# ---- fetch_pc_unit ----
[src/rtl/fetch_pc_unit.sv]
// Instruction fetch: owns the PC, issues single-outstanding word requests and drives IF/ID through a one-entry skid.
// Latency: request with gnt in cycle N, rvalid N+1, IF_Valid_o at N+2; Stall_i parks one response in the skid and blocks new requests.
// Optional FETCH_PERF_CNT_EN adds saturating fetch/kill/stall counters.
module fetch_pc_unit #(
   parameter logic [31:0] RESET_PC  = 32'h0000_0000,
   parameter logic [31:0] NOP_INSTR = 32'h0000_0013
) (
   input  logic        clk,
   input  logic        rst_n,
   input  logic        start_i,
   input  logic        PC_Branch_Select,
   input  logic [31:0] Branch_Target,
   input  logic        Jump_Taken_i,
   input  logic [31:0] Jump_Target_i,
   input  logic        Stall_i,
   output logic        imem_req_o,
   output logic [31:0] imem_addr_o,
   input  logic        imem_gnt_i,
   input  logic        imem_rvalid_i,
   input  logic [31:0] imem_rdata_i,
   output logic [31:0] IF_PC_o,
   output logic [31:0] IF_Instr_o,
   output logic        IF_Valid_o,
   output logic        Flush_o
`ifdef FETCH_PERF_CNT_EN
   ,
   output logic [31:0] Perf_Fetch_o,
   output logic [31:0] Perf_Kill_o,
   output logic [31:0] Perf_Stall_o
`endif
);

   typedef enum logic [1:0] {IDLE, REQ, WAIT_RSP, DRAIN} state_t;

   state_t      state_q;
   logic [31:0] pc_q;
   logic [31:0] req_pc_q;
   logic        skid_vld_q;
   logic [31:0] skid_pc_q;
   logic [31:0] skid_instr_q;
   logic [31:0] if_pc_q;
   logic [31:0] if_instr_q;
   logic        if_vld_q;

   logic        redirect;
   logic [31:0] redirect_tgt;
   logic        grant;
   logic        rsp_pending;
   logic        in_flight_next;
   logic        rsp_take;
   logic        kill;

   always_comb begin
      redirect     = start_i & (PC_Branch_Select | Jump_Taken_i);
      redirect_tgt = (PC_Branch_Select ? Branch_Target : Jump_Target_i) & 32'hFFFF_FFFC;
      // A full skid means IF/ID and skid both hold work; stop fetching until it drains.
      imem_req_o   = (state_q == REQ) & ~skid_vld_q;
      imem_addr_o  = imem_req_o ? pc_q : 32'h0000_0000;
      grant        = imem_req_o & imem_gnt_i;
      rsp_pending  = (state_q == WAIT_RSP) | (state_q == DRAIN);
      in_flight_next = grant | (rsp_pending & ~imem_rvalid_i);
      kill         = ~start_i | redirect;
      rsp_take     = (state_q == WAIT_RSP) & imem_rvalid_i & ~kill;
      Flush_o      = redirect;
   end

   assign IF_PC_o    = if_pc_q;
   assign IF_Instr_o = if_instr_q;
   assign IF_Valid_o = if_vld_q;

   always_ff @(posedge clk or negedge rst_n) begin
      if (!rst_n) begin
         state_q      <= IDLE;
         pc_q         <= RESET_PC;
         req_pc_q     <= RESET_PC;
         skid_vld_q   <= 1'b0;
         skid_pc_q    <= RESET_PC;
         skid_instr_q <= NOP_INSTR;
         if_pc_q      <= RESET_PC;
         if_instr_q   <= NOP_INSTR;
         if_vld_q     <= 1'b0;
      end else if (kill) begin
         // Anything still in flight must be swallowed by DRAIN before the next request.
         pc_q       <= start_i ? redirect_tgt : RESET_PC;
         skid_vld_q <= 1'b0;
         if_vld_q   <= 1'b0;
         if_instr_q <= NOP_INSTR;
         if (in_flight_next)
            state_q <= DRAIN;
         else if (start_i)
            state_q <= REQ;
         else
            state_q <= IDLE;
      end else begin
         if (grant) begin
            req_pc_q <= pc_q;
            pc_q     <= pc_q + 32'd4;
         end

         if (!Stall_i) begin
            if (skid_vld_q) begin
               if_pc_q    <= skid_pc_q;
               if_instr_q <= skid_instr_q;
               if_vld_q   <= 1'b1;
               skid_vld_q <= 1'b0;
            end else if (rsp_take) begin
               if_pc_q    <= req_pc_q;
               if_instr_q <= imem_rdata_i;
               if_vld_q   <= 1'b1;
            end else begin
               if_instr_q <= NOP_INSTR;
               if_vld_q   <= 1'b0;
            end
         end else if (rsp_take) begin
            skid_pc_q    <= req_pc_q;
            skid_instr_q <= imem_rdata_i;
            skid_vld_q   <= 1'b1;
         end

         case (state_q)
            IDLE:     state_q <= REQ;
            REQ:      if (grant) state_q <= WAIT_RSP;
            WAIT_RSP: if (imem_rvalid_i) state_q <= REQ;
            DRAIN:    if (imem_rvalid_i) state_q <= REQ;
            default:  state_q <= IDLE;
         endcase
      end
   end

`ifdef FETCH_PERF_CNT_EN
   logic fetch_inc;
   logic kill_inc;
   logic stall_inc;

   always_comb begin
      fetch_inc = ~kill & ~Stall_i & (skid_vld_q | rsp_take);
      kill_inc  = imem_rvalid_i & rsp_pending & ~rsp_take;
      stall_inc = Stall_i & if_vld_q;
   end

   always_ff @(posedge clk or negedge rst_n) begin
      if (!rst_n) begin
         Perf_Fetch_o <= 32'h0000_0000;
         Perf_Kill_o  <= 32'h0000_0000;
         Perf_Stall_o <= 32'h0000_0000;
      end else begin
         if (fetch_inc && (Perf_Fetch_o != 32'hFFFF_FFFF)) Perf_Fetch_o <= Perf_Fetch_o + 32'd1;
         if (kill_inc  && (Perf_Kill_o  != 32'hFFFF_FFFF)) Perf_Kill_o  <= Perf_Kill_o + 32'd1;
         if (stall_inc && (Perf_Stall_o != 32'hFFFF_FFFF)) Perf_Stall_o <= Perf_Stall_o + 32'd1;
      end
   end
`endif

endmodule

[config.mk]
export PLATFORM = sky130hd
export DESIGN_NAME = fetch_pc_unit
export DESIGN_NICKNAME = d
export VERILOG_FILES = /design/src/rtl/fetch_pc_unit.sv
export SDC_FILE = /design/constraint.sdc
export NUM_CORES = 1
export LEC_CHECK = 0
export CAP_MARGIN = 20
export CORE_MARGIN = 2
export CORE_UTILIZATION = 55
export CTS_BUF_LIST = sky130_fd_sc_hd__clkbuf_16
export DETAILED_ROUTE_END_ITERATION = 6
export PLACE_DENSITY = 0.92
export SLEW_MARGIN = 20
export SYNTH_ARGS = -nofsm -noshare
export SYNTH_HDL_FRONTEND = slang
export SYNTH_SLANG_ARGS = --single-unit
[constraint.sdc]
create_clock -name clk -period 2.75 [get_ports clk]
set_input_delay 0.4125 -clock clk [delete_from_list [all_inputs] [get_ports clk]]
set_output_delay 0.4125 -clock clk [all_outputs]
set_load 0.1 [all_outputs]
# ---- idea_arith_unit_flat ----
<file path="config.mk">
export PLATFORM = sky130hd
export DESIGN_NAME = idea_arith_unit_flat
export DESIGN_NICKNAME = d
export VERILOG_FILES = /design/src/rtl/idea_pkg.sv /design/src/rtl/idea_arith_if.sv /design/src/rtl/idea_mulmod_seq.sv /design/src/rtl/idea_arith_unit.sv /design/src/flat_wrapper.sv
export SDC_FILE = /design/constraint.sdc
export NUM_CORES = 1
export LEC_CHECK = 0
export CAP_MARGIN = 20
export CORE_UTILIZATION = 40
export DETAILED_ROUTE_END_ITERATION = 8
export GPL_TIMING_DRIVEN = 0
export PLACE_DENSITY = 0.61
export RECOVER_POWER = 100
export SYNTH_ARGS = -nofsm -noshare
export SYNTH_HDL_FRONTEND = slang
export SYNTH_SLANG_ARGS = --single-unit
</file>
<file path="constraint.sdc">
create_clock -name clk -period 5.6 [get_ports clk]
set_clock_uncertainty 0.05 [all_clocks]
set_input_delay 1.12 -clock clk [delete_from_list [all_inputs] [get_ports clk]]
set_output_delay 1.12 -clock clk [all_outputs]
set_load 0.1 [all_outputs]
</file>
<file path="src/rtl/idea_pkg.sv">
// Shared opcodes, state encoding and default width for the IDEA arithmetic unit.
package idea_pkg;

   localparam int IDEA_W = 16;

   localparam logic [1:0] OP_ADD = 2'b00;
   localparam logic [1:0] OP_XOR = 2'b01;
   localparam logic [1:0] OP_MUL = 2'b10;
   localparam logic [1:0] OP_SUB = 2'b11;

   typedef enum logic [1:0] {
      S_IDLE = 2'd0,
      S_MUL  = 2'd1,
      S_RED  = 2'd2,
      S_DONE = 2'd3
   } state_t;

endpackage

</file>
<file path="src/rtl/idea_arith_if.sv">
// Operation request / result handshake between the round controller and the arithmetic unit.
interface idea_arith_if
   import idea_pkg::*;
#(
   parameter int W = IDEA_W
);
   logic         in_valid;
   logic         in_ready;
   logic [1:0]   op;
   logic [W-1:0] a;
   logic [W-1:0] b;
   logic         out_valid;
   logic         out_ready;
   logic [W-1:0] out_data;
   logic         busy;

   modport master (
      output in_valid, op, a, b, out_ready,
      input  in_ready, out_valid, out_data, busy
   );

   modport slave (
      input  in_valid, op, a, b, out_ready,
      output in_ready, out_valid, out_data, busy
   );
endinterface

</file>
<file path="src/rtl/idea_mulmod_seq.sv">
// Shift-add multiplier (W iterations) and the mod 2^W+1 reduction, where operand 0 stands for 2^W.
module idea_mulmod_seq
   import idea_pkg::*;
#(
   parameter int W     = IDEA_W,
   parameter int CNT_W = $clog2(W + 1)
) (
   input  logic         clk,
   input  logic         rst,
   input  logic         start,
   input  logic [W-1:0] a,
   input  logic [W-1:0] b,
   output logic         done,
   output logic [W-1:0] result
);
   localparam logic [W-1:0] ONE = {{(W-1){1'b0}}, 1'b1};

   logic [W-1:0]     a_reg;
   logic [W-1:0]     b_reg;
   logic [2*W-1:0]   mcand;
   logic [W-1:0]     mplier;
   logic [2*W-1:0]   acc;
   logic [CNT_W-1:0] cnt;
   logic             run;
   logic [W-1:0]     lo;
   logic [W-1:0]     hi;

   assign done = run && (cnt == CNT_W'(W - 1));

   always_ff @(posedge clk) begin
      if (rst) begin
         a_reg  <= '0;
         b_reg  <= '0;
         mcand  <= '0;
         mplier <= '0;
         acc    <= '0;
         cnt    <= '0;
         run    <= 1'b0;
      end else if (start) begin
         a_reg  <= a;
         b_reg  <= b;
         mcand  <= {{W{1'b0}}, a};
         mplier <= b;
         acc    <= '0;
         cnt    <= '0;
         run    <= 1'b1;
      end else if (run) begin
         if (mplier[0]) acc <= acc + mcand;
         mcand  <= mcand << 1;
         mplier <= mplier >> 1;
         cnt    <= cnt + CNT_W'(1);
         if (done) run <= 1'b0;
      end
   end

   assign lo = acc[W-1:0];
   assign hi = acc[2*W-1:W];

   // 2^W == -1 mod 2^W+1, so a zero operand turns the product into 1 - other.
   always_comb begin
      result = '0;
      if (a_reg == '0)
         result = ONE - b_reg;
      else if (b_reg == '0)
         result = ONE - a_reg;
      else
         result = lo - hi + {{(W-1){1'b0}}, (lo < hi)};
   end
endmodule

</file>
<file path="src/rtl/idea_arith_unit.sv">
// Handshaked IDEA arithmetic unit: single-cycle ADD/XOR/SUB, sequential MUL mod 2^W+1.
//  state  | meaning
//  S_IDLE | ready for a new operation
//  S_MUL  | shift-add iterations running
//  S_RED  | mod 2^W+1 reduction, result written
//  S_DONE | result presented until out_ready
module idea_arith_unit
   import idea_pkg::*;
#(
   parameter int W     = IDEA_W,
   parameter int CNT_W = $clog2(W + 1)
) (
   input logic         clk,
   input logic         rst,
   idea_arith_if.slave bus
);
   state_t       state;
   state_t       state_nxt;
   logic         accept;
   logic         mul_start;
   logic         mul_done;
   logic [W-1:0] alu_res;
   logic [W-1:0] mul_result;
   logic [W-1:0] out_data_q;

   assign accept    = (state == S_IDLE) && bus.in_valid;
   assign mul_start = accept && (bus.op == OP_MUL);

   always_ff @(posedge clk) begin
      if (rst) state <= S_IDLE;
      else     state <= state_nxt;
   end

   always_comb begin
      state_nxt = state;
      case (state)
         S_IDLE:  if (accept) state_nxt = (bus.op == OP_MUL) ? S_MUL : S_DONE;
         S_MUL:   if (mul_done) state_nxt = S_RED;
         S_RED:   state_nxt = S_DONE;
         S_DONE:  if (bus.out_ready) state_nxt = S_IDLE;
         default: state_nxt = S_IDLE;
      endcase
   end

   always_comb begin
      alu_res = '0;
      case (bus.op)
         OP_ADD:  alu_res = bus.a + bus.b;
         OP_XOR:  alu_res = bus.a ^ bus.b;
         OP_SUB:  alu_res = bus.a - bus.b;
         default: alu_res = '0;
      endcase
   end

   always_ff @(posedge clk) begin
      if (rst)
         out_data_q <= '0;
      else if (accept && (bus.op != OP_MUL))
         out_data_q <= alu_res;
      else if (state == S_RED)
         out_data_q <= mul_result;
   end

   assign bus.in_ready  = (state == S_IDLE);
   assign bus.out_valid = (state == S_DONE);
   assign bus.busy      = (state != S_IDLE);
   assign bus.out_data  = out_data_q;

   idea_mulmod_seq #(
      .W     (W),
      .CNT_W (CNT_W)
   ) u_mulmod (
      .clk    (clk),
      .rst    (rst),
      .start  (mul_start),
      .a      (bus.a),
      .b      (bus.b),
      .done   (mul_done),
      .result (mul_result)
   );
endmodule

</file>
<file path="src/flat_wrapper.sv">
// flat-port wrapper written by rule: the top's interface ports become plain ports
module idea_arith_unit_flat import idea_pkg::*;
#(
   parameter int W     = IDEA_W,
   parameter int CNT_W = $clog2(W + 1)
)
  (clk, rst, bus_in_valid, bus_op, bus_a, bus_b, bus_out_ready, bus_in_ready, bus_out_valid, bus_out_data, bus_busy);
  idea_arith_if #(.W(W)) bus_i ();
  input logic clk;
  input logic rst;
  input wire logic [$bits(bus_i.in_valid)-1:0] bus_in_valid;
  input wire logic [$bits(bus_i.op)-1:0] bus_op;
  input wire logic [$bits(bus_i.a)-1:0] bus_a;
  input wire logic [$bits(bus_i.b)-1:0] bus_b;
  input wire logic [$bits(bus_i.out_ready)-1:0] bus_out_ready;
  output wire logic [$bits(bus_i.in_ready)-1:0] bus_in_ready;
  output wire logic [$bits(bus_i.out_valid)-1:0] bus_out_valid;
  output wire logic [$bits(bus_i.out_data)-1:0] bus_out_data;
  output wire logic [$bits(bus_i.busy)-1:0] bus_busy;
  assign bus_i.in_valid = bus_in_valid;
  assign bus_i.op = bus_op;
  assign bus_i.a = bus_a;
  assign bus_i.b = bus_b;
  assign bus_i.out_ready = bus_out_ready;
  assign bus_in_ready = bus_i.in_ready;
  assign bus_out_valid = bus_i.out_valid;
  assign bus_out_data = bus_i.out_data;
  assign bus_busy = bus_i.busy;
  idea_arith_unit #(.W(W), .CNT_W(CNT_W)) u_core (.clk(clk), .rst(rst), .bus(bus_i));
endmodule
</file>
# ---- dmem_arbiter_flat ----
==> config.mk <==
export PLATFORM = sky130hd
export DESIGN_NAME = dmem_arbiter_flat
export DESIGN_NICKNAME = d
export VERILOG_FILES = /design/src/rtl/dmem_arbiter_if.sv /design/src/rtl/dmem_arbiter.sv /design/src/flat_wrapper.sv
export SDC_FILE = /design/constraint.sdc
export NUM_CORES = 1
export LEC_CHECK = 0
export ABC_AREA = 1
export CORE_MARGIN = 2
export CORE_UTILIZATION = 28
export CTS_BUF_LIST = sky130_fd_sc_hd__clkbuf_16
export DETAILED_ROUTE_END_ITERATION = 16
export PLACE_DENSITY = 0.78
export SLEW_MARGIN = 10
export SYNTH_ARGS = -nofsm -noshare
export SYNTH_HDL_FRONTEND = slang
export SYNTH_SLANG_ARGS = --single-unit
==> constraint.sdc <==
create_clock -name clock -period 1.7 [get_ports clock]
set_input_delay 0.255 -clock clock [delete_from_list [all_inputs] [get_ports clock]]
set_output_delay 0.255 -clock clock [all_outputs]
set_load 0.01 [all_outputs]
==> src/rtl/dmem_arbiter_if.sv <==
// Bundle of the three buses around the shared data-memory port: core side,
// debug/loader side and the dmem side. The arbiter takes the slave view.
interface dmem_arbiter_if #(
  parameter int ADDR_W = 10,
  parameter int DATA_W = 32
);
  // Handshakes: cpu_req is qualified by ~cpu_stall (the access happens in any
  // cycle with cpu_req=1 and cpu_stall=0); dbg_req is held until a cycle with
  // dbg_gnt=1, which is the cycle the debug access is performed; dbg_rvalid
  // marks dbg_rd for exactly one cycle after a debug read grant.
  logic              cpu_req;
  logic              cpu_we;
  logic [ADDR_W-1:0] cpu_addr;
  logic [DATA_W-1:0] cpu_wd;
  logic [DATA_W-1:0] cpu_rd;
  logic              cpu_stall;

  logic              dbg_req;
  logic              dbg_lock;
  logic              dbg_we;
  logic [ADDR_W-1:0] dbg_addr;
  logic [DATA_W-1:0] dbg_wd;
  logic              dbg_gnt;
  logic [DATA_W-1:0] dbg_rd;
  logic              dbg_rvalid;

  logic              mem_we;
  logic [ADDR_W-1:0] mem_addr;
  logic [DATA_W-1:0] mem_wd;
  logic [DATA_W-1:0] mem_rd;

  modport slave (
    input  cpu_req, cpu_we, cpu_addr, cpu_wd,
    output cpu_rd, cpu_stall,
    input  dbg_req, dbg_lock, dbg_we, dbg_addr, dbg_wd,
    output dbg_gnt, dbg_rd, dbg_rvalid,
    output mem_we, mem_addr, mem_wd,
    input  mem_rd
  );

  modport master (
    output cpu_req, cpu_we, cpu_addr, cpu_wd,
    input  cpu_rd, cpu_stall,
    output dbg_req, dbg_lock, dbg_we, dbg_addr, dbg_wd,
    input  dbg_gnt, dbg_rd, dbg_rvalid,
    input  mem_we, mem_addr, mem_wd,
    output mem_rd
  );
endinterface

==> src/rtl/dmem_arbiter.sv <==
// Shares the single dmem port between the MIPS core and a debug/loader port.
// CPU has priority; a starvation counter and locked bursts guarantee debug progress.
module dmem_arbiter #(
  parameter int MAX_DBG_WAIT = 4,
  parameter int BURST_MAX    = 8
) (
  input  logic                 clock,
  input  logic                 reset,
  dmem_arbiter_if.slave        bus,
  output logic [1:0]           fsm_state
);
  localparam int WAIT_W = $clog2(MAX_DBG_WAIT + 1);
  localparam int BEAT_W = $clog2(BURST_MAX + 1);
  localparam logic [WAIT_W-1:0] WAIT_SAT = WAIT_W'(MAX_DBG_WAIT);
  localparam logic [BEAT_W-1:0] BEAT_CAP = BEAT_W'(BURST_MAX);

  typedef enum logic [1:0] {
    CPU_PRI   = 2'd0,
    DBG_BURST = 2'd1,
    CPU_HOLD  = 2'd2
  } state_t;

  state_t            state_q, state_d;
  logic [WAIT_W-1:0] wait_q, wait_d;
  logic [BEAT_W-1:0] beat_q, beat_d;
  logic              dbg_win;
  logic              dbg_read;

  always_comb begin
    dbg_win = 1'b0;
    state_d = state_q;
    beat_d  = beat_q;
    wait_d  = '0;

    unique case (state_q)
      CPU_PRI:   dbg_win = bus.dbg_req & (~bus.cpu_req | (wait_q == WAIT_SAT));
      DBG_BURST: dbg_win = bus.dbg_req;
      default:   dbg_win = 1'b0;
    endcase
    if (reset) dbg_win = 1'b0;

    // Starvation count only grows while debug is asking and losing.
    if (bus.dbg_req & ~dbg_win)
      wait_d = (wait_q == WAIT_SAT) ? wait_q : wait_q + 1'b1;

    unique case (state_q)
      CPU_PRI: begin
        if (dbg_win & bus.dbg_lock) begin
          beat_d  = BEAT_W'(1);
          state_d = (BURST_MAX == 1) ? CPU_HOLD : DBG_BURST;
        end
      end
      DBG_BURST: begin
        if (dbg_win) beat_d = beat_q + 1'b1;
        // An unlocked final beat is still granted above before leaving.
        if (~bus.dbg_req | ~bus.dbg_lock | (beat_d == BEAT_CAP))
          state_d = CPU_HOLD;
      end
      default: begin
        state_d = CPU_PRI;
        beat_d  = '0;
      end
    endcase
  end

  assign dbg_read      = dbg_win & ~bus.dbg_we;
  assign bus.dbg_gnt   = dbg_win;
  assign bus.cpu_stall = bus.cpu_req & dbg_win;
  assign bus.mem_we    = ~reset & (dbg_win ? bus.dbg_we : (bus.cpu_we & bus.cpu_req));
  assign bus.mem_addr  = dbg_win ? bus.dbg_addr : bus.cpu_addr;
  assign bus.mem_wd    = dbg_win ? bus.dbg_wd   : bus.cpu_wd;
  assign bus.cpu_rd    = bus.mem_rd;
  assign fsm_state     = state_q;

  always_ff @(posedge clock) begin
    if (reset) begin
      state_q        <= CPU_PRI;
      wait_q         <= '0;
      beat_q         <= '0;
      bus.dbg_rd     <= '0;
      bus.dbg_rvalid <= 1'b0;
    end else begin
      state_q        <= state_d;
      wait_q         <= wait_d;
      beat_q         <= beat_d;
      bus.dbg_rvalid <= dbg_read;
      if (dbg_read) bus.dbg_rd <= bus.mem_rd;
    end
  end
endmodule

==> src/flat_wrapper.sv <==
// flat-port wrapper written by rule: the top's interface ports become plain ports
module dmem_arbiter_flat 
#(
  parameter int MAX_DBG_WAIT = 4,
  parameter int BURST_MAX    = 8
)
  (clock, reset, fsm_state, bus_cpu_req, bus_cpu_we, bus_cpu_addr, bus_cpu_wd, bus_cpu_rd, bus_cpu_stall, bus_dbg_req, bus_dbg_lock, bus_dbg_we, bus_dbg_addr, bus_dbg_wd, bus_dbg_gnt, bus_dbg_rd, bus_dbg_rvalid, bus_mem_we, bus_mem_addr, bus_mem_wd, bus_mem_rd);
  dmem_arbiter_if #(.ADDR_W((10)), .DATA_W((32))) bus_i ();
  input  logic clock;
  input  logic reset;
  output logic [1:0] fsm_state;
  input wire logic [$bits(bus_i.cpu_req)-1:0] bus_cpu_req;
  input wire logic [$bits(bus_i.cpu_we)-1:0] bus_cpu_we;
  input wire logic [$bits(bus_i.cpu_addr)-1:0] bus_cpu_addr;
  input wire logic [$bits(bus_i.cpu_wd)-1:0] bus_cpu_wd;
  output wire logic [$bits(bus_i.cpu_rd)-1:0] bus_cpu_rd;
  output wire logic [$bits(bus_i.cpu_stall)-1:0] bus_cpu_stall;
  input wire logic [$bits(bus_i.dbg_req)-1:0] bus_dbg_req;
  input wire logic [$bits(bus_i.dbg_lock)-1:0] bus_dbg_lock;
  input wire logic [$bits(bus_i.dbg_we)-1:0] bus_dbg_we;
  input wire logic [$bits(bus_i.dbg_addr)-1:0] bus_dbg_addr;
  input wire logic [$bits(bus_i.dbg_wd)-1:0] bus_dbg_wd;
  output wire logic [$bits(bus_i.dbg_gnt)-1:0] bus_dbg_gnt;
  output wire logic [$bits(bus_i.dbg_rd)-1:0] bus_dbg_rd;
  output wire logic [$bits(bus_i.dbg_rvalid)-1:0] bus_dbg_rvalid;
  output wire logic [$bits(bus_i.mem_we)-1:0] bus_mem_we;
  output wire logic [$bits(bus_i.mem_addr)-1:0] bus_mem_addr;
  output wire logic [$bits(bus_i.mem_wd)-1:0] bus_mem_wd;
  input wire logic [$bits(bus_i.mem_rd)-1:0] bus_mem_rd;
  assign bus_i.cpu_req = bus_cpu_req;
  assign bus_i.cpu_we = bus_cpu_we;
  assign bus_i.cpu_addr = bus_cpu_addr;
  assign bus_i.cpu_wd = bus_cpu_wd;
  assign bus_cpu_rd = bus_i.cpu_rd;
  assign bus_cpu_stall = bus_i.cpu_stall;
  assign bus_i.dbg_req = bus_dbg_req;
  assign bus_i.dbg_lock = bus_dbg_lock;
  assign bus_i.dbg_we = bus_dbg_we;
  assign bus_i.dbg_addr = bus_dbg_addr;
  assign bus_i.dbg_wd = bus_dbg_wd;
  assign bus_dbg_gnt = bus_i.dbg_gnt;
  assign bus_dbg_rd = bus_i.dbg_rd;
  assign bus_dbg_rvalid = bus_i.dbg_rvalid;
  assign bus_mem_we = bus_i.mem_we;
  assign bus_mem_addr = bus_i.mem_addr;
  assign bus_mem_wd = bus_i.mem_wd;
  assign bus_i.mem_rd = bus_mem_rd;
  dmem_arbiter #(.MAX_DBG_WAIT(MAX_DBG_WAIT), .BURST_MAX(BURST_MAX)) u_core (.clock(clock), .reset(reset), .bus(bus_i), .fsm_state(fsm_state));
endmodule
# ---- seq_div_restoring ----
`config.mk`:
```
export PLATFORM = sky130hd
export DESIGN_NAME = seq_div_restoring
export DESIGN_NICKNAME = d
export VERILOG_FILES = /design/src/rtl/seq_div_restoring.sv
export SDC_FILE = /design/constraint.sdc
export NUM_CORES = 1
export LEC_CHECK = 0
export ABC_CLOCK_PERIOD_IN_PS = 3500
export CAP_MARGIN = 20
export CORE_AREA = 10 10 80 82
export DETAILED_ROUTE_END_ITERATION = 8
export DIE_AREA = 0 0 90 92
export PLACE_DENSITY = 0.8
export SLEW_MARGIN = 0
export SYNTH_ARGS = -nofsm -noshare
export SYNTH_HDL_FRONTEND = slang
export SYNTH_SLANG_ARGS = --single-unit
```
`constraint.sdc`:
```
create_clock -name clk -period 3.5 [get_ports clk]
set_clock_uncertainty 0.1 [all_clocks]
set_input_delay 0.7 -clock clk [delete_from_list [all_inputs] [get_ports clk]]
set_output_delay 0.7 -clock clk [all_outputs]
set_load 0.03 [all_outputs]
```
`src/rtl/seq_div_restoring.sv`:
```
// Iterative unsigned restoring divider producing one quotient bit per clock.
// Optional DIV_ZERO_EARLY_EN: a zero divisor finishes on the accepting edge instead of iterating.
module seq_div_restoring #(
  parameter int WIDTH = 8
) (
  input  logic             clk,
  input  logic             rst,
  input  logic             start,
  input  logic [WIDTH-1:0] dividend,
  input  logic [WIDTH-1:0] divisor,
  output logic             busy,
  output logic             done,
  output logic [WIDTH-1:0] quotient,
  output logic [WIDTH-1:0] remainder,
  output logic             div_by_zero
);

  localparam int CNT_W = (WIDTH > 1) ? $clog2(WIDTH) : 1;

  typedef enum logic [1:0] {IDLE, CALC, DONE} state_t;

  state_t           state_q, state_d;
  logic [WIDTH-1:0] p_q, p_d;
  logic [WIDTH-1:0] q_q, q_d;
  logic [WIDTH-1:0] d_q, d_d;
  logic [CNT_W-1:0] cnt_q, cnt_d;
  logic [WIDTH-1:0] quo_q, quo_d;
  logic [WIDTH-1:0] rem_q, rem_d;
  logic             dbz_q, dbz_d;

  logic [WIDTH:0]   p_sh;
  logic [WIDTH:0]   trial;
  logic [WIDTH-1:0] p_nxt;
  logic [WIDTH-1:0] q_nxt;

  // Adder with 4-bit lookahead blocks; block carries ripple, the top bit is a plain sum.
  function automatic logic [WIDTH:0] cla_add(input logic [WIDTH:0] a,
                                             input logic [WIDTH:0] b,
                                             input logic           cin);
    logic [WIDTH:0] g;
    logic [WIDTH:0] p;
    logic [WIDTH:0] c;
    int             base;
    g    = a & b;
    p    = a ^ b;
    c    = '0;
    c[0] = cin;
    for (int blk = 0; blk < WIDTH / 4; blk++) begin
      base = blk * 4;
      c[base+1] = g[base] | (p[base] & c[base]);
      c[base+2] = g[base+1] | (p[base+1] & g[base]) | (p[base+1] & p[base] & c[base]);
      c[base+3] = g[base+2] | (p[base+2] & g[base+1]) | (p[base+2] & p[base+1] & g[base])
                | (p[base+2] & p[base+1] & p[base] & c[base]);
      c[base+4] = g[base+3] | (p[base+3] & g[base+2]) | (p[base+3] & p[base+2] & g[base+1])
                | (p[base+3] & p[base+2] & p[base+1] & g[base])
                | (p[base+3] & p[base+2] & p[base+1] & p[base] & c[base]);
    end
    return p ^ c;
  endfunction

  // The restored partial remainder is always below the divisor, so its bit WIDTH is
  // provably zero and only WIDTH bits are stored; the shifted value regains the extra bit.
  assign p_sh  = {p_q, q_q[WIDTH-1]};
  assign trial = cla_add(p_sh, ~{1'b0, d_q}, 1'b1);
  assign p_nxt = trial[WIDTH] ? p_sh[WIDTH-1:0] : trial[WIDTH-1:0];
  assign q_nxt = {q_q[WIDTH-2:0], ~trial[WIDTH]};

  always_comb begin
    state_d = state_q;
    p_d     = p_q;
    q_d     = q_q;
    d_d     = d_q;
    cnt_d   = cnt_q;
    quo_d   = quo_q;
    rem_d   = rem_q;
    dbz_d   = dbz_q;
    case (state_q)
      IDLE, DONE: begin
        if (start) begin
          p_d     = '0;
          q_d     = dividend;
          d_d     = divisor;
          cnt_d   = '0;
          state_d = CALC;
`ifdef DIV_ZERO_EARLY_EN
          if (divisor == '0) begin
            state_d = DONE;
            quo_d   = '1;
            rem_d   = dividend;
            dbz_d   = 1'b1;
          end
`endif
        end else if (state_q == DONE) begin
          state_d = IDLE;
        end
      end
      CALC: begin
        p_d   = p_nxt;
        q_d   = q_nxt;
        cnt_d = cnt_q + 1'b1;
        if (cnt_q == CNT_W'(WIDTH - 1)) begin
          state_d = DONE;
          cnt_d   = '0;
          quo_d   = q_nxt;
          rem_d   = p_nxt;
          dbz_d   = (d_q == '0);
        end
      end
      default: state_d = IDLE;
    endcase
  end

  always_ff @(posedge clk) begin
    if (rst) begin
      state_q <= IDLE;
      p_q     <= '0;
      q_q     <= '0;
      d_q     <= '0;
      cnt_q   <= '0;
      quo_q   <= '0;
      rem_q   <= '0;
      dbz_q   <= 1'b0;
    end else begin
      state_q <= state_d;
      p_q     <= p_d;
      q_q     <= q_d;
      d_q     <= d_d;
      cnt_q   <= cnt_d;
      quo_q   <= quo_d;
      rem_q   <= rem_d;
      dbz_q   <= dbz_d;
    end
  end

  assign busy        = (state_q == CALC);
  assign done        = (state_q == DONE);
  assign quotient    = quo_q;
  assign remainder   = rem_q;
  assign div_by_zero = dbz_q;

endmodule

```

==> notes/layouts.md <==
Pictures saved along the way, in no particular order.

Power grid.
panel A
Scale: 4 px per um. Pins as bars on the die edge.
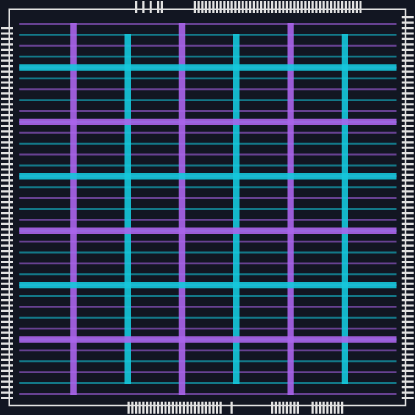
panel B
Scale: 3 px per um. Pins as bars on the die edge.
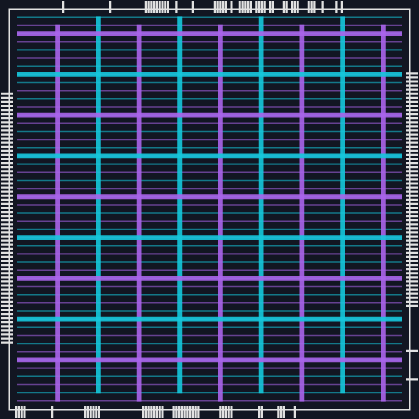
panel C
Scale: 2 px per um. Pins as bars on the die edge.
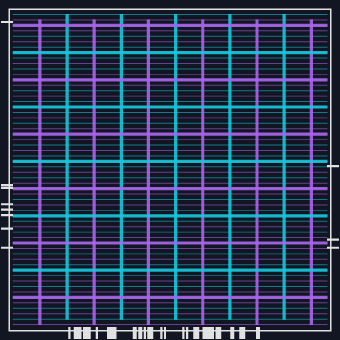
panel D
Scale: 4 px per um. Pins as bars on the die edge.
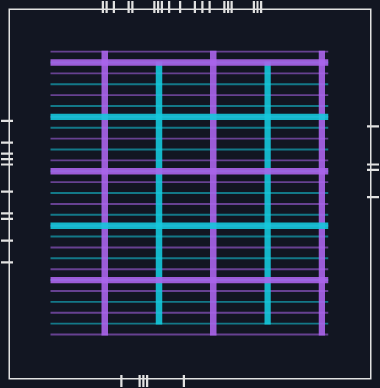
| from | picture |
|---|---|
| dmem_arbiter_flat | panel A |
| idea_arith_unit_flat | panel C |
| fetch_pc_unit | panel B |
| seq_div_restoring | panel D |
- fewest pins: panel D
- smallest die: panel D

Figure 1. Wiring by layer (idea_arith_unit_flat).
Scale: 3 px per um.
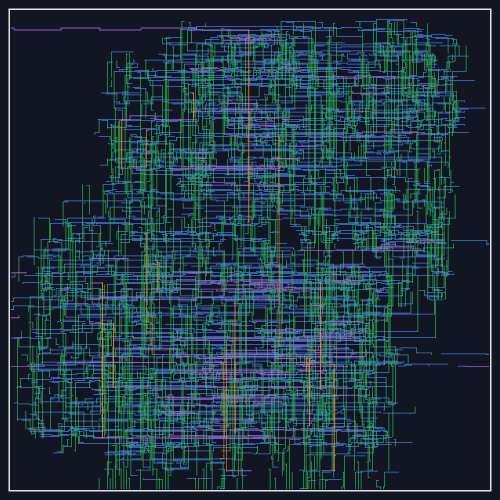
green -> M2  # wire length 13900 um
purple -> M3  # wire length 2250 um
orange -> M4  # wire length 515 um
blue -> M1  # wire length 15000 um
routed length per instance: 18.88 um
overall routed net length: 31640 um
total track usage: 24.86%
routed via count: 9539

==> impl_metrics.py, idea_arith_unit_flat <==
# Physical implementation metrics
metrics = {
    "synth": {
        "yosys-mux-area-fraction_pct": 5.800,
        "synth.most_common_cell": "nand2_1",
        "postSynthSeqShare_pct": 27.26,
        "yosysWarnings": 0,
        "synth-async-reset-ratio_pct": 0,
        "top_cells_by_area": "dfxtp_1 27%, ha_1 11%, a21oi_1 7.5%",
    },
    "worst_setup_path": {
        "start_kind": "primary input",
        "required_ps": 5830,
    },
    "die": {
        "dieArea_mm2": 0.02561,
        "rows": 57,
        "die_y_um": 160.0,
        "core_mm2": 0.02439,
    },
    "final_timing": {
        "rsz0062_at_grt": "no",
        "hold_violations": 0,
    },
    "finish": {
        "comb_share_pct": 58.90,
        "regArea_mm2": 0.002723,
        "seq_share_pct": 23.57,
        "num-nonclk-inverters": 57,
    },
    "clock_network": {
        "clk_latency_ps": 440,
        "post_cts_buffers": 0,
        "cts_tree": "built",
    },
    "global_routing": {
        "antenna_found_initial": 3,
        "grt_pass1_vias": 8814,
        "overflow": 0,
        "met1_usage_pct": 35.83,
    },
    "routing": {
        "via_per_inst": 5.692,
        "antenna_left": 0,
    },
    "placed_design": {
        "hpwl_um": 24990,
    },
    "run_status": {
        "status": "finished, final reports clean",
    },
}
[idea_arith_unit_flat: metrics by stage]
step | utilization, % | cells
global route | 47.35 | 1674
floorplan | - | 1264
CTS | 47.37 | 1674
detailed placement | 44.83 | 1642
finish | 47.37 | 1676
global placement | 44.83 | 1642
[idea_arith_unit_flat: path summary, 6_finish.rpt]
kind	end	from	depth (start not counted)	slack, ps
worst min-delay path	u_core.u_mulmod.mplier[15]$_SDFFE_PP0P_	u_core.u_mulmod.mplier[15]$_SDFFE_PP0P_	2	410
worst max register to register	u_core.bus.out_data[14]$_SDFFE_PP0P_	u_core.u_mulmod.acc[0]$_SDFFE_PP0P_	22	990
worst min register to register	u_core.u_mulmod.mplier[15]$_SDFFE_PP0P_	u_core.u_mulmod.mplier[15]$_SDFFE_PP0P_	2	410
worst max-delay path	u_core.bus.out_data[13]$_SDFFE_PP0P_	bus_b[2]	14	210
[idea_arith_unit_flat: report_power, final]
part           switching [uW]  internal [uW]
logic                    1070            471
registers                67.8           1050
clock network             525            686
total                    1660           2200
[idea_arith_unit_flat: tightest hold or removal path, cell delays in order (launching register included)]
cell and delay [ps]:
dfxtp_1 310, nand2_1 50, a21oi_1 50
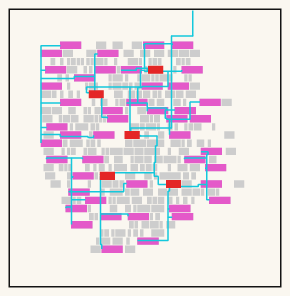
Figure 2: seq_div_restoring, clock network drawn from the DEF.
Scale: 3 px per um.
red -> clock-net drivers  # count 5
cyan -> clock wires  # length 554 um
magenta -> flip-flops  # count 46
routed clock nets = 6

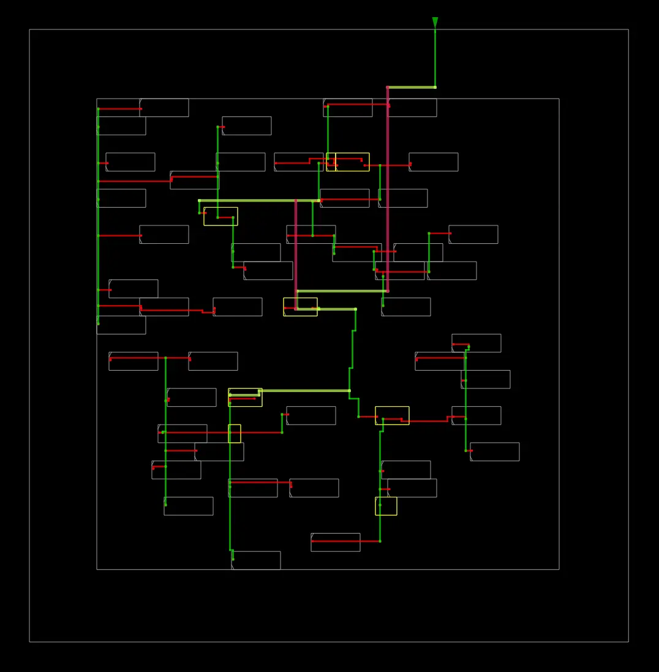
Figure 3: seq_div_restoring, clock wiring as the flow saved it.
clkbuf count: 6
power in the clock group: 318 uW
Clock Sink Count: 46
FFs & Latches: 46

==> impl_metrics.py, seq_div_restoring <==
# Physical implementation metrics
metrics = {
    "finish": {
        "final_util_pct": 54.94,
        "largest_class": "combinational gates",
        "regArea_um2": 920.9,
    },
    "synth": {
        "xor_area_share_pct": 2.348,
        "synth-async-reset-ratio_pct": 0,
    },
    "run_status": {
        "status": "finished, final reports clean",
    },
    "pwr": {
        "powerDensity_mw_per_mm2": 457.6,
        "seq_cell_power_uw": 573,
        "finalPower_uw": 1235,
    },
    "final_timing": {
        "hold_violations": 0,
    },
    "worst_setup_path": {
        "required_ps": 3590,
        "ff2ff_setup_slack_ps": 700,
        "cp-endpoint": "p_q[3]$_SDFFE_PP0P_",
    },
    "routing": {
        "drcViolationCount": 0,
    },
    "clock_network": {
        "clk_path_buf_depth": 2,
        "cts_hold_buf": 0,
    },
    "global_routing": {
        "grt_pass1_wl_um": 8611,
    },
    "die": {
        "die_y_um": 92,
    },
    "placed_design": {
        "place_congestion": 0.7803,
    },
}
[seq_div_restoring: synthesized netlist by cell type (all sizes together) (3+ instances only)]
| cell | instances |
|---|---|
| nand2 | 54 |
| a311oi | 7 |
| clkbuf | 12 |
| ha | 11 |
| nor3b | 3 |
| xnor2 | 4 |
| mux2i | 7 |
| a22oi | 4 |
| nor3 | 8 |
| nor2 | 21 |
| nor4 | 5 |
| dfxtp | 46 |
| a21oi | 20 |
| a211oi | 6 |
| inv | 15 |
| o21ai | 7 |
| nand2b | 4 |
[seq_div_restoring: critical path, stage by stage, from the launching register on]
cell	delay [ps]
dfxtp_1	370
inv_1	90
ha_1	320
o21ai_0	140
a22oi_1	420
a221oi_2	140
xnor2_2	650
mux2i_1	360
o21ai_0	120
[seq_div_restoring: layout by cell type (no fill, tap or decap), types with 6 or more instances in the layout]
cell and instances:
nand2_1 54, dfxtp_1 46, clkdlybuf4s50_1 37, nor2_1 21, a21oi_1 20, inv_1 15
ha_1 11, nor3_1 8, mux2i_1 7, a311oi_1 7, a211oi_1 6
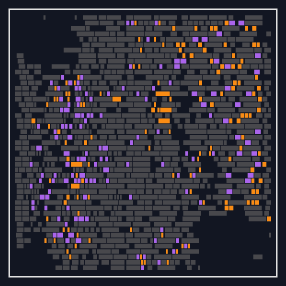
Figure 4: fetch_pc_unit, selected gate families.
Scale: 2 px per um.
orange -> nor cells  # cells 138, where widely spread
purple -> aoi and oai cells  # cells 139
most frequent logic cell in the layout: dfrtp_1
logic share of the area: 34.09%
final std cells w/o fill: 1238

==> impl_metrics.py, fetch_pc_unit <==
# Physical implementation metrics
metrics = {
    "routing": {
        "drcViolationCount": 0,
        "met2_length_um": 11260,
        "wl_met3_um": 1639,
        "top_layer": "met4",
    },
    "run_status": {
        "status": "finished, final reports clean",
    },
    "pwr": {
        "peakVddDrop_v": 0.0005486,
        "p_comb_share_pct": 28.5,
        "leakagePower_uw": 0.005497,
        "maxPowerGroup": "registers",
        "seq_cell_power_uw": 3260,
    },
    "synth": {
        "synth-adder-area-share_pct": 0.1368,
        "xor_area_share_pct": 0.2872,
    },
    "worst_setup_path": {
        "critPathMaxFanout": 22,
        "required_ps": 2340,
        "cp.buffers_inverters": 2,
    },
    "clock_network": {
        "h-tree-depth": 4,
    },
    "finish": {
        "comb_area_mm2": 0.004088,
        "drive_gt1_share_pct": 26.62,
    },
    "global_routing": {
        "met1_usage_pct": 34.47,
    },
    "final_timing": {
        "fin_skew_ps": 11.42,
    },
}
## fetch_pc_unit: cell usage after synthesis, types with 7 or more instances
cell type,count,share of area (%)
buf_2,25,1.4
buf_4,12,0.98
and2_1,35,2.4
a31oi_1,7,0.48
mux2_2,95,12
nand3_1,11,0.60
nand4_1,11,0.75
a21oi_1,59,3.2
a221oi_1,29,2.8
clkbuf_1,19,0.78
o22a_1,10,0.96
nor2b_1,30,2.1
mux2i_1,47,5.1
nor2_1,66,2.7
dfrtp_1,182,50
nor3_1,35,1.9
nand2_1,50,2.1
o21ai_0,24,1.3
## fetch_pc_unit: worst reg2reg max path, cell delays in order, from the launching register on
cell and delay, ps:
dfrtp_1 480, ha_1 250, nand3_1 140, nor2_1 550, and3_1 320, a31oi_1 100
o22a_1 210
## fetch_pc_unit: metrics by stage
step	cells	total power (uW)	hold WS [ps]	setup slack (ps)
5_1_grt	1238	8171	89.97	446.3
3_3_place_gp	1206	5485	468.7	345.6
3_5_place_dp	1206	5544	495.6	275.5
2_1_floorplan	831	4821	116.9	157.1
4_1_cts	1238	7941	49.35	492.3
6_report	1238	7910	35.89	504.6
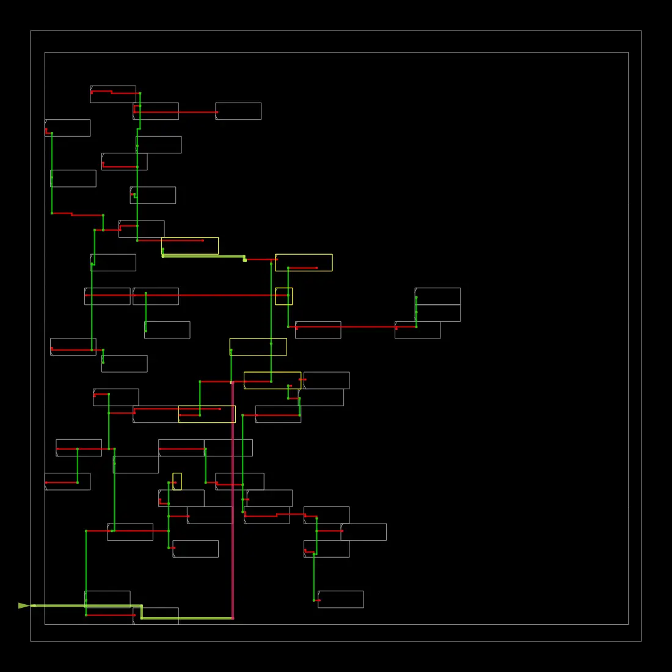
Figure 5: dmem_arbiter_flat, clock wiring as the flow saved it.
power in the clock group: 890 uW
worst setup skew after layout: 7.081 ps

==> impl_metrics.py, dmem_arbiter_flat <==
# Physical implementation metrics
metrics = {
    "run_status": {
        "violations": "setup timing",
        "status": "finished, violations left",
    },
    "final_timing": {
        "report.final.setup_viol": 60,
        "finalWorstSetupSlack_ps": -275.8,
        "hold_violations": 0,
    },
    "synth": {
        "avgSynthCellArea_um2": 6.357,
        "ys.flops": 42,
    },
    "worst_setup_path": {
        "critPathMaxFanout": 5,
    },
    "global_routing": {
        "use_met2_pct": 45.21,
    },
    "worst_hold_path": {
        "hp-start": "u_core.bus.dbg_rd[9]$_SDFFE_PP0P_",
        "min_delay_worst_endpoint": "u_core.bus.dbg_rd[9]$_SDFFE_PP0P_",
    },
    "placed_design": {
        "place_area_mm2": 0.004838,
    },
    "finish": {
        "largest_class": "non-clock buffers",
    },
    "flow_run": {
        "maxCapViolations": 0,
    },
    "routing": {
        "antenna_left": 0,
    },
}
[dmem_arbiter_flat: cells by family (layout without fill, tap and decap cells)]
family | count (synthesis) | count (layout) | synth area share [%]
flip-flops | 42 | 42 | 33.48
AND/OR/NAND/NOR | 243 | 249 | 40.06
buffers and inverters | 62 | 308 | 15.45
adder cells (fa/ha/maj) | 3 | 3 | 1.495
AND-OR/OR-AND | 44 | 44 | 9.168
XOR/XNOR | 1 | 1 | 0.3488
[dmem_arbiter_flat: what timing repair did]
item,4_1_cts,5_1_grt
setup endpoints to repair,87,84
setup buffers,23,1
gates cloned,13,4
hold buffers,0,0
pin swaps,39,46
resized,324,145
[dmem_arbiter_flat: flip-flops by register name, indices dropped and copies added, names as in the netlist]
register	count
u_core.bus.dbg_rd	32
u_core.beat_q	4
u_core.wait_q	3
u_core.fsm_state	2
u_core.bus.dbg_rvalid	1
[dmem_arbiter_flat: metrics by stage]
step | cells | power [uW]
global placement | 710 | 2164
floorplan | 395 | 1495
detailed placement | 710 | 2171
global route | 755 | 3636
CTS | 752 | 3304
finish | 755 | 3491

# ---- wb_gpio_bank ----
Figure 6. Wiring by layer (wb_gpio_bank).
Scale: 2 px per um.
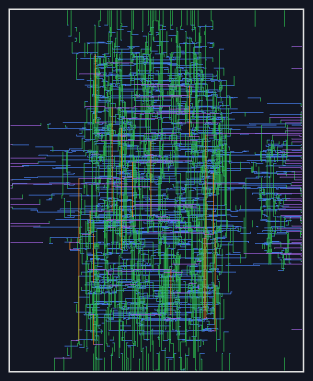

==> config.mk <==
export PLATFORM = sky130hd
export DESIGN_NAME = wb_gpio_bank
export DESIGN_NICKNAME = d
export VERILOG_FILES = /design/src/rtl/wb_gpio_bank.sv
export SDC_FILE = /design/constraint.sdc
export NUM_CORES = 1
export LEC_CHECK = 0
export ABC_AREA = 1
export ABC_CLOCK_PERIOD_IN_PS = 12700
export CAP_MARGIN = 20
export CORE_ASPECT_RATIO = 1.25
export CORE_MARGIN = 5
export CORE_UTILIZATION = 30
export DETAILED_ROUTE_END_ITERATION = 6
export PLACE_DENSITY = 0.58
export REMOVE_ABC_BUFFERS = 1
export SLEW_MARGIN = 0
export SYNTH_ARGS = -nofsm -noshare
export SYNTH_HDL_FRONTEND = slang
export SYNTH_SLANG_ARGS = --single-unit
==> constraint.sdc <==
create_clock -name wb_clk_i -period 12.7 [get_ports wb_clk_i]
set_clock_uncertainty 0.1 [all_clocks]
set_input_delay 2.54 -clock wb_clk_i [delete_from_list [all_inputs] [get_ports wb_clk_i]]
set_output_delay 2.54 -clock wb_clk_i [all_outputs]
set_load 0.02 [all_outputs]
==> src/rtl/wb_gpio_bank.sv <==
// Wishbone-slave GPIO bank: per-pin output/output-enable, atomic set/clear,
// synchronised inputs with rise/fall detection and W1C status folded onto 3 IRQ lines.
module wb_gpio_bank #(
    parameter int          N_PINS      = 16,
    parameter logic [31:0] BASE_ADDR   = 32'h3000_0000,
    parameter int          SYNC_STAGES = 2
) (
    input  logic              wb_clk_i,
    input  logic              wb_rst_i,
    input  logic              wbs_cyc_i,
    input  logic              wbs_stb_i,
    input  logic              wbs_we_i,
    input  logic [3:0]        wbs_sel_i,
    input  logic [31:0]       wbs_adr_i,
    input  logic [31:0]       wbs_dat_i,
    output logic              wbs_ack_o,
    output logic [31:0]       wbs_dat_o,
    input  logic [N_PINS-1:0] gpio_in,
    output logic [N_PINS-1:0] gpio_out,
    output logic [N_PINS-1:0] gpio_oeb,
    output logic [2:0]        irq
);

    localparam logic [2:0] REG_OUT     = 3'd0;
    localparam logic [2:0] REG_OE      = 3'd1;
    localparam logic [2:0] REG_IN      = 3'd2;
    localparam logic [2:0] REG_RISE_EN = 3'd3;
    localparam logic [2:0] REG_FALL_EN = 3'd4;
    localparam logic [2:0] REG_STAT    = 3'd5;
    localparam logic [2:0] REG_OUT_SET = 3'd6;
    localparam logic [2:0] REG_OUT_CLR = 3'd7;

    function automatic logic [N_PINS-1:0] lane_mask(input int lane);
        logic [N_PINS-1:0] m;
        m = '0;
        for (int i = 0; i < N_PINS; i++) m[i] = ((i % 3) == lane);
        return m;
    endfunction

    logic              ack_reg;
    logic [31:0]       dat_reg;
    logic [N_PINS-1:0] out_reg, oe_reg, rise_en_reg, fall_en_reg, stat_reg, prev_reg;
    logic [N_PINS-1:0] sync_reg [SYNC_STAGES];
    logic [N_PINS-1:0] in_sync;

    logic              access, mapped, wr;
    logic [2:0]        reg_sel;
    logic [31:0]       byte_mask;
    logic [N_PINS-1:0] wr_mask, wr_bits, stat_clr, events, rd_pins;
    logic [31:0]       rd_word;
    logic              unused_bits;

    // Input synchroniser chain; IN is the last stage.
    generate
        for (genvar gi = 0; gi < SYNC_STAGES; gi++) begin : g_sync
            if (gi == 0) begin : g_first
                always_ff @(posedge wb_clk_i or posedge wb_rst_i) begin
                    if (wb_rst_i) sync_reg[gi] <= '0;
                    else          sync_reg[gi] <= gpio_in;
                end
            end else begin : g_next
                always_ff @(posedge wb_clk_i or posedge wb_rst_i) begin
                    if (wb_rst_i) sync_reg[gi] <= '0;
                    else          sync_reg[gi] <= sync_reg[gi-1];
                end
            end
        end

        for (genvar gi = 0; gi < 4; gi++) begin : g_bytes
            assign byte_mask[gi*8 +: 8] = {8{wbs_sel_i[gi]}};
        end

        for (genvar gi = 0; gi < 3; gi++) begin : g_irq
            assign irq[gi] = |(stat_reg & lane_mask(gi));
        end
    endgenerate

    assign in_sync = sync_reg[SYNC_STAGES-1];

    // The !ack term keeps a held strobe from re-selecting in the ack cycle.
    assign access  = wbs_cyc_i & wbs_stb_i & (wbs_adr_i[31:8] == BASE_ADDR[31:8]) & ~ack_reg;
    assign mapped  = (wbs_adr_i[7:5] == 3'd0);
    assign reg_sel = wbs_adr_i[4:2];
    assign wr      = access & wbs_we_i & mapped;
    assign wr_mask = byte_mask[N_PINS-1:0];
    assign wr_bits = wbs_dat_i[N_PINS-1:0] & wr_mask;

    assign events   = (in_sync & ~prev_reg & rise_en_reg) | (~in_sync & prev_reg & fall_en_reg);
    assign stat_clr = (wr && reg_sel == REG_STAT) ? wr_bits : '0;

    always_comb begin
        rd_pins = '0;
        if (mapped) begin
            case (reg_sel)
                REG_OUT:     rd_pins = out_reg;
                REG_OE:      rd_pins = oe_reg;
                REG_IN:      rd_pins = in_sync;
                REG_RISE_EN: rd_pins = rise_en_reg;
                REG_FALL_EN: rd_pins = fall_en_reg;
                REG_STAT:    rd_pins = stat_reg;
                default:     rd_pins = '0;
            endcase
        end
        rd_word = '0;
        rd_word[N_PINS-1:0] = rd_pins;
    end

    always_ff @(posedge wb_clk_i or posedge wb_rst_i) begin
        if (wb_rst_i) begin
            ack_reg     <= 1'b0;
            dat_reg     <= '0;
            out_reg     <= '0;
            oe_reg      <= '0;
            rise_en_reg <= '0;
            fall_en_reg <= '0;
            stat_reg    <= '0;
            prev_reg    <= '0;
        end else begin
            ack_reg  <= access;
            dat_reg  <= (access && !wbs_we_i) ? rd_word : 32'd0;
            prev_reg <= in_sync;
            // New events are OR-ed in after the clear so a colliding event survives.
            stat_reg <= (stat_reg & ~stat_clr) | events;
            if (wr) begin
                case (reg_sel)
                    REG_OUT:     out_reg     <= (out_reg & ~wr_mask) | wr_bits;
                    REG_OE:      oe_reg      <= (oe_reg & ~wr_mask) | wr_bits;
                    REG_RISE_EN: rise_en_reg <= (rise_en_reg & ~wr_mask) | wr_bits;
                    REG_FALL_EN: fall_en_reg <= (fall_en_reg & ~wr_mask) | wr_bits;
                    REG_OUT_SET: out_reg     <= out_reg | wr_bits;
                    REG_OUT_CLR: out_reg     <= out_reg & ~wr_bits;
                    default:     ;
                endcase
            end
        end
    end

    assign wbs_ack_o = ack_reg;
    assign wbs_dat_o = dat_reg;
    assign gpio_out  = out_reg;
    assign gpio_oeb  = ~oe_reg;

    assign unused_bits = ^{wbs_adr_i[1:0], wbs_dat_i, byte_mask};

endmodule

# ---- tohost_monitor ----
--- config.mk ---
export PLATFORM = sky130hd
export DESIGN_NAME = tohost_monitor
export DESIGN_NICKNAME = d
export VERILOG_FILES = /design/src/rtl/rv32i_pkg.sv /design/src/rtl/sat_counter.sv /design/src/rtl/tohost_monitor.sv
export SDC_FILE = /design/constraint.sdc
export NUM_CORES = 1
export LEC_CHECK = 0
export CAP_MARGIN = 20
export CORE_ASPECT_RATIO = 1.4
export CORE_MARGIN = 2
export CORE_UTILIZATION = 40
export CTS_BUF_LIST = sky130_fd_sc_hd__clkbuf_8
export CTS_CLUSTER_SIZE = 30
export DETAILED_ROUTE_END_ITERATION = 7
export PLACE_DENSITY = 0.81
export SYNTH_ARGS = -nofsm -noshare
export SYNTH_HDL_FRONTEND = slang
export SYNTH_HIERARCHICAL = 1
export SYNTH_SLANG_ARGS = --single-unit
--- constraint.sdc ---
create_clock -name clk -period 3.2 [get_ports clk]
set_clock_uncertainty 0.1 [all_clocks]
set_input_delay 0.64 -clock clk [delete_from_list [all_inputs] [get_ports clk]]
set_output_delay 0.64 -clock clk [all_outputs]
set_load 0.01 [all_outputs]
--- src/rtl/rv32i_pkg.sv ---
// rv32i_pkg: shared types and constants for the tohost test-status monitor
package rv32i_pkg;
  typedef enum logic [1:0] {ST_IDLE, ST_RUN, ST_DONE, ST_TMO} tohost_state_t;
  localparam logic [31:0] TOHOST_ADDR_DEFAULT = 32'h8000_1000;
  localparam logic [30:0] TOHOST_TMO_CODE = 31'h7FFF_FFFF;
  localparam logic [31:0] TOHOST_PASS_VAL = 32'h1;
endpackage

--- src/rtl/sat_counter.sv ---
// sat_counter: up-counter that sticks at all-ones, with synchronous clear
module sat_counter #(
  parameter int W = 16
) (
  input  logic         clk,
  input  logic         rst,
  input  logic         clr,
  input  logic         inc,
  output logic [W-1:0] cnt
);
  always_ff @(posedge clk or posedge rst) begin
    if (rst) cnt <= '0;
    else if (clr) cnt <= '0;
    else if (inc && !(&cnt)) cnt <= cnt + W'(1);
  end
endmodule

--- src/rtl/tohost_monitor.sv ---
// tohost_monitor: snoops dmem writes to the tohost/subtest mailboxes and
// reports subtest results, end-of-test status and watchdog expiry
module tohost_monitor
  import rv32i_pkg::*;
#(
  parameter logic [31:0] TOHOST_ADDR    = TOHOST_ADDR_DEFAULT,
  parameter logic [31:0] SUBTEST_ADDR   = TOHOST_ADDR + 32'd4,
  parameter int unsigned TIMEOUT_CYCLES = 100000,
  parameter int          CNT_W          = 16
) (
  input  logic             clk,
  input  logic             rst,
  input  logic             start,
  input  logic             dmem_we,
  input  logic [31:0]      dmem_addr,
  input  logic [31:0]      dmem_wdata,
  input  logic [3:0]       dmem_wstrb,
  output logic             evt_valid,
  output logic             evt_pass,
  output logic [30:0]      evt_code,
  output logic [CNT_W-1:0] pass_cnt,
  output logic [CNT_W-1:0] fail_cnt,
  output logic             done,
  output logic             test_pass,
  output logic             timeout
);
  tohost_state_t state, state_n;
  logic [31:0] wdog;
  logic        wr, sub_hit, th_hit, fire, go, tp, ev_v, ev_p;
  logic [30:0] ev_c;
  always_comb begin
    go      = state == ST_IDLE && start;
    wr      = state == ST_RUN && dmem_we && dmem_wstrb == 4'hF;
    sub_hit = wr && dmem_addr == SUBTEST_ADDR;
    th_hit  = wr && dmem_addr == TOHOST_ADDR && dmem_wdata[0];
    // a mailbox accept in the expiry cycle pre-empts the watchdog
    fire    = state == ST_RUN && wdog >= TIMEOUT_CYCLES && !sub_hit && !th_hit;
    tp      = dmem_wdata == TOHOST_PASS_VAL && fail_cnt == '0;
    state_n = go ? ST_RUN : th_hit ? ST_DONE : fire ? ST_TMO : state;
    ev_v    = sub_hit || th_hit || fire;
    ev_p    = sub_hit ? dmem_wdata == 32'd0 : th_hit ? tp : 1'b0;
    ev_c    = sub_hit ? dmem_wdata[30:0] : th_hit ? dmem_wdata[31:1] : fire ? TOHOST_TMO_CODE : '0;
  end
  always_ff @(posedge clk or posedge rst) begin
    if (rst) state <= ST_IDLE;
    else state <= state_n;
  end
  always_ff @(posedge clk or posedge rst) begin
    if (rst) begin
      evt_valid <= 1'b0;
      evt_pass  <= 1'b0;
      evt_code  <= '0;
      done      <= 1'b0;
      test_pass <= 1'b0;
      timeout   <= 1'b0;
      wdog      <= '0;
    end else begin
      evt_valid <= ev_v;
      evt_pass  <= ev_p;
      evt_code  <= ev_c;
      done      <= done | th_hit | fire;
      test_pass <= test_pass | (th_hit && tp);
      timeout   <= timeout | fire;
      wdog      <= go ? '0 : state == ST_RUN ? wdog + 32'd1 : wdog;
    end
  end
  sat_counter #(.W(CNT_W)) u_pass (
    .clk(clk), .rst(rst), .clr(go), .inc(sub_hit && dmem_wdata == 32'd0), .cnt(pass_cnt)
  );
  sat_counter #(.W(CNT_W)) u_fail (
    .clk(clk), .rst(rst), .clr(go), .inc(sub_hit && dmem_wdata != 32'd0), .cnt(fail_cnt)
  );
endmodule

# ---- reg_file ----
<file path="src/rtl/mips_pkg.sv">
// ============================================================================
// Module : mips_pkg
// Brief  : Shared widths, constants and types for the MIPS datapath blocks.
// Rev    : 1.0  initial release
// ============================================================================
`default_nettype none

package mips_pkg;

  localparam int REG_ADDR_W = 5;
  localparam int WORD_W     = 32;
  localparam logic [REG_ADDR_W-1:0] ZERO_REG = 5'd0;

  typedef logic [REG_ADDR_W-1:0] reg_addr_t;
  typedef logic [WORD_W-1:0]     word_t;

endpackage

`default_nettype wire

</file>
<file path="src/rtl/reg_file_read_port.sv">
// ============================================================================
// Module : reg_file_read_port
// Brief  : One combinational read port with zero-register forcing and an
//          optional same-cycle write bypass.
// Rev    : 1.0  initial release
// ============================================================================
`default_nettype none

module reg_file_read_port
  import mips_pkg::*;
#(
  parameter int DATA_WIDTH   = WORD_W,
  parameter int ADDR_WIDTH   = REG_ADDR_W,
  parameter int WRITE_BYPASS = 0
) (
  input  logic                  reset,
  input  logic [ADDR_WIDTH-1:0] addr,
  input  logic [DATA_WIDTH-1:0] regs [2**ADDR_WIDTH],
  input  logic                  write_en,
  input  logic [ADDR_WIDTH-1:0] write_addr,
  input  logic [DATA_WIDTH-1:0] write_data,
  output logic [DATA_WIDTH-1:0] data
);

  logic w_bypass_hit;

  // The bypass is suppressed during reset because the pending write is dropped.
  assign w_bypass_hit = (WRITE_BYPASS != 0) && write_en && !reset && (write_addr == addr);

  always_comb begin
    data = '0;
    if (addr != '0) begin
      if (w_bypass_hit) begin
        data = write_data;
      end else begin
        data = regs[addr];
      end
    end
  end

endmodule

`default_nettype wire

</file>
<file path="src/rtl/reg_file.sv">
// ============================================================================
// Module : reg_file
// Brief  : 32 x 32 MIPS register file, two combinational reads, one write.
// Rev    : 1.0  initial release
// ============================================================================
`default_nettype none

module reg_file
  import mips_pkg::*;
#(
  parameter int DATA_WIDTH   = WORD_W,
  parameter int ADDR_WIDTH   = REG_ADDR_W,
  parameter int WRITE_BYPASS = 0
) (
  input  logic                  clock,
  input  logic                  reset,
  input  logic                  WriteEnable,
  input  logic [ADDR_WIDTH-1:0] ReadReg1,
  input  logic [ADDR_WIDTH-1:0] ReadReg2,
  input  logic [ADDR_WIDTH-1:0] WriteReg,
  input  logic [DATA_WIDTH-1:0] WriteData,
  output logic [DATA_WIDTH-1:0] ReadData1,
  output logic [DATA_WIDTH-1:0] ReadData2
);

  localparam int c_DEPTH = 2**ADDR_WIDTH;

  logic [DATA_WIDTH-1:0] r_regs [c_DEPTH];

  // Reset wins over a coincident write; register 0 is never written.
  always_ff @(posedge clock) begin
    if (reset) begin
      for (int i = 0; i < c_DEPTH; i++) begin
        r_regs[i] <= '0;
      end
    end else if (WriteEnable && (WriteReg != '0)) begin
      r_regs[WriteReg] <= WriteData;
    end
  end

  reg_file_read_port #(
    .DATA_WIDTH  (DATA_WIDTH),
    .ADDR_WIDTH  (ADDR_WIDTH),
    .WRITE_BYPASS(WRITE_BYPASS)
  ) u_read_port1 (
    .reset     (reset),
    .addr      (ReadReg1),
    .regs      (r_regs),
    .write_en  (WriteEnable),
    .write_addr(WriteReg),
    .write_data(WriteData),
    .data      (ReadData1)
  );

  reg_file_read_port #(
    .DATA_WIDTH  (DATA_WIDTH),
    .ADDR_WIDTH  (ADDR_WIDTH),
    .WRITE_BYPASS(WRITE_BYPASS)
  ) u_read_port2 (
    .reset     (reset),
    .addr      (ReadReg2),
    .regs      (r_regs),
    .write_en  (WriteEnable),
    .write_addr(WriteReg),
    .write_data(WriteData),
    .data      (ReadData2)
  );

endmodule

`default_nettype wire

</file>
<file path="config.mk">
export PLATFORM = sky130hd
export DESIGN_NAME = reg_file
export DESIGN_NICKNAME = d
export VERILOG_FILES = /design/src/rtl/mips_pkg.sv /design/src/rtl/reg_file_read_port.sv /design/src/rtl/reg_file.sv
export SDC_FILE = /design/constraint.sdc
export NUM_CORES = 2
export LEC_CHECK = 0
export ABC_AREA = 1
export CAP_MARGIN = 0
export CORE_MARGIN = 10
export CORE_UTILIZATION = 40
export DETAILED_ROUTE_END_ITERATION = 16
export GPL_ROUTABILITY_DRIVEN = 1
export GPL_TIMING_DRIVEN = 0
export MAX_ROUTING_LAYER = met4
export PLACE_DENSITY_LB_ADDON = 0.25
export SLEW_MARGIN = 10
export SYNTH_ARGS = -nofsm -noshare
export SYNTH_HDL_FRONTEND = slang
export SYNTH_HIERARCHICAL = 1
export SYNTH_SLANG_ARGS = --single-unit
export TNS_END_PERCENT = 30
</file>
<file path="constraint.sdc">
create_clock -name clock -period 2 [get_ports clock]
set_input_delay 0.4 -clock clock [delete_from_list [all_inputs] [get_ports clock]]
set_output_delay 0.4 -clock clock [all_outputs]
set_load 0.1 [all_outputs]
</file>
# ---- odd_series_eval ----
--- config.mk ---
export PLATFORM = sky130hd
export DESIGN_NAME = odd_series_eval
export DESIGN_NICKNAME = d
export VERILOG_FILES = /design/src/rtl/odd_series_eval.sv
export SDC_FILE = /design/constraint.sdc
export NUM_CORES = 1
export LEC_CHECK = 0
export CAP_MARGIN = 15
export CORE_ASPECT_RATIO = 1.5
export CORE_MARGIN = 5
export CORE_UTILIZATION = 58
export CTS_CLUSTER_SIZE = 8
export DETAILED_ROUTE_END_ITERATION = 16
export HOLD_SLACK_MARGIN = 0.05
export PLACE_DENSITY = 0.77
export SKIP_CTS_REPAIR_TIMING = 1
export SLEW_MARGIN = 20
export SYNTH_ARGS = -nofsm -noshare
export SYNTH_HDL_FRONTEND = slang
export SYNTH_SLANG_ARGS = --single-unit
--- constraint.sdc ---
create_clock -name clk -period 12.1 [get_ports clk]
set_input_delay 2.42 -clock clk [delete_from_list [all_inputs] [get_ports clk]]
set_output_delay 2.42 -clock clk [all_outputs]
set_load 0.03 [all_outputs]
--- src/rtl/odd_series_eval.sv ---
// odd_series_eval: iterative fixed-point evaluator for odd power series
//   f(x) = sum_k s_k * c_k * x^(2k+1), mode 0 tanh, 1 sin, 2 sinh, 3 atan.
// A single shared WIDTH x WIDTH multiplier produces x^2 and the running odd
// power p; a second small product scales p by the ROM coefficient.
// Optional build macro: SERIES_SAT_EN -- when defined, overflowing acc, p and
// xsq values clamp to the signed WIDTH range instead of wrapping.
module odd_series_eval #(
    parameter int WIDTH = 16,
    parameter int FRAC  = 12,
    parameter int TERMS = 4
) (
    input  logic             clk,
    input  logic             rst,
    input  logic             start,
    input  logic [1:0]       mode,
    input  logic [WIDTH-1:0] x,
    output logic             ready,
    output logic             done,
    output logic [WIDTH-1:0] result,
    output logic             ovf
);

    typedef enum logic [2:0] {IDLE, SQ, MAC, PWR, DONE} state_t;

    localparam int KW = 3;
    localparam int PW = 2 * WIDTH + 2;
    localparam logic signed [PW-1:0] MAXV = {{(WIDTH+3){1'b0}}, {(WIDTH-1){1'b1}}};
    localparam logic signed [PW-1:0] MINV = {{(WIDTH+3){1'b1}}, {(WIDTH-1){1'b0}}};
    localparam logic [1:0] MODE_SINH = 2'd2;

    state_t          state;
    logic [1:0]      mode_r;
    logic [KW-1:0]   k;
    logic [WIDTH-1:0] p;
    logic [WIDTH-1:0] xsq;
    logic [WIDTH-1:0] acc;

    logic             launch;
    logic [WIDTH:0]   coef;
    logic [WIDTH:0]   mul_f;
    logic [WIDTH:0]   term_f;
    logic [WIDTH:0]   acc_f;
    logic             sub;
    logic signed [PW-1:0] acc_sum;

    // Rounded coefficient magnitude |coef_k| * 2^FRAC, computed from the exact fractions
    function automatic logic [WIDTH:0] coef_rom(input int m, input int kk);
        longint num;
        longint den;
        num = 0;
        den = 1;
        case (m)
            0: case (kk)
                   0: begin num = 1;    den = 1;      end
                   1: begin num = 1;    den = 3;      end
                   2: begin num = 2;    den = 15;     end
                   3: begin num = 17;   den = 315;    end
                   4: begin num = 62;   den = 2835;   end
                   5: begin num = 1382; den = 155925; end
                   default: begin num = 0; den = 1; end
               endcase
            1, 2: case (kk)
                   0: begin num = 1; den = 1;        end
                   1: begin num = 1; den = 6;        end
                   2: begin num = 1; den = 120;      end
                   3: begin num = 1; den = 5040;     end
                   4: begin num = 1; den = 362880;   end
                   5: begin num = 1; den = 39916800; end
                   default: begin num = 0; den = 1; end
               endcase
            default: begin
                num = (kk < 6) ? 1 : 0;
                den = 2 * kk + 1;
            end
        endcase
        return (WIDTH+1)'((num * (longint'(1) <<< FRAC) * 2 + den) / (2 * den));
    endfunction

    // Sign-extend a WIDTH value to the internal product width
    function automatic logic signed [PW-1:0] sx(input logic [WIDTH-1:0] v);
        return {{(WIDTH+2){v[WIDTH-1]}}, v};
    endfunction

    // Reduce a wide value to WIDTH bits, returning {overflow, value}
    function automatic logic [WIDTH:0] fit(input logic signed [PW-1:0] v);
        logic [WIDTH:0] r;
        if (v > MAXV) begin
`ifdef SERIES_SAT_EN
            r = {1'b1, MAXV[WIDTH-1:0]};
`else
            r = {1'b1, v[WIDTH-1:0]};
`endif
        end else if (v < MINV) begin
`ifdef SERIES_SAT_EN
            r = {1'b1, MINV[WIDTH-1:0]};
`else
            r = {1'b1, v[WIDTH-1:0]};
`endif
        end else begin
            r = {1'b0, v[WIDTH-1:0]};
        end
        return r;
    endfunction

    // Fixed-point multiply: full product, floor shift by FRAC, range reduction
    function automatic logic [WIDTH:0] mulq(input logic signed [PW-1:0] a,
                                            input logic signed [PW-1:0] b);
        logic signed [PW-1:0] prod;
        prod = a * b;
        return fit(prod >>> FRAC);
    endfunction

    // Coefficient lookup for the latched mode and current term index
    always_comb begin
        coef = '0;
        for (int m = 0; m < 4; m++) begin
            for (int kk = 0; kk < 6; kk++) begin
                if (mode_r == 2'(m) && k == KW'(kk)) begin
                    coef = coef_rom(m, kk);
                end
            end
        end
    end

    // Shared multiplier squares x in SQ and advances the odd power in PWR; MAC adds the scaled term
    always_comb begin
        launch  = start && (state == IDLE || state == DONE);
        mul_f   = mulq(sx(p), (state == SQ) ? sx(p) : sx(xsq));
        term_f  = mulq({{(WIDTH+1){1'b0}}, coef}, sx(p));
        sub     = (mode_r != MODE_SINH) && k[0];
        acc_sum = sub ? (sx(acc) - sx(term_f[WIDTH-1:0]))
                      : (sx(acc) + sx(term_f[WIDTH-1:0]));
        acc_f   = fit(acc_sum);
    end

    // Sequencer: IDLE -> SQ -> (MAC -> PWR)* -> MAC -> DONE, start accepted again leaving DONE
    always_ff @(posedge clk or posedge rst) begin
        if (rst) begin
            state  <= IDLE;
            mode_r <= '0;
            k      <= '0;
            p      <= '0;
            xsq    <= '0;
            acc    <= '0;
            ready  <= 1'b1;
            done   <= 1'b0;
            result <= '0;
            ovf    <= 1'b0;
        end else if (launch) begin
            mode_r <= mode;
            p      <= x;
            acc    <= '0;
            k      <= '0;
            ovf    <= 1'b0;
            ready  <= 1'b0;
            done   <= 1'b0;
            state  <= SQ;
        end else begin
            case (state)
                IDLE: begin
                    ready <= 1'b1;
                    done  <= 1'b0;
                end
                SQ: begin
                    xsq   <= mul_f[WIDTH-1:0];
                    ovf   <= ovf | mul_f[WIDTH];
                    state <= MAC;
                end
                MAC: begin
                    acc <= acc_f[WIDTH-1:0];
                    ovf <= ovf | acc_f[WIDTH] | term_f[WIDTH];
                    if (k == KW'(TERMS - 1)) begin
                        result <= acc_f[WIDTH-1:0];
                        done   <= 1'b1;
                        state  <= DONE;
                    end else begin
                        state <= PWR;
                    end
                end
                PWR: begin
                    p     <= mul_f[WIDTH-1:0];
                    ovf   <= ovf | mul_f[WIDTH];
                    k     <= k + KW'(1);
                    state <= MAC;
                end
                DONE: begin
                    done  <= 1'b0;
                    ready <= 1'b1;
                    state <= IDLE;
                end
                default: begin
                    ready <= 1'b1;
                    done  <= 1'b0;
                    state <= IDLE;
                end
            endcase
        end
    end

endmodule

# ---- ms_uart_rx_fifo ----
`config.mk`:
```
export PLATFORM = sky130hd
export DESIGN_NAME = ms_uart_rx_fifo
export DESIGN_NICKNAME = d
export VERILOG_FILES = /design/src/rtl/ms_uart_pkg.sv /design/src/rtl/ms_uart_fifo_mem.sv /design/src/rtl/ms_uart_rx_fifo.sv
export SDC_FILE = /design/constraint.sdc
export NUM_CORES = 1
export LEC_CHECK = 0
export CAP_MARGIN = 20
export CORE_ASPECT_RATIO = 0.75
export CORE_MARGIN = 8
export CORE_UTILIZATION = 60
export CTS_CLUSTER_SIZE = 14
export DETAILED_ROUTE_END_ITERATION = 8
export MAX_ROUTING_LAYER = met4
export PLACE_DENSITY = 0.94
export SYNTH_ARGS = -nofsm -noshare
export SYNTH_HDL_FRONTEND = slang
export SYNTH_SLANG_ARGS = --single-unit
```
`constraint.sdc`:
```
create_clock -name CLK -period 7.88 [get_ports CLK]
set_clock_uncertainty 0.15 [all_clocks]
set_input_delay 1.576 -clock CLK [delete_from_list [all_inputs] [get_ports CLK]]
set_output_delay 1.576 -clock CLK [all_outputs]
set_load 0.01 [all_outputs]
```
`src/rtl/ms_uart_pkg.sv`:
```
// Shared widths and defaults for the UART receive path.
// MS_UART_RX_FIFO_ERR_EN widens FIFO entries to carry the per-byte parity flag.
package ms_uart_pkg;

  localparam int unsigned BYTE_W        = 8;
  localparam int unsigned FIFO_DEPTH    = 8;
  localparam int unsigned FIFO_ADDR_W   = 3;
  localparam int unsigned ENTRY_W_ERR   = BYTE_W + 1;
  localparam int unsigned ENTRY_W_NOERR = BYTE_W;

`ifdef MS_UART_RX_FIFO_ERR_EN
  localparam int unsigned ENTRY_W = ENTRY_W_ERR;
`else
  localparam int unsigned ENTRY_W = ENTRY_W_NOERR;
`endif

endpackage

```
`src/rtl/ms_uart_fifo_mem.sv`:
```
// DEPTH x WIDTH register array: one synchronous write port, one asynchronous read port.
// Contents are deliberately not reset.
module ms_uart_fifo_mem #(
  parameter int unsigned DEPTH  = 8,
  parameter int unsigned ADDR_W = 3,
  parameter int unsigned WIDTH  = 8
) (
  input  logic              internalclk,
  input  logic              wr_en,
  input  logic [ADDR_W-1:0] wr_addr,
  input  logic [WIDTH-1:0]  wr_data,
  input  logic [ADDR_W-1:0] rd_addr,
  output logic [WIDTH-1:0]  rd_data
);

  logic [WIDTH-1:0] mem [DEPTH];

  always_ff @(posedge internalclk) begin
    if (wr_en) mem[wr_addr] <= wr_data;
  end

  assign rd_data = mem[rd_addr];

endmodule

```
`src/rtl/ms_uart_rx_fifo.sv`:
```
// Receive FIFO behind the UART receiver: one push per DONE rising edge, FWFT read port.
// MS_UART_RX_FIFO_ERR_EN stores RX_ERR per byte and reports it on DOUT_ERR.
module ms_uart_rx_fifo
  import ms_uart_pkg::*;
#(
  parameter int unsigned DEPTH  = FIFO_DEPTH,
  parameter int unsigned ADDR_W = FIFO_ADDR_W
) (
  input  logic            CLK,
  input  logic            RESETN,
  input  logic [7:0]      RX_DATA,
  input  logic            RX_DONE,
  input  logic            RX_ERR,
  input  logic            RD_EN,
  input  logic            CLR_OVF,
  output logic [7:0]      DOUT,
  output logic            DOUT_ERR,
  output logic            EMPTY,
  output logic            FULL,
  output logic [ADDR_W:0] COUNT,
  output logic            OVERFLOW
);

  localparam logic [ADDR_W:0]   CNT_FULL = (ADDR_W+1)'(DEPTH);
  localparam logic [ADDR_W:0]   CNT_ONE  = (ADDR_W+1)'(1);
  localparam logic [ADDR_W-1:0] PTR_ONE  = ADDR_W'(1);

  logic               done_q;
  logic [ADDR_W-1:0]  wr_ptr;
  logic [ADDR_W-1:0]  rd_ptr;
  logic [ADDR_W:0]    count;
  logic               overflow;
  logic               push;
  logic               push_ok;
  logic               pop_ok;
  logic               ovf_set;
  logic [ENTRY_W-1:0] wr_entry;
  logic [ENTRY_W-1:0] rd_entry;

  assign EMPTY = (count == '0);
  assign FULL  = (count == CNT_FULL);

  // A pop frees the slot in the same cycle, so a push into a full FIFO is accepted alongside it.
  assign push    = RX_DONE & ~done_q;
  assign pop_ok  = RD_EN & ~EMPTY;
  assign push_ok = push & (~FULL | pop_ok);
  assign ovf_set = push & FULL & ~pop_ok;

`ifdef MS_UART_RX_FIFO_ERR_EN
  assign wr_entry = {RX_ERR, RX_DATA};
  assign DOUT_ERR = ~EMPTY & rd_entry[BYTE_W];
`else
  logic unused_rx_err;
  assign unused_rx_err = RX_ERR;
  assign wr_entry      = RX_DATA;
  assign DOUT_ERR      = 1'b0;
`endif

  assign DOUT     = EMPTY ? '0 : rd_entry[BYTE_W-1:0];
  assign COUNT    = count;
  assign OVERFLOW = overflow;

  always_ff @(posedge CLK) begin
    if (RESETN) begin
      done_q   <= 1'b1;
      wr_ptr   <= '0;
      rd_ptr   <= '0;
      count    <= '0;
      overflow <= 1'b0;
    end else begin
      done_q <= RX_DONE;
      if (push_ok) wr_ptr <= wr_ptr + PTR_ONE;
      if (pop_ok)  rd_ptr <= rd_ptr + PTR_ONE;
      case ({push_ok, pop_ok})
        2'b10:   count <= count + CNT_ONE;
        2'b01:   count <= count - CNT_ONE;
        default: count <= count;
      endcase
      if (ovf_set)      overflow <= 1'b1;
      else if (CLR_OVF) overflow <= 1'b0;
    end
  end

  ms_uart_fifo_mem #(
    .DEPTH  (DEPTH),
    .ADDR_W (ADDR_W),
    .WIDTH  (ENTRY_W)
  ) u_mem (
    .internalclk (CLK),
    .wr_en       (push_ok),
    .wr_addr     (wr_ptr),
    .wr_data     (wr_entry),
    .rd_addr     (rd_ptr),
    .rd_data     (rd_entry)
  );

endmodule

```

==> layout pictures side by side <==
Clock wiring as the flow saved it.
(a)
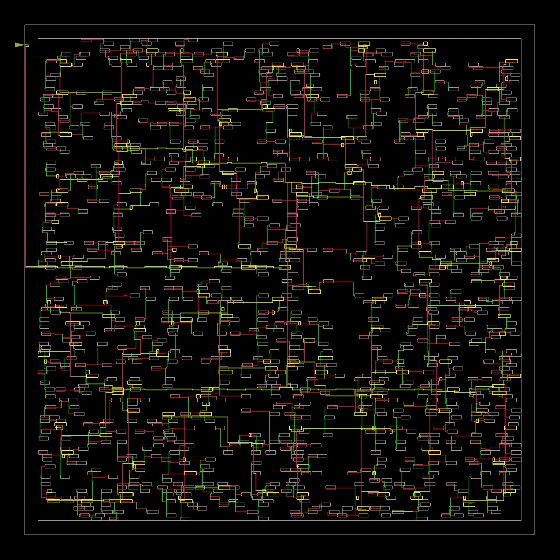
(b)
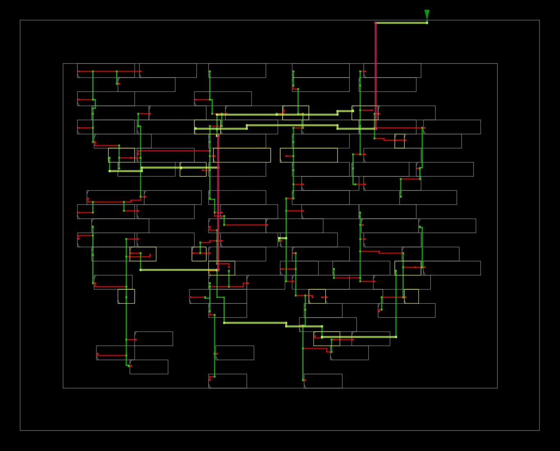
(c)
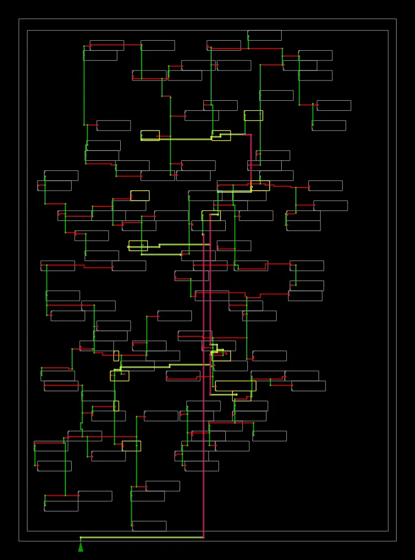
(d)
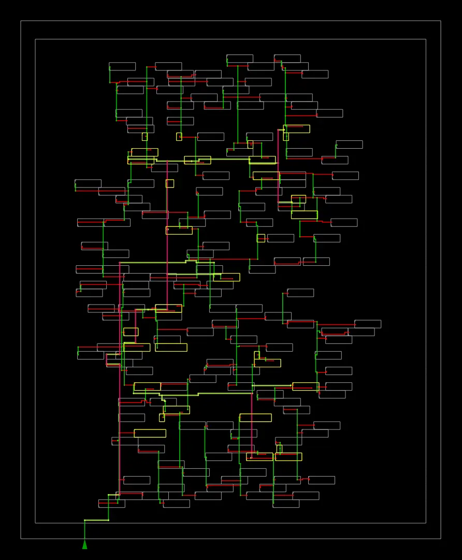
(e)
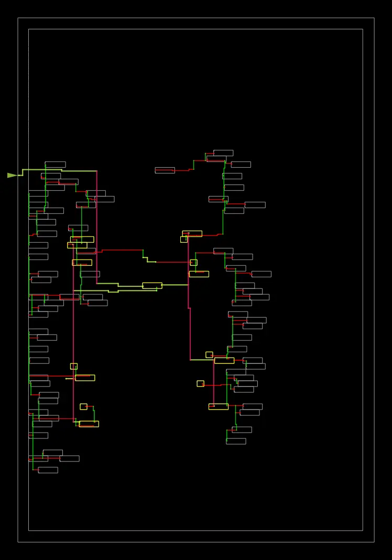
The one with the most sequential cells is (a).
The one with the most clock buffers is (a).
(c) -> tohost_monitor
(b) -> ms_uart_rx_fifo
(d) -> wb_gpio_bank
(a) -> reg_file
(e) -> odd_series_eval

Figure 7. Selected gate families (tohost_monitor).
Scale: 2 px per um.
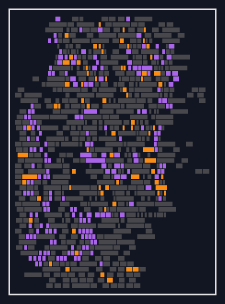
purple -> aoi and oai cells  # cells 187, where widely spread
orange -> nor cells  # cells 73

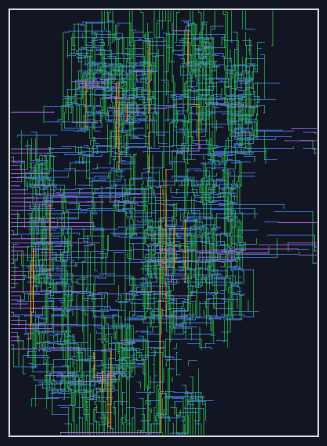
Figure 8: tohost_monitor, wiring by layer.
Scale: 3 px per um.
orange -> M4  # wire length 432 um
blue -> M1  # wire length 6050 um
purple -> M3  # wire length 1080 um
green -> M2  # wire length 8320 um
routed via count: 5424
total track usage: 22.16%
overall routed net length: 15890 um
routed length per instance: 16.85 um

==> impl_metrics.py, tohost_monitor <==
# Physical implementation metrics
metrics = {
    "worst_hold_path": {
        "hp-start": "timeout$_DFF_PP0_",
        "hold_depth": 1,
        "hp-class": "reg -> reg",
    },
    "die": {
        "rows": 50,
        "die_x_um": 102.5,
        "dieArea_mm2": 0.01454,
    },
    "worst_setup_path": {
        "cp-endpoint": "u_fail/cnt[12]$_DFFE_PP0P_",
        "setup.worst_path.start": "dmem_addr[18]",
        "ff2ff_setup_slack_ps": 720,
    },
    "placed_design": {
        "portBuffers": 139,
    },
    "routing": {
        "met2_length_um": 8324,
        "antenna_left": 0,
    },
    "global_routing": {
        "grt_max_degree": 44,
        "antenna_found_initial": 0,
    },
    "synth": {
        "syn_area_mm2": 0.005431,
        "postSynthSeqShare_pct": 46.99,
        "yosysTopAreaCellShare_pct": 46.99,
        "top_cells_by_area": "dfrtp_1 47%, a21oi_1 7.2%, nand2_1 2.8%",
    },
    "final_timing": {
        "finalSetupTns_ps": 0,
    },
    "finish": {
        "area_growth_pct": 39.71,
        "comb_area_mm2": 0.002698,
    },
    "clock_network": {
        "clk_latency_ps": 370,
        "clk_path_buf_depth": 2,
    },
    "run_status": {
        "status": "finished, final reports clean",
    },
}
==> tohost_monitor: cell families (layout without fill, tap and decap cells) <==
logic type	Yosys count	after routing	synth area share, %
AND/OR/NAND/NOR	213	213	22.48
AND-OR/OR-AND	191	191	20.85
flip-flops	102	102	46.99
buffers and inverters	52	231	4.953
multiplexers	19	19	3.640
adder cells (fa/ha/maj)	4	4	0.9215
XOR/XNOR	1	1	0.1613
==> tohost_monitor: per-stage QoR <==
| stage | hold slack, ps | std cells | worst slack [ps] | utilization (%) |
|---|---|---|---|---|
| 2_1_floorplan | 349.6 | 582 | -5.618 | - |
| 3_3_place_gp | 353.1 | 929 | -399.1 | 54.98 |
| 3_5_place_dp | 359.0 | 929 | -540.8 | 54.98 |
| 4_1_cts | 386.8 | 943 | 10.91 | 56.59 |
| 5_1_grt | 413.4 | 943 | -11.11 | 56.95 |
| 6_report | 379.4 | 943 | 64.32 | 56.95 |
==> tohost_monitor: registers in the layout, indices dropped and copies added (netlist names) <==
name and cells:
wdog 32, u_pass/cnt 16, timeout 1, state 2, evt_valid 1, test_pass 1
u_fail/cnt 16, done 1, evt_pass 1, evt_code 31
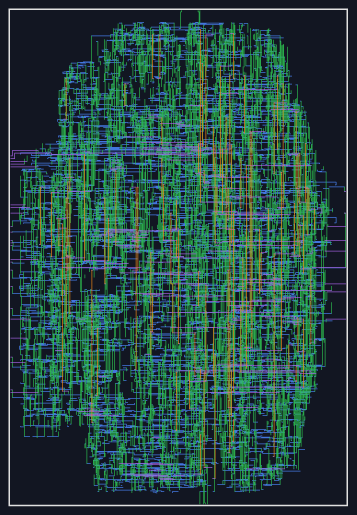
Figure 9: odd_series_eval, wiring by layer.
Scale: 2 px per um.
green -> M2  # wire length 29.9 mm
purple -> M3  # wire length 2510 um
orange -> M4  # wire length 3360 um
blue -> M1  # wire length 19400 um

==> impl_metrics.py, odd_series_eval <==
# Physical implementation metrics
metrics = {
    "placed_design": {
        "dpl.cell_count": 2912,
        "place_congestion": 0.9153,
    },
    "synth": {
        "yosysWarnings": 0,
        "top_area_cell": "fa_1",
        "floorplan.nets": 3126,
        "synthTopLogicFamily": "adder cells",
    },
    "routing": {
        "routed_wl_um": 55180,
        "drcViolationCount": 0,
        "via_per_inst": 5.740,
        "dr.pass1.iters": 5,
    },
    "final_timing": {
        "fin_crit_sh_pct": 93.44,
        "finalSetupTns_ps": 0,
    },
    "run_status": {
        "status": "finished, final reports clean",
    },
    "worst_setup_path": {
        "setup.worst_path.start": "mode_r[0]$_DFFE_PP0P_",
        "path_common_cell": "fa_1",
        "rr_endpoint": "ovf$_DFFE_PP0P_",
    },
    "global_routing": {
        "antenna_found_initial": 0,
    },
    "clock_network": {
        "h-tree-depth": 3,
    },
    "finish": {
        "n_antenna_cell": 0,
    },
}
[odd_series_eval: layout make-up]
type	instances	area, um2	area share [%]
well taps	489	611.8	2.671
flip-flops and latches	75	1881	8.208
clock inverters	7	82.58	0.3604
inverters	487	1829	7.984
multi-input cells	1789	17640	77.01
clock buffers	9	225.2	0.9830
repair buffers	72	638.1	2.785
[odd_series_eval: per-stage QoR]
stage / hold slack, ps / cell area (um2)
floorplan: 438.7 / 21790
global placement: 463.2 / 22590
detailed placement: 473.0 / 22590
CTS: 489.9 / 22900
global route: 509.7 / 22910
finish: 486.1 / 22910
[odd_series_eval: registers in the layout (all words and copies together) (netlist names), 2 cells and up]
register and cells:
acc 16, p 16, result 16, xsq 16, k 3, state 3, mode_r 2
[odd_series_eval: layer usage]
layer | GRT usage [%] | up-vias | wire length, um
met5 | 0 | - | 0
met4 | 14.59 | 0 | 3361
met3 | 3.219 | 212 | 2511
met2 | 52.71 | 560 | 29920
met1 | 30.64 | 8456 | 19390
li1 | - | 7580 | -
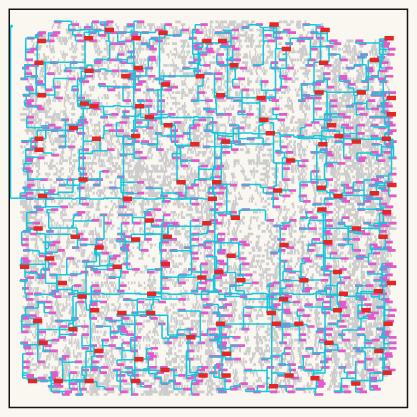
Figure 10: reg_file, clock network drawn from the DEF.
Scale: 1 px per um.
cyan -> clock wires  # length 15900 um
magenta -> flip-flops  # count 1024
red -> clock-net drivers  # count 120
flops lie = widely spread
routed clock nets = 121
worst setup skew after layout: 0 ps
clk latency of the worst-skew pair: 790 ps

==> impl_metrics.py, reg_file <==
# Physical implementation metrics
metrics = {
    "run_status": {
        "status": "finished, violations left",
        "violations": "setup timing",
    },
    "final_timing": {
        "finalWorstSetupSlack_ps": -732.2,
        "slew_viol_final": 0,
        "report.final.setup_viol": 530,
        "rsz0062_at_grt": "yes",
    },
    "placed_design": {
        "post-place-ws_ps": -3261,
        "place_congestion": 1.129,
    },
    "synth": {
        "ys_area_mm2": 0.05677,
        "yosys-mux-area-fraction_pct": 0,
    },
    "worst_setup_path": {
        "arrival_ps": 2330,
        "worst-setup-path-type": "in -> out",
        "rr_endpoint": "r_regs[561]$_SDFFE_PP0P_",
    },
    "global_routing": {
        "grt_pass1_vias": 66300,
    },
    "die": {
        "die_y_um": 396.7,
        "fp_util_pct": 40.19,
    },
    "clock_network": {
        "cts_tree": "built",
        "clk_pin_slew_worst_paths_ps": 60,
    },
    "flow_run": {
        "tool_warnings": 30,
    },
}
reg_file: synth_stat cells:
master	n	area [um2]
nand3_1	1377	6892
buf_1	72	270.3
inv_8	2	22.52
buf_6	80	900.9
clkbuf_1	457	1715
nor3_1	2	10.01
o21ai_0	890	4454
buf_2	218	1091
a21oi_1	740	3704
inv_2	3	11.26
nand2_2	1	6.260
dfxtp_1	1024	20500
nand4_1	194	1214
o21ai_1	58	290.3
buf_4	54	405.4
nor2_1	909	3412
nor2_2	3	18.77
nand2_1	2857	10720
inv_1	301	1130
reg_file: layout make-up:
class	instances	area, um2
inverters	306	1201
repair buffers	145	2202
diodes	26	65.06
fillers	14480	68730
flip-flops and latches	1024	21060
well taps	1890	2365
clock inverters	63	739.5
multi-input cells	7031	35040
plain buffers	874	6434
clock buffers	156	3400
reg_file: worst max-delay path, cell delays in order:
cell and delay [ps]:
clkbuf_4 210, buf_12 200, buf_8 210, nor3_2 90, nand3_4 200, buf_4 330
nand2_4 140, nor2_4 280, buf_12 220
reg_file: per-layer routing:
layer  wire length [um]  vias up  global-route usage, %
met5                  0        -                      -
met4              44570        0                  41.22
met3              52790     2125                  17.51
met2             157300     5703                  68.27
li1                   -    30880                      -
met1             134400    34020                  52.35
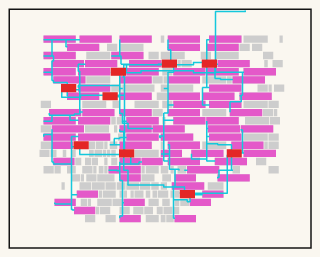
Figure 11: ms_uart_rx_fifo, clock network drawn from the DEF.
Scale: 3 px per um.
red -> clock-net drivers  # count 9
magenta -> flip-flops  # count 79
cyan -> clock wires  # length 743 um
routed clock nets = 10

==> impl_metrics.py, ms_uart_rx_fifo <==
# Physical implementation metrics
metrics = {
    "final_timing": {
        "worstMarginPinSlew_ps": 874.6,
        "fin_crit_sh_pct": 53.63,
        "report.final.setup_viol": 0,
    },
    "finish": {
        "largest_class": "flip-flops and latches",
        "buffer_area_share_pct": 8.526,
        "clkbuf_count": 9,
        "area_growth_pct": 18.95,
    },
    "die": {
        "die_y_um": 79.08,
        "rows": 23,
        "fp_util_pct": 60.77,
        "core_mm2": 0.005238,
    },
    "routing": {
        "met2_length_um": 2795,
        "routed_wl_um": 5645,
    },
    "clock_network": {
        "clock_sinks": 79,
    },
    "global_routing": {
        "grt_pass1_vias": 1637,
        "met1_usage_pct": 18.49,
    },
    "worst_hold_path": {
        "hp-class": "reg -> reg",
    },
    "worst_setup_path": {
        "cp_slowest_stage_delay_ps": 680,
        "cp-endpoint": "DOUT[6]",
    },
    "flow_run": {
        "tool_warnings": 28,
    },
    "run_status": {
        "status": "finished, final reports clean",
    },
}
ms_uart_rx_fifo: flip-flops by register name, indices dropped and copies added, names as in the netlist, named ones only:
signal,flops
u_mem.mem,64
wr_ptr,3
OVERFLOW,1
done_q,1
COUNT,4
rd_ptr,3
ms_uart_rx_fifo: stage by stage:
step                      utilization (%)  setup slack, ps  instance area [um2]
after floorplan                         -             4401                 3183
after global placement              67.63             3721                 3542
after detailed placement            67.63             3681                 3542
after CTS                           71.86             3271                 3764
after global routing                72.29             3482                 3786
final                               72.29             3654                 3786
ms_uart_rx_fifo: cells in the final DEF (no fill, tap or decap), types with 2 or more instances in the layout:
master            n
mux2i_1          11
nor3_1            2
nand2b_1          2
buf_4             4
edfxtp_1         64
mux4_2           16
clkinvlp_4        2
xor2_1            6
nand2_1           2
ha_1              5
or2_2             2
bufinv_16         2
o21ai_0           2
clkinv_4          2
a21oi_1           5
clkbuf_8          9
nor2_1           25
nand3b_1          2
clkdlybuf4s50_1  27
dfxtp_1          15
nor4_1            2
nor2b_1           4
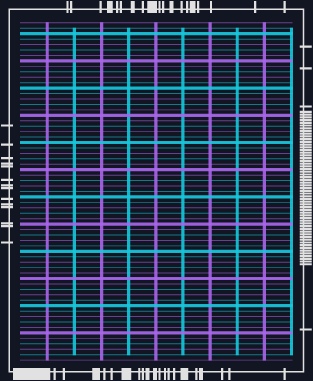
Figure 12: wb_gpio_bank, power grid.
Scale: 2 px per um. Pins as bars on the die edge.
cyan -> VDD
purple -> VSS
met1 rails = 63
met4 straps = 10
met5 straps = 12

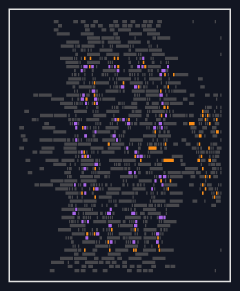
Figure 13: wb_gpio_bank, selected gate families.
Scale: 1.5 px per um.
purple -> aoi and oai cells  # cells 75
orange -> nor cells  # cells 74
logic share of the area: 28.75%
final std cells w/o fill: 1268

Notes on Figure 6 above:
blue -> M1  # wire length 8820 um
orange -> M4  # wire length 597 um
green -> M2  # wire length 10200 um
purple -> M3  # wire length 1440 um
overall routed net length: 21020 um
total track usage: 15.85%
routed via count: 6093

==> impl_metrics.py, wb_gpio_bank <==
# Physical implementation metrics
metrics = {
    "synth": {
        "top_area_cell": "dfrtp_1",
        "ys.flops": 145,
        "ys_cells": 857,
        "synth.most_common_cell": "nand2_1",
        "ff_type": "dfrtp_1",
        "yosysTopAreaCellShare_pct": 52.01,
        "edf_count": 0,
    },
    "global_routing": {
        "antenna_found_initial": 0,
        "grt_pass1_vias": 6077,
    },
    "finish": {
        "clkbuf_count": 19,
        "final_util_pct": 38.82,
        "comb_area_mm2": 0.002562,
        "stdcell_area_mm2": 0.008914,
        "area_growth_pct": 27.76,
        "n_antenna_cell": 0,
    },
    "routing": {
        "wl_met1_um": 8824,
        "drt_iter0_markers": 494,
    },
    "final_timing": {
        "fin_crit_sh_pct": 38.41,
    },
    "clock_network": {
        "clk_path_buf_depth": 2,
        "cts_root_buffer": "clkbuf_16",
    },
    "placed_design": {
        "dpl.cell_count": 1237,
        "place_area_mm2": 0.008320,
    },
    "run_status": {
        "status": "finished, final reports clean",
    },
}
-- wb_gpio_bank: final timing paths --
path	startpoint	to	slack [ps]	cells after the start
worst max-delay path	wbs_adr_i[6]	gpio_out[10]$_DFFE_PP0P_	7820	9
worst min-delay path	sync_reg[20]$_DFF_PP0_	in_sync[4]$_DFF_PP0_	250	0
worst max register to register	wbs_ack_o$_DFF_PP0_	wbs_dat_o[4]$_DFF_PP0_	10320	6
worst min register to register	sync_reg[20]$_DFF_PP0_	in_sync[4]$_DFF_PP0_	250	0
max in group asynchronous	wb_rst_i	sync_reg[19]$_DFF_PP0_	8590	3
min in group asynchronous	wb_rst_i	sync_reg[26]$_DFF_PP0_	2510	2
-- wb_gpio_bank: logic make-up after synthesis --
kind of cell / count (synthesis) / share of synthesized area (%)
other cells: 1 / 0.05375
compound gates: 75 / 6.653
simple gates: 451 / 29.21
buf+inv: 185 / 12.07
flops: 145 / 52.01

# ---- matmul_engine ----
Figure 14. Clock network drawn from the DEF (matmul_engine).
Scale: 1 px per um.
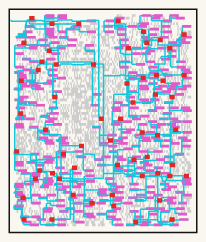

<file path="src/rtl/matmul_pkg.sv">
// Shared definitions for the matrix-multiply engine:
// controller state encoding and index-width helpers.
package matmul_pkg;

    localparam logic [1:0] S_IDLE    = 2'd0;
    localparam logic [1:0] S_COMPUTE = 2'd1;
    localparam logic [1:0] S_FINISH  = 2'd2;

    // Width needed to index n items, never below one bit.
    function automatic int idx_w(input int n);
        return (n <= 1) ? 1 : $clog2(n);
    endfunction

    function automatic int max2(input int a, input int b);
        return (a > b) ? a : b;
    endfunction

endpackage

</file>
<file path="src/rtl/mac_unit.sv">
// Unsigned multiply-accumulate. acc presents the running sum
// including the current product, so the caller can store it directly.
module mac_unit #(
    parameter int DATA_W = 8,
    parameter int ACC_W  = 19
) (
    input  logic              clk,
    input  logic              rst,
    input  logic [DATA_W-1:0] a,
    input  logic [DATA_W-1:0] b,
    input  logic              acc_clr,
    input  logic              en,
    output logic [ACC_W-1:0]  acc
);

    logic [2*DATA_W-1:0] prod;
    logic [ACC_W-1:0]    acc_q;
    logic [ACC_W-1:0]    acc_d;

    assign prod  = a * b;
    assign acc_d = acc_q + ACC_W'(prod);
    assign acc   = acc_d;

    // Clear wins over accumulate so the last term of a dot product
    // can be stored and the register zeroed on the same edge.
    always_ff @(posedge clk or posedge rst) begin
        if (rst) begin
            acc_q <= '0;
        end else if (acc_clr) begin
            acc_q <= '0;
        end else if (en) begin
            acc_q <= acc_d;
        end
    end

endmodule

</file>
<file path="src/rtl/matmul_engine.sv">
// C = A x B over unsigned operands, one MAC per cycle, with
// register-file style operand loading and a registered C read port.
module matmul_engine
    import matmul_pkg::*;
#(
    parameter int M      = 3,
    parameter int K      = 3,
    parameter int N      = 3,
    parameter int DATA_W = 8,
    parameter int ACC_W  = 2*DATA_W + $clog2(K) + 1,
    localparam int AW    = idx_w(max2(M*K, K*N)),
    localparam int RW    = idx_w(M*N)
) (
    input  logic              clk,
    input  logic              rst,
    input  logic              wr_en,
    input  logic              wr_sel,
    input  logic [AW-1:0]     wr_addr,
    input  logic [DATA_W-1:0] wr_data,
    input  logic              start,
    input  logic [RW-1:0]     rd_addr,
    output logic [ACC_W-1:0]  rd_data,
    output logic              busy,
    output logic              done,
    output logic              complete,
    output logic              wr_err
);

    localparam int IW = idx_w(M);
    localparam int KW = idx_w(K);
    localparam int JW = idx_w(N);

    logic [1:0]        state_q, state_d;
    logic [IW-1:0]     i_q, i_d;
    logic [JW-1:0]     j_q, j_d;
    logic [KW-1:0]     k_q, k_d;
    logic              complete_q, complete_d;
    logic              wr_err_q, wr_err_d;
    logic [ACC_W-1:0]  rd_q, rd_d;

    logic [DATA_W-1:0] a_q [M][K];
    logic [DATA_W-1:0] b_q [K][N];
    logic [ACC_W-1:0]  c_q [M][N];

    logic idle, comp;
    logic last_i, last_j, last_k;
    logic a_hit, b_hit, a_we, b_we, c_we;
    logic mac_clr;
    logic [ACC_W-1:0] mac_acc;

    assign idle   = (state_q == S_IDLE);
    assign comp   = (state_q == S_COMPUTE);
    assign last_i = (i_q == IW'(M-1));
    assign last_j = (j_q == JW'(N-1));
    assign last_k = (k_q == KW'(K-1));

    assign a_we     = wr_en & idle & ~wr_sel & a_hit;
    assign b_we     = wr_en & idle &  wr_sel & b_hit;
    assign wr_err_d = wr_en & ~(a_we | b_we);
    assign c_we     = comp & last_k;
    assign mac_clr  = (idle & start) | c_we;

    assign busy     = ~idle;
    assign done     = (state_q == S_FINISH);
    assign complete = complete_q;
    assign wr_err   = wr_err_q;
    assign rd_data  = rd_q;

    mac_unit #(
        .DATA_W (DATA_W),
        .ACC_W  (ACC_W)
    ) u_mac (
        .clk     (clk),
        .rst     (rst),
        .a       (a_q[i_q][k_q]),
        .b       (b_q[k_q][j_q]),
        .acc_clr (mac_clr),
        .en      (comp),
        .acc     (mac_acc)
    );

    // Decode which operand addresses are in range.
    always_comb begin
        a_hit = 1'b0;
        b_hit = 1'b0;
        for (int r = 0; r < M; r++)
            for (int c = 0; c < K; c++)
                a_hit = a_hit | (wr_addr == AW'(r*K + c));
        for (int r = 0; r < K; r++)
            for (int c = 0; c < N; c++)
                b_hit = b_hit | (wr_addr == AW'(r*N + c));
    end

    // Select the C element for the read port; unmatched reads give 0.
    always_comb begin
        rd_d = '0;
        for (int r = 0; r < M; r++)
            for (int c = 0; c < N; c++)
                if (rd_addr == RW'(r*N + c))
                    rd_d = c_q[r][c];
    end

    // Controller: k innermost, then j, then i.
    always_comb begin
        state_d    = state_q;
        i_d        = i_q;
        j_d        = j_q;
        k_d        = k_q;
        complete_d = complete_q;
        unique case (state_q)
            S_IDLE: begin
                if (start) begin
                    state_d    = S_COMPUTE;
                    i_d        = '0;
                    j_d        = '0;
                    k_d        = '0;
                    complete_d = 1'b0;
                end
            end
            S_COMPUTE: begin
                if (!last_k) begin
                    k_d = k_q + 1'b1;
                end else begin
                    k_d = '0;
                    if (!last_j) begin
                        j_d = j_q + 1'b1;
                    end else begin
                        j_d = '0;
                        if (!last_i) begin
                            i_d = i_q + 1'b1;
                        end else begin
                            i_d     = '0;
                            state_d = S_FINISH;
                        end
                    end
                end
            end
            S_FINISH: begin
                state_d    = S_IDLE;
                complete_d = 1'b1;
            end
            default: state_d = S_IDLE;
        endcase
    end

    // Control and status registers.
    always_ff @(posedge clk or posedge rst) begin
        if (rst) begin
            state_q    <= S_IDLE;
            i_q        <= '0;
            j_q        <= '0;
            k_q        <= '0;
            complete_q <= 1'b0;
            wr_err_q   <= 1'b0;
            rd_q       <= '0;
        end else begin
            state_q    <= state_d;
            i_q        <= i_d;
            j_q        <= j_d;
            k_q        <= k_d;
            complete_q <= complete_d;
            wr_err_q   <= wr_err_d;
            rd_q       <= rd_d;
        end
    end

    // Operand and result storage.
    always_ff @(posedge clk or posedge rst) begin
        if (rst) begin
            for (int r = 0; r < M; r++)
                for (int c = 0; c < K; c++)
                    a_q[r][c] <= '0;
            for (int r = 0; r < K; r++)
                for (int c = 0; c < N; c++)
                    b_q[r][c] <= '0;
            for (int r = 0; r < M; r++)
                for (int c = 0; c < N; c++)
                    c_q[r][c] <= '0;
        end else begin
            for (int r = 0; r < M; r++)
                for (int c = 0; c < K; c++)
                    if (a_we && wr_addr == AW'(r*K + c))
                        a_q[r][c] <= wr_data;
            for (int r = 0; r < K; r++)
                for (int c = 0; c < N; c++)
                    if (b_we && wr_addr == AW'(r*N + c))
                        b_q[r][c] <= wr_data;
            if (c_we)
                c_q[i_q][j_q] <= mac_acc;
        end
    end

endmodule

</file>
<file path="config.mk">
export PLATFORM = sky130hd
export DESIGN_NAME = matmul_engine
export DESIGN_NICKNAME = d
export VERILOG_FILES = /design/src/rtl/matmul_pkg.sv /design/src/rtl/mac_unit.sv /design/src/rtl/matmul_engine.sv
export SDC_FILE = /design/constraint.sdc
export NUM_CORES = 1
export LEC_CHECK = 0
export ABC_AREA = 1
export CAP_MARGIN = 20
export CELL_PAD_IN_SITES_DETAIL_PLACEMENT = 1
export CELL_PAD_IN_SITES_GLOBAL_PLACEMENT = 1
export CORE_ASPECT_RATIO = 1.2
export CORE_MARGIN = 4
export CORE_UTILIZATION = 50
export CTS_BUF_LIST = sky130_fd_sc_hd__clkbuf_8
export DETAILED_ROUTE_END_ITERATION = 7
export PLACE_DENSITY_LB_ADDON = 0.08
export SYNTH_ARGS = -nofsm -noshare
export SYNTH_HDL_FRONTEND = slang
export SYNTH_HIERARCHICAL = 1
export SYNTH_SLANG_ARGS = --single-unit
</file>
<file path="constraint.sdc">
create_clock -name clk -period 27.5 [get_ports clk]
set_input_delay 2.75 -clock clk [delete_from_list [all_inputs] [get_ports clk]]
set_output_delay 2.75 -clock clk [all_outputs]
set_load 0.01 [all_outputs]
</file>
# ---- adder6_reg ----
--- config.mk ---
export PLATFORM = sky130hd
export DESIGN_NAME = adder6_reg
export DESIGN_NICKNAME = d
export VERILOG_FILES = /design/src/rtl/adder6_reg.sv
export SDC_FILE = /design/constraint.sdc
export NUM_CORES = 1
export LEC_CHECK = 0
export CORE_AREA = 2 2 39 41
export CTS_BUF_LIST = sky130_fd_sc_hd__clkbuf_4 sky130_fd_sc_hd__clkbuf_8 sky130_fd_sc_hd__clkbuf_16
export DETAILED_ROUTE_END_ITERATION = 16
export DIE_AREA = 0 0 41 43
export PLACE_DENSITY = 0.76
export SYNTH_ARGS = -nofsm -noshare
export SYNTH_HDL_FRONTEND = slang
export SYNTH_SLANG_ARGS = --single-unit
--- constraint.sdc ---
create_clock -name clk -period 3.8 [get_ports clk]
set_input_delay 0.76 -clock clk [delete_from_list [all_inputs] [get_ports clk]]
set_output_delay 0.76 -clock clk [all_outputs]
set_load 0.02 [all_outputs]
--- src/rtl/adder6_reg.sv ---
// Registered 6-bit unsigned adder: ripple-carry core feeding a 7-bit output register.
// The sum is qualified by out_valid one clock after the operands arrive.
module adder6_reg (
  input  logic       clk,
  input  logic       rst,
  input  logic       in_valid,
  input  logic [5:0] a,
  input  logic [5:0] b,
  output logic [6:0] sum,
  output logic       out_valid
);

  logic [6:0] carry;
  logic [5:0] sum_bits;
  logic [6:0] sum_d, sum_q;
  logic       out_valid_d, out_valid_q;

  // Ripple-carry chain; carry[0] is tied low and carry[6] becomes the sum MSB.
  always_comb begin
    // NOTE: every combinational output gets a default first, so no path can infer a latch.
    carry    = '0;
    sum_bits = '0;
    for (int i = 0; i < 6; i++) begin
      sum_bits[i]  = a[i] ^ b[i] ^ carry[i];
      carry[i + 1] = (a[i] & b[i]) | (carry[i] & (a[i] ^ b[i]));
    end
  end

  // Only a valid beat reaches the register, so X operands on idle cycles never land in sum.
  always_comb begin
    sum_d       = sum_q;
    out_valid_d = 1'b0;
    if (in_valid) begin
      sum_d       = {carry[6], sum_bits};
      out_valid_d = 1'b1;
    end
  end

  always_ff @(posedge clk) begin
    // NOTE: sequential state uses non-blocking assignments so every flop samples pre-edge values.
    if (rst) begin
      sum_q       <= 7'd0;
      out_valid_q <= 1'b0;
    end else begin
      sum_q       <= sum_d;
      out_valid_q <= out_valid_d;
    end
  end

  assign sum       = sum_q;
  assign out_valid = out_valid_q;

endmodule

# ---- mem_rr_arbiter ----
## config.mk

```make
export PLATFORM = sky130hd
export DESIGN_NAME = mem_rr_arbiter
export DESIGN_NICKNAME = d
export VERILOG_FILES = /design/src/rtl/mem_arb_pkg.sv /design/src/rtl/rr_arb2.sv /design/src/rtl/mem_rr_arbiter.sv
export SDC_FILE = /design/constraint.sdc
export NUM_CORES = 1
export LEC_CHECK = 0
export CAP_MARGIN = 0
export CORE_UTILIZATION = 36
export CTS_CLUSTER_SIZE = 28
export DETAILED_ROUTE_END_ITERATION = 8
export PLACE_DENSITY_LB_ADDON = 0.3
export SLEW_MARGIN = 5
export SYNTH_ARGS = -nofsm -noshare
export SYNTH_HDL_FRONTEND = slang
export SYNTH_SLANG_ARGS = --single-unit
```

## constraint.sdc

```tcl
create_clock -name Clk -period 1.3 [get_ports Clk]
set_input_delay 0.39 -clock Clk [delete_from_list [all_inputs] [get_ports Clk]]
set_output_delay 0.39 -clock Clk [all_outputs]
set_load 0.01 [all_outputs]
```

## src/rtl/mem_arb_pkg.sv

```systemverilog
// Shared encodings for the two-port memory arbiter: FSM states, op codes, port ids.
package mem_arb_pkg;

    localparam int unsigned NUM_PORTS = 2;

    typedef enum logic [1:0] {
        IDLE  = 2'd0,
        ISSUE = 2'd1,
        WAIT  = 2'd2,
        DONE  = 2'd3
    } arbState_t;

    localparam logic RW_WRITE = 1'b1;
    localparam logic RW_READ  = 1'b0;

    localparam logic PORT0 = 1'b0;
    localparam logic PORT1 = 1'b1;

endpackage

```

## src/rtl/rr_arb2.sv

```systemverilog
// Two-way round-robin grant; the port that was not granted last wins a tie.
module rr_arb2
    import mem_arb_pkg::*;
(
    input  logic                 req0,
    input  logic                 req1,
    input  logic                 lastGnt,
    output logic [NUM_PORTS-1:0] gnt_c
);

    always_comb begin
        gnt_c = '0;
        if (req0 && req1) begin
            gnt_c = (lastGnt == PORT0) ? 2'b10 : 2'b01;
        end else if (req0) begin
            gnt_c = 2'b01;
        end else if (req1) begin
            gnt_c = 2'b10;
        end
    end

endmodule

```

## src/rtl/mem_rr_arbiter.sv

```systemverilog
// Round-robin arbiter serialising two requesters onto the single-port Memory
// interface; one transaction in flight, acknowledged with a one-cycle pulse.
module mem_rr_arbiter
    import mem_arb_pkg::*;
#(
    parameter int unsigned AddrSize = 8,
    parameter int unsigned DataSize = 32
) (
    input  logic                Clk,
    input  logic                Reset,
    input  logic                Req0,
    input  logic                RW0,
    input  logic [AddrSize-1:0] Addr0,
    input  logic [DataSize-1:0] WData0,
    output logic                Ack0,
    output logic [DataSize-1:0] RData0,
    input  logic                Req1,
    input  logic                RW1,
    input  logic [AddrSize-1:0] Addr1,
    input  logic [DataSize-1:0] WData1,
    output logic                Ack1,
    output logic [DataSize-1:0] RData1,
    output logic                MemValid,
    output logic                MemR_W,
    output logic [AddrSize-1:0] MemAddr,
    output logic [DataSize-1:0] MemDin,
    input  logic [DataSize-1:0] MemDout,
    output logic                Busy
);

    arbState_t state, stateNxt;

    logic                 lastGnt, lastGntNxt;
    logic                 curPort, curPortNxt;
    logic [NUM_PORTS-1:0] gnt;

    logic                memValidNxt, memRWNxt, ack0Nxt, ack1Nxt, busyNxt;
    logic [AddrSize-1:0] memAddrNxt;
    logic [DataSize-1:0] memDinNxt, rData0Nxt, rData1Nxt;

    rr_arb2 uArb (
        .req0   (Req0),
        .req1   (Req1),
        .lastGnt(lastGnt),
        .gnt_c  (gnt)
    );

    always_ff @(posedge Clk or negedge Reset) begin
        if (!Reset) begin
            state <= IDLE;
        end else begin
            state <= stateNxt;
        end
    end

    // The Mem* output registers double as the latched request fields.
    always_comb begin
        stateNxt    = state;
        lastGntNxt  = lastGnt;
        curPortNxt  = curPort;
        memValidNxt = 1'b0;
        memRWNxt    = MemR_W;
        memAddrNxt  = MemAddr;
        memDinNxt   = MemDin;
        ack0Nxt     = 1'b0;
        ack1Nxt     = 1'b0;
        rData0Nxt   = RData0;
        rData1Nxt   = RData1;

        case (state)
            IDLE: begin
                if (gnt != 2'b00) begin
                    curPortNxt  = gnt[1];
                    lastGntNxt  = gnt[1];
                    memValidNxt = 1'b1;
                    stateNxt    = ISSUE;
                    if (gnt[1]) begin
                        memRWNxt   = RW1;
                        memAddrNxt = Addr1;
                        memDinNxt  = WData1;
                    end else begin
                        memRWNxt   = RW0;
                        memAddrNxt = Addr0;
                        memDinNxt  = WData0;
                    end
                end
            end
            ISSUE: begin
                if (MemR_W == RW_WRITE) begin
                    stateNxt = DONE;
                    ack0Nxt  = (curPort == PORT0);
                    ack1Nxt  = (curPort == PORT1);
                end else begin
                    stateNxt = WAIT;
                end
            end
            WAIT: begin
                stateNxt = DONE;
                ack0Nxt  = (curPort == PORT0);
                ack1Nxt  = (curPort == PORT1);
                if (curPort == PORT1) begin
                    rData1Nxt = MemDout;
                end else begin
                    rData0Nxt = MemDout;
                end
            end
            DONE: begin
                stateNxt = IDLE;
            end
            default: begin
                stateNxt = IDLE;
            end
        endcase

        busyNxt = (stateNxt != IDLE);
    end

    always_ff @(posedge Clk or negedge Reset) begin
        if (!Reset) begin
            lastGnt  <= PORT1;
            curPort  <= PORT0;
            MemValid <= 1'b0;
            MemR_W   <= 1'b0;
            MemAddr  <= '0;
            MemDin   <= '0;
            Ack0     <= 1'b0;
            Ack1     <= 1'b0;
            RData0   <= '0;
            RData1   <= '0;
            Busy     <= 1'b0;
        end else begin
            lastGnt  <= lastGntNxt;
            curPort  <= curPortNxt;
            MemValid <= memValidNxt;
            MemR_W   <= memRWNxt;
            MemAddr  <= memAddrNxt;
            MemDin   <= memDinNxt;
            Ack0     <= ack0Nxt;
            Ack1     <= ack1Nxt;
            RData0   <= rData0Nxt;
            RData1   <= rData1Nxt;
            Busy     <= busyNxt;
        end
    end

endmodule
```

# ---- jtag_scan_sequencer ----
$ cat src/rtl/jtag_scan_sequencer.sv
// jtag_scan_sequencer: drives one IR+DR scan per start through a modelled 1149.1 TAP.
// Define JTAG_TAP_RESET_EN to prefix each scan with a TAP reset (5x tms=1, then tms=0).
module jtag_scan_sequencer #(
  parameter int MAX_VECTOR_WIDTH = 32,
  parameter int MAX_INSTR_WIDTH = 5
) (
  input  logic                        clk,
  input  logic                        reset,
  input  logic                        start,
  input  logic [MAX_INSTR_WIDTH-1:0]  instruction,
  input  logic [2:0]                  instructionWidth,
  input  logic [MAX_VECTOR_WIDTH-1:0] testVector,
  input  logic [5:0]                  vectorWidth,
  input  logic                        tdo,
  output logic                        tms,
  output logic                        tdi,
  output logic                        busy,
  output logic                        done,
  output logic                        error,
  output logic [MAX_VECTOR_WIDTH-1:0] captureVector,
  output logic [3:0]                  tapState
);
  typedef enum logic [2:0] {INIT, IDLE, TAPRST, GOIR, SHIR, GODR, SHDR, GOIDLE} ctrlState_e;
`ifdef JTAG_TAP_RESET_EN
  localparam ctrlState_e FIRST = TAPRST;
`else
  localparam ctrlState_e FIRST = GOIR;
`endif
  ctrlState_e state, nextState;
  logic [5:0] cnt, nextCnt, lastIr, lastDr;
  logic [MAX_INSTR_WIDTH-1:0] irQ;
  logic [MAX_VECTOR_WIDTH-1:0] drQ, capShift;
  logic [2:0] iwQ;
  logic [5:0] vwQ;
  logic nextBusy, nextDone, nextErr, nextTms, nextTdi, launch, legal;
  // state/cnt are registered together with tms/tdi, so they always name the bit on the wire
  function automatic logic [3:0] tapNext(input logic [3:0] s, input logic m);
    case (s)
      4'd0: tapNext = m ? 4'd0 : 4'd1;
      4'd1, 4'd9, 4'd15: tapNext = m ? 4'd2 : 4'd1;
      4'd2: tapNext = m ? 4'd3 : 4'd10;
      4'd3: tapNext = m ? 4'd0 : 4'd4;
      4'd4, 4'd5: tapNext = m ? 4'd6 : 4'd5;
      4'd6: tapNext = m ? 4'd9 : 4'd7;
      4'd7: tapNext = m ? 4'd8 : 4'd7;
      4'd8: tapNext = m ? 4'd9 : 4'd5;
      4'd10, 4'd11: tapNext = m ? 4'd12 : 4'd11;
      4'd12: tapNext = m ? 4'd15 : 4'd13;
      4'd13: tapNext = m ? 4'd14 : 4'd13;
      default: tapNext = m ? 4'd15 : 4'd11;
    endcase
  endfunction
  assign legal = instructionWidth inside {3'd3, 3'd4, 3'd5} && vectorWidth inside {6'd8, 6'd16, 6'd24, 6'd32};
  assign lastIr = {3'b000, iwQ} - 6'd1;
  assign lastDr = vwQ - 6'd1;
  always_comb begin
    nextState = state;
    nextCnt = cnt + 6'd1;
    nextBusy = 1'b1;
    nextDone = 1'b0;
    nextErr = 1'b0;
    launch = 1'b0;
    case (state)
      INIT: begin
        nextState = cnt == 6'd0 ? INIT : IDLE;
        nextBusy = cnt == 6'd0;
      end
      IDLE: begin
        nextCnt = 6'd0;
        launch = start & legal;
        nextErr = start & ~legal;
        nextBusy = launch;
        nextState = launch ? FIRST : IDLE;
      end
      TAPRST: if (cnt == 6'd5) begin nextState = GOIR; nextCnt = 6'd0; end
      GOIR: if (cnt == 6'd3) begin nextState = SHIR; nextCnt = 6'd0; end
      SHIR: if (cnt == lastIr) begin nextState = GODR; nextCnt = 6'd0; end
      GODR: if (cnt == 6'd3) begin nextState = SHDR; nextCnt = 6'd0; end
      SHDR: if (cnt == lastDr) begin nextState = GOIDLE; nextCnt = 6'd0; end
      default: begin
        nextState = IDLE;
        nextCnt = 6'd0;
        nextBusy = 1'b0;
        nextDone = 1'b1;
      end
    endcase
    nextTms = nextState == TAPRST ? nextCnt < 6'd5 :
              (nextState == GOIR || nextState == GODR) ? nextCnt < 6'd2 :
              nextState == SHIR ? nextCnt == lastIr :
              nextState == SHDR ? nextCnt == lastDr :
              nextState == GOIDLE;
    nextTdi = nextState == SHIR ? |(irQ & (MAX_INSTR_WIDTH'(1) << nextCnt)) :
              nextState == SHDR ? |(drQ & (MAX_VECTOR_WIDTH'(1) << nextCnt)) : 1'b0;
  end
  always_ff @(posedge clk) begin
    if (reset) begin
      state <= INIT;
      cnt <= 6'd0;
      tms <= 1'b1;
      tdi <= 1'b0;
      busy <= 1'b1;
      done <= 1'b0;
      error <= 1'b0;
      captureVector <= '0;
      capShift <= '0;
      tapState <= 4'd0;
      irQ <= '0;
      drQ <= '0;
      iwQ <= 3'd0;
      vwQ <= 6'd0;
    end else begin
      state <= nextState;
      cnt <= nextCnt;
      tms <= nextTms;
      tdi <= nextTdi;
      busy <= nextBusy;
      done <= nextDone;
      error <= nextErr;
      tapState <= tapNext(tapState, tms);
      if (launch) begin
        irQ <= instruction;
        drQ <= testVector;
        iwQ <= instructionWidth;
        vwQ <= vectorWidth;
        capShift <= '0;
      end else if (state == SHDR) capShift <= capShift | (MAX_VECTOR_WIDTH'(tdo) << cnt);
      if (nextDone) captureVector <= capShift;
    end
  end
endmodule

$ cat config.mk
export PLATFORM = sky130hd
export DESIGN_NAME = jtag_scan_sequencer
export DESIGN_NICKNAME = d
export VERILOG_FILES = /design/src/rtl/jtag_scan_sequencer.sv
export SDC_FILE = /design/constraint.sdc
export NUM_CORES = 1
export LEC_CHECK = 0
export CAP_MARGIN = 20
export CORE_MARGIN = 2
export CORE_UTILIZATION = 58
export CTS_CLUSTER_SIZE = 28
export DETAILED_ROUTE_END_ITERATION = 10
export PLACE_DENSITY = 0.85
export SKIP_CTS_REPAIR_TIMING = 1
export SLEW_MARGIN = 15
export SYNTH_ARGS = -nofsm -noshare
export SYNTH_HDL_FRONTEND = slang
export SYNTH_SLANG_ARGS = --single-unit
$ cat constraint.sdc
create_clock -name clk -period 5.4 [get_ports clk]
set_input_delay 0.81 -clock clk [delete_from_list [all_inputs] [get_ports clk]]
set_output_delay 0.81 -clock clk [all_outputs]
set_load 0.005 [all_outputs]
# ---- serial_link_isolate_ctrl ----
===== src/rtl/serial_link_isolate_ctrl.sv =====
// Serial-link power sequencer: ordered clock/reset/isolation bring-up and tear-down
// with a timeout on each isolation handshake and a sticky error flag.
module serial_link_isolate_ctrl #(
  parameter int ResetCycles   = 8,
  parameter int SettleCycles  = 4,
  parameter int TimeoutCycles = 1024,
  parameter int CntWidth      = $clog2(
    (((ResetCycles > SettleCycles) ? ResetCycles : SettleCycles) > TimeoutCycles
       ? ((ResetCycles > SettleCycles) ? ResetCycles : SettleCycles)
       : TimeoutCycles) + 1)
) (
  input  logic       clk_i,
  input  logic       rst_i,
  input  logic       en_i,
  input  logic [1:0] isolated_i,
  input  logic       err_clr_i,
  output logic [1:0] isolate_o,
  output logic       clk_ena_o,
  output logic       reset_no,
  output logic       busy_o,
  output logic       on_o,
  output logic       err_o
);

  typedef enum logic [2:0] {
    S_OFF, S_CLK_ON, S_RST_REL, S_DEISO, S_ON, S_ISO, S_RST_ASSERT
  } state_e;

  localparam logic [CntWidth-1:0] RstLast = CntWidth'(ResetCycles - 1);
  localparam logic [CntWidth-1:0] SetLast = CntWidth'(SettleCycles - 1);
  localparam logic [CntWidth-1:0] ToLast  = CntWidth'(TimeoutCycles - 1);

  state_e              state_q, state_d;
  logic [CntWidth-1:0] cnt_q, cnt_d;
  logic                err_q, err_d;
  logic                set_err;

  always_ff @(posedge clk_i or posedge rst_i) begin
    if (rst_i) begin
      state_q <= S_OFF;
      cnt_q   <= '0;
      err_q   <= 1'b0;
    end else begin
      state_q <= state_d;
      cnt_q   <= cnt_d;
      err_q   <= err_d;
    end
  end

  // Handshakes need both stage acknowledges to agree; a split ack just waits.
  always_comb begin
    state_d = state_q;
    set_err = 1'b0;
    case (state_q)
      S_OFF:        if (en_i) state_d = S_CLK_ON;
      S_CLK_ON:     if (cnt_q == RstLast) state_d = S_RST_REL;
      S_RST_REL:    if (cnt_q == SetLast) state_d = S_DEISO;
      S_DEISO: begin
        if (isolated_i == 2'b00) begin
          state_d = S_ON;
        end else if (cnt_q == ToLast) begin
          state_d = S_ISO;
          set_err = 1'b1;
        end
      end
      S_ON:         if (!en_i) state_d = S_ISO;
      S_ISO: begin
        if (isolated_i == 2'b11) begin
          state_d = S_RST_ASSERT;
        end else if (cnt_q == ToLast) begin
          state_d = S_RST_ASSERT;
          set_err = 1'b1;
        end
      end
      S_RST_ASSERT: if (cnt_q == RstLast) state_d = S_OFF;
      default:      state_d = S_OFF;
    endcase
  end

  always_comb begin
    if (state_d != state_q) cnt_d = '0;
    else if (cnt_q != '1)   cnt_d = cnt_q + 1'b1;
    else                    cnt_d = cnt_q;
  end

  always_comb begin
    err_d = err_q;
    if (err_clr_i) err_d = 1'b0;
    if (set_err)   err_d = 1'b1;
  end

  // Outputs decode straight from the state register, so nothing is combinational from inputs.
  always_comb begin
    isolate_o = 2'b11;
    clk_ena_o = 1'b1;
    reset_no  = 1'b0;
    case (state_q)
      S_OFF:        clk_ena_o = 1'b0;
      S_CLK_ON:     reset_no  = 1'b0;
      S_RST_REL:    reset_no  = 1'b1;
      S_DEISO: begin
        isolate_o = 2'b00;
        reset_no  = 1'b1;
      end
      S_ON: begin
        isolate_o = 2'b00;
        reset_no  = 1'b1;
      end
      S_ISO:        reset_no  = 1'b1;
      S_RST_ASSERT: reset_no  = 1'b0;
      default:      clk_ena_o = 1'b0;
    endcase
  end

  assign busy_o = (state_q != S_OFF) && (state_q != S_ON);
  assign on_o   = (state_q == S_ON);
  assign err_o  = err_q;

endmodule


===== config.mk =====
export PLATFORM = sky130hd
export DESIGN_NAME = serial_link_isolate_ctrl
export DESIGN_NICKNAME = d
export VERILOG_FILES = /design/src/rtl/serial_link_isolate_ctrl.sv
export SDC_FILE = /design/constraint.sdc
export NUM_CORES = 1
export LEC_CHECK = 0
export ABC_AREA = 1
export CAP_MARGIN = 20
export CORE_ASPECT_RATIO = 1.4
export CORE_MARGIN = 5
export CORE_UTILIZATION = 53
export CTS_CLUSTER_SIZE = 8
export DETAILED_ROUTE_END_ITERATION = 7
export PLACE_DENSITY = 0.77
export SLEW_MARGIN = 30
export SYNTH_ARGS = -nofsm -noshare
export SYNTH_HDL_FRONTEND = slang
export SYNTH_SLANG_ARGS = --single-unit

===== constraint.sdc =====
create_clock -name clk_i -period 2 [get_ports clk_i]
set_clock_uncertainty 0.1 [all_clocks]
set_input_delay 0.6 -clock clk_i [delete_from_list [all_inputs] [get_ports clk_i]]
set_output_delay 0.6 -clock clk_i [all_outputs]
set_load 0.02 [all_outputs]

Figure 15. Wiring by layer (jtag_scan_sequencer).
Scale: 4 px per um.
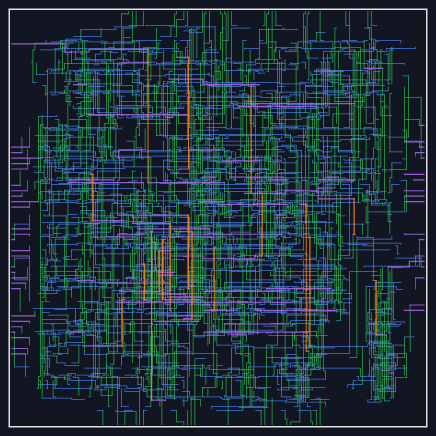
purple -> M3  # wire length 930 um
orange -> M4  # wire length 367 um
blue -> M1  # wire length 6300 um
green -> M2  # wire length 7360 um
routed length per instance: 15.57 um
routed via count: 5500
overall routed net length: 14960 um

==> impl_metrics.py, jtag_scan_sequencer <==
# Physical implementation metrics
metrics = {
    "run_status": {
        "status": "finished, final reports clean",
    },
    "global_routing": {
        "met1_usage_pct": 34.45,
        "grt_max_degree": 96,
        "use_met3_pct": 6.203,
        "use_met2_pct": 46.19,
    },
    "pwr": {
        "switching_power_uw": 633.6,
        "maxPowerGroup": "the clock network",
    },
    "final_timing": {
        "fmax_ghz": 0.2782,
        "worstMarginPinSlew_ps": 971.3,
        "holdWs_ps": 452.3,
    },
    "die": {
        "ios": 91,
    },
    "finish": {
        "num-nonclk-inverters": 10,
        "reg.largest.list": "capShift: 32 flops, captureVector: 32 flops, drQ: 32 flops",
    },
    "synth": {
        "xor_area_share_pct": 4.702,
        "avgSynthCellArea_um2": 7.673,
        "syn_inst": 756,
        "edf_count": 0,
    },
    "worst_setup_path": {
        "cp_slowest_stage_delay_ps": 620,
    },
}
## jtag_scan_sequencer: final timing paths
check                            startpoint                             end  cells past startpoint
max                       cnt[2]$_SDFF_PP0_                  tdi$_SDFF_PP0_                      9
min          captureVector[13]$_SDFFE_PP0P_  captureVector[13]$_SDFFE_PP0P_                      2
max reg2reg               cnt[2]$_SDFF_PP0_                  tdi$_SDFF_PP0_                      9
min reg2reg  captureVector[13]$_SDFFE_PP0P_  captureVector[13]$_SDFFE_PP0P_                      2
## jtag_scan_sequencer: layout by cell type, fill, tap and decap left out, types with 6 or more instances in the layout
master / count
xnor2_1: 17
a22oi_1: 6
nand2_1: 182
a21oi_1: 119
inv_1: 10
nand3_1: 17
nor2_1: 79
clkdlybuf4s50_1: 89
xor2_1: 9
and2_1: 6
clkbuf_16: 16
mux2i_1: 12
nor3_1: 12
a211oi_1: 6
dfxtp_1: 128
o21ai_0: 20
## jtag_scan_sequencer: per-stage QoR
stage	instance area [um2]	utilization, %
6_report	7271	74.73
5_1_grt	7271	74.73
4_1_cts	7264	74.67
3_5_place_dp	6683	68.69
3_3_place_gp	6668	68.53
2_1_floorplan	5801	-
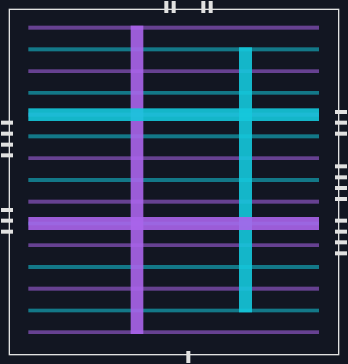
Figure 16: adder6_reg, power grid.
Scale: 8 px per um. Pins as bars on the die edge.
cyan -> VDD
purple -> VSS
met5 straps = 2
met4 straps = 2
signal pins = 23
Worst IR Drop VDD: 0.0001409 V
Die Wd: 41 um
Core ar.: 0.001384 mm2

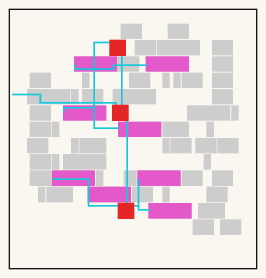
Figure 17: adder6_reg, clock network drawn from the DEF.
Scale: 6 px per um.
red -> clock-net drivers  # count 3
magenta -> flip-flops  # count 8
cyan -> clock wires  # length 115 um
routed clock nets = 4

==> impl_metrics.py, adder6_reg <==
# Physical implementation metrics
metrics = {
    "clock_network": {
        "clk_latency_ps": 240,
        "cts_hold_buf": 0,
        "cts_tree": "built",
    },
    "synth": {
        "yosys-mux-area-fraction_pct": 9.412,
        "ys_area_um2": 425.4,
        "floorplan.nets": 59,
        "avgSynthCellArea_um2": 11.19,
        "synthSimpleGateAreaFrac_pct": 7.647,
    },
    "placed_design": {
        "place_congestion": 0.6503,
    },
    "routing": {
        "top_layer": "met3",
        "wl_met3_um": 91,
        "met2_length_um": 352,
    },
    "final_timing": {
        "report.final.setup_viol": 0,
        "hold_violations": 0,
        "finalSetupTns_ps": 0,
    },
    "finish": {
        "n_antenna_cell": 0,
        "seq_share_pct": 23.84,
        "largest_register_ffs": 7,
        "buffer_area_share_pct": 32.77,
    },
    "worst_setup_path": {
        "path_common_cell": "fa_1",
        "path_depth": 11,
        "rr_worst_depth": 2,
    },
    "pwr": {
        "clock_power_share_pct": 27.9,
        "p_comb_share_pct": 30.2,
    },
    "run_status": {
        "status": "finished, final reports clean",
    },
    "die": {
        "fp_util_pct": 30.74,
        "rows": 14,
    },
    "global_routing": {
        "groute.usage.overall_pct": 11.25,
    },
}
## adder6_reg: worst paths after layout
| path | endpoint | start |
|---|---|---|
| setup / recovery | sum[5]$_SDFFE_PP0P_ | a[0] |
| hold / removal | sum[2]$_SDFFE_PP0P_ | sum[2]$_SDFFE_PP0P_ |
| setup reg to reg | sum[5]$_SDFFE_PP0P_ | sum[5]$_SDFFE_PP0P_ |
| hold reg to reg | sum[2]$_SDFFE_PP0P_ | sum[2]$_SDFFE_PP0P_ |
## adder6_reg: routing by layer
layer	up-vias	track usage [%]
met5	-	0
met3	0	3.665
li1	164	-
met4	0	10.00
met1	138	11.92
met2	18	16.56
## adder6_reg: through the flow
step                      util, %  std cells  power [uW]  setup slack, ps
after floorplan                 -         38       132.4            768.1
final                       48.55         77       227.7            462.0
after detailed placement    46.93         74       166.8            193.5
after global routing        48.55         77       243.4            330.7
after global placement      46.93         74       165.4            277.6
after CTS                   48.55         77       232.7            449.2
## adder6_reg: cell usage after synthesis, drive strengths merged
| cell | number |
|---|---|
| a211oi | 3 |
| buf | 1 |
| clkbuf | 1 |
| dfxtp | 8 |
| fa | 5 |
| ha | 1 |
| inv | 7 |
| mux2i | 4 |
| nor2 | 7 |
| nor2b | 1 |
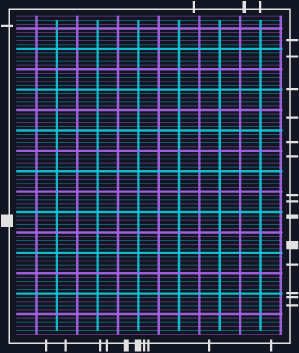
Figure 18: matmul_engine, power grid.
Scale: 1.5 px per um. Pins as bars on the die edge.
purple -> VSS
cyan -> VDD
signal pins = 44
met5 straps = 15
met1 rails = 79
Die Wd: 186.1 um
Die H: 221.7 um

Notes on Figure 14 above:
red -> clock-net drivers  # count 60
magenta -> flip-flops  # count 363
cyan -> clock wires  # length 5330 um
flops lie = widely spread
power in the clock group: 511 uW
clock share of power: 42.6%
clk latency of the worst-skew pair: 680 ps
worst setup skew after layout: 31.93 ps

==> impl_metrics.py, matmul_engine <==
# Physical implementation metrics
metrics = {
    "run_status": {
        "status": "finished, final reports clean",
    },
    "synth": {
        "yosysTopAreaCellShare_pct": 47.72,
        "synth_cell_types": 40,
        "ys_cells": 2336,
        "ys.flops": 363,
        "edf_count": 0,
        "ff_type": "dfrtp_1",
        "avgSynthCellArea_um2": 8.149,
        "synthSimpleGateAreaFrac_pct": 25.62,
    },
    "finish": {
        "buffer_area_share_pct": 3.076,
        "drive_gt1_share_pct": 8.469,
    },
    "worst_hold_path": {
        "hold_depth": 1,
        "hp-class": "reg -> reg",
    },
    "pwr": {
        "leakagePower_uw": 0.01055,
    },
    "clock_network": {
        "post_cts_buffers": 0,
        "cts_root_buffer": "clkbuf_8",
        "post_cts_resized": 0,
    },
    "global_routing": {
        "met1_usage_pct": 34.19,
    },
    "routing": {
        "drcViolationCount": 0,
        "met2_length_um": 27390,
    },
    "worst_setup_path": {
        "setup.worst_path.start": "i_q[0]$_DFFE_PP0P_",
        "required_ps": 28020,
    },
    "die": {
        "dieArea_mm2": 0.04127,
    },
    "placed_design": {
        "portBuffers": 43,
    },
    "final_timing": {
        "report.final.setup_viol": 0,
    },
}
-- matmul_engine: per-stage QoR --
stage / hold slack [ps] / total power (uW) / instances
2_1_floorplan: 449.1 / 642.7 / 2336
3_3_place_gp: 460.3 / 692.6 / 2766
3_5_place_dp: 468.3 / 696.5 / 2766
4_1_cts: 483.3 / 1210 / 2876
5_1_grt: 509.0 / 1250 / 2877
6_report: 480.1 / 1199 / 2877
-- matmul_engine: placed cells by master, fill, tap and decap left out, types with 21 or more instances in the layout --
cell,Yosys,routed
nand4_1,21,21
o21ai_2,23,23
ha_1,41,41
o21ai_1,135,135
buf_4,0,25
nor2_1,101,99
dfrtp_1,363,363
nand3_1,177,177
inv_1,262,280
nand2_1,772,772
o21ai_0,167,167
clkbuf_8,0,73
clkdlybuf4s50_1,0,43
fa_1,50,50
-- matmul_engine: where the power goes --
part	internal, uW	total, uW	switching (uW)
combinational	24.9	137	113
clock	279	511	231
sequential	540	551	10.6
-- matmul_engine: logic make-up (layout without fill, tap and decap cells) --
group | after synthesis | after routing
xor gates and xnor gates | 7 | 7
AOI/OAI and AO/OA | 348 | 348
and+or+nand+nor | 1139 | 1139
buffers and inverters | 388 | 449
adders and majority gates | 91 | 91
DFF | 363 | 363
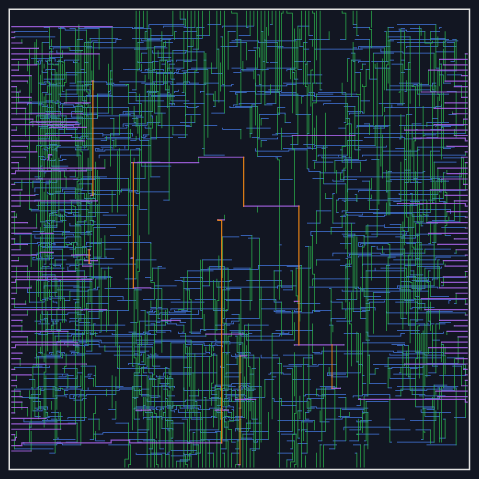
Figure 19: mem_rr_arbiter, wiring by layer.
Scale: 4 px per um.
blue -> M1  # wire length 5500 um
green -> M2  # wire length 7450 um
orange -> M4  # wire length 205 um
purple -> M3  # wire length 1120 um

==> impl_metrics.py, mem_rr_arbiter <==
# Physical implementation metrics
metrics = {
    "worst_setup_path": {
        "arrival_ps": 1740,
        "rr_worst_depth": 6,
        "worst-setup-path-type": "reg -> reg",
    },
    "run_status": {
        "violations": "setup timing",
        "status": "finished, violations left",
    },
    "synth": {
        "ys_cells": 386,
        "yosysTopAreaCellShare_pct": 61.32,
        "top_area_cell": "dfrtp_1",
        "synth_cell_types": 21,
    },
    "finish": {
        "regArea_mm2": 0.002830,
        "fillers": 910,
        "stdcell_area_mm2": 0.008376,
        "final_layout_top_logic_cells": "114 x clkdlybuf4s50_1, 111 x dfrtp_1, 83 x nand2_1, 74 x buf_2, 55 x mux2_2",
    },
    "die": {
        "core_mm2": 0.01221,
    },
    "worst_hold_path": {
        "hp-start": "Req1",
    },
    "routing": {
        "top_layer": "met4",
        "wl_met3_um": 1121,
        "dr.pass1.iters": 5,
        "wl_per_cell_um": 16.40,
        "wl_met1_um": 5500,
    },
    "flow_run": {
        "tool_warnings": 32,
    },
    "final_timing": {
        "report.final.setup_viol": 161,
        "finalWorstSetupSlack_ps": -164.3,
    },
    "placed_design": {
        "hpwl_um": 9118,
    },
    "clock_network": {
        "cts_made_buffers": 17,
        "cts_tree": "built",
        "post_cts_resized": 477,
        "cts_root_buffer": "clkbuf_16",
    },
    "global_routing": {
        "antenna_found_initial": 0,
        "top_usage_layer": "met2",
    },
}
-- mem_rr_arbiter: sequential cells by signal, indices dropped and copies added, names as in the netlist --
signal / count
state: 2
Ack1: 1
RData0: 32
Ack0: 1
Busy: 1
lastGnt: 1
MemDin: 32
MemR_W: 1
MemValid: 1
RData1: 32
MemAddr: 8
curPort: 1
-- mem_rr_arbiter: worst max-delay path: stages (launching register included) --
cell and delay (ps):
dfrtp_1 390, inv_2 90, ha_4 180, nand2_4 90
buf_12 130, buf_12 130, mux2_2 330
-- mem_rr_arbiter: cell type report --
type,count,share of cell area (%)
multi-input combinational,248,22.24
clock inverter,9,1.837
inverter,3,0.1344
timing repair buffer,306,33.78
clock buffer,23,5.707
sequential,113,33.79
tap,168,2.510
-- mem_rr_arbiter: final timing paths --
check | to | slack, ps
hold reg to reg | RData0[11]$_DFFE_PN0P_ | 500
min in group asynchronous | RData1[31]$_DFFE_PN0P_ | 420
setup reg to reg | RData0[9]$_DFFE_PN0P_ | -160
max in group asynchronous | MemDin[20]$_DFFE_PN0P_ | 370
hold / removal | lastGnt$_DFFE_PN1P_ | 400
setup / recovery | RData0[9]$_DFFE_PN0P_ | -160
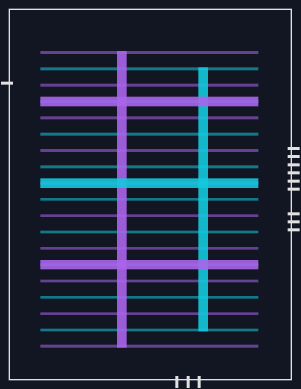
Figure 20: serial_link_isolate_ctrl, power grid.
Scale: 6 px per um. Pins as bars on the die edge.
cyan -> VDD
purple -> VSS
signal pins = 13
rows = 18
met1 rails = 19
met4 straps = 2
met5 straps = 3

==> impl_metrics.py, serial_link_isolate_ctrl <==
# Physical implementation metrics
metrics = {
    "worst_setup_path": {
        "required_ps": 1300,
        "cp.buffers_inverters": 2,
    },
    "final_timing": {
        "fin_crit_sh_pct": 98.73,
    },
    "placed_design": {
        "hpwl_um": 1855,
        "dpl.cell_count": 188,
        "post-place-ws_ps": -179.0,
    },
    "finish": {
        "logic_gate_count": 107,
        "largest_register_ffs": 11,
        "comb_share_pct": 44.67,
        "clkCellAreaFrac_pct": 2.113,
        "fin_cells": 193,
    },
    "global_routing": {
        "grt_pass1_wl_um": 4229,
        "grt_max_degree": 16,
    },
    "routing": {
        "wl_met3_um": 105,
        "top_layer": "met4",
    },
    "pwr": {
        "leakagePower_uw": 0.0006499,
        "peakVddDrop_v": 0.0006258,
    },
    "run_status": {
        "status": "finished, final reports clean",
    },
}
serial_link_isolate_ctrl: where the power goes:
| group | internal, uW | switching (uW) | total (uW) |
|---|---|---|---|
| registers | 359 | 64.3 | 423 |
| logic | 378 | 519 | 897 |
| clock network | 74.4 | 104 | 178 |
serial_link_isolate_ctrl: worst max path at each step:
stage	start	endpoint	slack (ps)
floorplan	state_q[0]$_DFF_PP0_	reset_no	100
detailed placement	isolated_i[1]	cnt_q[5]$_DFFE_PP0P_	-180
CTS	state_q[1]$_DFF_PP0_	reset_no	-20
global route	state_q[1]$_DFF_PP0_	reset_no	-50
global placement	isolated_i[1]	cnt_q[4]$_DFFE_PP0P_	-170
finish	state_q[1]$_DFF_PP0_	reset_no	30
serial_link_isolate_ctrl: kinds of logic after synthesis:
kind of cell,after synthesis,synth area share [%]
buffers and inverters,22,8.977
and+or+nand+nor,88,40.52
AOI/OAI and AO/OA,13,7.358
adders and majority gates,1,1.247
xor gates and xnor gates,4,3.492
DFF,15,37.41
muxes,1,0.9975
serial_link_isolate_ctrl: metal layers:
metal,up-vias,GRT usage [%]
met5,-,0
met1,451,23.54
li1,521,-
met3,8,2.632
met4,0,10.67
met2,31,37.28

# ---- shift_frame_receiver_flat ----
Figure 21. Wiring by layer (shift_frame_receiver_flat).
Scale: 6 px per um.
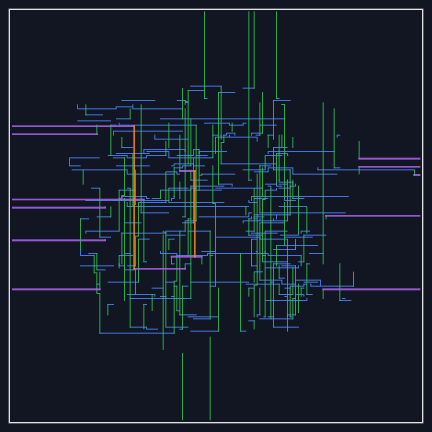

<file path="config.mk">
export PLATFORM = sky130hd
export DESIGN_NAME = shift_frame_receiver_flat
export DESIGN_NICKNAME = d
export VERILOG_FILES = /design/src/rtl/shift_frame_receiver_if.sv /design/src/rtl/shift_frame_receiver.sv /design/src/flat_wrapper.sv
export SDC_FILE = /design/constraint.sdc
export NUM_CORES = 1
export LEC_CHECK = 0
export CAP_MARGIN = 20
export CORE_MARGIN = 10
export CORE_UTILIZATION = 45
export CTS_BUF_LIST = sky130_fd_sc_hd__clkbuf_4 sky130_fd_sc_hd__clkbuf_8 sky130_fd_sc_hd__clkbuf_16
export CTS_CLUSTER_SIZE = 28
export DETAILED_ROUTE_END_ITERATION = 10
export PLACE_DENSITY = 0.75
export SLEW_MARGIN = 20
export SYNTH_ARGS = -nofsm -noshare
export SYNTH_HDL_FRONTEND = slang
export SYNTH_SLANG_ARGS = --single-unit
</file>
<file path="constraint.sdc">
create_clock -name clk -period 1.9 [get_ports clk]
set_input_delay 0.38 -clock clk [delete_from_list [all_inputs] [get_ports clk]]
set_output_delay 0.38 -clock clk [all_outputs]
set_load 0.02 [all_outputs]
</file>
<file path="src/rtl/shift_frame_receiver_if.sv">
// Serial input / word-output bundle for shift_frame_receiver.
// master = receiver side, slave = driver/consumer side.
`default_nettype none

interface shift_frame_receiver_if #(
  parameter int DATA_W = 8
);
  logic              ser_in;
  logic              ser_stb;
  logic [DATA_W-1:0] out_data;
  logic              out_valid;
  logic              out_ready;
  logic              frame_err;
  logic              overrun;
  logic              busy;

  modport master (
    input  ser_in, ser_stb, out_ready,
    output out_data, out_valid, frame_err, overrun, busy
  );

  modport slave (
    output ser_in, ser_stb, out_ready,
    input  out_data, out_valid, frame_err, overrun, busy
  );
endinterface

`default_nettype wire

</file>
<file path="src/rtl/shift_frame_receiver.sv">
// LSB-first strobed serial frame receiver with a one-entry valid/ready output buffer.
// Optional even parity bit enabled by defining SHIFT_FRAME_PARITY_EN.
`default_nettype none

module shift_frame_receiver #(
  parameter int DATA_W = 8
) (
  input  logic                   clk,
  input  logic                   rst,
  shift_frame_receiver_if.master bus
);

  localparam int                 CNT_W    = $clog2(DATA_W + 1);
  localparam logic [CNT_W-1:0]   LAST_BIT = CNT_W'(DATA_W - 1);

`ifdef SHIFT_FRAME_PARITY_EN
  typedef enum logic [1:0] {
    S_IDLE   = 2'd0,
    S_DATA   = 2'd1,
    S_STOP   = 2'd2,
    S_PARITY = 2'd3
  } state_t;
`else
  typedef enum logic [1:0] {
    S_IDLE   = 2'd0,
    S_DATA   = 2'd1,
    S_STOP   = 2'd2
  } state_t;
`endif

  state_t             r_state;
  logic [CNT_W-1:0]   r_bit_cnt;
  logic [DATA_W-1:0]  r_shift;
  logic [DATA_W-1:0]  r_out_data;
  logic               r_out_valid;
  logic               r_frame_err;
  logic               r_overrun;
  logic               r_busy;
`ifdef SHIFT_FRAME_PARITY_EN
  logic               r_par_bit;
`endif

  logic               w_pop;
  logic               w_good;
  logic [DATA_W-1:0]  w_shift_next;

  assign w_pop = r_out_valid & bus.out_ready;

  // Frame quality as judged on the stop-bit strobe (ser_in is the stop bit).
`ifdef SHIFT_FRAME_PARITY_EN
  assign w_good = bus.ser_in & ~((^r_shift) ^ r_par_bit);
`else
  assign w_good = bus.ser_in;
`endif

  // Right-shift insertion lands the first received bit at position 0 after DATA_W strobes.
  always_comb begin
    w_shift_next             = r_shift >> 1;
    w_shift_next[DATA_W-1]   = bus.ser_in;
  end

  always_ff @(posedge clk or negedge rst) begin
    if (!rst) begin
      r_state     <= S_IDLE;
      r_bit_cnt   <= '0;
      r_shift     <= '0;
      r_out_data  <= '0;
      r_out_valid <= 1'b0;
      r_frame_err <= 1'b0;
      r_overrun   <= 1'b0;
      r_busy      <= 1'b0;
`ifdef SHIFT_FRAME_PARITY_EN
      r_par_bit   <= 1'b0;
`endif
    end else begin
      r_frame_err <= 1'b0;
      if (w_pop) begin
        r_out_valid <= 1'b0;
      end
      if (bus.ser_stb) begin
        case (r_state)
          S_IDLE: begin
            if (!bus.ser_in) begin
              r_bit_cnt <= '0;
              r_state   <= S_DATA;
              r_busy    <= 1'b1;
            end
          end
          S_DATA: begin
            r_shift   <= w_shift_next;
            r_bit_cnt <= r_bit_cnt + CNT_W'(1);
            if (r_bit_cnt == LAST_BIT) begin
`ifdef SHIFT_FRAME_PARITY_EN
              r_state <= S_PARITY;
`else
              r_state <= S_STOP;
`endif
            end
          end
`ifdef SHIFT_FRAME_PARITY_EN
          S_PARITY: begin
            r_par_bit <= bus.ser_in;
            r_state   <= S_STOP;
          end
`endif
          S_STOP: begin
            r_state <= S_IDLE;
            r_busy  <= 1'b0;
            if (w_good) begin
              // A pop on this same edge frees the slot, so the new word loads without a gap.
              if (!r_out_valid || w_pop) begin
                r_out_data  <= r_shift;
                r_out_valid <= 1'b1;
              end else begin
                r_overrun <= 1'b1;
              end
            end else begin
              r_frame_err <= 1'b1;
            end
          end
          default: begin
            r_state <= S_IDLE;
            r_busy  <= 1'b0;
          end
        endcase
      end
    end
  end

  assign bus.out_data  = r_out_data;
  assign bus.out_valid = r_out_valid;
  assign bus.frame_err = r_frame_err;
  assign bus.overrun   = r_overrun;
  assign bus.busy      = r_busy;

endmodule

`default_nettype wire

</file>
<file path="src/flat_wrapper.sv">
// flat-port wrapper written by rule: the top's interface ports become plain ports
module shift_frame_receiver_flat 
#(
  parameter int DATA_W = 8
)
  (clk, rst, bus_ser_in, bus_ser_stb, bus_out_ready, bus_out_data, bus_out_valid, bus_frame_err, bus_overrun, bus_busy);
  shift_frame_receiver_if #(.DATA_W(DATA_W)) bus_i ();
  input  logic clk;
  input  logic rst;
  input wire logic [$bits(bus_i.ser_in)-1:0] bus_ser_in;
  input wire logic [$bits(bus_i.ser_stb)-1:0] bus_ser_stb;
  input wire logic [$bits(bus_i.out_ready)-1:0] bus_out_ready;
  output wire logic [$bits(bus_i.out_data)-1:0] bus_out_data;
  output wire logic [$bits(bus_i.out_valid)-1:0] bus_out_valid;
  output wire logic [$bits(bus_i.frame_err)-1:0] bus_frame_err;
  output wire logic [$bits(bus_i.overrun)-1:0] bus_overrun;
  output wire logic [$bits(bus_i.busy)-1:0] bus_busy;
  assign bus_i.ser_in = bus_ser_in;
  assign bus_i.ser_stb = bus_ser_stb;
  assign bus_i.out_ready = bus_out_ready;
  assign bus_out_data = bus_i.out_data;
  assign bus_out_valid = bus_i.out_valid;
  assign bus_frame_err = bus_i.frame_err;
  assign bus_overrun = bus_i.overrun;
  assign bus_busy = bus_i.busy;
  shift_frame_receiver #(.DATA_W(DATA_W)) u_core (.clk(clk), .rst(rst), .bus(bus_i));
endmodule
</file>
# ---- compare_sequencer ----
`config.mk`:
```
export PLATFORM = sky130hd
export DESIGN_NAME = compare_sequencer
export DESIGN_NICKNAME = d
export VERILOG_FILES = /design/src/rtl/compare_sequencer.sv
export SDC_FILE = /design/constraint.sdc
export NUM_CORES = 1
export LEC_CHECK = 0
export ABC_AREA = 1
export CAP_MARGIN = 30
export CELL_PAD_IN_SITES_DETAIL_PLACEMENT = 0
export CELL_PAD_IN_SITES_GLOBAL_PLACEMENT = 2
export CORE_ASPECT_RATIO = 1.1
export CORE_UTILIZATION = 29
export DETAILED_ROUTE_END_ITERATION = 10
export GPL_ROUTABILITY_DRIVEN = 0
export GPL_TIMING_DRIVEN = 0
export PLACE_DENSITY_LB_ADDON = 0.05
export RECOVER_POWER = 100
export SETUP_SLACK_MARGIN = 0.05
export SLEW_MARGIN = 10
export SYNTH_ARGS = -nofsm -noshare
export SYNTH_HDL_FRONTEND = slang
export SYNTH_SLANG_ARGS = --single-unit
```
`constraint.sdc`:
```
create_clock -name CLK -period 1.8 [get_ports CLK]
set_input_delay 0.36 -clock CLK [delete_from_list [all_inputs] [get_ports CLK]]
set_output_delay 0.36 -clock CLK [all_outputs]
set_load 0.05 [all_outputs]
```
`src/rtl/compare_sequencer.sv`:
```
// Registered valid/ready front/back end for a combinational 5-bit magnitude comparator.
// Drives PORTA/PORTB, waits SETTLE cycles, samples EQUAL/LESS/HIGHER and keeps outcome counters.
module compare_sequencer #(
   parameter int unsigned SETTLE = 1,
   parameter int unsigned CNT_W  = 8
) (
   input  logic             CLK,
   input  logic             RST_N,
   input  logic             CLR,
   input  logic             IN_VALID,
   output logic             IN_READY,
   input  logic [4:0]       IN_A,
   input  logic [4:0]       IN_B,
   output logic [4:0]       PORTA,
   output logic [4:0]       PORTB,
   input  logic             EQUAL,
   input  logic             LESS,
   input  logic             HIGHER,
   output logic             OUT_VALID,
   input  logic             OUT_READY,
   output logic             OUT_EQ,
   output logic             OUT_LT,
   output logic             OUT_GT,
   output logic [CNT_W-1:0] CNT_EQ,
   output logic [CNT_W-1:0] CNT_LT,
   output logic [CNT_W-1:0] CNT_GT,
   output logic             ERR
);

   typedef enum logic [1:0] {IDLE = 2'd0, WAIT = 2'd1, HOLD = 2'd2} state_t;

   localparam logic [3:0] SETTLE_CNT = 4'(SETTLE);

   state_t     state;
   state_t     state_nxt;
   logic [3:0] settle_cnt;
   logic       accept;
   logic       sample;
   logic       handoff;
   logic [2:0] flags;
   logic       one_hot;

   function automatic logic [CNT_W-1:0] sat_inc(input logic [CNT_W-1:0] v);
      return (v == '1) ? v : v + CNT_W'(1);
   endfunction

   assign flags    = {EQUAL, LESS, HIGHER};
   assign one_hot  = $onehot(flags);
   assign IN_READY = (state == IDLE);

   // NOTE: every signal written here gets a default first, so no path can infer a latch.
   always_comb begin
      state_nxt = state;
      accept    = 1'b0;
      sample    = 1'b0;
      handoff   = 1'b0;
      unique case (state)
         IDLE: if (IN_VALID) begin
            accept    = 1'b1;
            state_nxt = WAIT;
         end
         WAIT: if (settle_cnt == 4'd0) begin
            sample    = 1'b1;
            state_nxt = HOLD;
         end
         HOLD: if (OUT_READY) begin
            handoff   = 1'b1;
            state_nxt = IDLE;
         end
         default: state_nxt = IDLE;
      endcase
   end

   // NOTE: registers use non-blocking assignments so every flop sees pre-edge values.
   always_ff @(posedge CLK or negedge RST_N) begin
      if (!RST_N) state <= IDLE;
      else        state <= state_nxt;
   end

   always_ff @(posedge CLK or negedge RST_N) begin
      if (!RST_N) begin
         PORTA      <= '0;
         PORTB      <= '0;
         settle_cnt <= '0;
         OUT_EQ     <= 1'b0;
         OUT_LT     <= 1'b0;
         OUT_GT     <= 1'b0;
         OUT_VALID  <= 1'b0;
      end else begin
         if (accept) begin
            PORTA      <= IN_A;
            PORTB      <= IN_B;
            settle_cnt <= SETTLE_CNT;
         end else if (state == WAIT && settle_cnt != 4'd0) begin
            settle_cnt <= settle_cnt - 4'd1;
         end
         // Raw flags are delivered even when they are not one-hot.
         if (sample) begin
            OUT_EQ    <= EQUAL;
            OUT_LT    <= LESS;
            OUT_GT    <= HIGHER;
            OUT_VALID <= 1'b1;
         end else if (handoff) begin
            OUT_VALID <= 1'b0;
         end
      end
   end

   // CLR has priority over a coincident sample.
   always_ff @(posedge CLK or negedge RST_N) begin
      if (!RST_N) begin
         CNT_EQ <= '0;
         CNT_LT <= '0;
         CNT_GT <= '0;
         ERR    <= 1'b0;
      end else if (CLR) begin
         CNT_EQ <= '0;
         CNT_LT <= '0;
         CNT_GT <= '0;
         ERR    <= 1'b0;
      end else if (sample) begin
         if (one_hot) begin
            if (EQUAL)  CNT_EQ <= sat_inc(CNT_EQ);
            if (LESS)   CNT_LT <= sat_inc(CNT_LT);
            if (HIGHER) CNT_GT <= sat_inc(CNT_GT);
         end else begin
            ERR <= 1'b1;
         end
      end
   end

endmodule

```
Figure 22. Clock network drawn from the DEF (shift_frame_receiver_flat).
Scale: 4 px per um.
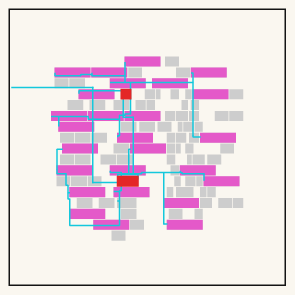
cyan -> clock wires  # length 296 um
magenta -> flip-flops  # count 26
red -> clock-net drivers  # count 3
routed clock nets = 4

## Picture notes: Figure 21
blue -> M1  # wire length 793 um
purple -> M3  # wire length 170 um
green -> M2  # wire length 925 um
orange -> M4  # wire length 38.1 um

==> impl_metrics.py, shift_frame_receiver_flat <==
# Physical implementation metrics
metrics = {
    "run_status": {
        "status": "finished, final reports clean",
    },
    "clock_network": {
        "cts_tree": "built",
        "post_cts_resized": 0,
    },
    "synth": {
        "ys_cells": 77,
        "synth_cell_types": 27,
        "avgSynthCellArea_um2": 13.83,
        "edf_count": 0,
        "syn_inst": 77,
    },
    "routing": {
        "antenna_left": 0,
    },
    "die": {
        "fp_util_pct": 47.68,
    },
    "worst_setup_path": {
        "rr_worst_depth": 4,
        "end_kind": "output pin",
    },
    "finish": {
        "stdcell_area_mm2": 0.001303,
        "fin_cells": 126,
    },
    "final_timing": {
        "fin_crit_ps": 1708,
        "holdWs_ps": 403.6,
        "finalWorstSetupSlack_ps": 191.6,
    },
    "pwr": {
        "maxPowerGroup": "registers",
        "leakagePower_uw": 0.0005985,
    },
    "flow_run": {
        "maxCapViolations": 0,
    },
    "placed_design": {
        "place_area_mm2": 0.001266,
    },
    "global_routing": {
        "overflow": 0,
    },
}
-- shift_frame_receiver_flat: cells by family (layout without fill, tap and decap cells) --
family	Yosys count	in the layout	share of synthesized area, %
DFF	26	26	61.10
muxes	17	17	17.86
and+or+nand+nor	16	16	9.401
AOI/OAI and AO/OA	12	12	7.521
buffers and inverters	5	26	2.938
adders and majority gates	1	1	1.175
-- shift_frame_receiver_flat: area by class of cell --
type                    count  area, um2  share of cell area, %
clock buffers               4      36.28                  2.786
flip-flops and latches     26      650.6                  49.95
repair buffers             20      190.2                  14.60
inverters                   2      7.507                 0.5764
multi-input cells          46      382.9                  29.39
well taps                  28      35.03                  2.690
-- shift_frame_receiver_flat: per-layer routing --
metal  track usage (%)  vias to the layer above
met5                 0                        -
li1                  -                      315
met1             10.14                      309
met4             5.276                        0
met2             14.86                       14
met3             4.509                        4
-- shift_frame_receiver_flat: registers in the layout (all words and copies together), names as in the netlist --
register	count
u_core.r_bit_cnt	4
u_core.bus.busy	1
u_core.r_state	2
u_core.bus.out_valid	1
u_core.bus.frame_err	1
u_core.r_shift	8
u_core.bus.overrun	1
u_core.bus.out_data	8
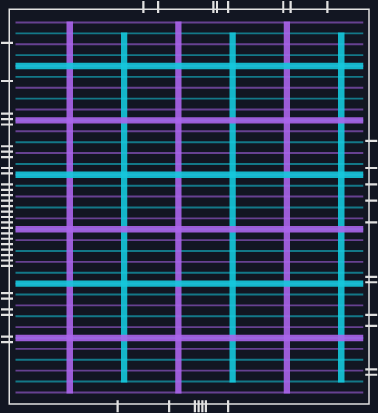
Figure 23: compare_sequencer, power grid.
Scale: 4 px per um. Pins as bars on the die edge.
purple -> VSS
cyan -> VDD
rows = 34
signal pins = 58
met5 straps = 6
met4 straps = 6

==> impl_metrics.py, compare_sequencer <==
# Physical implementation metrics
metrics = {
    "global_routing": {
        "antenna_found_initial": 0,
    },
    "routing": {
        "via_per_inst": 4.620,
    },
    "worst_setup_path": {
        "crit_chain": "dlygate4sd2_1",
        "end_kind": "output pin",
        "cp-endpoint": "CNT_GT[4]",
        "setup.worst_path.start": "CNT_GT[4]$_DFFE_PN0P_",
        "crit_family": "buffers and inverters",
    },
    "synth": {
        "postSynthSeqShare_pct": 46.04,
        "ff_type": "dfrtp_1",
        "top_area_cell": "dfrtp_1",
        "top_cells_by_area": "dfrtp_1 46%, nand3_1 12%, nand2_1 10%",
        "synthSimpleGateAreaFrac_pct": 32.74,
    },
    "die": {
        "ios": 58,
    },
    "pwr": {
        "peakVddDrop_v": 0.0006899,
        "powerDensity_mw_per_mm2": 1140,
        "finalPower_uw": 3765,
    },
    "clock_network": {
        "cts_made_buffers": 5,
    },
    "placed_design": {
        "post-place-ws_ps": -576.4,
        "hpwl_um": 4563,
    },
    "finish": {
        "fin_cells": 466,
        "comb_share_pct": 38.54,
    },
    "run_status": {
        "status": "finished, final reports clean",
    },
    "final_timing": {
        "finalWorstSetupSlack_ps": 119.9,
    },
}
==> compare_sequencer: cell usage after synthesis (2+ instances only) <==
cell type,count
ha_1,5
nand3_1,58
mux2_2,10
clkbuf_1,2
buf_2,2
nand2_4,2
dfrtp_1,45
o21ai_0,8
nand3b_1,3
xor2_1,4
nor2_1,22
nand2_1,67
nand2_2,2
inv_1,28
o21bai_1,8
nor2_2,3
nor2_4,6
a21oi_1,6
==> compare_sequencer: layer usage <==
metal,track usage [%],wire (um),up-vias
met2,24.53,2887,48
met4,4.029,67,0
met1,20.13,2862,1009
met3,4.649,366,5
met5,0,0,-
li1,-,-,1091
==> compare_sequencer: registers in the layout, indices dropped and copies added (netlist names), 2 cells and up <==
register    cells
PORTB           5
state           2
PORTA           5
CNT_EQ          8
settle_cnt      4
CNT_LT          8
CNT_GT          8
==> compare_sequencer: where the power goes <==
part | total, uW | leakage [uW] | switching [uW] | internal [uW]
clock | 635 | 0.0000439 | 366 | 269
sequential | 1370 | 0.000589 | 131 | 1240
combinational | 1760 | 0.00106 | 1240 | 522
==> compare_sequencer: timing repair <==
item	4_1_cts	5_1_grt
setup buffers	0	1
gates resized	49	30
pin swaps	1	6
cloned	0	0
setup endpoints to repair	65	20

# ---- ibis_tmds_encoder_multi ----
Figure 24. Power grid (ibis_tmds_encoder_multi).
Scale: 3 px per um. Pins as bars on the die edge.
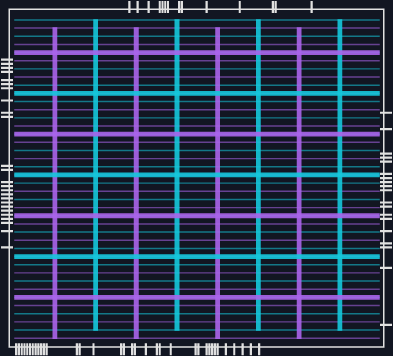

<file path="src/rtl/ibis_tmds_pkg.sv">
// Shared types, code tables and the transition-minimising helper for the TMDS encoder.
// IBIS_TMDS_TERC4_EN adds the TERC4 data-island code table.
package ibis_tmds_pkg;

    typedef enum logic [1:0] {
        MODE_CTRL  = 2'b00,
        MODE_VIDEO = 2'b01,
        MODE_TERC4 = 2'b10,
        MODE_GUARD = 2'b11
    } tmds_mode_t;

    localparam logic [9:0] CTRL_CODE [0:3] = '{
        10'b1101010100, 10'b0010101011, 10'b0101010100, 10'b1010101011
    };

    // Entry 0 is used on even lanes (blue/red), entry 1 on odd lanes (green).
    localparam logic [9:0] GUARD_CODE [0:1] = '{10'b1011001100, 10'b0100110011};

`ifdef IBIS_TMDS_TERC4_EN
    localparam logic [9:0] TERC4_CODE [0:15] = '{
        10'b1010011100, 10'b1001100011, 10'b1011100100, 10'b1011100010,
        10'b0101110001, 10'b0100011110, 10'b0110001110, 10'b0100111100,
        10'b1011001100, 10'b0100111001, 10'b0110011100, 10'b1011000110,
        10'b1010001110, 10'b1001110001, 10'b0101100011, 10'b1011000011
    };
`endif

    // Returns {q_m[8:0], bal[4:0]}; bal is the signed ones-minus-zeros count of q_m[7:0].
    function automatic logic [13:0] tmds_qm(input logic [7:0] d);
        logic [3:0] n1;
        logic [3:0] nq;
        logic       use_xnor;
        logic [8:0] q;
        logic [4:0] bal;
        n1 = '0;
        for (int i = 0; i < 8; i++) n1 = n1 + 4'(d[i]);
        use_xnor = (n1 > 4'd4) || ((n1 == 4'd4) && !d[0]);
        q[0] = d[0];
        for (int i = 1; i < 8; i++) q[i] = use_xnor ? ~(q[i-1] ^ d[i]) : (q[i-1] ^ d[i]);
        q[8] = ~use_xnor;
        nq = '0;
        for (int i = 0; i < 8; i++) nq = nq + 4'(q[i]);
        bal = 5'({1'b0, nq, 1'b0} - 6'd8);
        return {q, bal};
    endfunction

endpackage

</file>
<file path="src/rtl/ibis_tmds_qm_stage.sv">
// First pipeline stage for one TMDS lane: q_m/balance per symbol plus registered sideband.
module ibis_tmds_qm_stage
    import ibis_tmds_pkg::*;
#(
    parameter int SYMBOLS = 1
) (
    input  logic                   aclk,
    input  logic                   aresetn,
    input  logic                   enable,
    input  tmds_mode_t             mode,
    input  logic [SYMBOLS*8-1:0]   data,
    input  logic [1:0]             control,
    input  logic [SYMBOLS*4-1:0]   terc4,
    output logic [SYMBOLS*9-1:0]   qm_p1,
    output logic [SYMBOLS*5-1:0]   bal_p1,
    output tmds_mode_t             mode_p1,
    output logic [1:0]             control_p1,
    output logic [SYMBOLS*4-1:0]   terc4_p1
);

    logic [SYMBOLS*9-1:0] qm_nx;
    logic [SYMBOLS*5-1:0] bal_nx;

    always_comb begin
        qm_nx  = '0;
        bal_nx = '0;
        for (int s = 0; s < SYMBOLS; s++)
            {qm_nx[s*9 +: 9], bal_nx[s*5 +: 5]} = tmds_qm(data[s*8 +: 8]);
    end

    // Stage 1 register: a reset sample decodes as control code 00.
    always_ff @(posedge aclk or negedge aresetn) begin
        if (!aresetn) begin
            qm_p1      <= '0;
            bal_p1     <= '0;
            mode_p1    <= MODE_CTRL;
            control_p1 <= '0;
            terc4_p1   <= '0;
        end else if (enable) begin
            qm_p1      <= qm_nx;
            bal_p1     <= bal_nx;
            mode_p1    <= mode;
            control_p1 <= control;
            terc4_p1   <= terc4;
        end
    end

endmodule

</file>
<file path="src/rtl/ibis_tmds_encoder_multi.sv">
// Multi-lane, multi-symbol TMDS encoder: stage 1 per lane, disparity chain and output mux here.
// IBIS_TMDS_TERC4_EN enables TERC4 island encoding; otherwise mode 10 behaves as control.
module ibis_tmds_encoder_multi
    import ibis_tmds_pkg::*;
#(
    parameter int CHANNELS = 3,
    parameter int SYMBOLS  = 1
) (
    input  logic                             aclk,
    input  logic                             aresetn,
    input  logic                             enable,
    input  logic [1:0]                       mode,
    input  logic [CHANNELS*SYMBOLS*8-1:0]    data,
    input  logic [CHANNELS*2-1:0]            control,
    input  logic [CHANNELS*SYMBOLS*4-1:0]    terc4,
    output logic [CHANNELS*SYMBOLS*10-1:0]   out_parallel,
    output logic                             out_valid,
    output logic [CHANNELS*5-1:0]            debug_bias
);

    logic [CHANNELS-1:0][SYMBOLS*9-1:0]  qm_p1;
    logic [CHANNELS-1:0][SYMBOLS*5-1:0]  bal_p1;
    tmds_mode_t                          mode_p1 [CHANNELS];
    logic [CHANNELS-1:0][1:0]            control_p1;
    logic [CHANNELS-1:0][SYMBOLS*4-1:0]  terc4_p1;

    logic [CHANNELS-1:0][SYMBOLS*10-1:0] out_nx, out_p2;
    logic [CHANNELS-1:0][4:0]            bias_nx, bias_p2;
    logic                                vld_p1, vld_p2;

    logic signed [4:0] b_w, bl_w;
    logic        [8:0] q_w;

    for (genvar c = 0; c < CHANNELS; c++) begin : g_lane
        ibis_tmds_qm_stage #(.SYMBOLS(SYMBOLS)) u_qm (
            .aclk       (aclk),
            .aresetn    (aresetn),
            .enable     (enable),
            .mode       (tmds_mode_t'(mode)),
            .data       (data[c*SYMBOLS*8 +: SYMBOLS*8]),
            .control    (control[c*2 +: 2]),
            .terc4      (terc4[c*SYMBOLS*4 +: SYMBOLS*4]),
            .qm_p1      (qm_p1[c]),
            .bal_p1     (bal_p1[c]),
            .mode_p1    (mode_p1[c]),
            .control_p1 (control_p1[c]),
            .terc4_p1   (terc4_p1[c])
        );
    end

`ifndef IBIS_TMDS_TERC4_EN
    logic unused_terc4;
    assign unused_terc4 = ^terc4_p1;
`endif

    // Symbols are chained in time order so each one sees the disparity left by its predecessor.
    always_comb begin
        out_nx  = '0;
        bias_nx = '0;
        b_w     = '0;
        bl_w    = '0;
        q_w     = '0;
        for (int c = 0; c < CHANNELS; c++) begin
            b_w = $signed(bias_p2[c]);
            for (int s = 0; s < SYMBOLS; s++) begin
                q_w  = qm_p1[c][s*9 +: 9];
                bl_w = $signed(bal_p1[c][s*5 +: 5]);
                case (mode_p1[c])
                    MODE_VIDEO: begin
                        if (b_w == 5'sd0 || bl_w == 5'sd0) begin
                            out_nx[c][s*10 +: 10] = {~q_w[8], q_w[8], q_w[8] ? q_w[7:0] : ~q_w[7:0]};
                            b_w = q_w[8] ? b_w + bl_w : b_w - bl_w;
                        end else if (b_w[4] == bl_w[4]) begin
                            out_nx[c][s*10 +: 10] = {1'b1, q_w[8], ~q_w[7:0]};
                            b_w = b_w + (q_w[8] ? 5'sd2 : 5'sd0) - bl_w;
                        end else begin
                            out_nx[c][s*10 +: 10] = {1'b0, q_w[8], q_w[7:0]};
                            b_w = b_w + bl_w - (q_w[8] ? 5'sd0 : 5'sd2);
                        end
                    end
                    MODE_GUARD: begin
                        out_nx[c][s*10 +: 10] = (c % 2 == 0) ? GUARD_CODE[0] : GUARD_CODE[1];
                        b_w = '0;
                    end
`ifdef IBIS_TMDS_TERC4_EN
                    MODE_TERC4: begin
                        out_nx[c][s*10 +: 10] = TERC4_CODE[terc4_p1[c][s*4 +: 4]];
                        b_w = '0;
                    end
`endif
                    default: begin
                        out_nx[c][s*10 +: 10] = CTRL_CODE[control_p1[c]];
                        b_w = '0;
                    end
                endcase
            end
            bias_nx[c] = b_w;
        end
    end

    // Stage 2 register: encoded words, per-lane disparity and the fill indicator.
    always_ff @(posedge aclk or negedge aresetn) begin
        if (!aresetn) begin
            out_p2  <= '0;
            bias_p2 <= '0;
            vld_p1  <= 1'b0;
            vld_p2  <= 1'b0;
        end else if (enable) begin
            out_p2  <= out_nx;
            bias_p2 <= bias_nx;
            vld_p1  <= 1'b1;
            vld_p2  <= vld_p1;
        end
    end

    assign out_parallel = out_p2;
    assign debug_bias   = bias_p2;
    assign out_valid    = vld_p2;

endmodule

</file>
<file path="config.mk">
export PLATFORM = sky130hd
export DESIGN_NAME = ibis_tmds_encoder_multi
export DESIGN_NICKNAME = d
export VERILOG_FILES = /design/src/rtl/ibis_tmds_pkg.sv /design/src/rtl/ibis_tmds_qm_stage.sv /design/src/rtl/ibis_tmds_encoder_multi.sv
export SDC_FILE = /design/constraint.sdc
export NUM_CORES = 1
export LEC_CHECK = 0
export ABC_AREA = 1
export CAP_MARGIN = 10
export CORE_ASPECT_RATIO = 0.9
export CORE_UTILIZATION = 51
export DETAILED_ROUTE_END_ITERATION = 16
export PLACE_DENSITY = 0.78
export SYNTH_ARGS = -nofsm -noshare
export SYNTH_HDL_FRONTEND = slang
export SYNTH_SLANG_ARGS = --single-unit
</file>
<file path="constraint.sdc">
create_clock -name aclk -period 2.2 [get_ports aclk]
set_clock_uncertainty 0.15 [all_clocks]
set_input_delay 0.55 -clock aclk [delete_from_list [all_inputs] [get_ports aclk]]
set_output_delay 0.55 -clock aclk [all_outputs]
set_load 0.05 [all_outputs]
</file>
# ---- tmw_harvester ----
--- src/rtl/tmw_harvester.sv ---
// Entropy harvester: runs an external TMW window/RO counter pair once per bit,
// collects the LSB of each RO edge count and hands out NBITS-bit words.
module tmw_harvester #(
    parameter int WIDTH = 5,
    parameter int CW    = 16,
    parameter int NBITS = 8
) (
    input  logic             clk,
    input  logic             rst,
    input  logic             start_i,
    input  logic             cont_i,
    input  logic [WIDTH-1:0] window_i,
    input  logic             ro_en_i,
    input  logic [CW-1:0]    ro_cnt_i,
    input  logic             ready_i,
    output logic             tmw_clr_o,
    output logic             tmw_en_o,
    output logic [WIDTH-1:0] max_counts_o,
    output logic [NBITS-1:0] data_o,
    output logic             valid_o,
    output logic             busy_o,
    output logic             err_o
);

    localparam int BCW = $clog2(NBITS + 1);
    localparam int TCW = WIDTH + 3;
    localparam logic [TCW-1:0] TMO_LAST = {1'b0, {(WIDTH + 2){1'b1}}};

    typedef enum logic [2:0] {
        S_IDLE,
        S_CLEAR,
        S_ARM,
        S_MEASURE,
        S_SAMPLE,
        S_OUTPUT
    } state_t;

    state_t           state;
    state_t           state_next;
    logic [BCW-1:0]   bit_cnt;
    logic [TCW-1:0]   tmo_cnt;
    logic [NBITS-1:0] shift_q;
    logic [NBITS-1:0] data_q;
    logic [WIDTH-1:0] max_q;
    logic             err_q;

    logic             launch;
    logic             in_window;
    logic             tmo_hit;
    logic             last_bit;
    logic             handshake;
    logic [NBITS-1:0] shift_next;
    logic             unused_ro_hi;

    // Only the RO count parity carries entropy; the upper bits are ignored.
    assign unused_ro_hi = ^ro_cnt_i[CW-1:1];

    assign launch     = (state == S_IDLE) && (start_i || cont_i);
    assign in_window  = (state == S_ARM) || (state == S_MEASURE);
    assign tmo_hit    = in_window && (tmo_cnt == TMO_LAST);
    assign last_bit   = (bit_cnt == BCW'(NBITS - 1));
    assign handshake  = (state == S_OUTPUT) && ready_i;
    assign shift_next = {ro_cnt_i[0], shift_q[NBITS-1:1]};

    // NOTE: state and datapath registers use non-blocking assignments so every
    // flop samples the pre-edge values regardless of block evaluation order.
    always_ff @(posedge clk) begin
        if (rst) begin
            state <= S_IDLE;
        end else begin
            state <= state_next;
        end
    end

    // NOTE: state_next gets a default before the case so no path infers a latch.
    always_comb begin
        state_next = state;
        case (state)
            S_IDLE: begin
                if (start_i || cont_i) begin
                    state_next = S_CLEAR;
                end
            end
            S_CLEAR: begin
                state_next = S_ARM;
            end
            S_ARM: begin
                if (tmo_hit) begin
                    state_next = S_IDLE;
                end else if (ro_en_i) begin
                    state_next = S_MEASURE;
                end
            end
            S_MEASURE: begin
                if (tmo_hit) begin
                    state_next = S_IDLE;
                end else if (!ro_en_i) begin
                    state_next = S_SAMPLE;
                end
            end
            S_SAMPLE: begin
                state_next = last_bit ? S_OUTPUT : S_CLEAR;
            end
            S_OUTPUT: begin
                if (ready_i) begin
                    state_next = cont_i ? S_CLEAR : S_IDLE;
                end
            end
            default: begin
                state_next = S_IDLE;
            end
        endcase
    end

    always_comb begin
        tmw_clr_o = 1'b0;
        tmw_en_o  = 1'b0;
        valid_o   = 1'b0;
        busy_o    = 1'b1;
        case (state)
            S_IDLE:    busy_o    = 1'b0;
            S_CLEAR:   tmw_clr_o = 1'b1;
            S_ARM:     tmw_en_o  = 1'b1;
            S_MEASURE: tmw_en_o  = 1'b1;
            S_OUTPUT:  valid_o   = 1'b1;
            default:   busy_o    = 1'b1;
        endcase
    end

    // NOTE: reset is synchronous; the sample shift register is cleared along
    // with everything else so a post-reset word never shows stale bits.
    always_ff @(posedge clk) begin
        if (rst) begin
            bit_cnt <= '0;
            tmo_cnt <= '0;
            shift_q <= '0;
            data_q  <= '0;
            max_q   <= '0;
            err_q   <= 1'b0;
        end else begin
            err_q <= tmo_hit;

            if (launch) begin
                max_q <= (window_i == '0) ? WIDTH'(1) : window_i;
            end

            // Timeout budget is per bit: restarted by every CLEAR.
            if (state == S_CLEAR || tmo_hit) begin
                tmo_cnt <= '0;
            end else if (in_window) begin
                tmo_cnt <= tmo_cnt + 1'b1;
            end

            if (tmo_hit || handshake) begin
                bit_cnt <= '0;
            end else if (state == S_SAMPLE) begin
                bit_cnt <= bit_cnt + 1'b1;
            end

            // Shifting in from the top leaves the first sample in bit 0 after
            // NBITS samples; an aborted word is simply overwritten next time.
            if (state == S_SAMPLE) begin
                shift_q <= shift_next;
                if (last_bit) begin
                    data_q <= shift_next;
                end
            end
        end
    end

    assign max_counts_o = max_q;
    assign data_o       = data_q;
    assign err_o        = err_q;

endmodule

--- config.mk ---
export PLATFORM = sky130hd
export DESIGN_NAME = tmw_harvester
export DESIGN_NICKNAME = d
export VERILOG_FILES = /design/src/rtl/tmw_harvester.sv
export SDC_FILE = /design/constraint.sdc
export NUM_CORES = 1
export LEC_CHECK = 0
export CAP_MARGIN = 20
export CORE_ASPECT_RATIO = 1.75
export CORE_MARGIN = 1.5
export CORE_UTILIZATION = 50
export DETAILED_ROUTE_END_ITERATION = 8
export PLACE_DENSITY = 0.83
export RECOVER_POWER = 50
export SKIP_CTS_REPAIR_TIMING = 1
export SLEW_MARGIN = 15
export SYNTH_ARGS = -nofsm -noshare
export SYNTH_HDL_FRONTEND = slang
export SYNTH_SLANG_ARGS = --single-unit
--- constraint.sdc ---
create_clock -name clk -period 3.4 [get_ports clk]
set_input_delay 0.34 -clock clk [delete_from_list [all_inputs] [get_ports clk]]
set_output_delay 0.34 -clock clk [all_outputs]
set_load 0.02 [all_outputs]
# ---- lcd_read_fsm ----
<file path="src/rtl/lcd_read_fsm.sv">
// HD44780-style read sequencer: single RS reads and busy-flag polling with a Moore FSM.
// Optional macro POLL_TIMEOUT_EN abandons a poll after TIMEOUT_POLLS busy reads.
module lcd_read_fsm #(
  parameter int unsigned SETUP_CYC     = 2,
  parameter int unsigned EN_CYC        = 4,
  parameter int unsigned HOLD_CYC      = 2,
  parameter int unsigned TIMEOUT_POLLS = 255
) (
  input  logic       clk,
  input  logic       reset,
  input  logic       readReq,
  input  logic       pollReq,
  input  logic       RSin,
  input  logic [7:0] dataBus,
  output logic       RSout,
  output logic       RWout,
  output logic       enable,
  output logic [7:0] dataOut,
  output logic       dataValid,
  output logic       busy,
  output logic       timeout
);

  typedef enum logic [2:0] {StIdle, StSetup, StEnHi, StHold, StDone} state_e;

  localparam logic [7:0] SetupLast = 8'(SETUP_CYC - 1);
  localparam logic [7:0] EnLast    = 8'(EN_CYC - 1);
  localparam logic [7:0] HoldLast  = 8'(HOLD_CYC - 1);

  state_e      state_q, state_d;
  logic [7:0]  cnt_q, cnt_d;
  logic        poll_q, poll_d;
  logic        rs_q, rs_d;
  logic [7:0]  data_q, data_d;

`ifdef POLL_TIMEOUT_EN
  localparam logic [7:0] PollLast = 8'(TIMEOUT_POLLS - 1);
  logic [7:0]  poll_cnt_q, poll_cnt_d;
`else
  logic [7:0]  unused_timeout_polls;
  assign unused_timeout_polls = 8'(TIMEOUT_POLLS);
`endif

  always_ff @(posedge clk) begin
    if (reset) begin
      state_q    <= StIdle;
      cnt_q      <= '0;
      poll_q     <= 1'b0;
      rs_q       <= 1'b0;
      data_q     <= '0;
`ifdef POLL_TIMEOUT_EN
      poll_cnt_q <= '0;
`endif
    end else begin
      state_q    <= state_d;
      cnt_q      <= cnt_d;
      poll_q     <= poll_d;
      rs_q       <= rs_d;
      data_q     <= data_d;
`ifdef POLL_TIMEOUT_EN
      poll_cnt_q <= poll_cnt_d;
`endif
    end
  end

  always_comb begin
    state_d   = state_q;
    cnt_d     = cnt_q + 8'd1;
    poll_d    = poll_q;
    rs_d      = rs_q;
    data_d    = data_q;
    RSout     = 1'b0;
    RWout     = 1'b0;
    enable    = 1'b0;
    dataValid = 1'b0;
    timeout   = 1'b0;
`ifdef POLL_TIMEOUT_EN
    poll_cnt_d = poll_cnt_q;
`endif

    case (state_q)
      StIdle: begin
        cnt_d = '0;
`ifdef POLL_TIMEOUT_EN
        poll_cnt_d = '0;
`endif
        // Poll takes priority and always reads the status register (RS=0).
        if (pollReq) begin
          state_d = StSetup;
          poll_d  = 1'b1;
          rs_d    = 1'b0;
        end else if (readReq) begin
          state_d = StSetup;
          poll_d  = 1'b0;
          rs_d    = RSin;
        end
      end
      StSetup: begin
        RSout = rs_q;
        RWout = 1'b1;
        if (cnt_q >= SetupLast) begin
          state_d = StEnHi;
          cnt_d   = '0;
        end
      end
      StEnHi: begin
        RSout  = rs_q;
        RWout  = 1'b1;
        enable = 1'b1;
        if (cnt_q >= EnLast) begin
          state_d = StHold;
          cnt_d   = '0;
          data_d  = dataBus;
        end
      end
      StHold: begin
        RSout = rs_q;
        RWout = 1'b1;
        if (cnt_q >= HoldLast) begin
          state_d = StDone;
          cnt_d   = '0;
        end
      end
      StDone: begin
        cnt_d   = '0;
        state_d = StIdle;
`ifdef POLL_TIMEOUT_EN
        if (poll_q) begin
          poll_cnt_d = poll_cnt_q + 8'd1;
        end
`endif
        if (poll_q && data_q[7]) begin
`ifdef POLL_TIMEOUT_EN
          if (poll_cnt_q >= PollLast) begin
            timeout   = 1'b1;
            dataValid = 1'b1;
          end else begin
            state_d = StSetup;
          end
`else
          state_d = StSetup;
`endif
        end else begin
          dataValid = 1'b1;
        end
      end
      default: begin
        state_d = StIdle;
        cnt_d   = '0;
      end
    endcase
  end

  assign busy    = (state_q != StIdle);
  assign dataOut = data_q;

endmodule
</file>
<file path="config.mk">
export PLATFORM = sky130hd
export DESIGN_NAME = lcd_read_fsm
export DESIGN_NICKNAME = d
export VERILOG_FILES = /design/src/rtl/lcd_read_fsm.sv
export SDC_FILE = /design/constraint.sdc
export NUM_CORES = 1
export LEC_CHECK = 0
export CORE_MARGIN = 3
export CORE_UTILIZATION = 40
export DETAILED_ROUTE_END_ITERATION = 6
export PLACE_DENSITY_LB_ADDON = 0.25
export SYNTH_ARGS = -nofsm -noshare
export SYNTH_HDL_FRONTEND = slang
export SYNTH_SLANG_ARGS = --single-unit
</file>
<file path="constraint.sdc">
create_clock -name clk -period 1.2 [get_ports clk]
set_input_delay 0.18 -clock clk [delete_from_list [all_inputs] [get_ports clk]]
set_output_delay 0.18 -clock clk [all_outputs]
set_load 0.005 [all_outputs]
</file>
Figure 25. Clock network drawn from the DEF (ibis_tmds_encoder_multi).
Scale: 2 px per um.
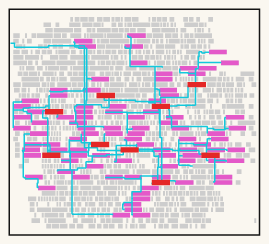
red -> clock-net drivers  # count 9
magenta -> flip-flops  # count 91
cyan -> clock wires  # length 1160 um
routed clock nets = 10

About Figure 24:
cyan -> VDD
purple -> VSS
signal pins = 93
rows = 39
met5 straps = 7

==> impl_metrics.py, ibis_tmds_encoder_multi <==
# Physical implementation metrics
metrics = {
    "routing": {
        "antenna_left": 0,
        "drt_iter0_markers": 538,
    },
    "pwr": {
        "leakagePower_uw": 0.004748,
        "p_int_uw": 7610,
    },
    "synth": {
        "synthAoiAreaFrac_pct": 11.86,
        "yosys-mux-area-fraction_pct": 0,
        "avgSynthCellArea_um2": 8.228,
        "synth-async-reset-ratio_pct": 100.0,
    },
    "final_timing": {
        "report.final.setup_viol": 30,
        "finalWorstSetupSlack_ps": -3415,
        "fin_crit_ps": 5615,
    },
    "run_status": {
        "status": "finished, violations left",
        "violations": "setup timing",
    },
    "finish": {
        "fin_nets": 1176,
    },
    "clock_network": {
        "post_cts_buffers": 12,
    },
    "die": {
        "fp_util_pct": 53.13,
    },
    "global_routing": {
        "grt_pass1_vias": 6111,
    },
}
## ibis_tmds_encoder_multi: state kept, by name (all words and copies together), names as in the netlist
name,cells
debug_bias,12
vld_p1,1
g_lane.u_qm.bal_p1,12
out_valid,1
g_lane.u_qm.control_p1,6
g_lane.u_qm.mode_p1,2
g_lane.u_qm.qm_p1,27
out_parallel,30
## ibis_tmds_encoder_multi: path summary, 6_finish.rpt
path | depth (start not counted) | slack, ps | endpoint
max | 22 | -3410 | g_lane[1].u_qm.bal_p1[2]$_DFFE_PN0P_
min | 1 | 8 | out_parallel[3]$_DFFE_PN0P_
max reg2reg | 9 | 20 | debug_bias[9]$_DFFE_PN0P_
min in group aclk | 1 | 320 | vld_p1$_DFFE_PN0P_
max in group asynchronous | 2 | 1320 | g_lane[0].u_qm.bal_p1[3]$_DFFE_PN0P_
min reg2reg | 1 | 320 | vld_p1$_DFFE_PN0P_
## ibis_tmds_encoder_multi: stage by stage
stage          hold WS, ps  TNS (ps)
6_report             8.089    -63940
5_1_grt              45.04    -68580
4_1_cts              19.86    -63250
3_5_place_dp         300.6    -85430
3_3_place_gp         300.9    -82430
2_1_floorplan        104.4    -60990
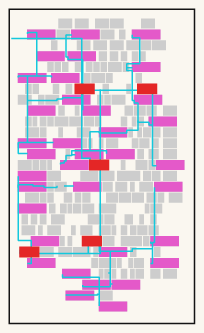
Figure 26: tmw_harvester, clock network drawn from the DEF.
Scale: 4 px per um.
cyan -> clock wires  # length 439 um
magenta -> flip-flops  # count 36
red -> clock-net drivers  # count 5
routed clock nets = 6
power in the clock group: 301 uW
worst setup skew after layout: 13.54 ps
clock share of power: 32.3%
clk latency of the worst-skew pair: 290 ps

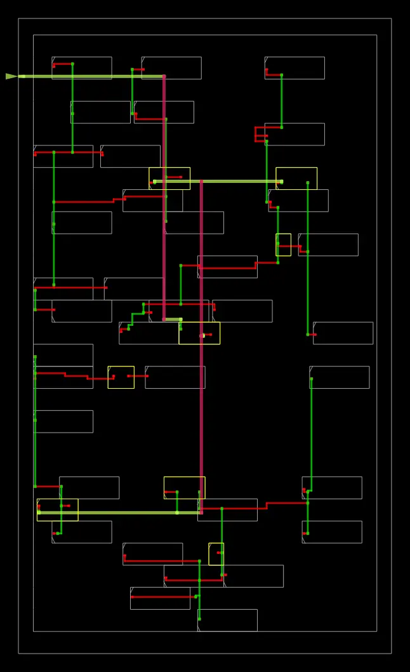
Figure 27: tmw_harvester, clock wiring as the flow saved it.
Clock Sink Count: 36
clkbuf count: 5
FFs & Latches: 36
total CTS buffers: 5

==> impl_metrics.py, tmw_harvester <==
# Physical implementation metrics
metrics = {
    "finish": {
        "buffers": 31,
        "regArea_um2": 720.7,
        "largest_class": "combinational gates",
    },
    "die": {
        "rows": 27,
    },
    "run_status": {
        "status": "finished, final reports clean",
    },
    "placed_design": {
        "portBuffers": 29,
        "hpwl_um": 2628,
    },
    "global_routing": {
        "grt_pass1_vias": 1446,
        "grt_max_degree": 25,
        "top_usage_layer": "met2",
    },
    "routing": {
        "antenna_left": 0,
        "drcViolationCount": 0,
    },
    "flow_run": {
        "maxCapViolations": 0,
    },
    "synth": {
        "avgSynthCellArea_um2": 8.974,
        "yosys-top-cells-count": "36 x dfxtp_1, 23 x a21oi_1, 15 x nand3_1, 15 x o21ai_0, 14 x nor2_1",
        "synth_cell_types": 40,
    },
    "worst_hold_path": {
        "min_delay_worst_endpoint": "data_o[5]$_SDFFE_PP0P_",
    },
    "worst_setup_path": {
        "cp.buffers_inverters": 2,
        "rr_endpoint": "max_counts_o[0]$_SDFFE_PP0P_",
    },
    "clock_network": {
        "clk_path_buf_depth": 2,
        "clk_pin_slew_worst_paths_ps": 80,
        "h-tree-depth": 2,
    },
}
-- tmw_harvester: stage by stage --
step           cells  total power, uW
6_report         252            929.9
5_1_grt          252            965.6
4_1_cts          252            944.9
3_5_place_dp     244            648.3
3_3_place_gp     244            640.4
2_1_floorplan    180            580.7
-- tmw_harvester: sequential cells by signal, indices dropped and copies added, names as in the netlist --
register and flops:
bit_cnt 4, data_o 8, err_o 1, max_counts_o 5, shift_q 7, state 3, tmo_cnt 8
-- tmw_harvester: worst min-delay path, cell delays in order (launching register included) --
cell	delay (ps)
dfxtp_1	310
o21ai_0	60
a21oi_1	60
-- tmw_harvester: layer usage --
| layer | part of all wire (%) | up-vias | wire (um) |
|---|---|---|---|
| met1 | 40 | 693 | 1476 |
| met5 | 0 | - | 0 |
| met2 | 54 | 33 | 1966 |
| li1 | - | 707 | - |
| met4 | 3.0 | 0 | 108 |
| met3 | 2.8 | 9 | 103 |
-- tmw_harvester: logic make-up after synthesis --
group           share of synthesized area, %
simple gates                           23.86
compound gates                         18.13
fa+ha+maj                              1.549
xor+xnor                               2.169
buf+inv                                4.724
mux                                    4.958
flops                                  44.62
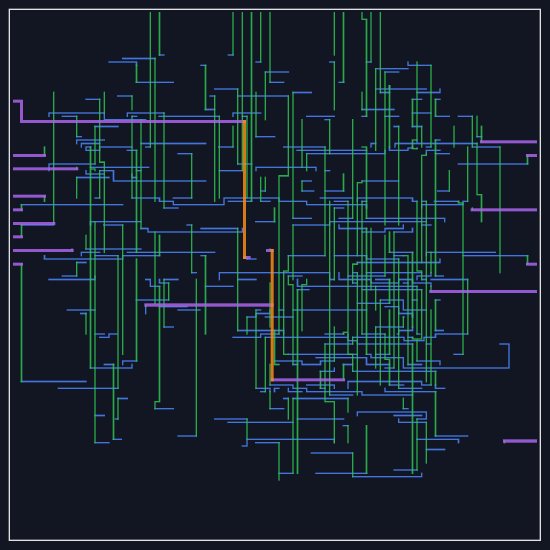
Figure 28: lcd_read_fsm, wiring by layer.
Scale: 10 px per um.
orange -> M4  # wire length 26.5 um
green -> M2  # wire length 1050 um
purple -> M3  # wire length 96.1 um
blue -> M1  # wire length 793 um
routed via count: 765
routed length per instance: 12.07 um

==> impl_metrics.py, lcd_read_fsm <==
# Physical implementation metrics
metrics = {
    "synth": {
        "synth.most_common_cell": "dfxtp_1",
        "ys_area_um2": 882.1,
    },
    "run_status": {
        "status": "finished, violations left",
        "violations": "setup timing",
    },
    "die": {
        "dieArea_mm2": 0.002805,
    },
    "pwr": {
        "powerDensity_mw_per_mm2": 1039,
        "switching_power_uw": 403.5,
        "maxPowerGroup": "registers",
    },
    "final_timing": {
        "report.final.setup_viol": 18,
        "finalWorstSetupSlack_ps": -242.9,
        "holdWs_ps": 453.4,
    },
    "clock_network": {
        "cts_made_buffers": 3,
    },
    "worst_setup_path": {
        "required_ps": 1410,
        "reg2reg_from": "cnt_q[1]$_SDFF_PP0_",
    },
    "routing": {
        "antenna_left": 0,
    },
}
## lcd_read_fsm: worst max-delay path: stages (launching register included)
cell,delay (ps)
dfxtp_2,380
inv_2,40
ha_2,160
and3b_2,220
o211ai_4,200
mux2i_1,250
o31ai_1,90
## lcd_read_fsm: state kept, by name (all words and copies together) (netlist names)
name and flops:
cnt_q 8, dataOut 8, state_q 3, poll_q 1, rs_q 1
## lcd_read_fsm: routing by layer
layer | routed length (um) | track usage [%] | part of all wire, % | vias to the layer above
met5 | 0 | 0 | 0 | -
met4 | 26 | 5.106 | 1.3 | 0
met3 | 96 | 5.070 | 4.9 | 5
met2 | 1052 | 30.79 | 53 | 18
met1 | 793 | 15.72 | 40 | 353
li1 | - | - | - | 389
## lcd_read_fsm: final cells by class
cell class                 instances  area (um2)  area share, %
clock buffer                       3       22.52          1.585
multi-input combinational         64       523.0          36.80
inverter                           4       15.01          1.056
tap                               27       33.78          2.377
sequential                        21       446.7          31.43
clock inverter                     1       7.507         0.5282
timing repair buffer              43       372.9          26.23
## lcd_read_fsm: through the flow
step	power, uW	area, um2
detailed placement	1079	1260
global placement	1074	1260
global route	1555	1421
floorplan	916.9	912.1
CTS	1470	1376
finish	1477	1421

# ---- fetch_queue ----
Figure 29. Clock wiring as the flow saved it (fetch_queue).
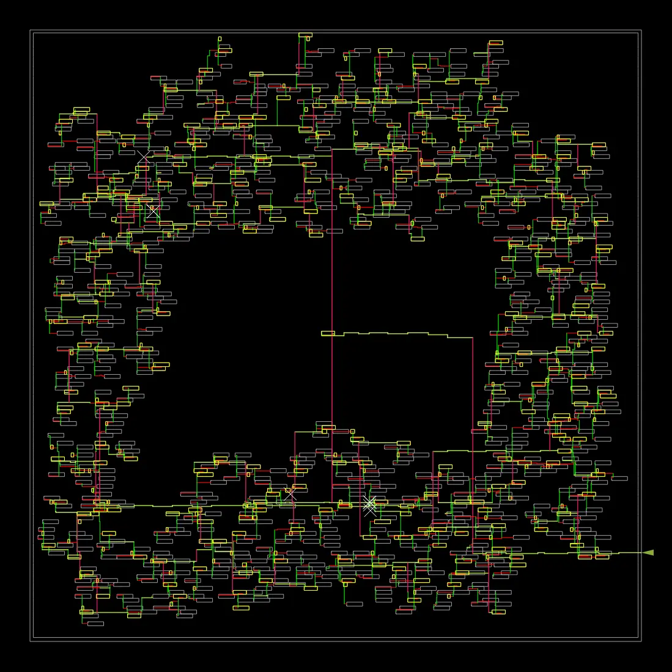

--- src/rtl/fetch_queue.sv ---
// 3-wide in-order fetch queue between fetch and dispatch, with per-slot back-pressure.
// Optional macro FETCH_QUEUE_SAME_CYCLE_FREE_EN lets slots dispatched this cycle be refilled in the same cycle.
package fetch_queue_pkg;
  typedef struct packed {
    logic        valid;
    logic [31:0] inst;
    logic [31:0] PC;
    logic [31:0] NPC;
  } IF_ID_PACKET;
endpackage

module fetch_queue
  import fetch_queue_pkg::*;
#(
  parameter int FQ_DEPTH = 8,
  parameter int FQ_PTR_W = $clog2(FQ_DEPTH),
  parameter int FQ_CNT_W = $clog2(FQ_DEPTH + 1)
) (
  input  logic                clock,
  input  logic                reset,
  input  logic                squash,
  input  IF_ID_PACKET [2:0]   if_packet_in,
  input  logic [1:0]          dis_num,
  output IF_ID_PACKET [2:0]   if_packet_out,
  output logic [2:0]          dis_stall,
  output logic [FQ_CNT_W-1:0] fq_count
);

  IF_ID_PACKET         entries_q [FQ_DEPTH];
  IF_ID_PACKET         entries_d [FQ_DEPTH];
  logic [FQ_PTR_W-1:0] head_q, head_d;
  logic [FQ_PTR_W-1:0] tail_q, tail_d;
  logic [FQ_CNT_W-1:0] count_q, count_d;
  logic [FQ_CNT_W-1:0] n_out;
  logic [FQ_CNT_W-1:0] free;
  logic [2:0]          accept;
  logic [1:0]          n_in;
  logic [FQ_PTR_W-1:0] wr_idx;
  logic [FQ_PTR_W-1:0] rd_idx;

  // Dispatch can never take more than is present, so an oversized dis_num is clamped.
  always_comb begin
    n_out = (FQ_CNT_W'(dis_num) < count_q) ? FQ_CNT_W'(dis_num) : count_q;
  end

  always_comb begin
`ifdef FETCH_QUEUE_SAME_CYCLE_FREE_EN
    free = FQ_CNT_W'(FQ_DEPTH) - count_q + n_out;
`else
    free = FQ_CNT_W'(FQ_DEPTH) - count_q;
`endif
  end

  assign dis_stall[2] = (free < FQ_CNT_W'(1));
  assign dis_stall[1] = (free < FQ_CNT_W'(2));
  assign dis_stall[0] = (free < FQ_CNT_W'(3));

  assign accept[2] = if_packet_in[2].valid && !dis_stall[2];
  assign accept[1] = if_packet_in[1].valid && !dis_stall[1];
  assign accept[0] = if_packet_in[0].valid && !dis_stall[0];
  assign n_in      = 2'(accept[2]) + 2'(accept[1]) + 2'(accept[0]);

  // Slot 2 is oldest and lands at tail; pointer arithmetic wraps since FQ_DEPTH is a power of two.
  always_comb begin
    entries_d = entries_q;
    head_d    = head_q;
    tail_d    = tail_q;
    count_d   = count_q;
    wr_idx    = '0;
    if (squash) begin
      head_d  = '0;
      tail_d  = '0;
      count_d = '0;
    end else begin
      for (int i = 0; i < 3; i++) begin
        wr_idx = tail_q + FQ_PTR_W'(2 - i);
        if (accept[i]) begin
          entries_d[wr_idx] = if_packet_in[i];
        end
      end
      tail_d  = tail_q + FQ_PTR_W'(n_in);
      head_d  = head_q + FQ_PTR_W'(n_out);
      count_d = count_q + FQ_CNT_W'(n_in) - n_out;
    end
  end

  always_ff @(posedge clock) begin
    if (reset) begin
      head_q  <= '0;
      tail_q  <= '0;
      count_q <= '0;
    end else begin
      head_q  <= head_d;
      tail_q  <= tail_d;
      count_q <= count_d;
    end
  end

  // Storage needs no reset: an entry is only visible once count covers it.
  always_ff @(posedge clock) begin
    entries_q <= entries_d;
  end

  always_comb begin
    if_packet_out = '0;
    rd_idx        = '0;
    for (int k = 0; k < 3; k++) begin
      rd_idx = head_q + FQ_PTR_W'(2 - k);
      if (count_q > FQ_CNT_W'(2 - k)) begin
        if_packet_out[k] = entries_q[rd_idx];
      end
    end
  end

  assign fq_count = count_q;

endmodule

--- config.mk ---
export PLATFORM = sky130hd
export DESIGN_NAME = fetch_queue
export DESIGN_NICKNAME = d
export VERILOG_FILES = /design/src/rtl/fetch_queue.sv
export SDC_FILE = /design/constraint.sdc
export NUM_CORES = 2
export LEC_CHECK = 0
export CAP_MARGIN = 0
export CORE_MARGIN = 2
export CORE_UTILIZATION = 35
export CTS_CLUSTER_DIAMETER = 30
export DETAILED_ROUTE_END_ITERATION = 10
export GPL_ROUTABILITY_DRIVEN = 0
export PLACE_DENSITY = 0.64
export SYNTH_ARGS = -nofsm -noshare
export SYNTH_HDL_FRONTEND = slang
export SYNTH_SLANG_ARGS = --single-unit
--- constraint.sdc ---
create_clock -name clock -period 25.8 [get_ports clock]
set_input_delay 7.74 -clock clock [delete_from_list [all_inputs] [get_ports clock]]
set_output_delay 7.74 -clock clock [all_outputs]
set_load 0.05 [all_outputs]
# ---- subleq_core ----
**config.mk**
```make
export PLATFORM = sky130hd
export DESIGN_NAME = subleq_core
export DESIGN_NICKNAME = d
export VERILOG_FILES = /design/src/rtl/subleq_core.sv
export SDC_FILE = /design/constraint.sdc
export NUM_CORES = 1
export LEC_CHECK = 0
export CORE_MARGIN = 3
export CORE_UTILIZATION = 49
export CTS_CLUSTER_DIAMETER = 50
export DETAILED_ROUTE_END_ITERATION = 16
export PLACE_DENSITY = 0.77
export SLEW_MARGIN = 10
export SYNTH_ARGS = -nofsm -noshare
export SYNTH_HDL_FRONTEND = slang
export SYNTH_SLANG_ARGS = --single-unit
```
**constraint.sdc**
```tcl
create_clock -name CLK -period 4.01 [get_ports CLK]
set_input_delay 0.802 -clock CLK [delete_from_list [all_inputs] [get_ports CLK]]
set_output_delay 0.802 -clock CLK [all_outputs]
set_load 0.01 [all_outputs]
```
**src/rtl/subleq_core.sv**
```systemverilog
// -----------------------------------------------------------------------------
// subleq_core
//   SUBLEQ sequencer acting as the initiator of a dual-port RAM with two
//   registered-address read ports (1-cycle latency) and one write port.
//   Each instruction (A, B, C) takes four cycles:
//     mem[B] <= mem[B] - mem[A]; if result <= 0 then PC <= C else PC <= PC + 3.
//   A taken branch to HALT_ADDR parks the core in a terminal halt state.
//
// Parameters
//   RESET_PC   PC loaded on reset
//   HALT_ADDR  taken-branch target that halts the core
//
// Ports
//   CLK     in   1  system clock, all state on posedge
//   RST     in   1  synchronous, active-high reset
//   RUN     in   1  lets the next instruction start (sampled in S_FETCH_AB only)
//   STEP    in   1  single-step request (present only with SUBLEQ_STEP_EN)
//   dataA   in   8  RAM port A read data (one cycle after addrA)
//   dataB   in   8  RAM port B read data (one cycle after addrB)
//   addrA   out  8  RAM read port A address
//   addrB   out  8  RAM read port B address
//   addrC   out  8  RAM write address
//   dataC   out  8  RAM write data
//   WE      out  1  RAM write strobe
//   PC      out  8  current program counter
//   HALTED  out  1  high once the core has halted
//
// Configuration
//   SUBLEQ_STEP_EN  when defined, adds STEP: a rising edge arms exactly one
//                   instruction even with RUN low.
// -----------------------------------------------------------------------------
module subleq_core #(
  parameter logic [7:0] RESET_PC  = 8'h00,
  parameter logic [7:0] HALT_ADDR = 8'hFF
) (
  input  logic       CLK,
  input  logic       RST,
  input  logic       RUN,
`ifdef SUBLEQ_STEP_EN
  input  logic       STEP,
`endif
  input  logic [7:0] dataA,
  input  logic [7:0] dataB,
  output logic [7:0] addrA,
  output logic [7:0] addrB,
  output logic [7:0] addrC,
  output logic [7:0] dataC,
  output logic       WE,
  output logic [7:0] PC,
  output logic       HALTED
);

  typedef enum logic [2:0] {
    S_FETCH_AB,
    S_FETCH_C,
    S_OPER,
    S_EXEC,
    S_HALT
  } state_t;

  state_t     r_state;
  state_t     w_state_nxt;
  logic [7:0] r_pc;
  logic [7:0] r_ptr_a;
  logic [7:0] r_ptr_b;
  logic [7:0] r_ptr_c;

  logic [7:0] w_res;
  logic       w_le;
  logic       w_go;
  logic       w_advance;

  // In S_EXEC the RAM returns mem[ptrA] on port A and mem[ptrB] on port B.
  assign w_res = dataB - dataA;
  // Wrapping subtraction: bit 7 alone decides the sign, so 0x80-0x01=0x7F
  // is treated as positive.
  assign w_le  = w_res[7] | (w_res == 8'h00);

`ifdef SUBLEQ_STEP_EN
  logic r_step_q;
  logic r_armed;
  logic w_step_rise;

  assign w_step_rise = STEP & ~r_step_q;
  assign w_go        = RUN | r_armed;

  always_ff @(posedge CLK) begin
    if (RST) begin
      r_step_q <= 1'b0;
      r_armed  <= 1'b0;
    end else begin
      r_step_q <= STEP;
      // Consuming the arm takes priority; a held STEP produces no new edge.
      if (w_advance)        r_armed <= 1'b0;
      else if (w_step_rise) r_armed <= 1'b1;
    end
  end
`else
  assign w_go = RUN;
`endif

  assign w_advance = (r_state == S_FETCH_AB) && w_go;

  // ---------------------------------------------------------------------------
  // State register
  // ---------------------------------------------------------------------------
  // NOTE: sequential state uses non-blocking assignments so every register
  // samples pre-edge values, independent of block ordering.
  always_ff @(posedge CLK) begin
    if (RST) r_state <= S_FETCH_AB;
    else     r_state <= w_state_nxt;
  end

  // ---------------------------------------------------------------------------
  // Next-state logic
  // ---------------------------------------------------------------------------
  // NOTE: every always_comb output gets a default first so no path leaves it
  // unassigned, which would infer a latch.
  always_comb begin
    w_state_nxt = r_state;
    unique case (r_state)
      S_FETCH_AB: if (w_go) w_state_nxt = S_FETCH_C;
      S_FETCH_C:            w_state_nxt = S_OPER;
      S_OPER:               w_state_nxt = S_EXEC;
      S_EXEC: begin
        if (w_le && (r_ptr_c == HALT_ADDR)) w_state_nxt = S_HALT;
        else                                w_state_nxt = S_FETCH_AB;
      end
      S_HALT:               w_state_nxt = S_HALT;
      default:              w_state_nxt = S_FETCH_AB;
    endcase
  end

  // ---------------------------------------------------------------------------
  // Datapath registers: PC and operand pointers
  // ---------------------------------------------------------------------------
  always_ff @(posedge CLK) begin
    if (RST) begin
      r_pc    <= RESET_PC;
      r_ptr_a <= 8'h00;
      r_ptr_b <= 8'h00;
      r_ptr_c <= 8'h00;
    end else begin
      unique case (r_state)
        S_FETCH_C: begin
          r_ptr_a <= dataA;
          r_ptr_b <= dataB;
        end
        S_OPER: r_ptr_c <= dataA;
        // A halting branch loads ptrC, which equals HALT_ADDR by definition.
        S_EXEC: r_pc <= w_le ? r_ptr_c : (r_pc + 8'd3);
        default: ;
      endcase
    end
  end

  // ---------------------------------------------------------------------------
  // Output logic
  // ---------------------------------------------------------------------------
  always_comb begin
    addrA = r_pc;
    addrB = r_pc + 8'd1;
    addrC = 8'h00;
    dataC = 8'h00;
    WE    = 1'b0;
    unique case (r_state)
      S_FETCH_AB: ;
      S_FETCH_C:  addrA = r_pc + 8'd2;
      S_OPER: begin
        addrA = r_ptr_a;
        addrB = r_ptr_b;
      end
      S_EXEC: begin
        addrA = r_ptr_a;
        addrB = r_ptr_b;
        addrC = r_ptr_b;
        dataC = w_res;
        // Reset during execute must suppress the write landing on this edge.
        WE    = ~RST;
      end
      S_HALT: ;
      default: ;
    endcase
  end

  assign PC     = r_pc;
  assign HALTED = (r_state == S_HALT);

endmodule
```
Figure 30. Selected gate families (subleq_core).
Scale: 4 px per um.
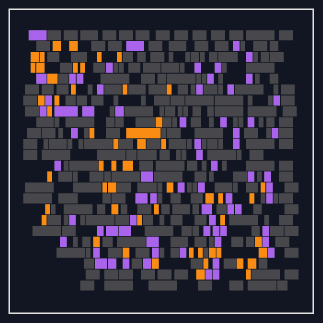
purple -> aoi and oai cells  # cells 70
orange -> nor cells  # cells 54, where widely spread
most frequent logic cell in the layout: clkdlybuf4s50_1
final std cells w/o fill: 434

==> impl_metrics.py, subleq_core <==
# Physical implementation metrics
metrics = {
    "run_status": {
        "status": "finished, final reports clean",
    },
    "worst_hold_path": {
        "hp-start": "r_ptr_a[0]$_SDFFE_PP0P_",
    },
    "final_timing": {
        "fin_crit_ps": 3913,
        "worstMarginPinSlew_ps": 864.4,
        "hold_violations": 0,
        "fmax_ghz": 0.2556,
        "slew_viol_final": 0,
    },
    "synth": {
        "ff_type": "dfxtp_1",
        "top_area_cell": "dfxtp_1",
        "syn_area_mm2": 0.002377,
        "floorplan.nets": 355,
    },
    "global_routing": {
        "antenna_found_initial": 0,
    },
    "pwr": {
        "leakagePower_uw": 0.001191,
        "seq_cell_power_uw": 386,
        "p_seq_share_pct": 43.1,
    },
    "die": {
        "rows": 24,
    },
    "worst_setup_path": {
        "cp_slowest_cell": "clkdlybuf4s50_1",
        "critPathMaxFanout": 3,
        "rr_endpoint": "r_ptr_c[2]$_SDFFE_PP0P_",
        "crit_chain": "clkdlybuf4s50_1 > ha_1 > inv_1 > fa_1 > a211oi_2 > nor2_1 > a211oi_2 > nor2_1 > clkdlybuf4s50_1",
    },
    "clock_network": {
        "cts_tree": "built",
        "h-tree-depth": 2,
        "clock_sinks": 35,
    },
    "finish": {
        "regArea_um2": 700.7,
    },
    "routing": {
        "via_per_inst": 5.820,
        "wl_per_cell_um": 16.98,
    },
}
subleq_core: flip-flops by register name, summed over array words and instances, names as in the netlist:
signal,flops
r_state,3
r_ptr_a,8
PC,8
r_ptr_b,8
r_ptr_c,8
subleq_core: layout make-up:
| cell class | count | share of cell area [%] |
|---|---|---|
| Multi-Input combinational cell | 252 | 49.09 |
| Sequential cell | 35 | 22.24 |
| Timing Repair Buffer | 72 | 22.00 |
| Clock buffer | 5 | 2.184 |
| Tap cell | 52 | 2.065 |
| Inverter | 15 | 1.787 |
| Clock inverter | 3 | 0.6354 |
subleq_core: per-stage QoR:
stage          setup slack, ps  power, uW  setup TNS [ps]
6_report                 97.17      896.0               0
3_3_place_gp             94.71      632.6               0
3_5_place_dp             33.82      636.8               0
4_1_cts                  45.31      893.6               0
5_1_grt                 -20.97      942.7          -20.97
2_1_floorplan            980.0      546.7               0
subleq_core: layer usage:
metal | global-route usage, % | share of wire (%) | wire [um] | vias to the layer above
li1 | - | - | - | 1231
met1 | 39.13 | 44 | 3242 | 1194
met2 | 41.61 | 47 | 3478 | 91
met3 | 4.881 | 7.4 | 544 | 10
met4 | 7.961 | 1.4 | 106 | 0
met5 | 0 | 0 | 0 | -
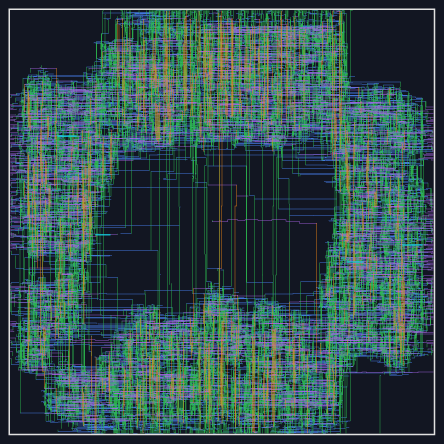
Figure 31: fetch_queue, wiring by layer.
Scale: 1 px per um.
cyan -> M5  # wire length 64.4 um
purple -> M3  # wire length 38.9 mm
orange -> M4  # wire length 17900 um
green -> M2  # wire length 120 mm
blue -> M1  # wire length 88.0 mm
routed length per instance: 34.73 um
routed via count: 55010
overall routed net length: 265200 um
total track usage: 28.28%

About Figure 29:
worst setup skew after layout: 47.62 ps
FFs & Latches: 786
clkbuf count: 265
Clock Sink Count: 786

==> impl_metrics.py, fetch_queue <==
# Physical implementation metrics
metrics = {
    "clock_network": {
        "post_cts_buffers": 0,
        "clk_pin_slew_worst_paths_ps": 40,
        "cts_root_buffer": "clkbuf_16",
    },
    "synth": {
        "ys.flops": 786,
        "synth.most_common_cell": "mux2i_1",
    },
    "pwr": {
        "switching_share_pct": 42.98,
        "seq_cell_power_uw": 2310,
        "peakVddDrop_v": 0.0001023,
    },
    "worst_setup_path": {
        "cp_slowest_cell": "buf_4",
        "start_kind": "flop",
        "reg2reg_from": "fq_count[1]$_SDFF_PP0_",
        "ff2ff_setup_slack_ps": 20420,
    },
    "routing": {
        "antenna_left": 0,
        "drcViolationCount": 8,
        "dr.pass1.iters": 11,
    },
    "global_routing": {
        "antenna_found_initial": 33,
    },
    "finish": {
        "buffers": 718,
        "regMostFlops": "entries_q",
        "final_layout_top_logic_cells": "962 x mux2i_1, 776 x edfxtp_1, 760 x a222oi_1, 593 x clkdlybuf4s50_1, 581 x mux4_2",
    },
    "run_status": {
        "status": "finished, violations left",
        "violations": "DRC",
    },
    "die": {
        "die_y_um": 423.7,
    },
}
==> fetch_queue: through the flow <==
step	setup WS (ps)	cells	util (%)	hold WS, ps	total power, uW
floorplan	2028	4805	-	540.7	5672
detailed placement	11200	7178	39.23	584.7	7296
CTS	10250	7605	43.49	599.0	10040
global route	9769	7633	43.53	631.1	10430
finish	10340	7636	43.53	603.3	10120
global placement	11280	7178	39.23	583.6	7226
==> fetch_queue: how the worst max path moves through the flow <==
| stage | cells past startpoint | to | start | slack [ps] |
|---|---|---|---|---|
| detailed placement | 9 | if_packet_out[283] | head_q[0]$_SDFF_PP0_ | 11200 |
| CTS | 9 | if_packet_out[283] | head_q[0]$_SDFF_PP0_ | 10250 |
| global route | 9 | if_packet_out[89] | head_q[0]$_SDFF_PP0_ | 9770 |
| global placement | 9 | if_packet_out[283] | head_q[0]$_SDFF_PP0_ | 11280 |
| finish | 9 | if_packet_out[94] | head_q[0]$_SDFF_PP0_ | 10340 |
| floorplan | 1 | entries_q[0]$_DFFE_PN_ | squash | 2030 |

# ---- scarv_cop_mem_arb ----
Figure 32. Clock network drawn from the DEF (scarv_cop_mem_arb).
Scale: 2 px per um.
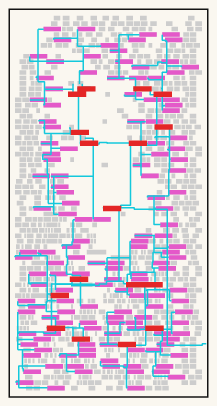

### config.mk
export PLATFORM = sky130hd
export DESIGN_NAME = scarv_cop_mem_arb
export DESIGN_NICKNAME = d
export VERILOG_FILES = /design/src/rtl/scarv_cop_pkg.sv /design/src/rtl/scarv_cop_rr_arb2.sv /design/src/rtl/scarv_cop_mem_arb.sv
export SDC_FILE = /design/constraint.sdc
export NUM_CORES = 1
export LEC_CHECK = 0
export CAP_MARGIN = 20
export CORE_ASPECT_RATIO = 2
export CORE_MARGIN = 2
export CORE_UTILIZATION = 38
export DETAILED_ROUTE_END_ITERATION = 8
export PLACE_DENSITY = 0.78
export SYNTH_ARGS = -nofsm -noshare
export SYNTH_HDL_FRONTEND = slang
export SYNTH_SLANG_ARGS = --single-unit
### constraint.sdc
create_clock -name g_clk -period 4.9 [get_ports g_clk]
set_input_delay 0.735 -clock g_clk [delete_from_list [all_inputs] [get_ports g_clk]]
set_output_delay 0.735 -clock g_clk [all_outputs]
set_load 0.005 [all_outputs]
### src/rtl/scarv_cop_pkg.sv
// Shared types for the COP memory arbiter: FSM state encoding and the
// per-requester response register layout.
package scarv_cop_pkg;

  typedef enum logic {
    ST_IDLE = 1'b0,
    ST_XFER = 1'b1
  } arb_state_e;

  localparam int unsigned RSP_DATA_W = 32;

  typedef struct packed {
    logic                  error;
    logic [RSP_DATA_W-1:0] rdata;
  } rsp_t;

  localparam int unsigned RSP_W = $bits(rsp_t);

  typedef struct packed {
    logic        wen;
    logic [31:0] addr;
    logic [31:0] wdata;
    logic [3:0]  ben;
    logic        lock;
  } xfer_t;

endpackage

### src/rtl/scarv_cop_rr_arb2.sv
// Two-way winner select: fixed priority to requester 0, or alternate
// away from the last owner when both request.
module scarv_cop_rr_arb2 (
  input  logic [1:0] req,
  input  logic       last,
  input  logic       fixed,
  output logic [1:0] grant
);

  always_comb begin
    grant = req;
    if (req == 2'b11) begin
      grant = (fixed || last) ? 2'b01 : 2'b10;
    end
  end

endmodule

### src/rtl/scarv_cop_mem_arb.sv
// Two-requester arbiter for the COP memory bus with optional bus locking,
// stall-tolerant single outstanding transfer and registered responses.
module scarv_cop_mem_arb
  import scarv_cop_pkg::*;
#(
  parameter int          FIXED_PRIO = 0,
  parameter int unsigned LOCK_MAX   = 16
) (
  input  logic                  g_clk,
  input  logic                  g_resten,

  input  logic                  r0_req,
  input  logic                  r0_lock,
  input  logic                  r0_wen,
  input  logic [31:0]           r0_addr,
  input  logic [31:0]           r0_wdata,
  input  logic [3:0]            r0_ben,
  output logic                  r0_gnt,
  output logic                  r0_rsp,
  output logic [RSP_DATA_W-1:0] r0_rdata,
  output logic                  r0_error,

  input  logic                  r1_req,
  input  logic                  r1_lock,
  input  logic                  r1_wen,
  input  logic [31:0]           r1_addr,
  input  logic [31:0]           r1_wdata,
  input  logic [3:0]            r1_ben,
  output logic                  r1_gnt,
  output logic                  r1_rsp,
  output logic [RSP_DATA_W-1:0] r1_rdata,
  output logic                  r1_error,

  output logic                  cop_mem_cen,
  output logic                  cop_mem_wen,
  output logic [31:0]           cop_mem_addr,
  output logic [31:0]           cop_mem_wdata,
  output logic [3:0]            cop_mem_ben,
  input  logic [31:0]           cop_mem_rdata,
  input  logic                  cop_mem_stall,
  input  logic                  cop_mem_error
);

  localparam int unsigned     CNT_W     = (LOCK_MAX > 1) ? $clog2(LOCK_MAX) : 1;
  localparam logic [CNT_W-1:0] LOCK_LAST = CNT_W'(LOCK_MAX - 1);

  arb_state_e       state_q, state_d;
  logic             owner_q, owner_d;
  logic [CNT_W-1:0] lock_cnt_q, lock_cnt_d;
  xfer_t            cur_q, cur_d;
  rsp_t             rsp0_q, rsp0_d, rsp1_q, rsp1_d;
  logic [1:0]       rsp_vld_q, rsp_vld_d;

  xfer_t            req0_x, req1_x;
  logic             in_xfer, arb_cycle, completing, owner_req, lock_hold;
  logic [1:0]       elig, grant, grant_v;
  rsp_t             rsp_new;

  assign req0_x = '{wen: r0_wen, addr: r0_addr, wdata: r0_wdata, ben: r0_ben, lock: r0_lock};
  assign req1_x = '{wen: r1_wen, addr: r1_addr, wdata: r1_wdata, ben: r1_ben, lock: r1_lock};

  assign in_xfer    = (state_q == ST_XFER);
  assign completing = in_xfer && !cop_mem_stall;
  assign arb_cycle  = !in_xfer || !cop_mem_stall;
  assign owner_req  = owner_q ? r1_req : r0_req;

  // A locked owner keeps the bus only while it re-requests and its budget lasts.
  assign lock_hold  = completing && cur_q.lock && owner_req && (lock_cnt_q < LOCK_LAST);
  assign elig       = lock_hold ? (owner_q ? {r1_req, 1'b0} : {1'b0, r0_req})
                                : {r1_req, r0_req};

  scarv_cop_rr_arb2 u_arb (
    .req   (elig),
    .last  (owner_q),
    .fixed (FIXED_PRIO != 0),
    .grant (grant)
  );

  assign grant_v = arb_cycle ? grant : 2'b00;
  assign r0_gnt  = grant_v[0] & ~g_resten;
  assign r1_gnt  = grant_v[1] & ~g_resten;

  assign rsp_new = '{error: cop_mem_error, rdata: cur_q.wen ? '0 : cop_mem_rdata};

  always_comb begin
    state_d    = state_q;
    owner_d    = owner_q;
    lock_cnt_d = lock_cnt_q;
    cur_d      = cur_q;
    rsp0_d     = rsp0_q;
    rsp1_d     = rsp1_q;
    rsp_vld_d  = 2'b00;

    if (arb_cycle) begin
      lock_cnt_d = lock_hold ? lock_cnt_q + CNT_W'(1) : '0;
      if (grant != 2'b00) begin
        state_d = ST_XFER;
        owner_d = grant[1];
        cur_d   = grant[1] ? req1_x : req0_x;
      end else begin
        state_d = ST_IDLE;
        cur_d   = '0;
      end
    end

    if (completing) begin
      if (owner_q) begin
        rsp1_d       = rsp_new;
        rsp_vld_d[1] = 1'b1;
      end else begin
        rsp0_d       = rsp_new;
        rsp_vld_d[0] = 1'b1;
      end
    end
  end

  always_ff @(posedge g_clk or posedge g_resten) begin
    if (g_resten) begin
      state_q    <= ST_IDLE;
      owner_q    <= 1'b1;
      lock_cnt_q <= '0;
      cur_q      <= '0;
      rsp0_q     <= '0;
      rsp1_q     <= '0;
      rsp_vld_q  <= 2'b00;
    end else begin
      state_q    <= state_d;
      owner_q    <= owner_d;
      lock_cnt_q <= lock_cnt_d;
      cur_q      <= cur_d;
      rsp0_q     <= rsp0_d;
      rsp1_q     <= rsp1_d;
      rsp_vld_q  <= rsp_vld_d;
    end
  end

  assign cop_mem_cen   = in_xfer;
  assign cop_mem_wen   = in_xfer ? cur_q.wen   : 1'b0;
  assign cop_mem_addr  = in_xfer ? cur_q.addr  : '0;
  assign cop_mem_wdata = in_xfer ? cur_q.wdata : '0;
  assign cop_mem_ben   = in_xfer ? cur_q.ben   : '0;

  assign r0_rsp   = rsp_vld_q[0];
  assign r0_rdata = rsp0_q.rdata;
  assign r0_error = rsp0_q.error;
  assign r1_rsp   = rsp_vld_q[1];
  assign r1_rdata = rsp1_q.rdata;
  assign r1_error = rsp1_q.error;

endmodule

# ---- tiny_riscv_boot_ctrl ----
==> config.mk <==
export PLATFORM = sky130hd
export DESIGN_NAME = tiny_riscv_boot_ctrl
export DESIGN_NICKNAME = d
export VERILOG_FILES = /design/src/rtl/tiny_riscv_pkg.sv /design/src/rtl/tiny_riscv_boot_ctrl_run_watchdog.sv /design/src/rtl/tiny_riscv_boot_ctrl.sv
export SDC_FILE = /design/constraint.sdc
export NUM_CORES = 1
export LEC_CHECK = 0
export CAP_MARGIN = 5
export CORE_MARGIN = 2
export CORE_UTILIZATION = 48
export CTS_CLUSTER_DIAMETER = 150
export DETAILED_ROUTE_END_ITERATION = 7
export GPL_TIMING_DRIVEN = 0
export PLACE_DENSITY = 0.85
export SLEW_MARGIN = 20
export SYNTH_ARGS = -nofsm -noshare
export SYNTH_HDL_FRONTEND = slang
export SYNTH_SLANG_ARGS = --single-unit
==> constraint.sdc <==
create_clock -name clk -period 1.9 [get_ports clk]
set_clock_uncertainty 0.2 [all_clocks]
set_input_delay 0.19 -clock clk [delete_from_list [all_inputs] [get_ports clk]]
set_output_delay 0.19 -clock clk [all_outputs]
set_load 0.03 [all_outputs]
==> src/rtl/tiny_riscv_pkg.sv <==
// Shared definitions for the tiny RISC-V core and its boot/run controller:
// memory geometry, command-header opcodes (header bits [7:6]) and the
// controller state encoding exposed on the status port.
package tiny_riscv_pkg;

  localparam int unsigned ADDR_W = 4;  // 16-word instruction memory
  localparam int unsigned DATA_W = 8;  // instruction / command byte

  localparam logic [1:0] CMD_LOAD  = 2'b00;
  localparam logic [1:0] CMD_RUN   = 2'b01;
  localparam logic [1:0] CMD_STEP  = 2'b10;
  localparam logic [1:0] CMD_RESET = 2'b11;

  typedef enum logic [2:0] {
    ST_IDLE  = 3'd0,
    ST_LOAD  = 3'd1,
    ST_CHECK = 3'd2,
    ST_CRST  = 3'd3,
    ST_RUN   = 3'd4,
    ST_STEP  = 3'd5
  } state_t;

endpackage

==> src/rtl/tiny_riscv_boot_ctrl_run_watchdog.sv <==
// run_watchdog: clear/enable cycle counter with a terminal-count flag.
//   clk, rst  : clock, synchronous active-high reset
//   clr       : restart the count (held while the core is not running)
//   en        : count this cycle
//   expired   : high during the WDOG_CYCLES-th enabled cycle since clr
module run_watchdog #(
  parameter int unsigned WDOG_CYCLES = 200
) (
  input  logic clk,
  input  logic rst,
  input  logic clr,
  input  logic en,
  output logic expired
);

  localparam int unsigned CW = $clog2(WDOG_CYCLES + 1);

  logic [CW-1:0] cnt;

  always_ff @(posedge clk) begin
    if (rst || clr) begin
      cnt <= '0;
    end else if (en && (cnt != CW'(WDOG_CYCLES))) begin
      cnt <= cnt + 1'b1;
    end
  end

  // cnt holds completed cycles, so the current enabled cycle is number cnt+1.
  assign expired = en && (cnt == CW'(WDOG_CYCLES - 1));

endmodule

==> src/rtl/tiny_riscv_boot_ctrl.sv <==
// tiny_riscv_boot_ctrl: boot/run controller for the 8-bit tiny RISC-V core.
// Loads instruction memory from a byte command stream (header, N data bytes,
// XOR checksum), then resets, free-runs or single-steps the core.
//   clk, rst                 : clock, synchronous active-high reset
//   cmd_valid/ready/data     : command byte stream (transfer on valid & ready)
//   imem_we/addr/wdata       : registered instruction-memory write port
//   core_run, core_rst       : core advance enable, core pc/register clear
//   core_halted, core_retire : core HALT level, one-pulse-per-retire
//   status                   : current controller state encoding
//   loaded, done, err        : verified program present, halted, sticky error
//   insn_cnt                 : saturating retired-instruction count
module tiny_riscv_boot_ctrl
  import tiny_riscv_pkg::*;
#(
  parameter int unsigned ADDR_WIDTH  = ADDR_W,
  parameter int unsigned DATA_WIDTH  = DATA_W,
  parameter int unsigned WDOG_CYCLES = 200
) (
  input  logic                  clk,
  input  logic                  rst,
  input  logic                  cmd_valid,
  output logic                  cmd_ready,
  input  logic [DATA_WIDTH-1:0] cmd_data,
  output logic                  imem_we,
  output logic [ADDR_WIDTH-1:0] imem_addr,
  output logic [DATA_WIDTH-1:0] imem_wdata,
  output logic                  core_run,
  output logic                  core_rst,
  input  logic                  core_halted,
  input  logic                  core_retire,
  output logic [2:0]            status,
  output logic                  loaded,
  output logic                  done,
  output logic                  err,
  output logic [7:0]            insn_cnt
);

  state_t                state, state_next;
  logic [ADDR_WIDTH-1:0] idx, n_last;
  logic [DATA_WIDTH-1:0] csum;
  logic [1:0]            op;
  logic                  accept, running, wdog_expired;
  logic                  load_start, data_wr, ck_done, set_err, clr_err, set_done, clr_core;

  assign op        = cmd_data[DATA_WIDTH-1 -: 2];
  assign cmd_ready = (state == ST_IDLE) || (state == ST_LOAD) ||
                     (state == ST_CHECK) || (state == ST_RUN);
  assign accept    = cmd_valid && cmd_ready;
  assign running   = (state == ST_RUN) || (state == ST_STEP);
  assign core_run  = running;
  assign core_rst  = (state == ST_LOAD) || (state == ST_CHECK) || (state == ST_CRST);
  assign status    = state;

  run_watchdog #(
    .WDOG_CYCLES(WDOG_CYCLES)
  ) u_wdog (
    .clk     (clk),
    .rst     (rst),
    .clr     (!running),
    .en      (running),
    .expired (wdog_expired)
  );

  always_ff @(posedge clk) begin
    if (rst) begin
      state <= ST_IDLE;
    end else begin
      state <= state_next;
    end
  end

  // Halt is checked before watchdog and abort so it wins any tie.
  always_comb begin
    state_next = state;
    load_start = 1'b0;
    data_wr    = 1'b0;
    ck_done    = 1'b0;
    set_err    = 1'b0;
    clr_err    = 1'b0;
    set_done   = 1'b0;
    clr_core   = 1'b0;
    unique case (state)
      ST_IDLE: begin
        if (accept) begin
          clr_err = 1'b1;
          unique case (op)
            CMD_LOAD: begin
              load_start = 1'b1;
              state_next = ST_LOAD;
            end
            CMD_RUN: begin
              if (loaded) state_next = ST_RUN;
              else        set_err    = 1'b1;
            end
            CMD_STEP: begin
              if (loaded) state_next = ST_STEP;
              else        set_err    = 1'b1;
            end
            default: state_next = ST_CRST;
          endcase
        end
      end
      ST_LOAD: begin
        if (accept) begin
          data_wr = 1'b1;
          if (idx == n_last) state_next = ST_CHECK;
        end
      end
      ST_CHECK: begin
        if (accept) begin
          ck_done    = 1'b1;
          set_err    = (cmd_data != csum);
          state_next = ST_IDLE;
        end
      end
      ST_CRST: begin
        clr_core   = 1'b1;
        state_next = ST_IDLE;
      end
      ST_RUN: begin
        if (core_halted) begin
          set_done   = 1'b1;
          state_next = ST_IDLE;
        end else if (wdog_expired) begin
          set_err    = 1'b1;
          state_next = ST_IDLE;
        end else if (accept) begin
          if (op == CMD_RESET) state_next = ST_CRST;
          else                 set_err    = 1'b1;
        end
      end
      ST_STEP: begin
        if (core_halted) begin
          set_done   = 1'b1;
          state_next = ST_IDLE;
        end else if (core_retire) begin
          state_next = ST_IDLE;
        end else if (wdog_expired) begin
          set_err    = 1'b1;
          state_next = ST_IDLE;
        end
      end
      default: state_next = ST_IDLE;
    endcase
  end

  always_ff @(posedge clk) begin
    if (rst) begin
      idx        <= '0;
      n_last     <= '0;
      csum       <= '0;
      imem_we    <= 1'b0;
      imem_addr  <= '0;
      imem_wdata <= '0;
      loaded     <= 1'b0;
      done       <= 1'b0;
      err        <= 1'b0;
      insn_cnt   <= '0;
    end else begin
      imem_we <= data_wr;
      if (load_start) begin
        n_last <= cmd_data[ADDR_WIDTH-1:0];
        idx    <= '0;
        csum   <= '0;
        loaded <= 1'b0;
      end
      if (data_wr) begin
        imem_addr  <= idx;
        imem_wdata <= cmd_data;
        csum       <= csum ^ cmd_data;
        idx        <= idx + 1'b1;
      end
      if (ck_done) loaded <= (cmd_data == csum);

      if (set_err)      err <= 1'b1;
      else if (clr_err) err <= 1'b0;

      if (load_start || clr_core) done <= 1'b0;
      else if (set_done)          done <= 1'b1;

      if (load_start || clr_core)               insn_cnt <= '0;
      else if (core_retire && (insn_cnt != '1)) insn_cnt <= insn_cnt + 1'b1;
    end
  end

endmodule
Figure 33. Clock wiring as the flow saved it (tiny_riscv_boot_ctrl).
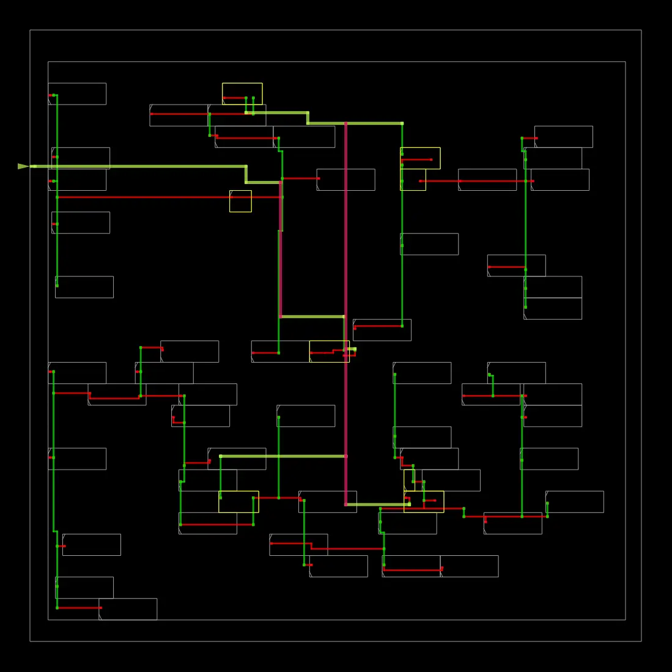
power in the clock group: 630 uW
total CTS buffers: 5
clk latency of the worst-skew pair: 310 ps
clkbuf count: 6
FFs & Latches: 51

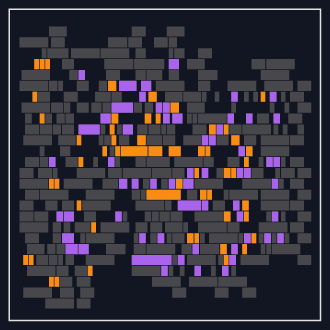
Figure 34: tiny_riscv_boot_ctrl, selected gate families.
Scale: 4 px per um.
orange -> nor cells  # cells 54
purple -> aoi and oai cells  # cells 60

==> impl_metrics.py, tiny_riscv_boot_ctrl <==
# Physical implementation metrics
metrics = {
    "run_status": {
        "status": "finished, final reports clean",
    },
    "pwr": {
        "clock_power_share_pct": 24.6,
        "peakVddDrop_v": 0.0003849,
    },
    "synth": {
        "edf_count": 0,
        "avgSynthCellArea_um2": 8.464,
        "xor_area_share_pct": 8.792,
        "ys.flops": 51,
        "postSynthSeqShare_pct": 39.42,
        "top_cells_by_area": "dfxtp_1 39%, xor2_1 8.1%, a21oi_1 6.4%",
    },
    "global_routing": {
        "grt_max_degree": 17,
    },
    "clock_network": {
        "clock_sinks": 51,
    },
    "placed_design": {
        "hpwl_um": 4113,
    },
    "die": {
        "dieArea_mm2": 0.005999,
    },
    "worst_setup_path": {
        "worst-setup-path-type": "reg -> out",
    },
    "final_timing": {
        "worstMarginPinSlew_ps": 499.4,
    },
    "finish": {
        "fillers": 442,
    },
}
[tiny_riscv_boot_ctrl: repair_timing]
item,4_1_cts,5_1_grt
buffers inserted,0,2
endpoints found under the setup margin,15,28
resized,16,22
pin swaps,0,2
[tiny_riscv_boot_ctrl: cells in the final DEF (no fill, tap or decap), types with 4 or more instances in the layout]
master	Yosys	routed
nand3_1	9	9
o21ai_0	11	11
nor2_1	33	33
xor2_1	24	24
nor3_1	12	12
a21oi_1	33	33
ha_1	9	8
nand2_1	36	36
and3_1	4	4
clkbuf_1	8	8
clkdlybuf4s50_1	0	35
inv_1	6	6
dfxtp_1	51	50
buf_4	0	8
clkbuf_8	0	5
nand4_1	6	6
nor2b_1	4	4
[tiny_riscv_boot_ctrl: layout make-up]
class	instances	area [um2]	share of cell area, %
clock buffer	6	72.57	2.247
timing repair buffer	43	411.6	12.75
buffer	18	107.6	3.332
inverter	6	22.52	0.6974
multi-input combinational	231	1489	46.11
clock inverter	2	16.27	0.5037
sequential	51	1022	31.65
tap	70	87.58	2.712
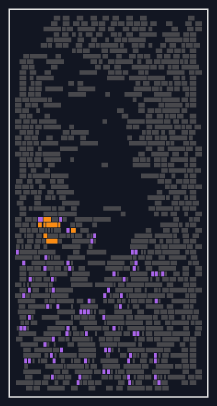
Figure 35: scarv_cop_mem_arb, selected gate families.
Scale: 2 px per um.
orange -> nor cells  # cells 8, where left middle
purple -> aoi and oai cells  # cells 69

About Figure 32:
red -> clock-net drivers  # count 17
magenta -> flip-flops  # count 144
cyan -> clock wires  # length 1840 um
flops lie = widely spread
clk latency of the worst-skew pair: 410 ps
clock share of power: 26.6%

==> impl_metrics.py, scarv_cop_mem_arb <==
# Physical implementation metrics
metrics = {
    "die": {
        "fp_util_pct": 38.58,
        "dieArea_mm2": 0.01903,
    },
    "pwr": {
        "peakVddDrop_v": 0.0003274,
        "switching_power_uw": 1355,
    },
    "worst_setup_path": {
        "path_depth": 6,
        "arrival_ps": 2590,
        "rr_worst_depth": 4,
        "cp_slowest_stage_delay_ps": 550,
        "cp_slowest_cell": "clkdlybuf4s50_1",
        "rr_endpoint": "owner_q$_DFFE_PP1P_",
    },
    "finish": {
        "final_layout_top_logic_cells": "317 x clkdlybuf4s50_1, 142 x dfrtp_1, 71 x a221o_1, 70 x a22o_1",
        "clkbuf_count": 19,
        "n_antenna_cell": 0,
        "regArea_mm2": 0.003606,
        "logic_gate_count": 411,
    },
    "synth": {
        "yosys-mux-area-fraction_pct": 0.4971,
        "avgSynthCellArea_um2": 11.07,
    },
    "clock_network": {
        "clk_path_buf_depth": 2,
    },
    "global_routing": {
        "top_usage_layer": "met2",
        "use_met2_pct": 37.23,
        "groute.usage.overall_pct": 23.08,
    },
    "final_timing": {
        "hold_violations": 0,
    },
    "routing": {
        "routed_wl_um": 21990,
        "via_per_inst": 5.445,
        "top_layer": "met4",
    },
    "run_status": {
        "status": "finished, final reports clean",
    },
}
## scarv_cop_mem_arb: stage by stage
stage               utilization, %  setup slack (ps)  area [um2]
CTS                          59.88              1173       10550
global route                 60.31              1420       10620
floorplan                        -             300.4        6795
finish                       60.31              1574       10620
global placement             56.66              1638        9978
detailed placement           56.66              1592        9978
## scarv_cop_mem_arb: worst min-delay path: cells and delay by family (launching register included)
family             cells  cell delay (ps)
DFF                    1              340
AOI/OAI and AO/OA      1               60
and+or+nand+nor        1               40
## scarv_cop_mem_arb: cell usage after synthesis (all sizes together)
cell / number
a211oi: 1
and3: 1
or3: 1
clkbuf: 30
nor4: 1
nand3b: 1
dfstp: 1
a32o: 1
a21o: 3
buf: 26
o21a: 1
ha: 1
and2b: 1
inv: 3
a21oi: 2
or2: 1
a221o: 71
nor2b: 1
a21bo: 1
nand2b: 33
nand2: 70
nor3: 2
a22o: 70
o21ai: 66
dfrtp: 143
nor3b: 1
and2: 70
nand4: 1
nor2: 3
xnor2: 1
nand3: 3
mux2: 3

==> gallery <==
Wiring by layer.
Plate I
Scale: 6 px per um.
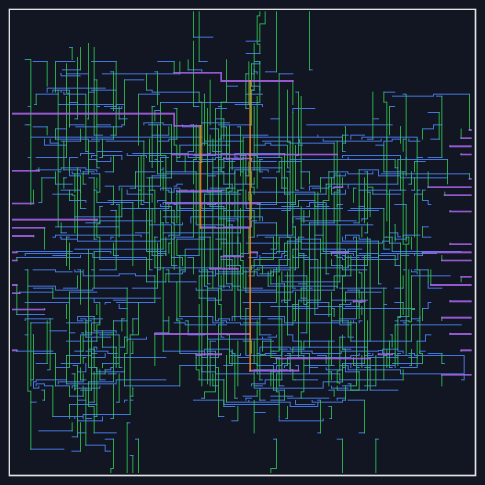
Plate II
Scale: 3 px per um.
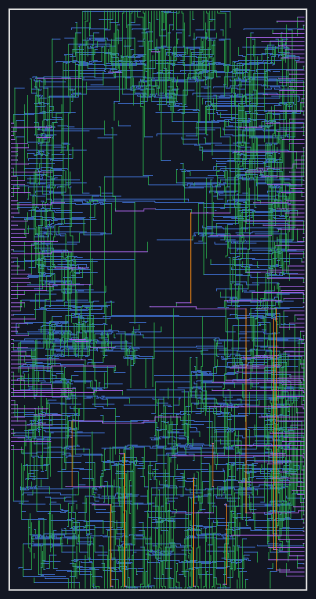
| from | picture |
|---|---|
| tiny_riscv_boot_ctrl | Plate I |
| scarv_cop_mem_arb | Plate II |

Key to Plate II:
purple -> M3  # wire length 1910 um
blue -> M1  # wire length 9030 um
orange -> M4  # wire length 432 um
green -> M2  # wire length 10600 um


# ---- mem_access ----
===== src/rtl/mem_access_pkg.sv =====
// Shared types and constants for the load/store memory access unit.
package mem_access_pkg;

   localparam int DEF_TIMEOUT = 15;

   typedef logic [2:0] state_t;
   localparam state_t ST_IDLE  = 3'd0;
   localparam state_t ST_REQ   = 3'd1;
   localparam state_t ST_RWAIT = 3'd2;
   localparam state_t ST_WB    = 3'd3;
   localparam state_t ST_ERR   = 3'd4;

   typedef logic [1:0] lane_t;

   function automatic logic [31:0] rep_byte(input logic [7:0] b);
      return {4{b}};
   endfunction

endpackage


===== src/rtl/mem_access_lane_fmt.sv =====
// Byte-lane formatting: store replication, byte enables and load lane extraction.
module lane_fmt
   import mem_access_pkg::*;
(
   input  logic        i_is_byte,
   input  lane_t       i_lane,
   input  logic [31:0] i_str_data,
   input  logic [31:0] i_rdata,
   output logic [31:0] o_wdata,
   output logic [3:0]  o_be,
   output logic [31:0] o_ldata
);

   logic [7:0] w_lane_byte;

   // store formatting and load lane select
   always_comb begin
      o_wdata = i_is_byte ? rep_byte(i_str_data[7:0]) : i_str_data;
      o_be    = i_is_byte ? (4'b0001 << i_lane) : 4'b1111;
      case (i_lane)
         2'd0:    w_lane_byte = i_rdata[7:0];
         2'd1:    w_lane_byte = i_rdata[15:8];
         2'd2:    w_lane_byte = i_rdata[23:16];
         2'd3:    w_lane_byte = i_rdata[31:24];
         default: w_lane_byte = 8'h00;
      endcase
      o_ldata = i_is_byte ? {24'h000000, w_lane_byte} : i_rdata;
   end

endmodule


===== src/rtl/mem_access.sv =====
// Single-access load/store sequencer between the CPU controller and data memory,
// with alignment check, bounded handshake waits and load writeback.
module mem_access
   import mem_access_pkg::*;
#(
   parameter int MEM_AW  = 11,
   parameter int TIMEOUT = DEF_TIMEOUT
) (
   input  logic              clk,
   input  logic              rst_n,
   input  logic              start,
   input  logic              is_load,
   input  logic              is_byte,
   input  logic [31:0]       addr,
   input  logic [31:0]       str_data,
   input  logic [3:0]        rd_addr,
   output logic              mem_req,
   output logic              mem_we,
   output logic [MEM_AW-1:0] mem_addr,
   output logic [31:0]       mem_wdata,
   output logic [3:0]        mem_be,
   input  logic              mem_rdy,
   input  logic              mem_rvalid,
   input  logic [31:0]       mem_rdata,
   output logic [31:0]       w_data_ldr,
   output logic [3:0]        w_addr_ldr,
   output logic              w_en_ldr,
   output logic              busy,
   output logic              done,
   output logic              abort
);

   localparam int CW = $clog2(TIMEOUT + 1);

   state_t            r_state;
   logic [MEM_AW+1:0] r_addr;
   logic [31:0]       r_str_data;
   logic [3:0]        r_rd_addr;
   logic              r_is_load;
   logic              r_is_byte;
   logic [CW-1:0]     r_cnt;
   logic [31:0]       r_ldata;

   state_t            w_state_nxt;
   logic [CW-1:0]     w_cnt_nxt;
   logic [CW-1:0]     w_cnt_inc;
   logic              w_expired;
   logic              w_misalign;
   logic [31:0]       w_wdata;
   logic [3:0]        w_be;
   logic [31:0]       w_ldata;
   logic              w_unused_addr;

   // only the word-address bits reach memory; the rest wrap around
   assign w_unused_addr = ^addr[31:MEM_AW+2];
   assign w_misalign    = ~is_byte & (addr[1:0] != 2'b00);

   lane_fmt u_lane_fmt (
      .i_is_byte  (r_is_byte),
      .i_lane     (r_addr[1:0]),
      .i_str_data (r_str_data),
      .i_rdata    (mem_rdata),
      .o_wdata    (w_wdata),
      .o_be       (w_be),
      .o_ldata    (w_ldata)
   );

   // next state and saturating wait counter
   always_comb begin
      w_state_nxt = r_state;
      w_cnt_inc   = (r_cnt == CW'(TIMEOUT)) ? r_cnt : r_cnt + CW'(1);
      w_cnt_nxt   = r_cnt;
      w_expired   = (r_cnt >= CW'(TIMEOUT - 1));
      case (r_state)
         ST_IDLE: begin
            if (start) begin
               w_state_nxt = w_misalign ? ST_ERR : ST_REQ;
               w_cnt_nxt   = {CW{1'b0}};
            end else begin
               w_state_nxt = ST_IDLE;
            end
         end
         ST_REQ: begin
            if (mem_rdy) begin
               w_state_nxt = r_is_load ? ST_RWAIT : ST_IDLE;
               w_cnt_nxt   = {CW{1'b0}};
            end else if (w_expired) begin
               w_state_nxt = ST_ERR;
               w_cnt_nxt   = w_cnt_inc;
            end else begin
               w_cnt_nxt   = w_cnt_inc;
            end
         end
         ST_RWAIT: begin
            if (mem_rvalid) begin
               w_state_nxt = ST_WB;
            end else if (w_expired) begin
               w_state_nxt = ST_ERR;
               w_cnt_nxt   = w_cnt_inc;
            end else begin
               w_cnt_nxt   = w_cnt_inc;
            end
         end
         ST_WB:   w_state_nxt = ST_IDLE;
         ST_ERR:  w_state_nxt = ST_IDLE;
         default: w_state_nxt = ST_IDLE;
      endcase
   end

   // state, request latch and load capture
   always_ff @(posedge clk or negedge rst_n) begin
      if (!rst_n) begin
         r_state    <= ST_IDLE;
         r_addr     <= '0;
         r_str_data <= 32'h0000_0000;
         r_rd_addr  <= 4'h0;
         r_is_load  <= 1'b0;
         r_is_byte  <= 1'b0;
         r_cnt      <= {CW{1'b0}};
         r_ldata    <= 32'h0000_0000;
      end else begin
         r_state <= w_state_nxt;
         r_cnt   <= w_cnt_nxt;
         if (r_state == ST_IDLE && start) begin
            r_addr     <= addr[MEM_AW+1:0];
            r_str_data <= str_data;
            r_rd_addr  <= rd_addr;
            r_is_load  <= is_load;
            r_is_byte  <= is_byte;
         end
         if (r_state == ST_RWAIT && mem_rvalid) begin
            r_ldata <= w_ldata;
         end
      end
   end

   assign busy       = (r_state != ST_IDLE);
   assign mem_req    = (r_state == ST_REQ);
   assign mem_we     = mem_req & ~r_is_load;
   assign mem_be     = mem_req ? w_be : 4'b0000;
   assign mem_addr   = r_addr[MEM_AW+1:2];
   assign mem_wdata  = w_wdata;
   assign w_en_ldr   = (r_state == ST_WB);
   assign w_data_ldr = r_ldata;
   assign w_addr_ldr = r_rd_addr;
   assign abort      = (r_state == ST_ERR);
   // a store completes in its acceptance cycle
   assign done       = (mem_req & mem_rdy & ~r_is_load) | w_en_ldr | abort;

endmodule


===== config.mk =====
export PLATFORM = sky130hd
export DESIGN_NAME = mem_access
export DESIGN_NICKNAME = d
export VERILOG_FILES = /design/src/rtl/mem_access_pkg.sv /design/src/rtl/mem_access_lane_fmt.sv /design/src/rtl/mem_access.sv
export SDC_FILE = /design/constraint.sdc
export NUM_CORES = 1
export LEC_CHECK = 0
export CAP_MARGIN = 20
export CORE_ASPECT_RATIO = 1.5
export CORE_MARGIN = 2
export CORE_UTILIZATION = 30
export CTS_BUF_LIST = sky130_fd_sc_hd__clkbuf_16
export CTS_CLUSTER_SIZE = 12
export DETAILED_ROUTE_END_ITERATION = 10
export MAX_ROUTING_LAYER = met4
export PLACE_DENSITY_LB_ADDON = 0.3
export SYNTH_ARGS = -nofsm -noshare
export SYNTH_HDL_FRONTEND = slang
export SYNTH_SLANG_ARGS = --single-unit

===== constraint.sdc =====
create_clock -name clk -period 3.1 [get_ports clk]
set_input_delay 0.62 -clock clk [delete_from_list [all_inputs] [get_ports clk]]
set_output_delay 0.62 -clock clk [all_outputs]
set_load 0.02 [all_outputs]

# ---- onehot5_seq ----
===== src/rtl/onehot5_seq.sv =====
// rtl/onehot5_seq.sv - five-state one-hot LOAD/RUN/DRAIN job sequencer with dwell counter
module onehot5_seq #(
    parameter int LOAD_CYC  = 3,
    parameter int RUN_CYC   = 8,
    parameter int DRAIN_CYC = 2,
    parameter int CNT_W     = 4
) (
    input  logic       clk,
    input  logic       rst,
    input  logic       start,
    input  logic       abort,
    output logic [4:0] state,
    output logic [4:0] nxt_state,
    output logic       busy,
    output logic       done,
    output logic       err
);

    typedef enum logic [4:0] {
        ST_IDLE  = 5'b00001,
        ST_LOAD  = 5'b00010,
        ST_RUN   = 5'b00100,
        ST_DRAIN = 5'b01000,
        ST_DONE  = 5'b10000
    } state_t;

    // Dwell counts are loaded as N-1 so that the phase ends when the counter reads zero.
    localparam logic [CNT_W-1:0] LOAD_INIT  = CNT_W'(LOAD_CYC - 1);
    localparam logic [CNT_W-1:0] RUN_INIT   = CNT_W'(RUN_CYC - 1);
    localparam logic [CNT_W-1:0] DRAIN_INIT = CNT_W'(DRAIN_CYC - 1);

    logic [CNT_W-1:0] cnt;
    logic [CNT_W-1:0] nxt_cnt;
    logic             illegal;
    logic             cnt_zero;

    assign cnt_zero = (cnt == '0);

    // Next-state and next-count decode; any pattern that is not exactly one hot falls to default.
    always_comb begin
        nxt_state = state;
        nxt_cnt   = cnt;
        illegal   = 1'b0;
        case (state)
            ST_IDLE: begin
                if (start) begin
                    nxt_state = ST_LOAD;
                    nxt_cnt   = LOAD_INIT;
                end
            end
            ST_LOAD: begin
                if (abort) begin
                    nxt_state = ST_DRAIN;
                    nxt_cnt   = DRAIN_INIT;
                end else if (cnt_zero) begin
                    nxt_state = ST_RUN;
                    nxt_cnt   = RUN_INIT;
                end else begin
                    nxt_cnt = cnt - 1'b1;
                end
            end
            ST_RUN: begin
                if (abort || cnt_zero) begin
                    nxt_state = ST_DRAIN;
                    nxt_cnt   = DRAIN_INIT;
                end else begin
                    nxt_cnt = cnt - 1'b1;
                end
            end
            ST_DRAIN: begin
                if (cnt_zero) begin
                    nxt_state = ST_DONE;
                end else begin
                    nxt_cnt = cnt - 1'b1;
                end
            end
            ST_DONE: begin
                nxt_state = ST_IDLE;
            end
            default: begin
                nxt_state = ST_IDLE;
                nxt_cnt   = '0;
                illegal   = 1'b1;
            end
        endcase
    end

    // State, counter and sticky error registers; reset overrides everything including recovery.
    always_ff @(posedge clk) begin
        if (rst) begin
            state <= ST_IDLE;
            cnt   <= '0;
            err   <= 1'b0;
        end else begin
            state <= nxt_state;
            cnt   <= nxt_cnt;
            err   <= err | illegal;
        end
    end

    assign busy = state[1] | state[2] | state[3];
    assign done = state[4];

endmodule


===== config.mk =====
export PLATFORM = sky130hd
export DESIGN_NAME = onehot5_seq
export DESIGN_NICKNAME = d
export VERILOG_FILES = /design/src/rtl/onehot5_seq.sv
export SDC_FILE = /design/constraint.sdc
export NUM_CORES = 1
export LEC_CHECK = 0
export ABC_CLOCK_PERIOD_IN_PS = 1850
export CAP_MARGIN = 20
export CELL_PAD_IN_SITES_DETAIL_PLACEMENT = 2
export CELL_PAD_IN_SITES_GLOBAL_PLACEMENT = 2
export CORE_ASPECT_RATIO = 0.8
export CORE_MARGIN = 2
export CORE_UTILIZATION = 25
export CTS_CLUSTER_SIZE = 30
export DETAILED_ROUTE_END_ITERATION = 8
export GPL_ROUTABILITY_DRIVEN = 0
export GPL_TIMING_DRIVEN = 1
export HOLD_SLACK_MARGIN = 0.03
export MAX_ROUTING_LAYER = met4
export PLACE_DENSITY_LB_ADDON = 0.1
export SLEW_MARGIN = 40
export SYNTH_ARGS = -nofsm -noshare
export SYNTH_HDL_FRONTEND = slang
export SYNTH_SLANG_ARGS = --single-unit

===== constraint.sdc =====
create_clock -name clk -period 1.85 [get_ports clk]
set_clock_uncertainty 0.2 [all_clocks]
set_input_delay 0.2775 -clock clk [delete_from_list [all_inputs] [get_ports clk]]
set_output_delay 0.2775 -clock clk [all_outputs]
set_load 0.03 [all_outputs]


==> notes/layouts.md <==
Pictures saved along the way, in no particular order.

Power grid.
shot_01.png
Scale: 2 px per um. Pins as bars on the die edge.
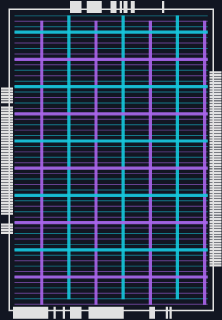
shot_02.png
Scale: 6 px per um. Pins as bars on the die edge.
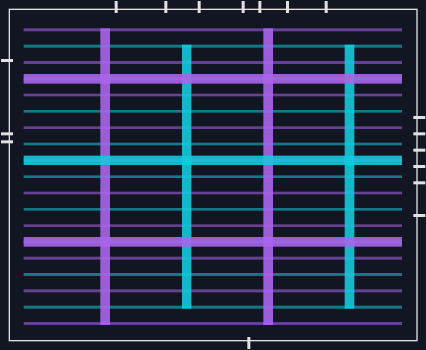
| from | picture |
|---|---|
| mem_access | shot_01.png |
| onehot5_seq | shot_02.png |

Key to shot_02.png:
purple -> VSS
cyan -> VDD
met5 straps = 3
signal pins = 17
met1 rails = 19

Figure 36. Clock network drawn from the DEF (mem_access).
Scale: 2 px per um.
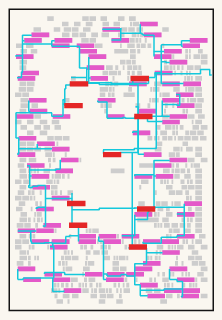
magenta -> flip-flops  # count 90
red -> clock-net drivers  # count 9
cyan -> clock wires  # length 1240 um
routed clock nets = 10

==> impl_metrics.py, mem_access <==
# Physical implementation metrics
metrics = {
    "run_status": {
        "status": "finished, final reports clean",
    },
    "finish": {
        "comb_area_mm2": 0.001597,
        "seq_share_pct": 35.69,
        "clkCellAreaFrac_pct": 4.619,
        "stdcell_area_mm2": 0.006311,
        "fin_nets": 700,
    },
    "synth": {
        "synth.most_common_cell": "nand2_1",
        "top_area_cell": "dfrtp_1",
        "synthSimpleGateAreaFrac_pct": 11.77,
    },
    "routing": {
        "met2_length_um": 6227,
        "via_per_inst": 4.792,
    },
    "die": {
        "fp_util_pct": 30.54,
    },
    "worst_setup_path": {
        "worst-setup-path-type": "reg -> out",
        "end_kind": "output pin",
        "setup.worst_path.start": "r_state[2]$_DFF_PN0_",
    },
    "global_routing": {
        "use_met3_pct": 3.970,
        "grt_pass1_vias": 3735,
        "antenna_found_initial": 0,
    },
    "pwr": {
        "switching_power_uw": 2768,
        "p_seq_share_pct": 29.7,
        "p_clk_uw": 1090,
        "peakVddDrop_v": 0.0004964,
    },
    "clock_network": {
        "cts_hold_buf": 0,
    },
    "final_timing": {
        "fin_skew_ps": 8.660,
    },
}
## mem_access: sequential cells by signal (all words and copies together) (netlist names)
name and count:
r_addr 13, r_cnt 4, r_is_byte 1, r_is_load 1, r_state 3, r_str_data 32
w_addr_ldr 4, w_data_ldr 32
## mem_access: worst min-delay path by stage
stage / start / endpoint / slack [ps] / cells after the start
after floorplan: rst_n / r_addr[0]$_DFFE_PN0P_ / 320 / 0
after global routing: rst_n / w_data_ldr[30]$_DFFE_PN0P_ / 340 / 1
after CTS: rst_n / w_data_ldr[30]$_DFFE_PN0P_ / 320 / 1
after detailed placement: w_data_ldr[24]$_DFFE_PN0P_ / w_data_ldr[24]$_DFFE_PN0P_ / 470 / 2
after global placement: w_data_ldr[7]$_DFFE_PN0P_ / w_data_ldr[7]$_DFFE_PN0P_ / 460 / 1
final: rst_n / w_data_ldr[30]$_DFFE_PN0P_ / 300 / 1
## mem_access: cells in the final DEF (no fill, tap or decap), types with 7 or more instances in the layout
cell / n
clkdlybuf4s50_1: 175
nand2_1: 91
dfrtp_1: 90
o21ai_0: 85
inv_1: 30
mux2_2: 25
a21oi_1: 9
clkbuf_16: 9
nor2_1: 8
mux2i_1: 8
buf_4: 8
a2bb2oi_1: 7
o22ai_1: 7
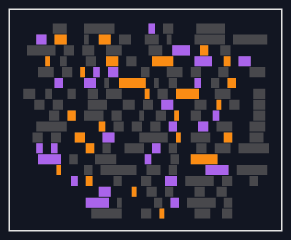
Figure 37: onehot5_seq, selected gate families.
Scale: 4 px per um.
purple -> aoi and oai cells  # cells 26
orange -> nor cells  # cells 25

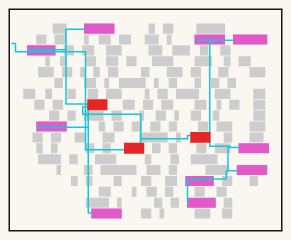
Figure 38: onehot5_seq, clock network drawn from the DEF.
Scale: 4 px per um.
cyan -> clock wires  # length 251 um
magenta -> flip-flops  # count 10
red -> clock-net drivers  # count 3
flops lie = widely spread

==> impl_metrics.py, onehot5_seq <==
# Physical implementation metrics
metrics = {
    "routing": {
        "drcViolationCount": 0,
        "routed_wl_um": 3702,
    },
    "pwr": {
        "p_seq_share_pct": 28.9,
        "p_clk_uw": 293,
    },
    "finish": {
        "seq_share_pct": 15.27,
        "final_layout_top_logic_cells": "28 x buf_4, 9 x nor2_1, 6 x dfxtp_2, 6 x buf_6",
        "clkCellAreaFrac_pct": 3.975,
        "logic_gate_count": 83,
        "regArea_um2": 211.5,
        "fillers": 343,
        "n_antenna_cell": 0,
    },
    "global_routing": {
        "grt_max_degree": 14,
        "antenna_found_initial": 0,
        "grt_pass1_wl_um": 5313,
    },
    "die": {
        "ios": 17,
        "dieArea_mm2": 0.003723,
    },
    "synth": {
        "synth-adder-area-share_pct": 1.541,
        "yosysTopAreaCellShare_pct": 24.65,
        "xor_area_share_pct": 1.079,
        "syn_area_um2": 812.0,
        "ff_type": "dfxtp_1",
    },
    "flow_run": {
        "tool_warnings": 30,
    },
    "worst_setup_path": {
        "reg2reg_from": "cnt[0]$_SDFFE_PP0P_",
        "path_depth": 7,
    },
    "final_timing": {
        "fin_crit_ps": 2202,
        "finalWorstSetupSlack_ps": -351.9,
        "report.final.setup_viol": 9,
    },
    "run_status": {
        "status": "finished, violations left",
        "violations": "setup timing",
    },
}
-- onehot5_seq: repair_timing --
item | in CTS | in global routing
resized | 21 | 21
pin swaps | 5 | 13
setup endpoints to repair | 15 | 10
gates cloned | 0 | 0
buffers inserted | 4 | 7
-- onehot5_seq: registers in the layout (all words and copies together), names as in the netlist --
| name | count |
|---|---|
| state | 5 |
| cnt | 4 |
| err | 1 |
-- onehot5_seq: metrics by stage --
stage	utilization, %	hold slack, ps
finish	44.89	342.5
global route	44.89	401.2
CTS	41.12	336.6
detailed placement	37.15	324.8
global placement	37.15	316.5
floorplan	-	256.6
-- onehot5_seq: routing by layer --
metal / GRT usage [%] / up-vias / part of all wire [%]
met4: 6.122 / 0 / 1.7
met5: - / - / 0
met1: 26.28 / 476 / 44
met2: 35.46 / 28 / 49
met3: 4.858 / 7 / 5.6
li1: - / 468 / -
-- onehot5_seq: worst register-to-register path: stages, from the launching register on --
cell and delay (ps):
dfxtp_2 350, inv_4 50, ha_4 160, or3b_4 250, buf_6 130, buf_12 110, o21ai_4 60, a21o_4 230
or3_4 390, o32ai_2 90


==> gallery <==
Clock network drawn from the DEF.
image #1
Scale: 2 px per um.
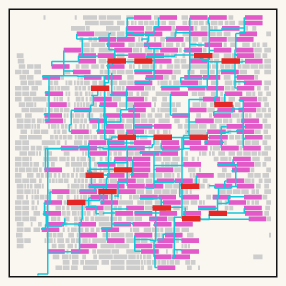
image #2
Scale: 4 px per um.
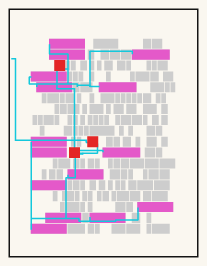
image #3
Scale: 4 px per um.
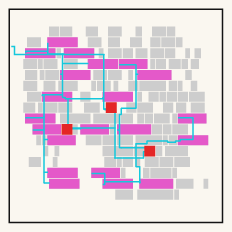
image #4
Scale: 4 px per um.
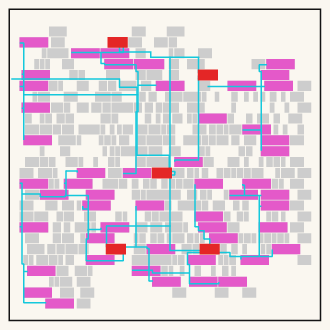
image #5
Scale: 1 px per um.
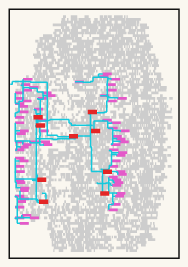
image #6
Scale: 1.5 px per um.
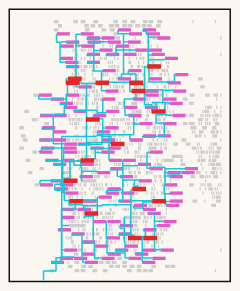
| picture | from |
|---|---|
| image #1 | fetch_pc_unit |
| image #3 | lcd_read_fsm |
| image #6 | wb_gpio_bank |
| image #4 | tiny_riscv_boot_ctrl |
| image #5 | odd_series_eval |
| image #2 | serial_link_isolate_ctrl |


## Gallery

Clock network drawn from the DEF.
picture 1
Scale: 2 px per um.
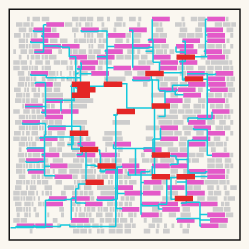
picture 2
Scale: 2 px per um.
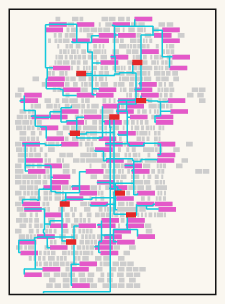
picture 3
Scale: 1 px per um.
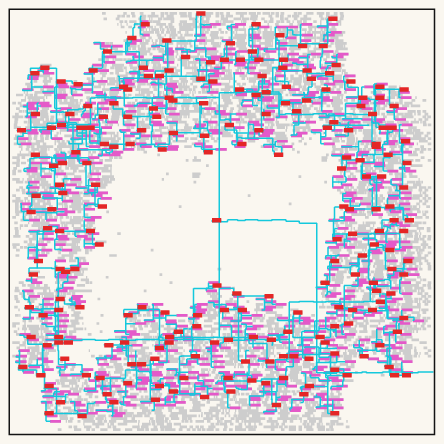
picture 4
Scale: 3 px per um.
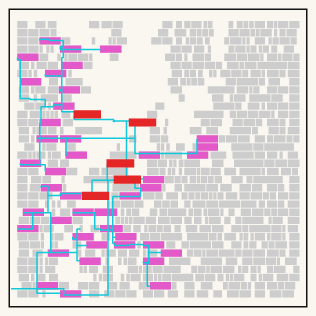
picture 5
Scale: 3 px per um.
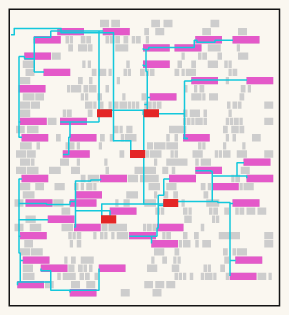
picture 6
Scale: 3 px per um.
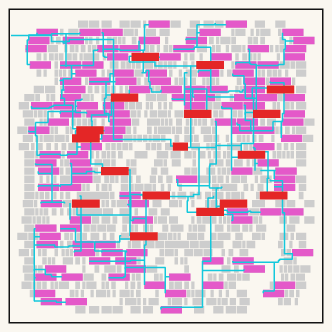
The one with the most sequential cells is picture 3.
The one with the largest die is picture 3.
mem_rr_arbiter: picture 1
fetch_queue: picture 3
compare_sequencer: picture 5
dmem_arbiter_flat: picture 4
tohost_monitor: picture 2
jtag_scan_sequencer: picture 6

Key to picture 3:
red -> clock-net drivers  # count 227
magenta -> flip-flops  # count 786
cyan -> clock wires  # length 14500 um
routed clock nets = 228
flops lie = widely spread

Power is estimated from default activity; no workload was simulated.
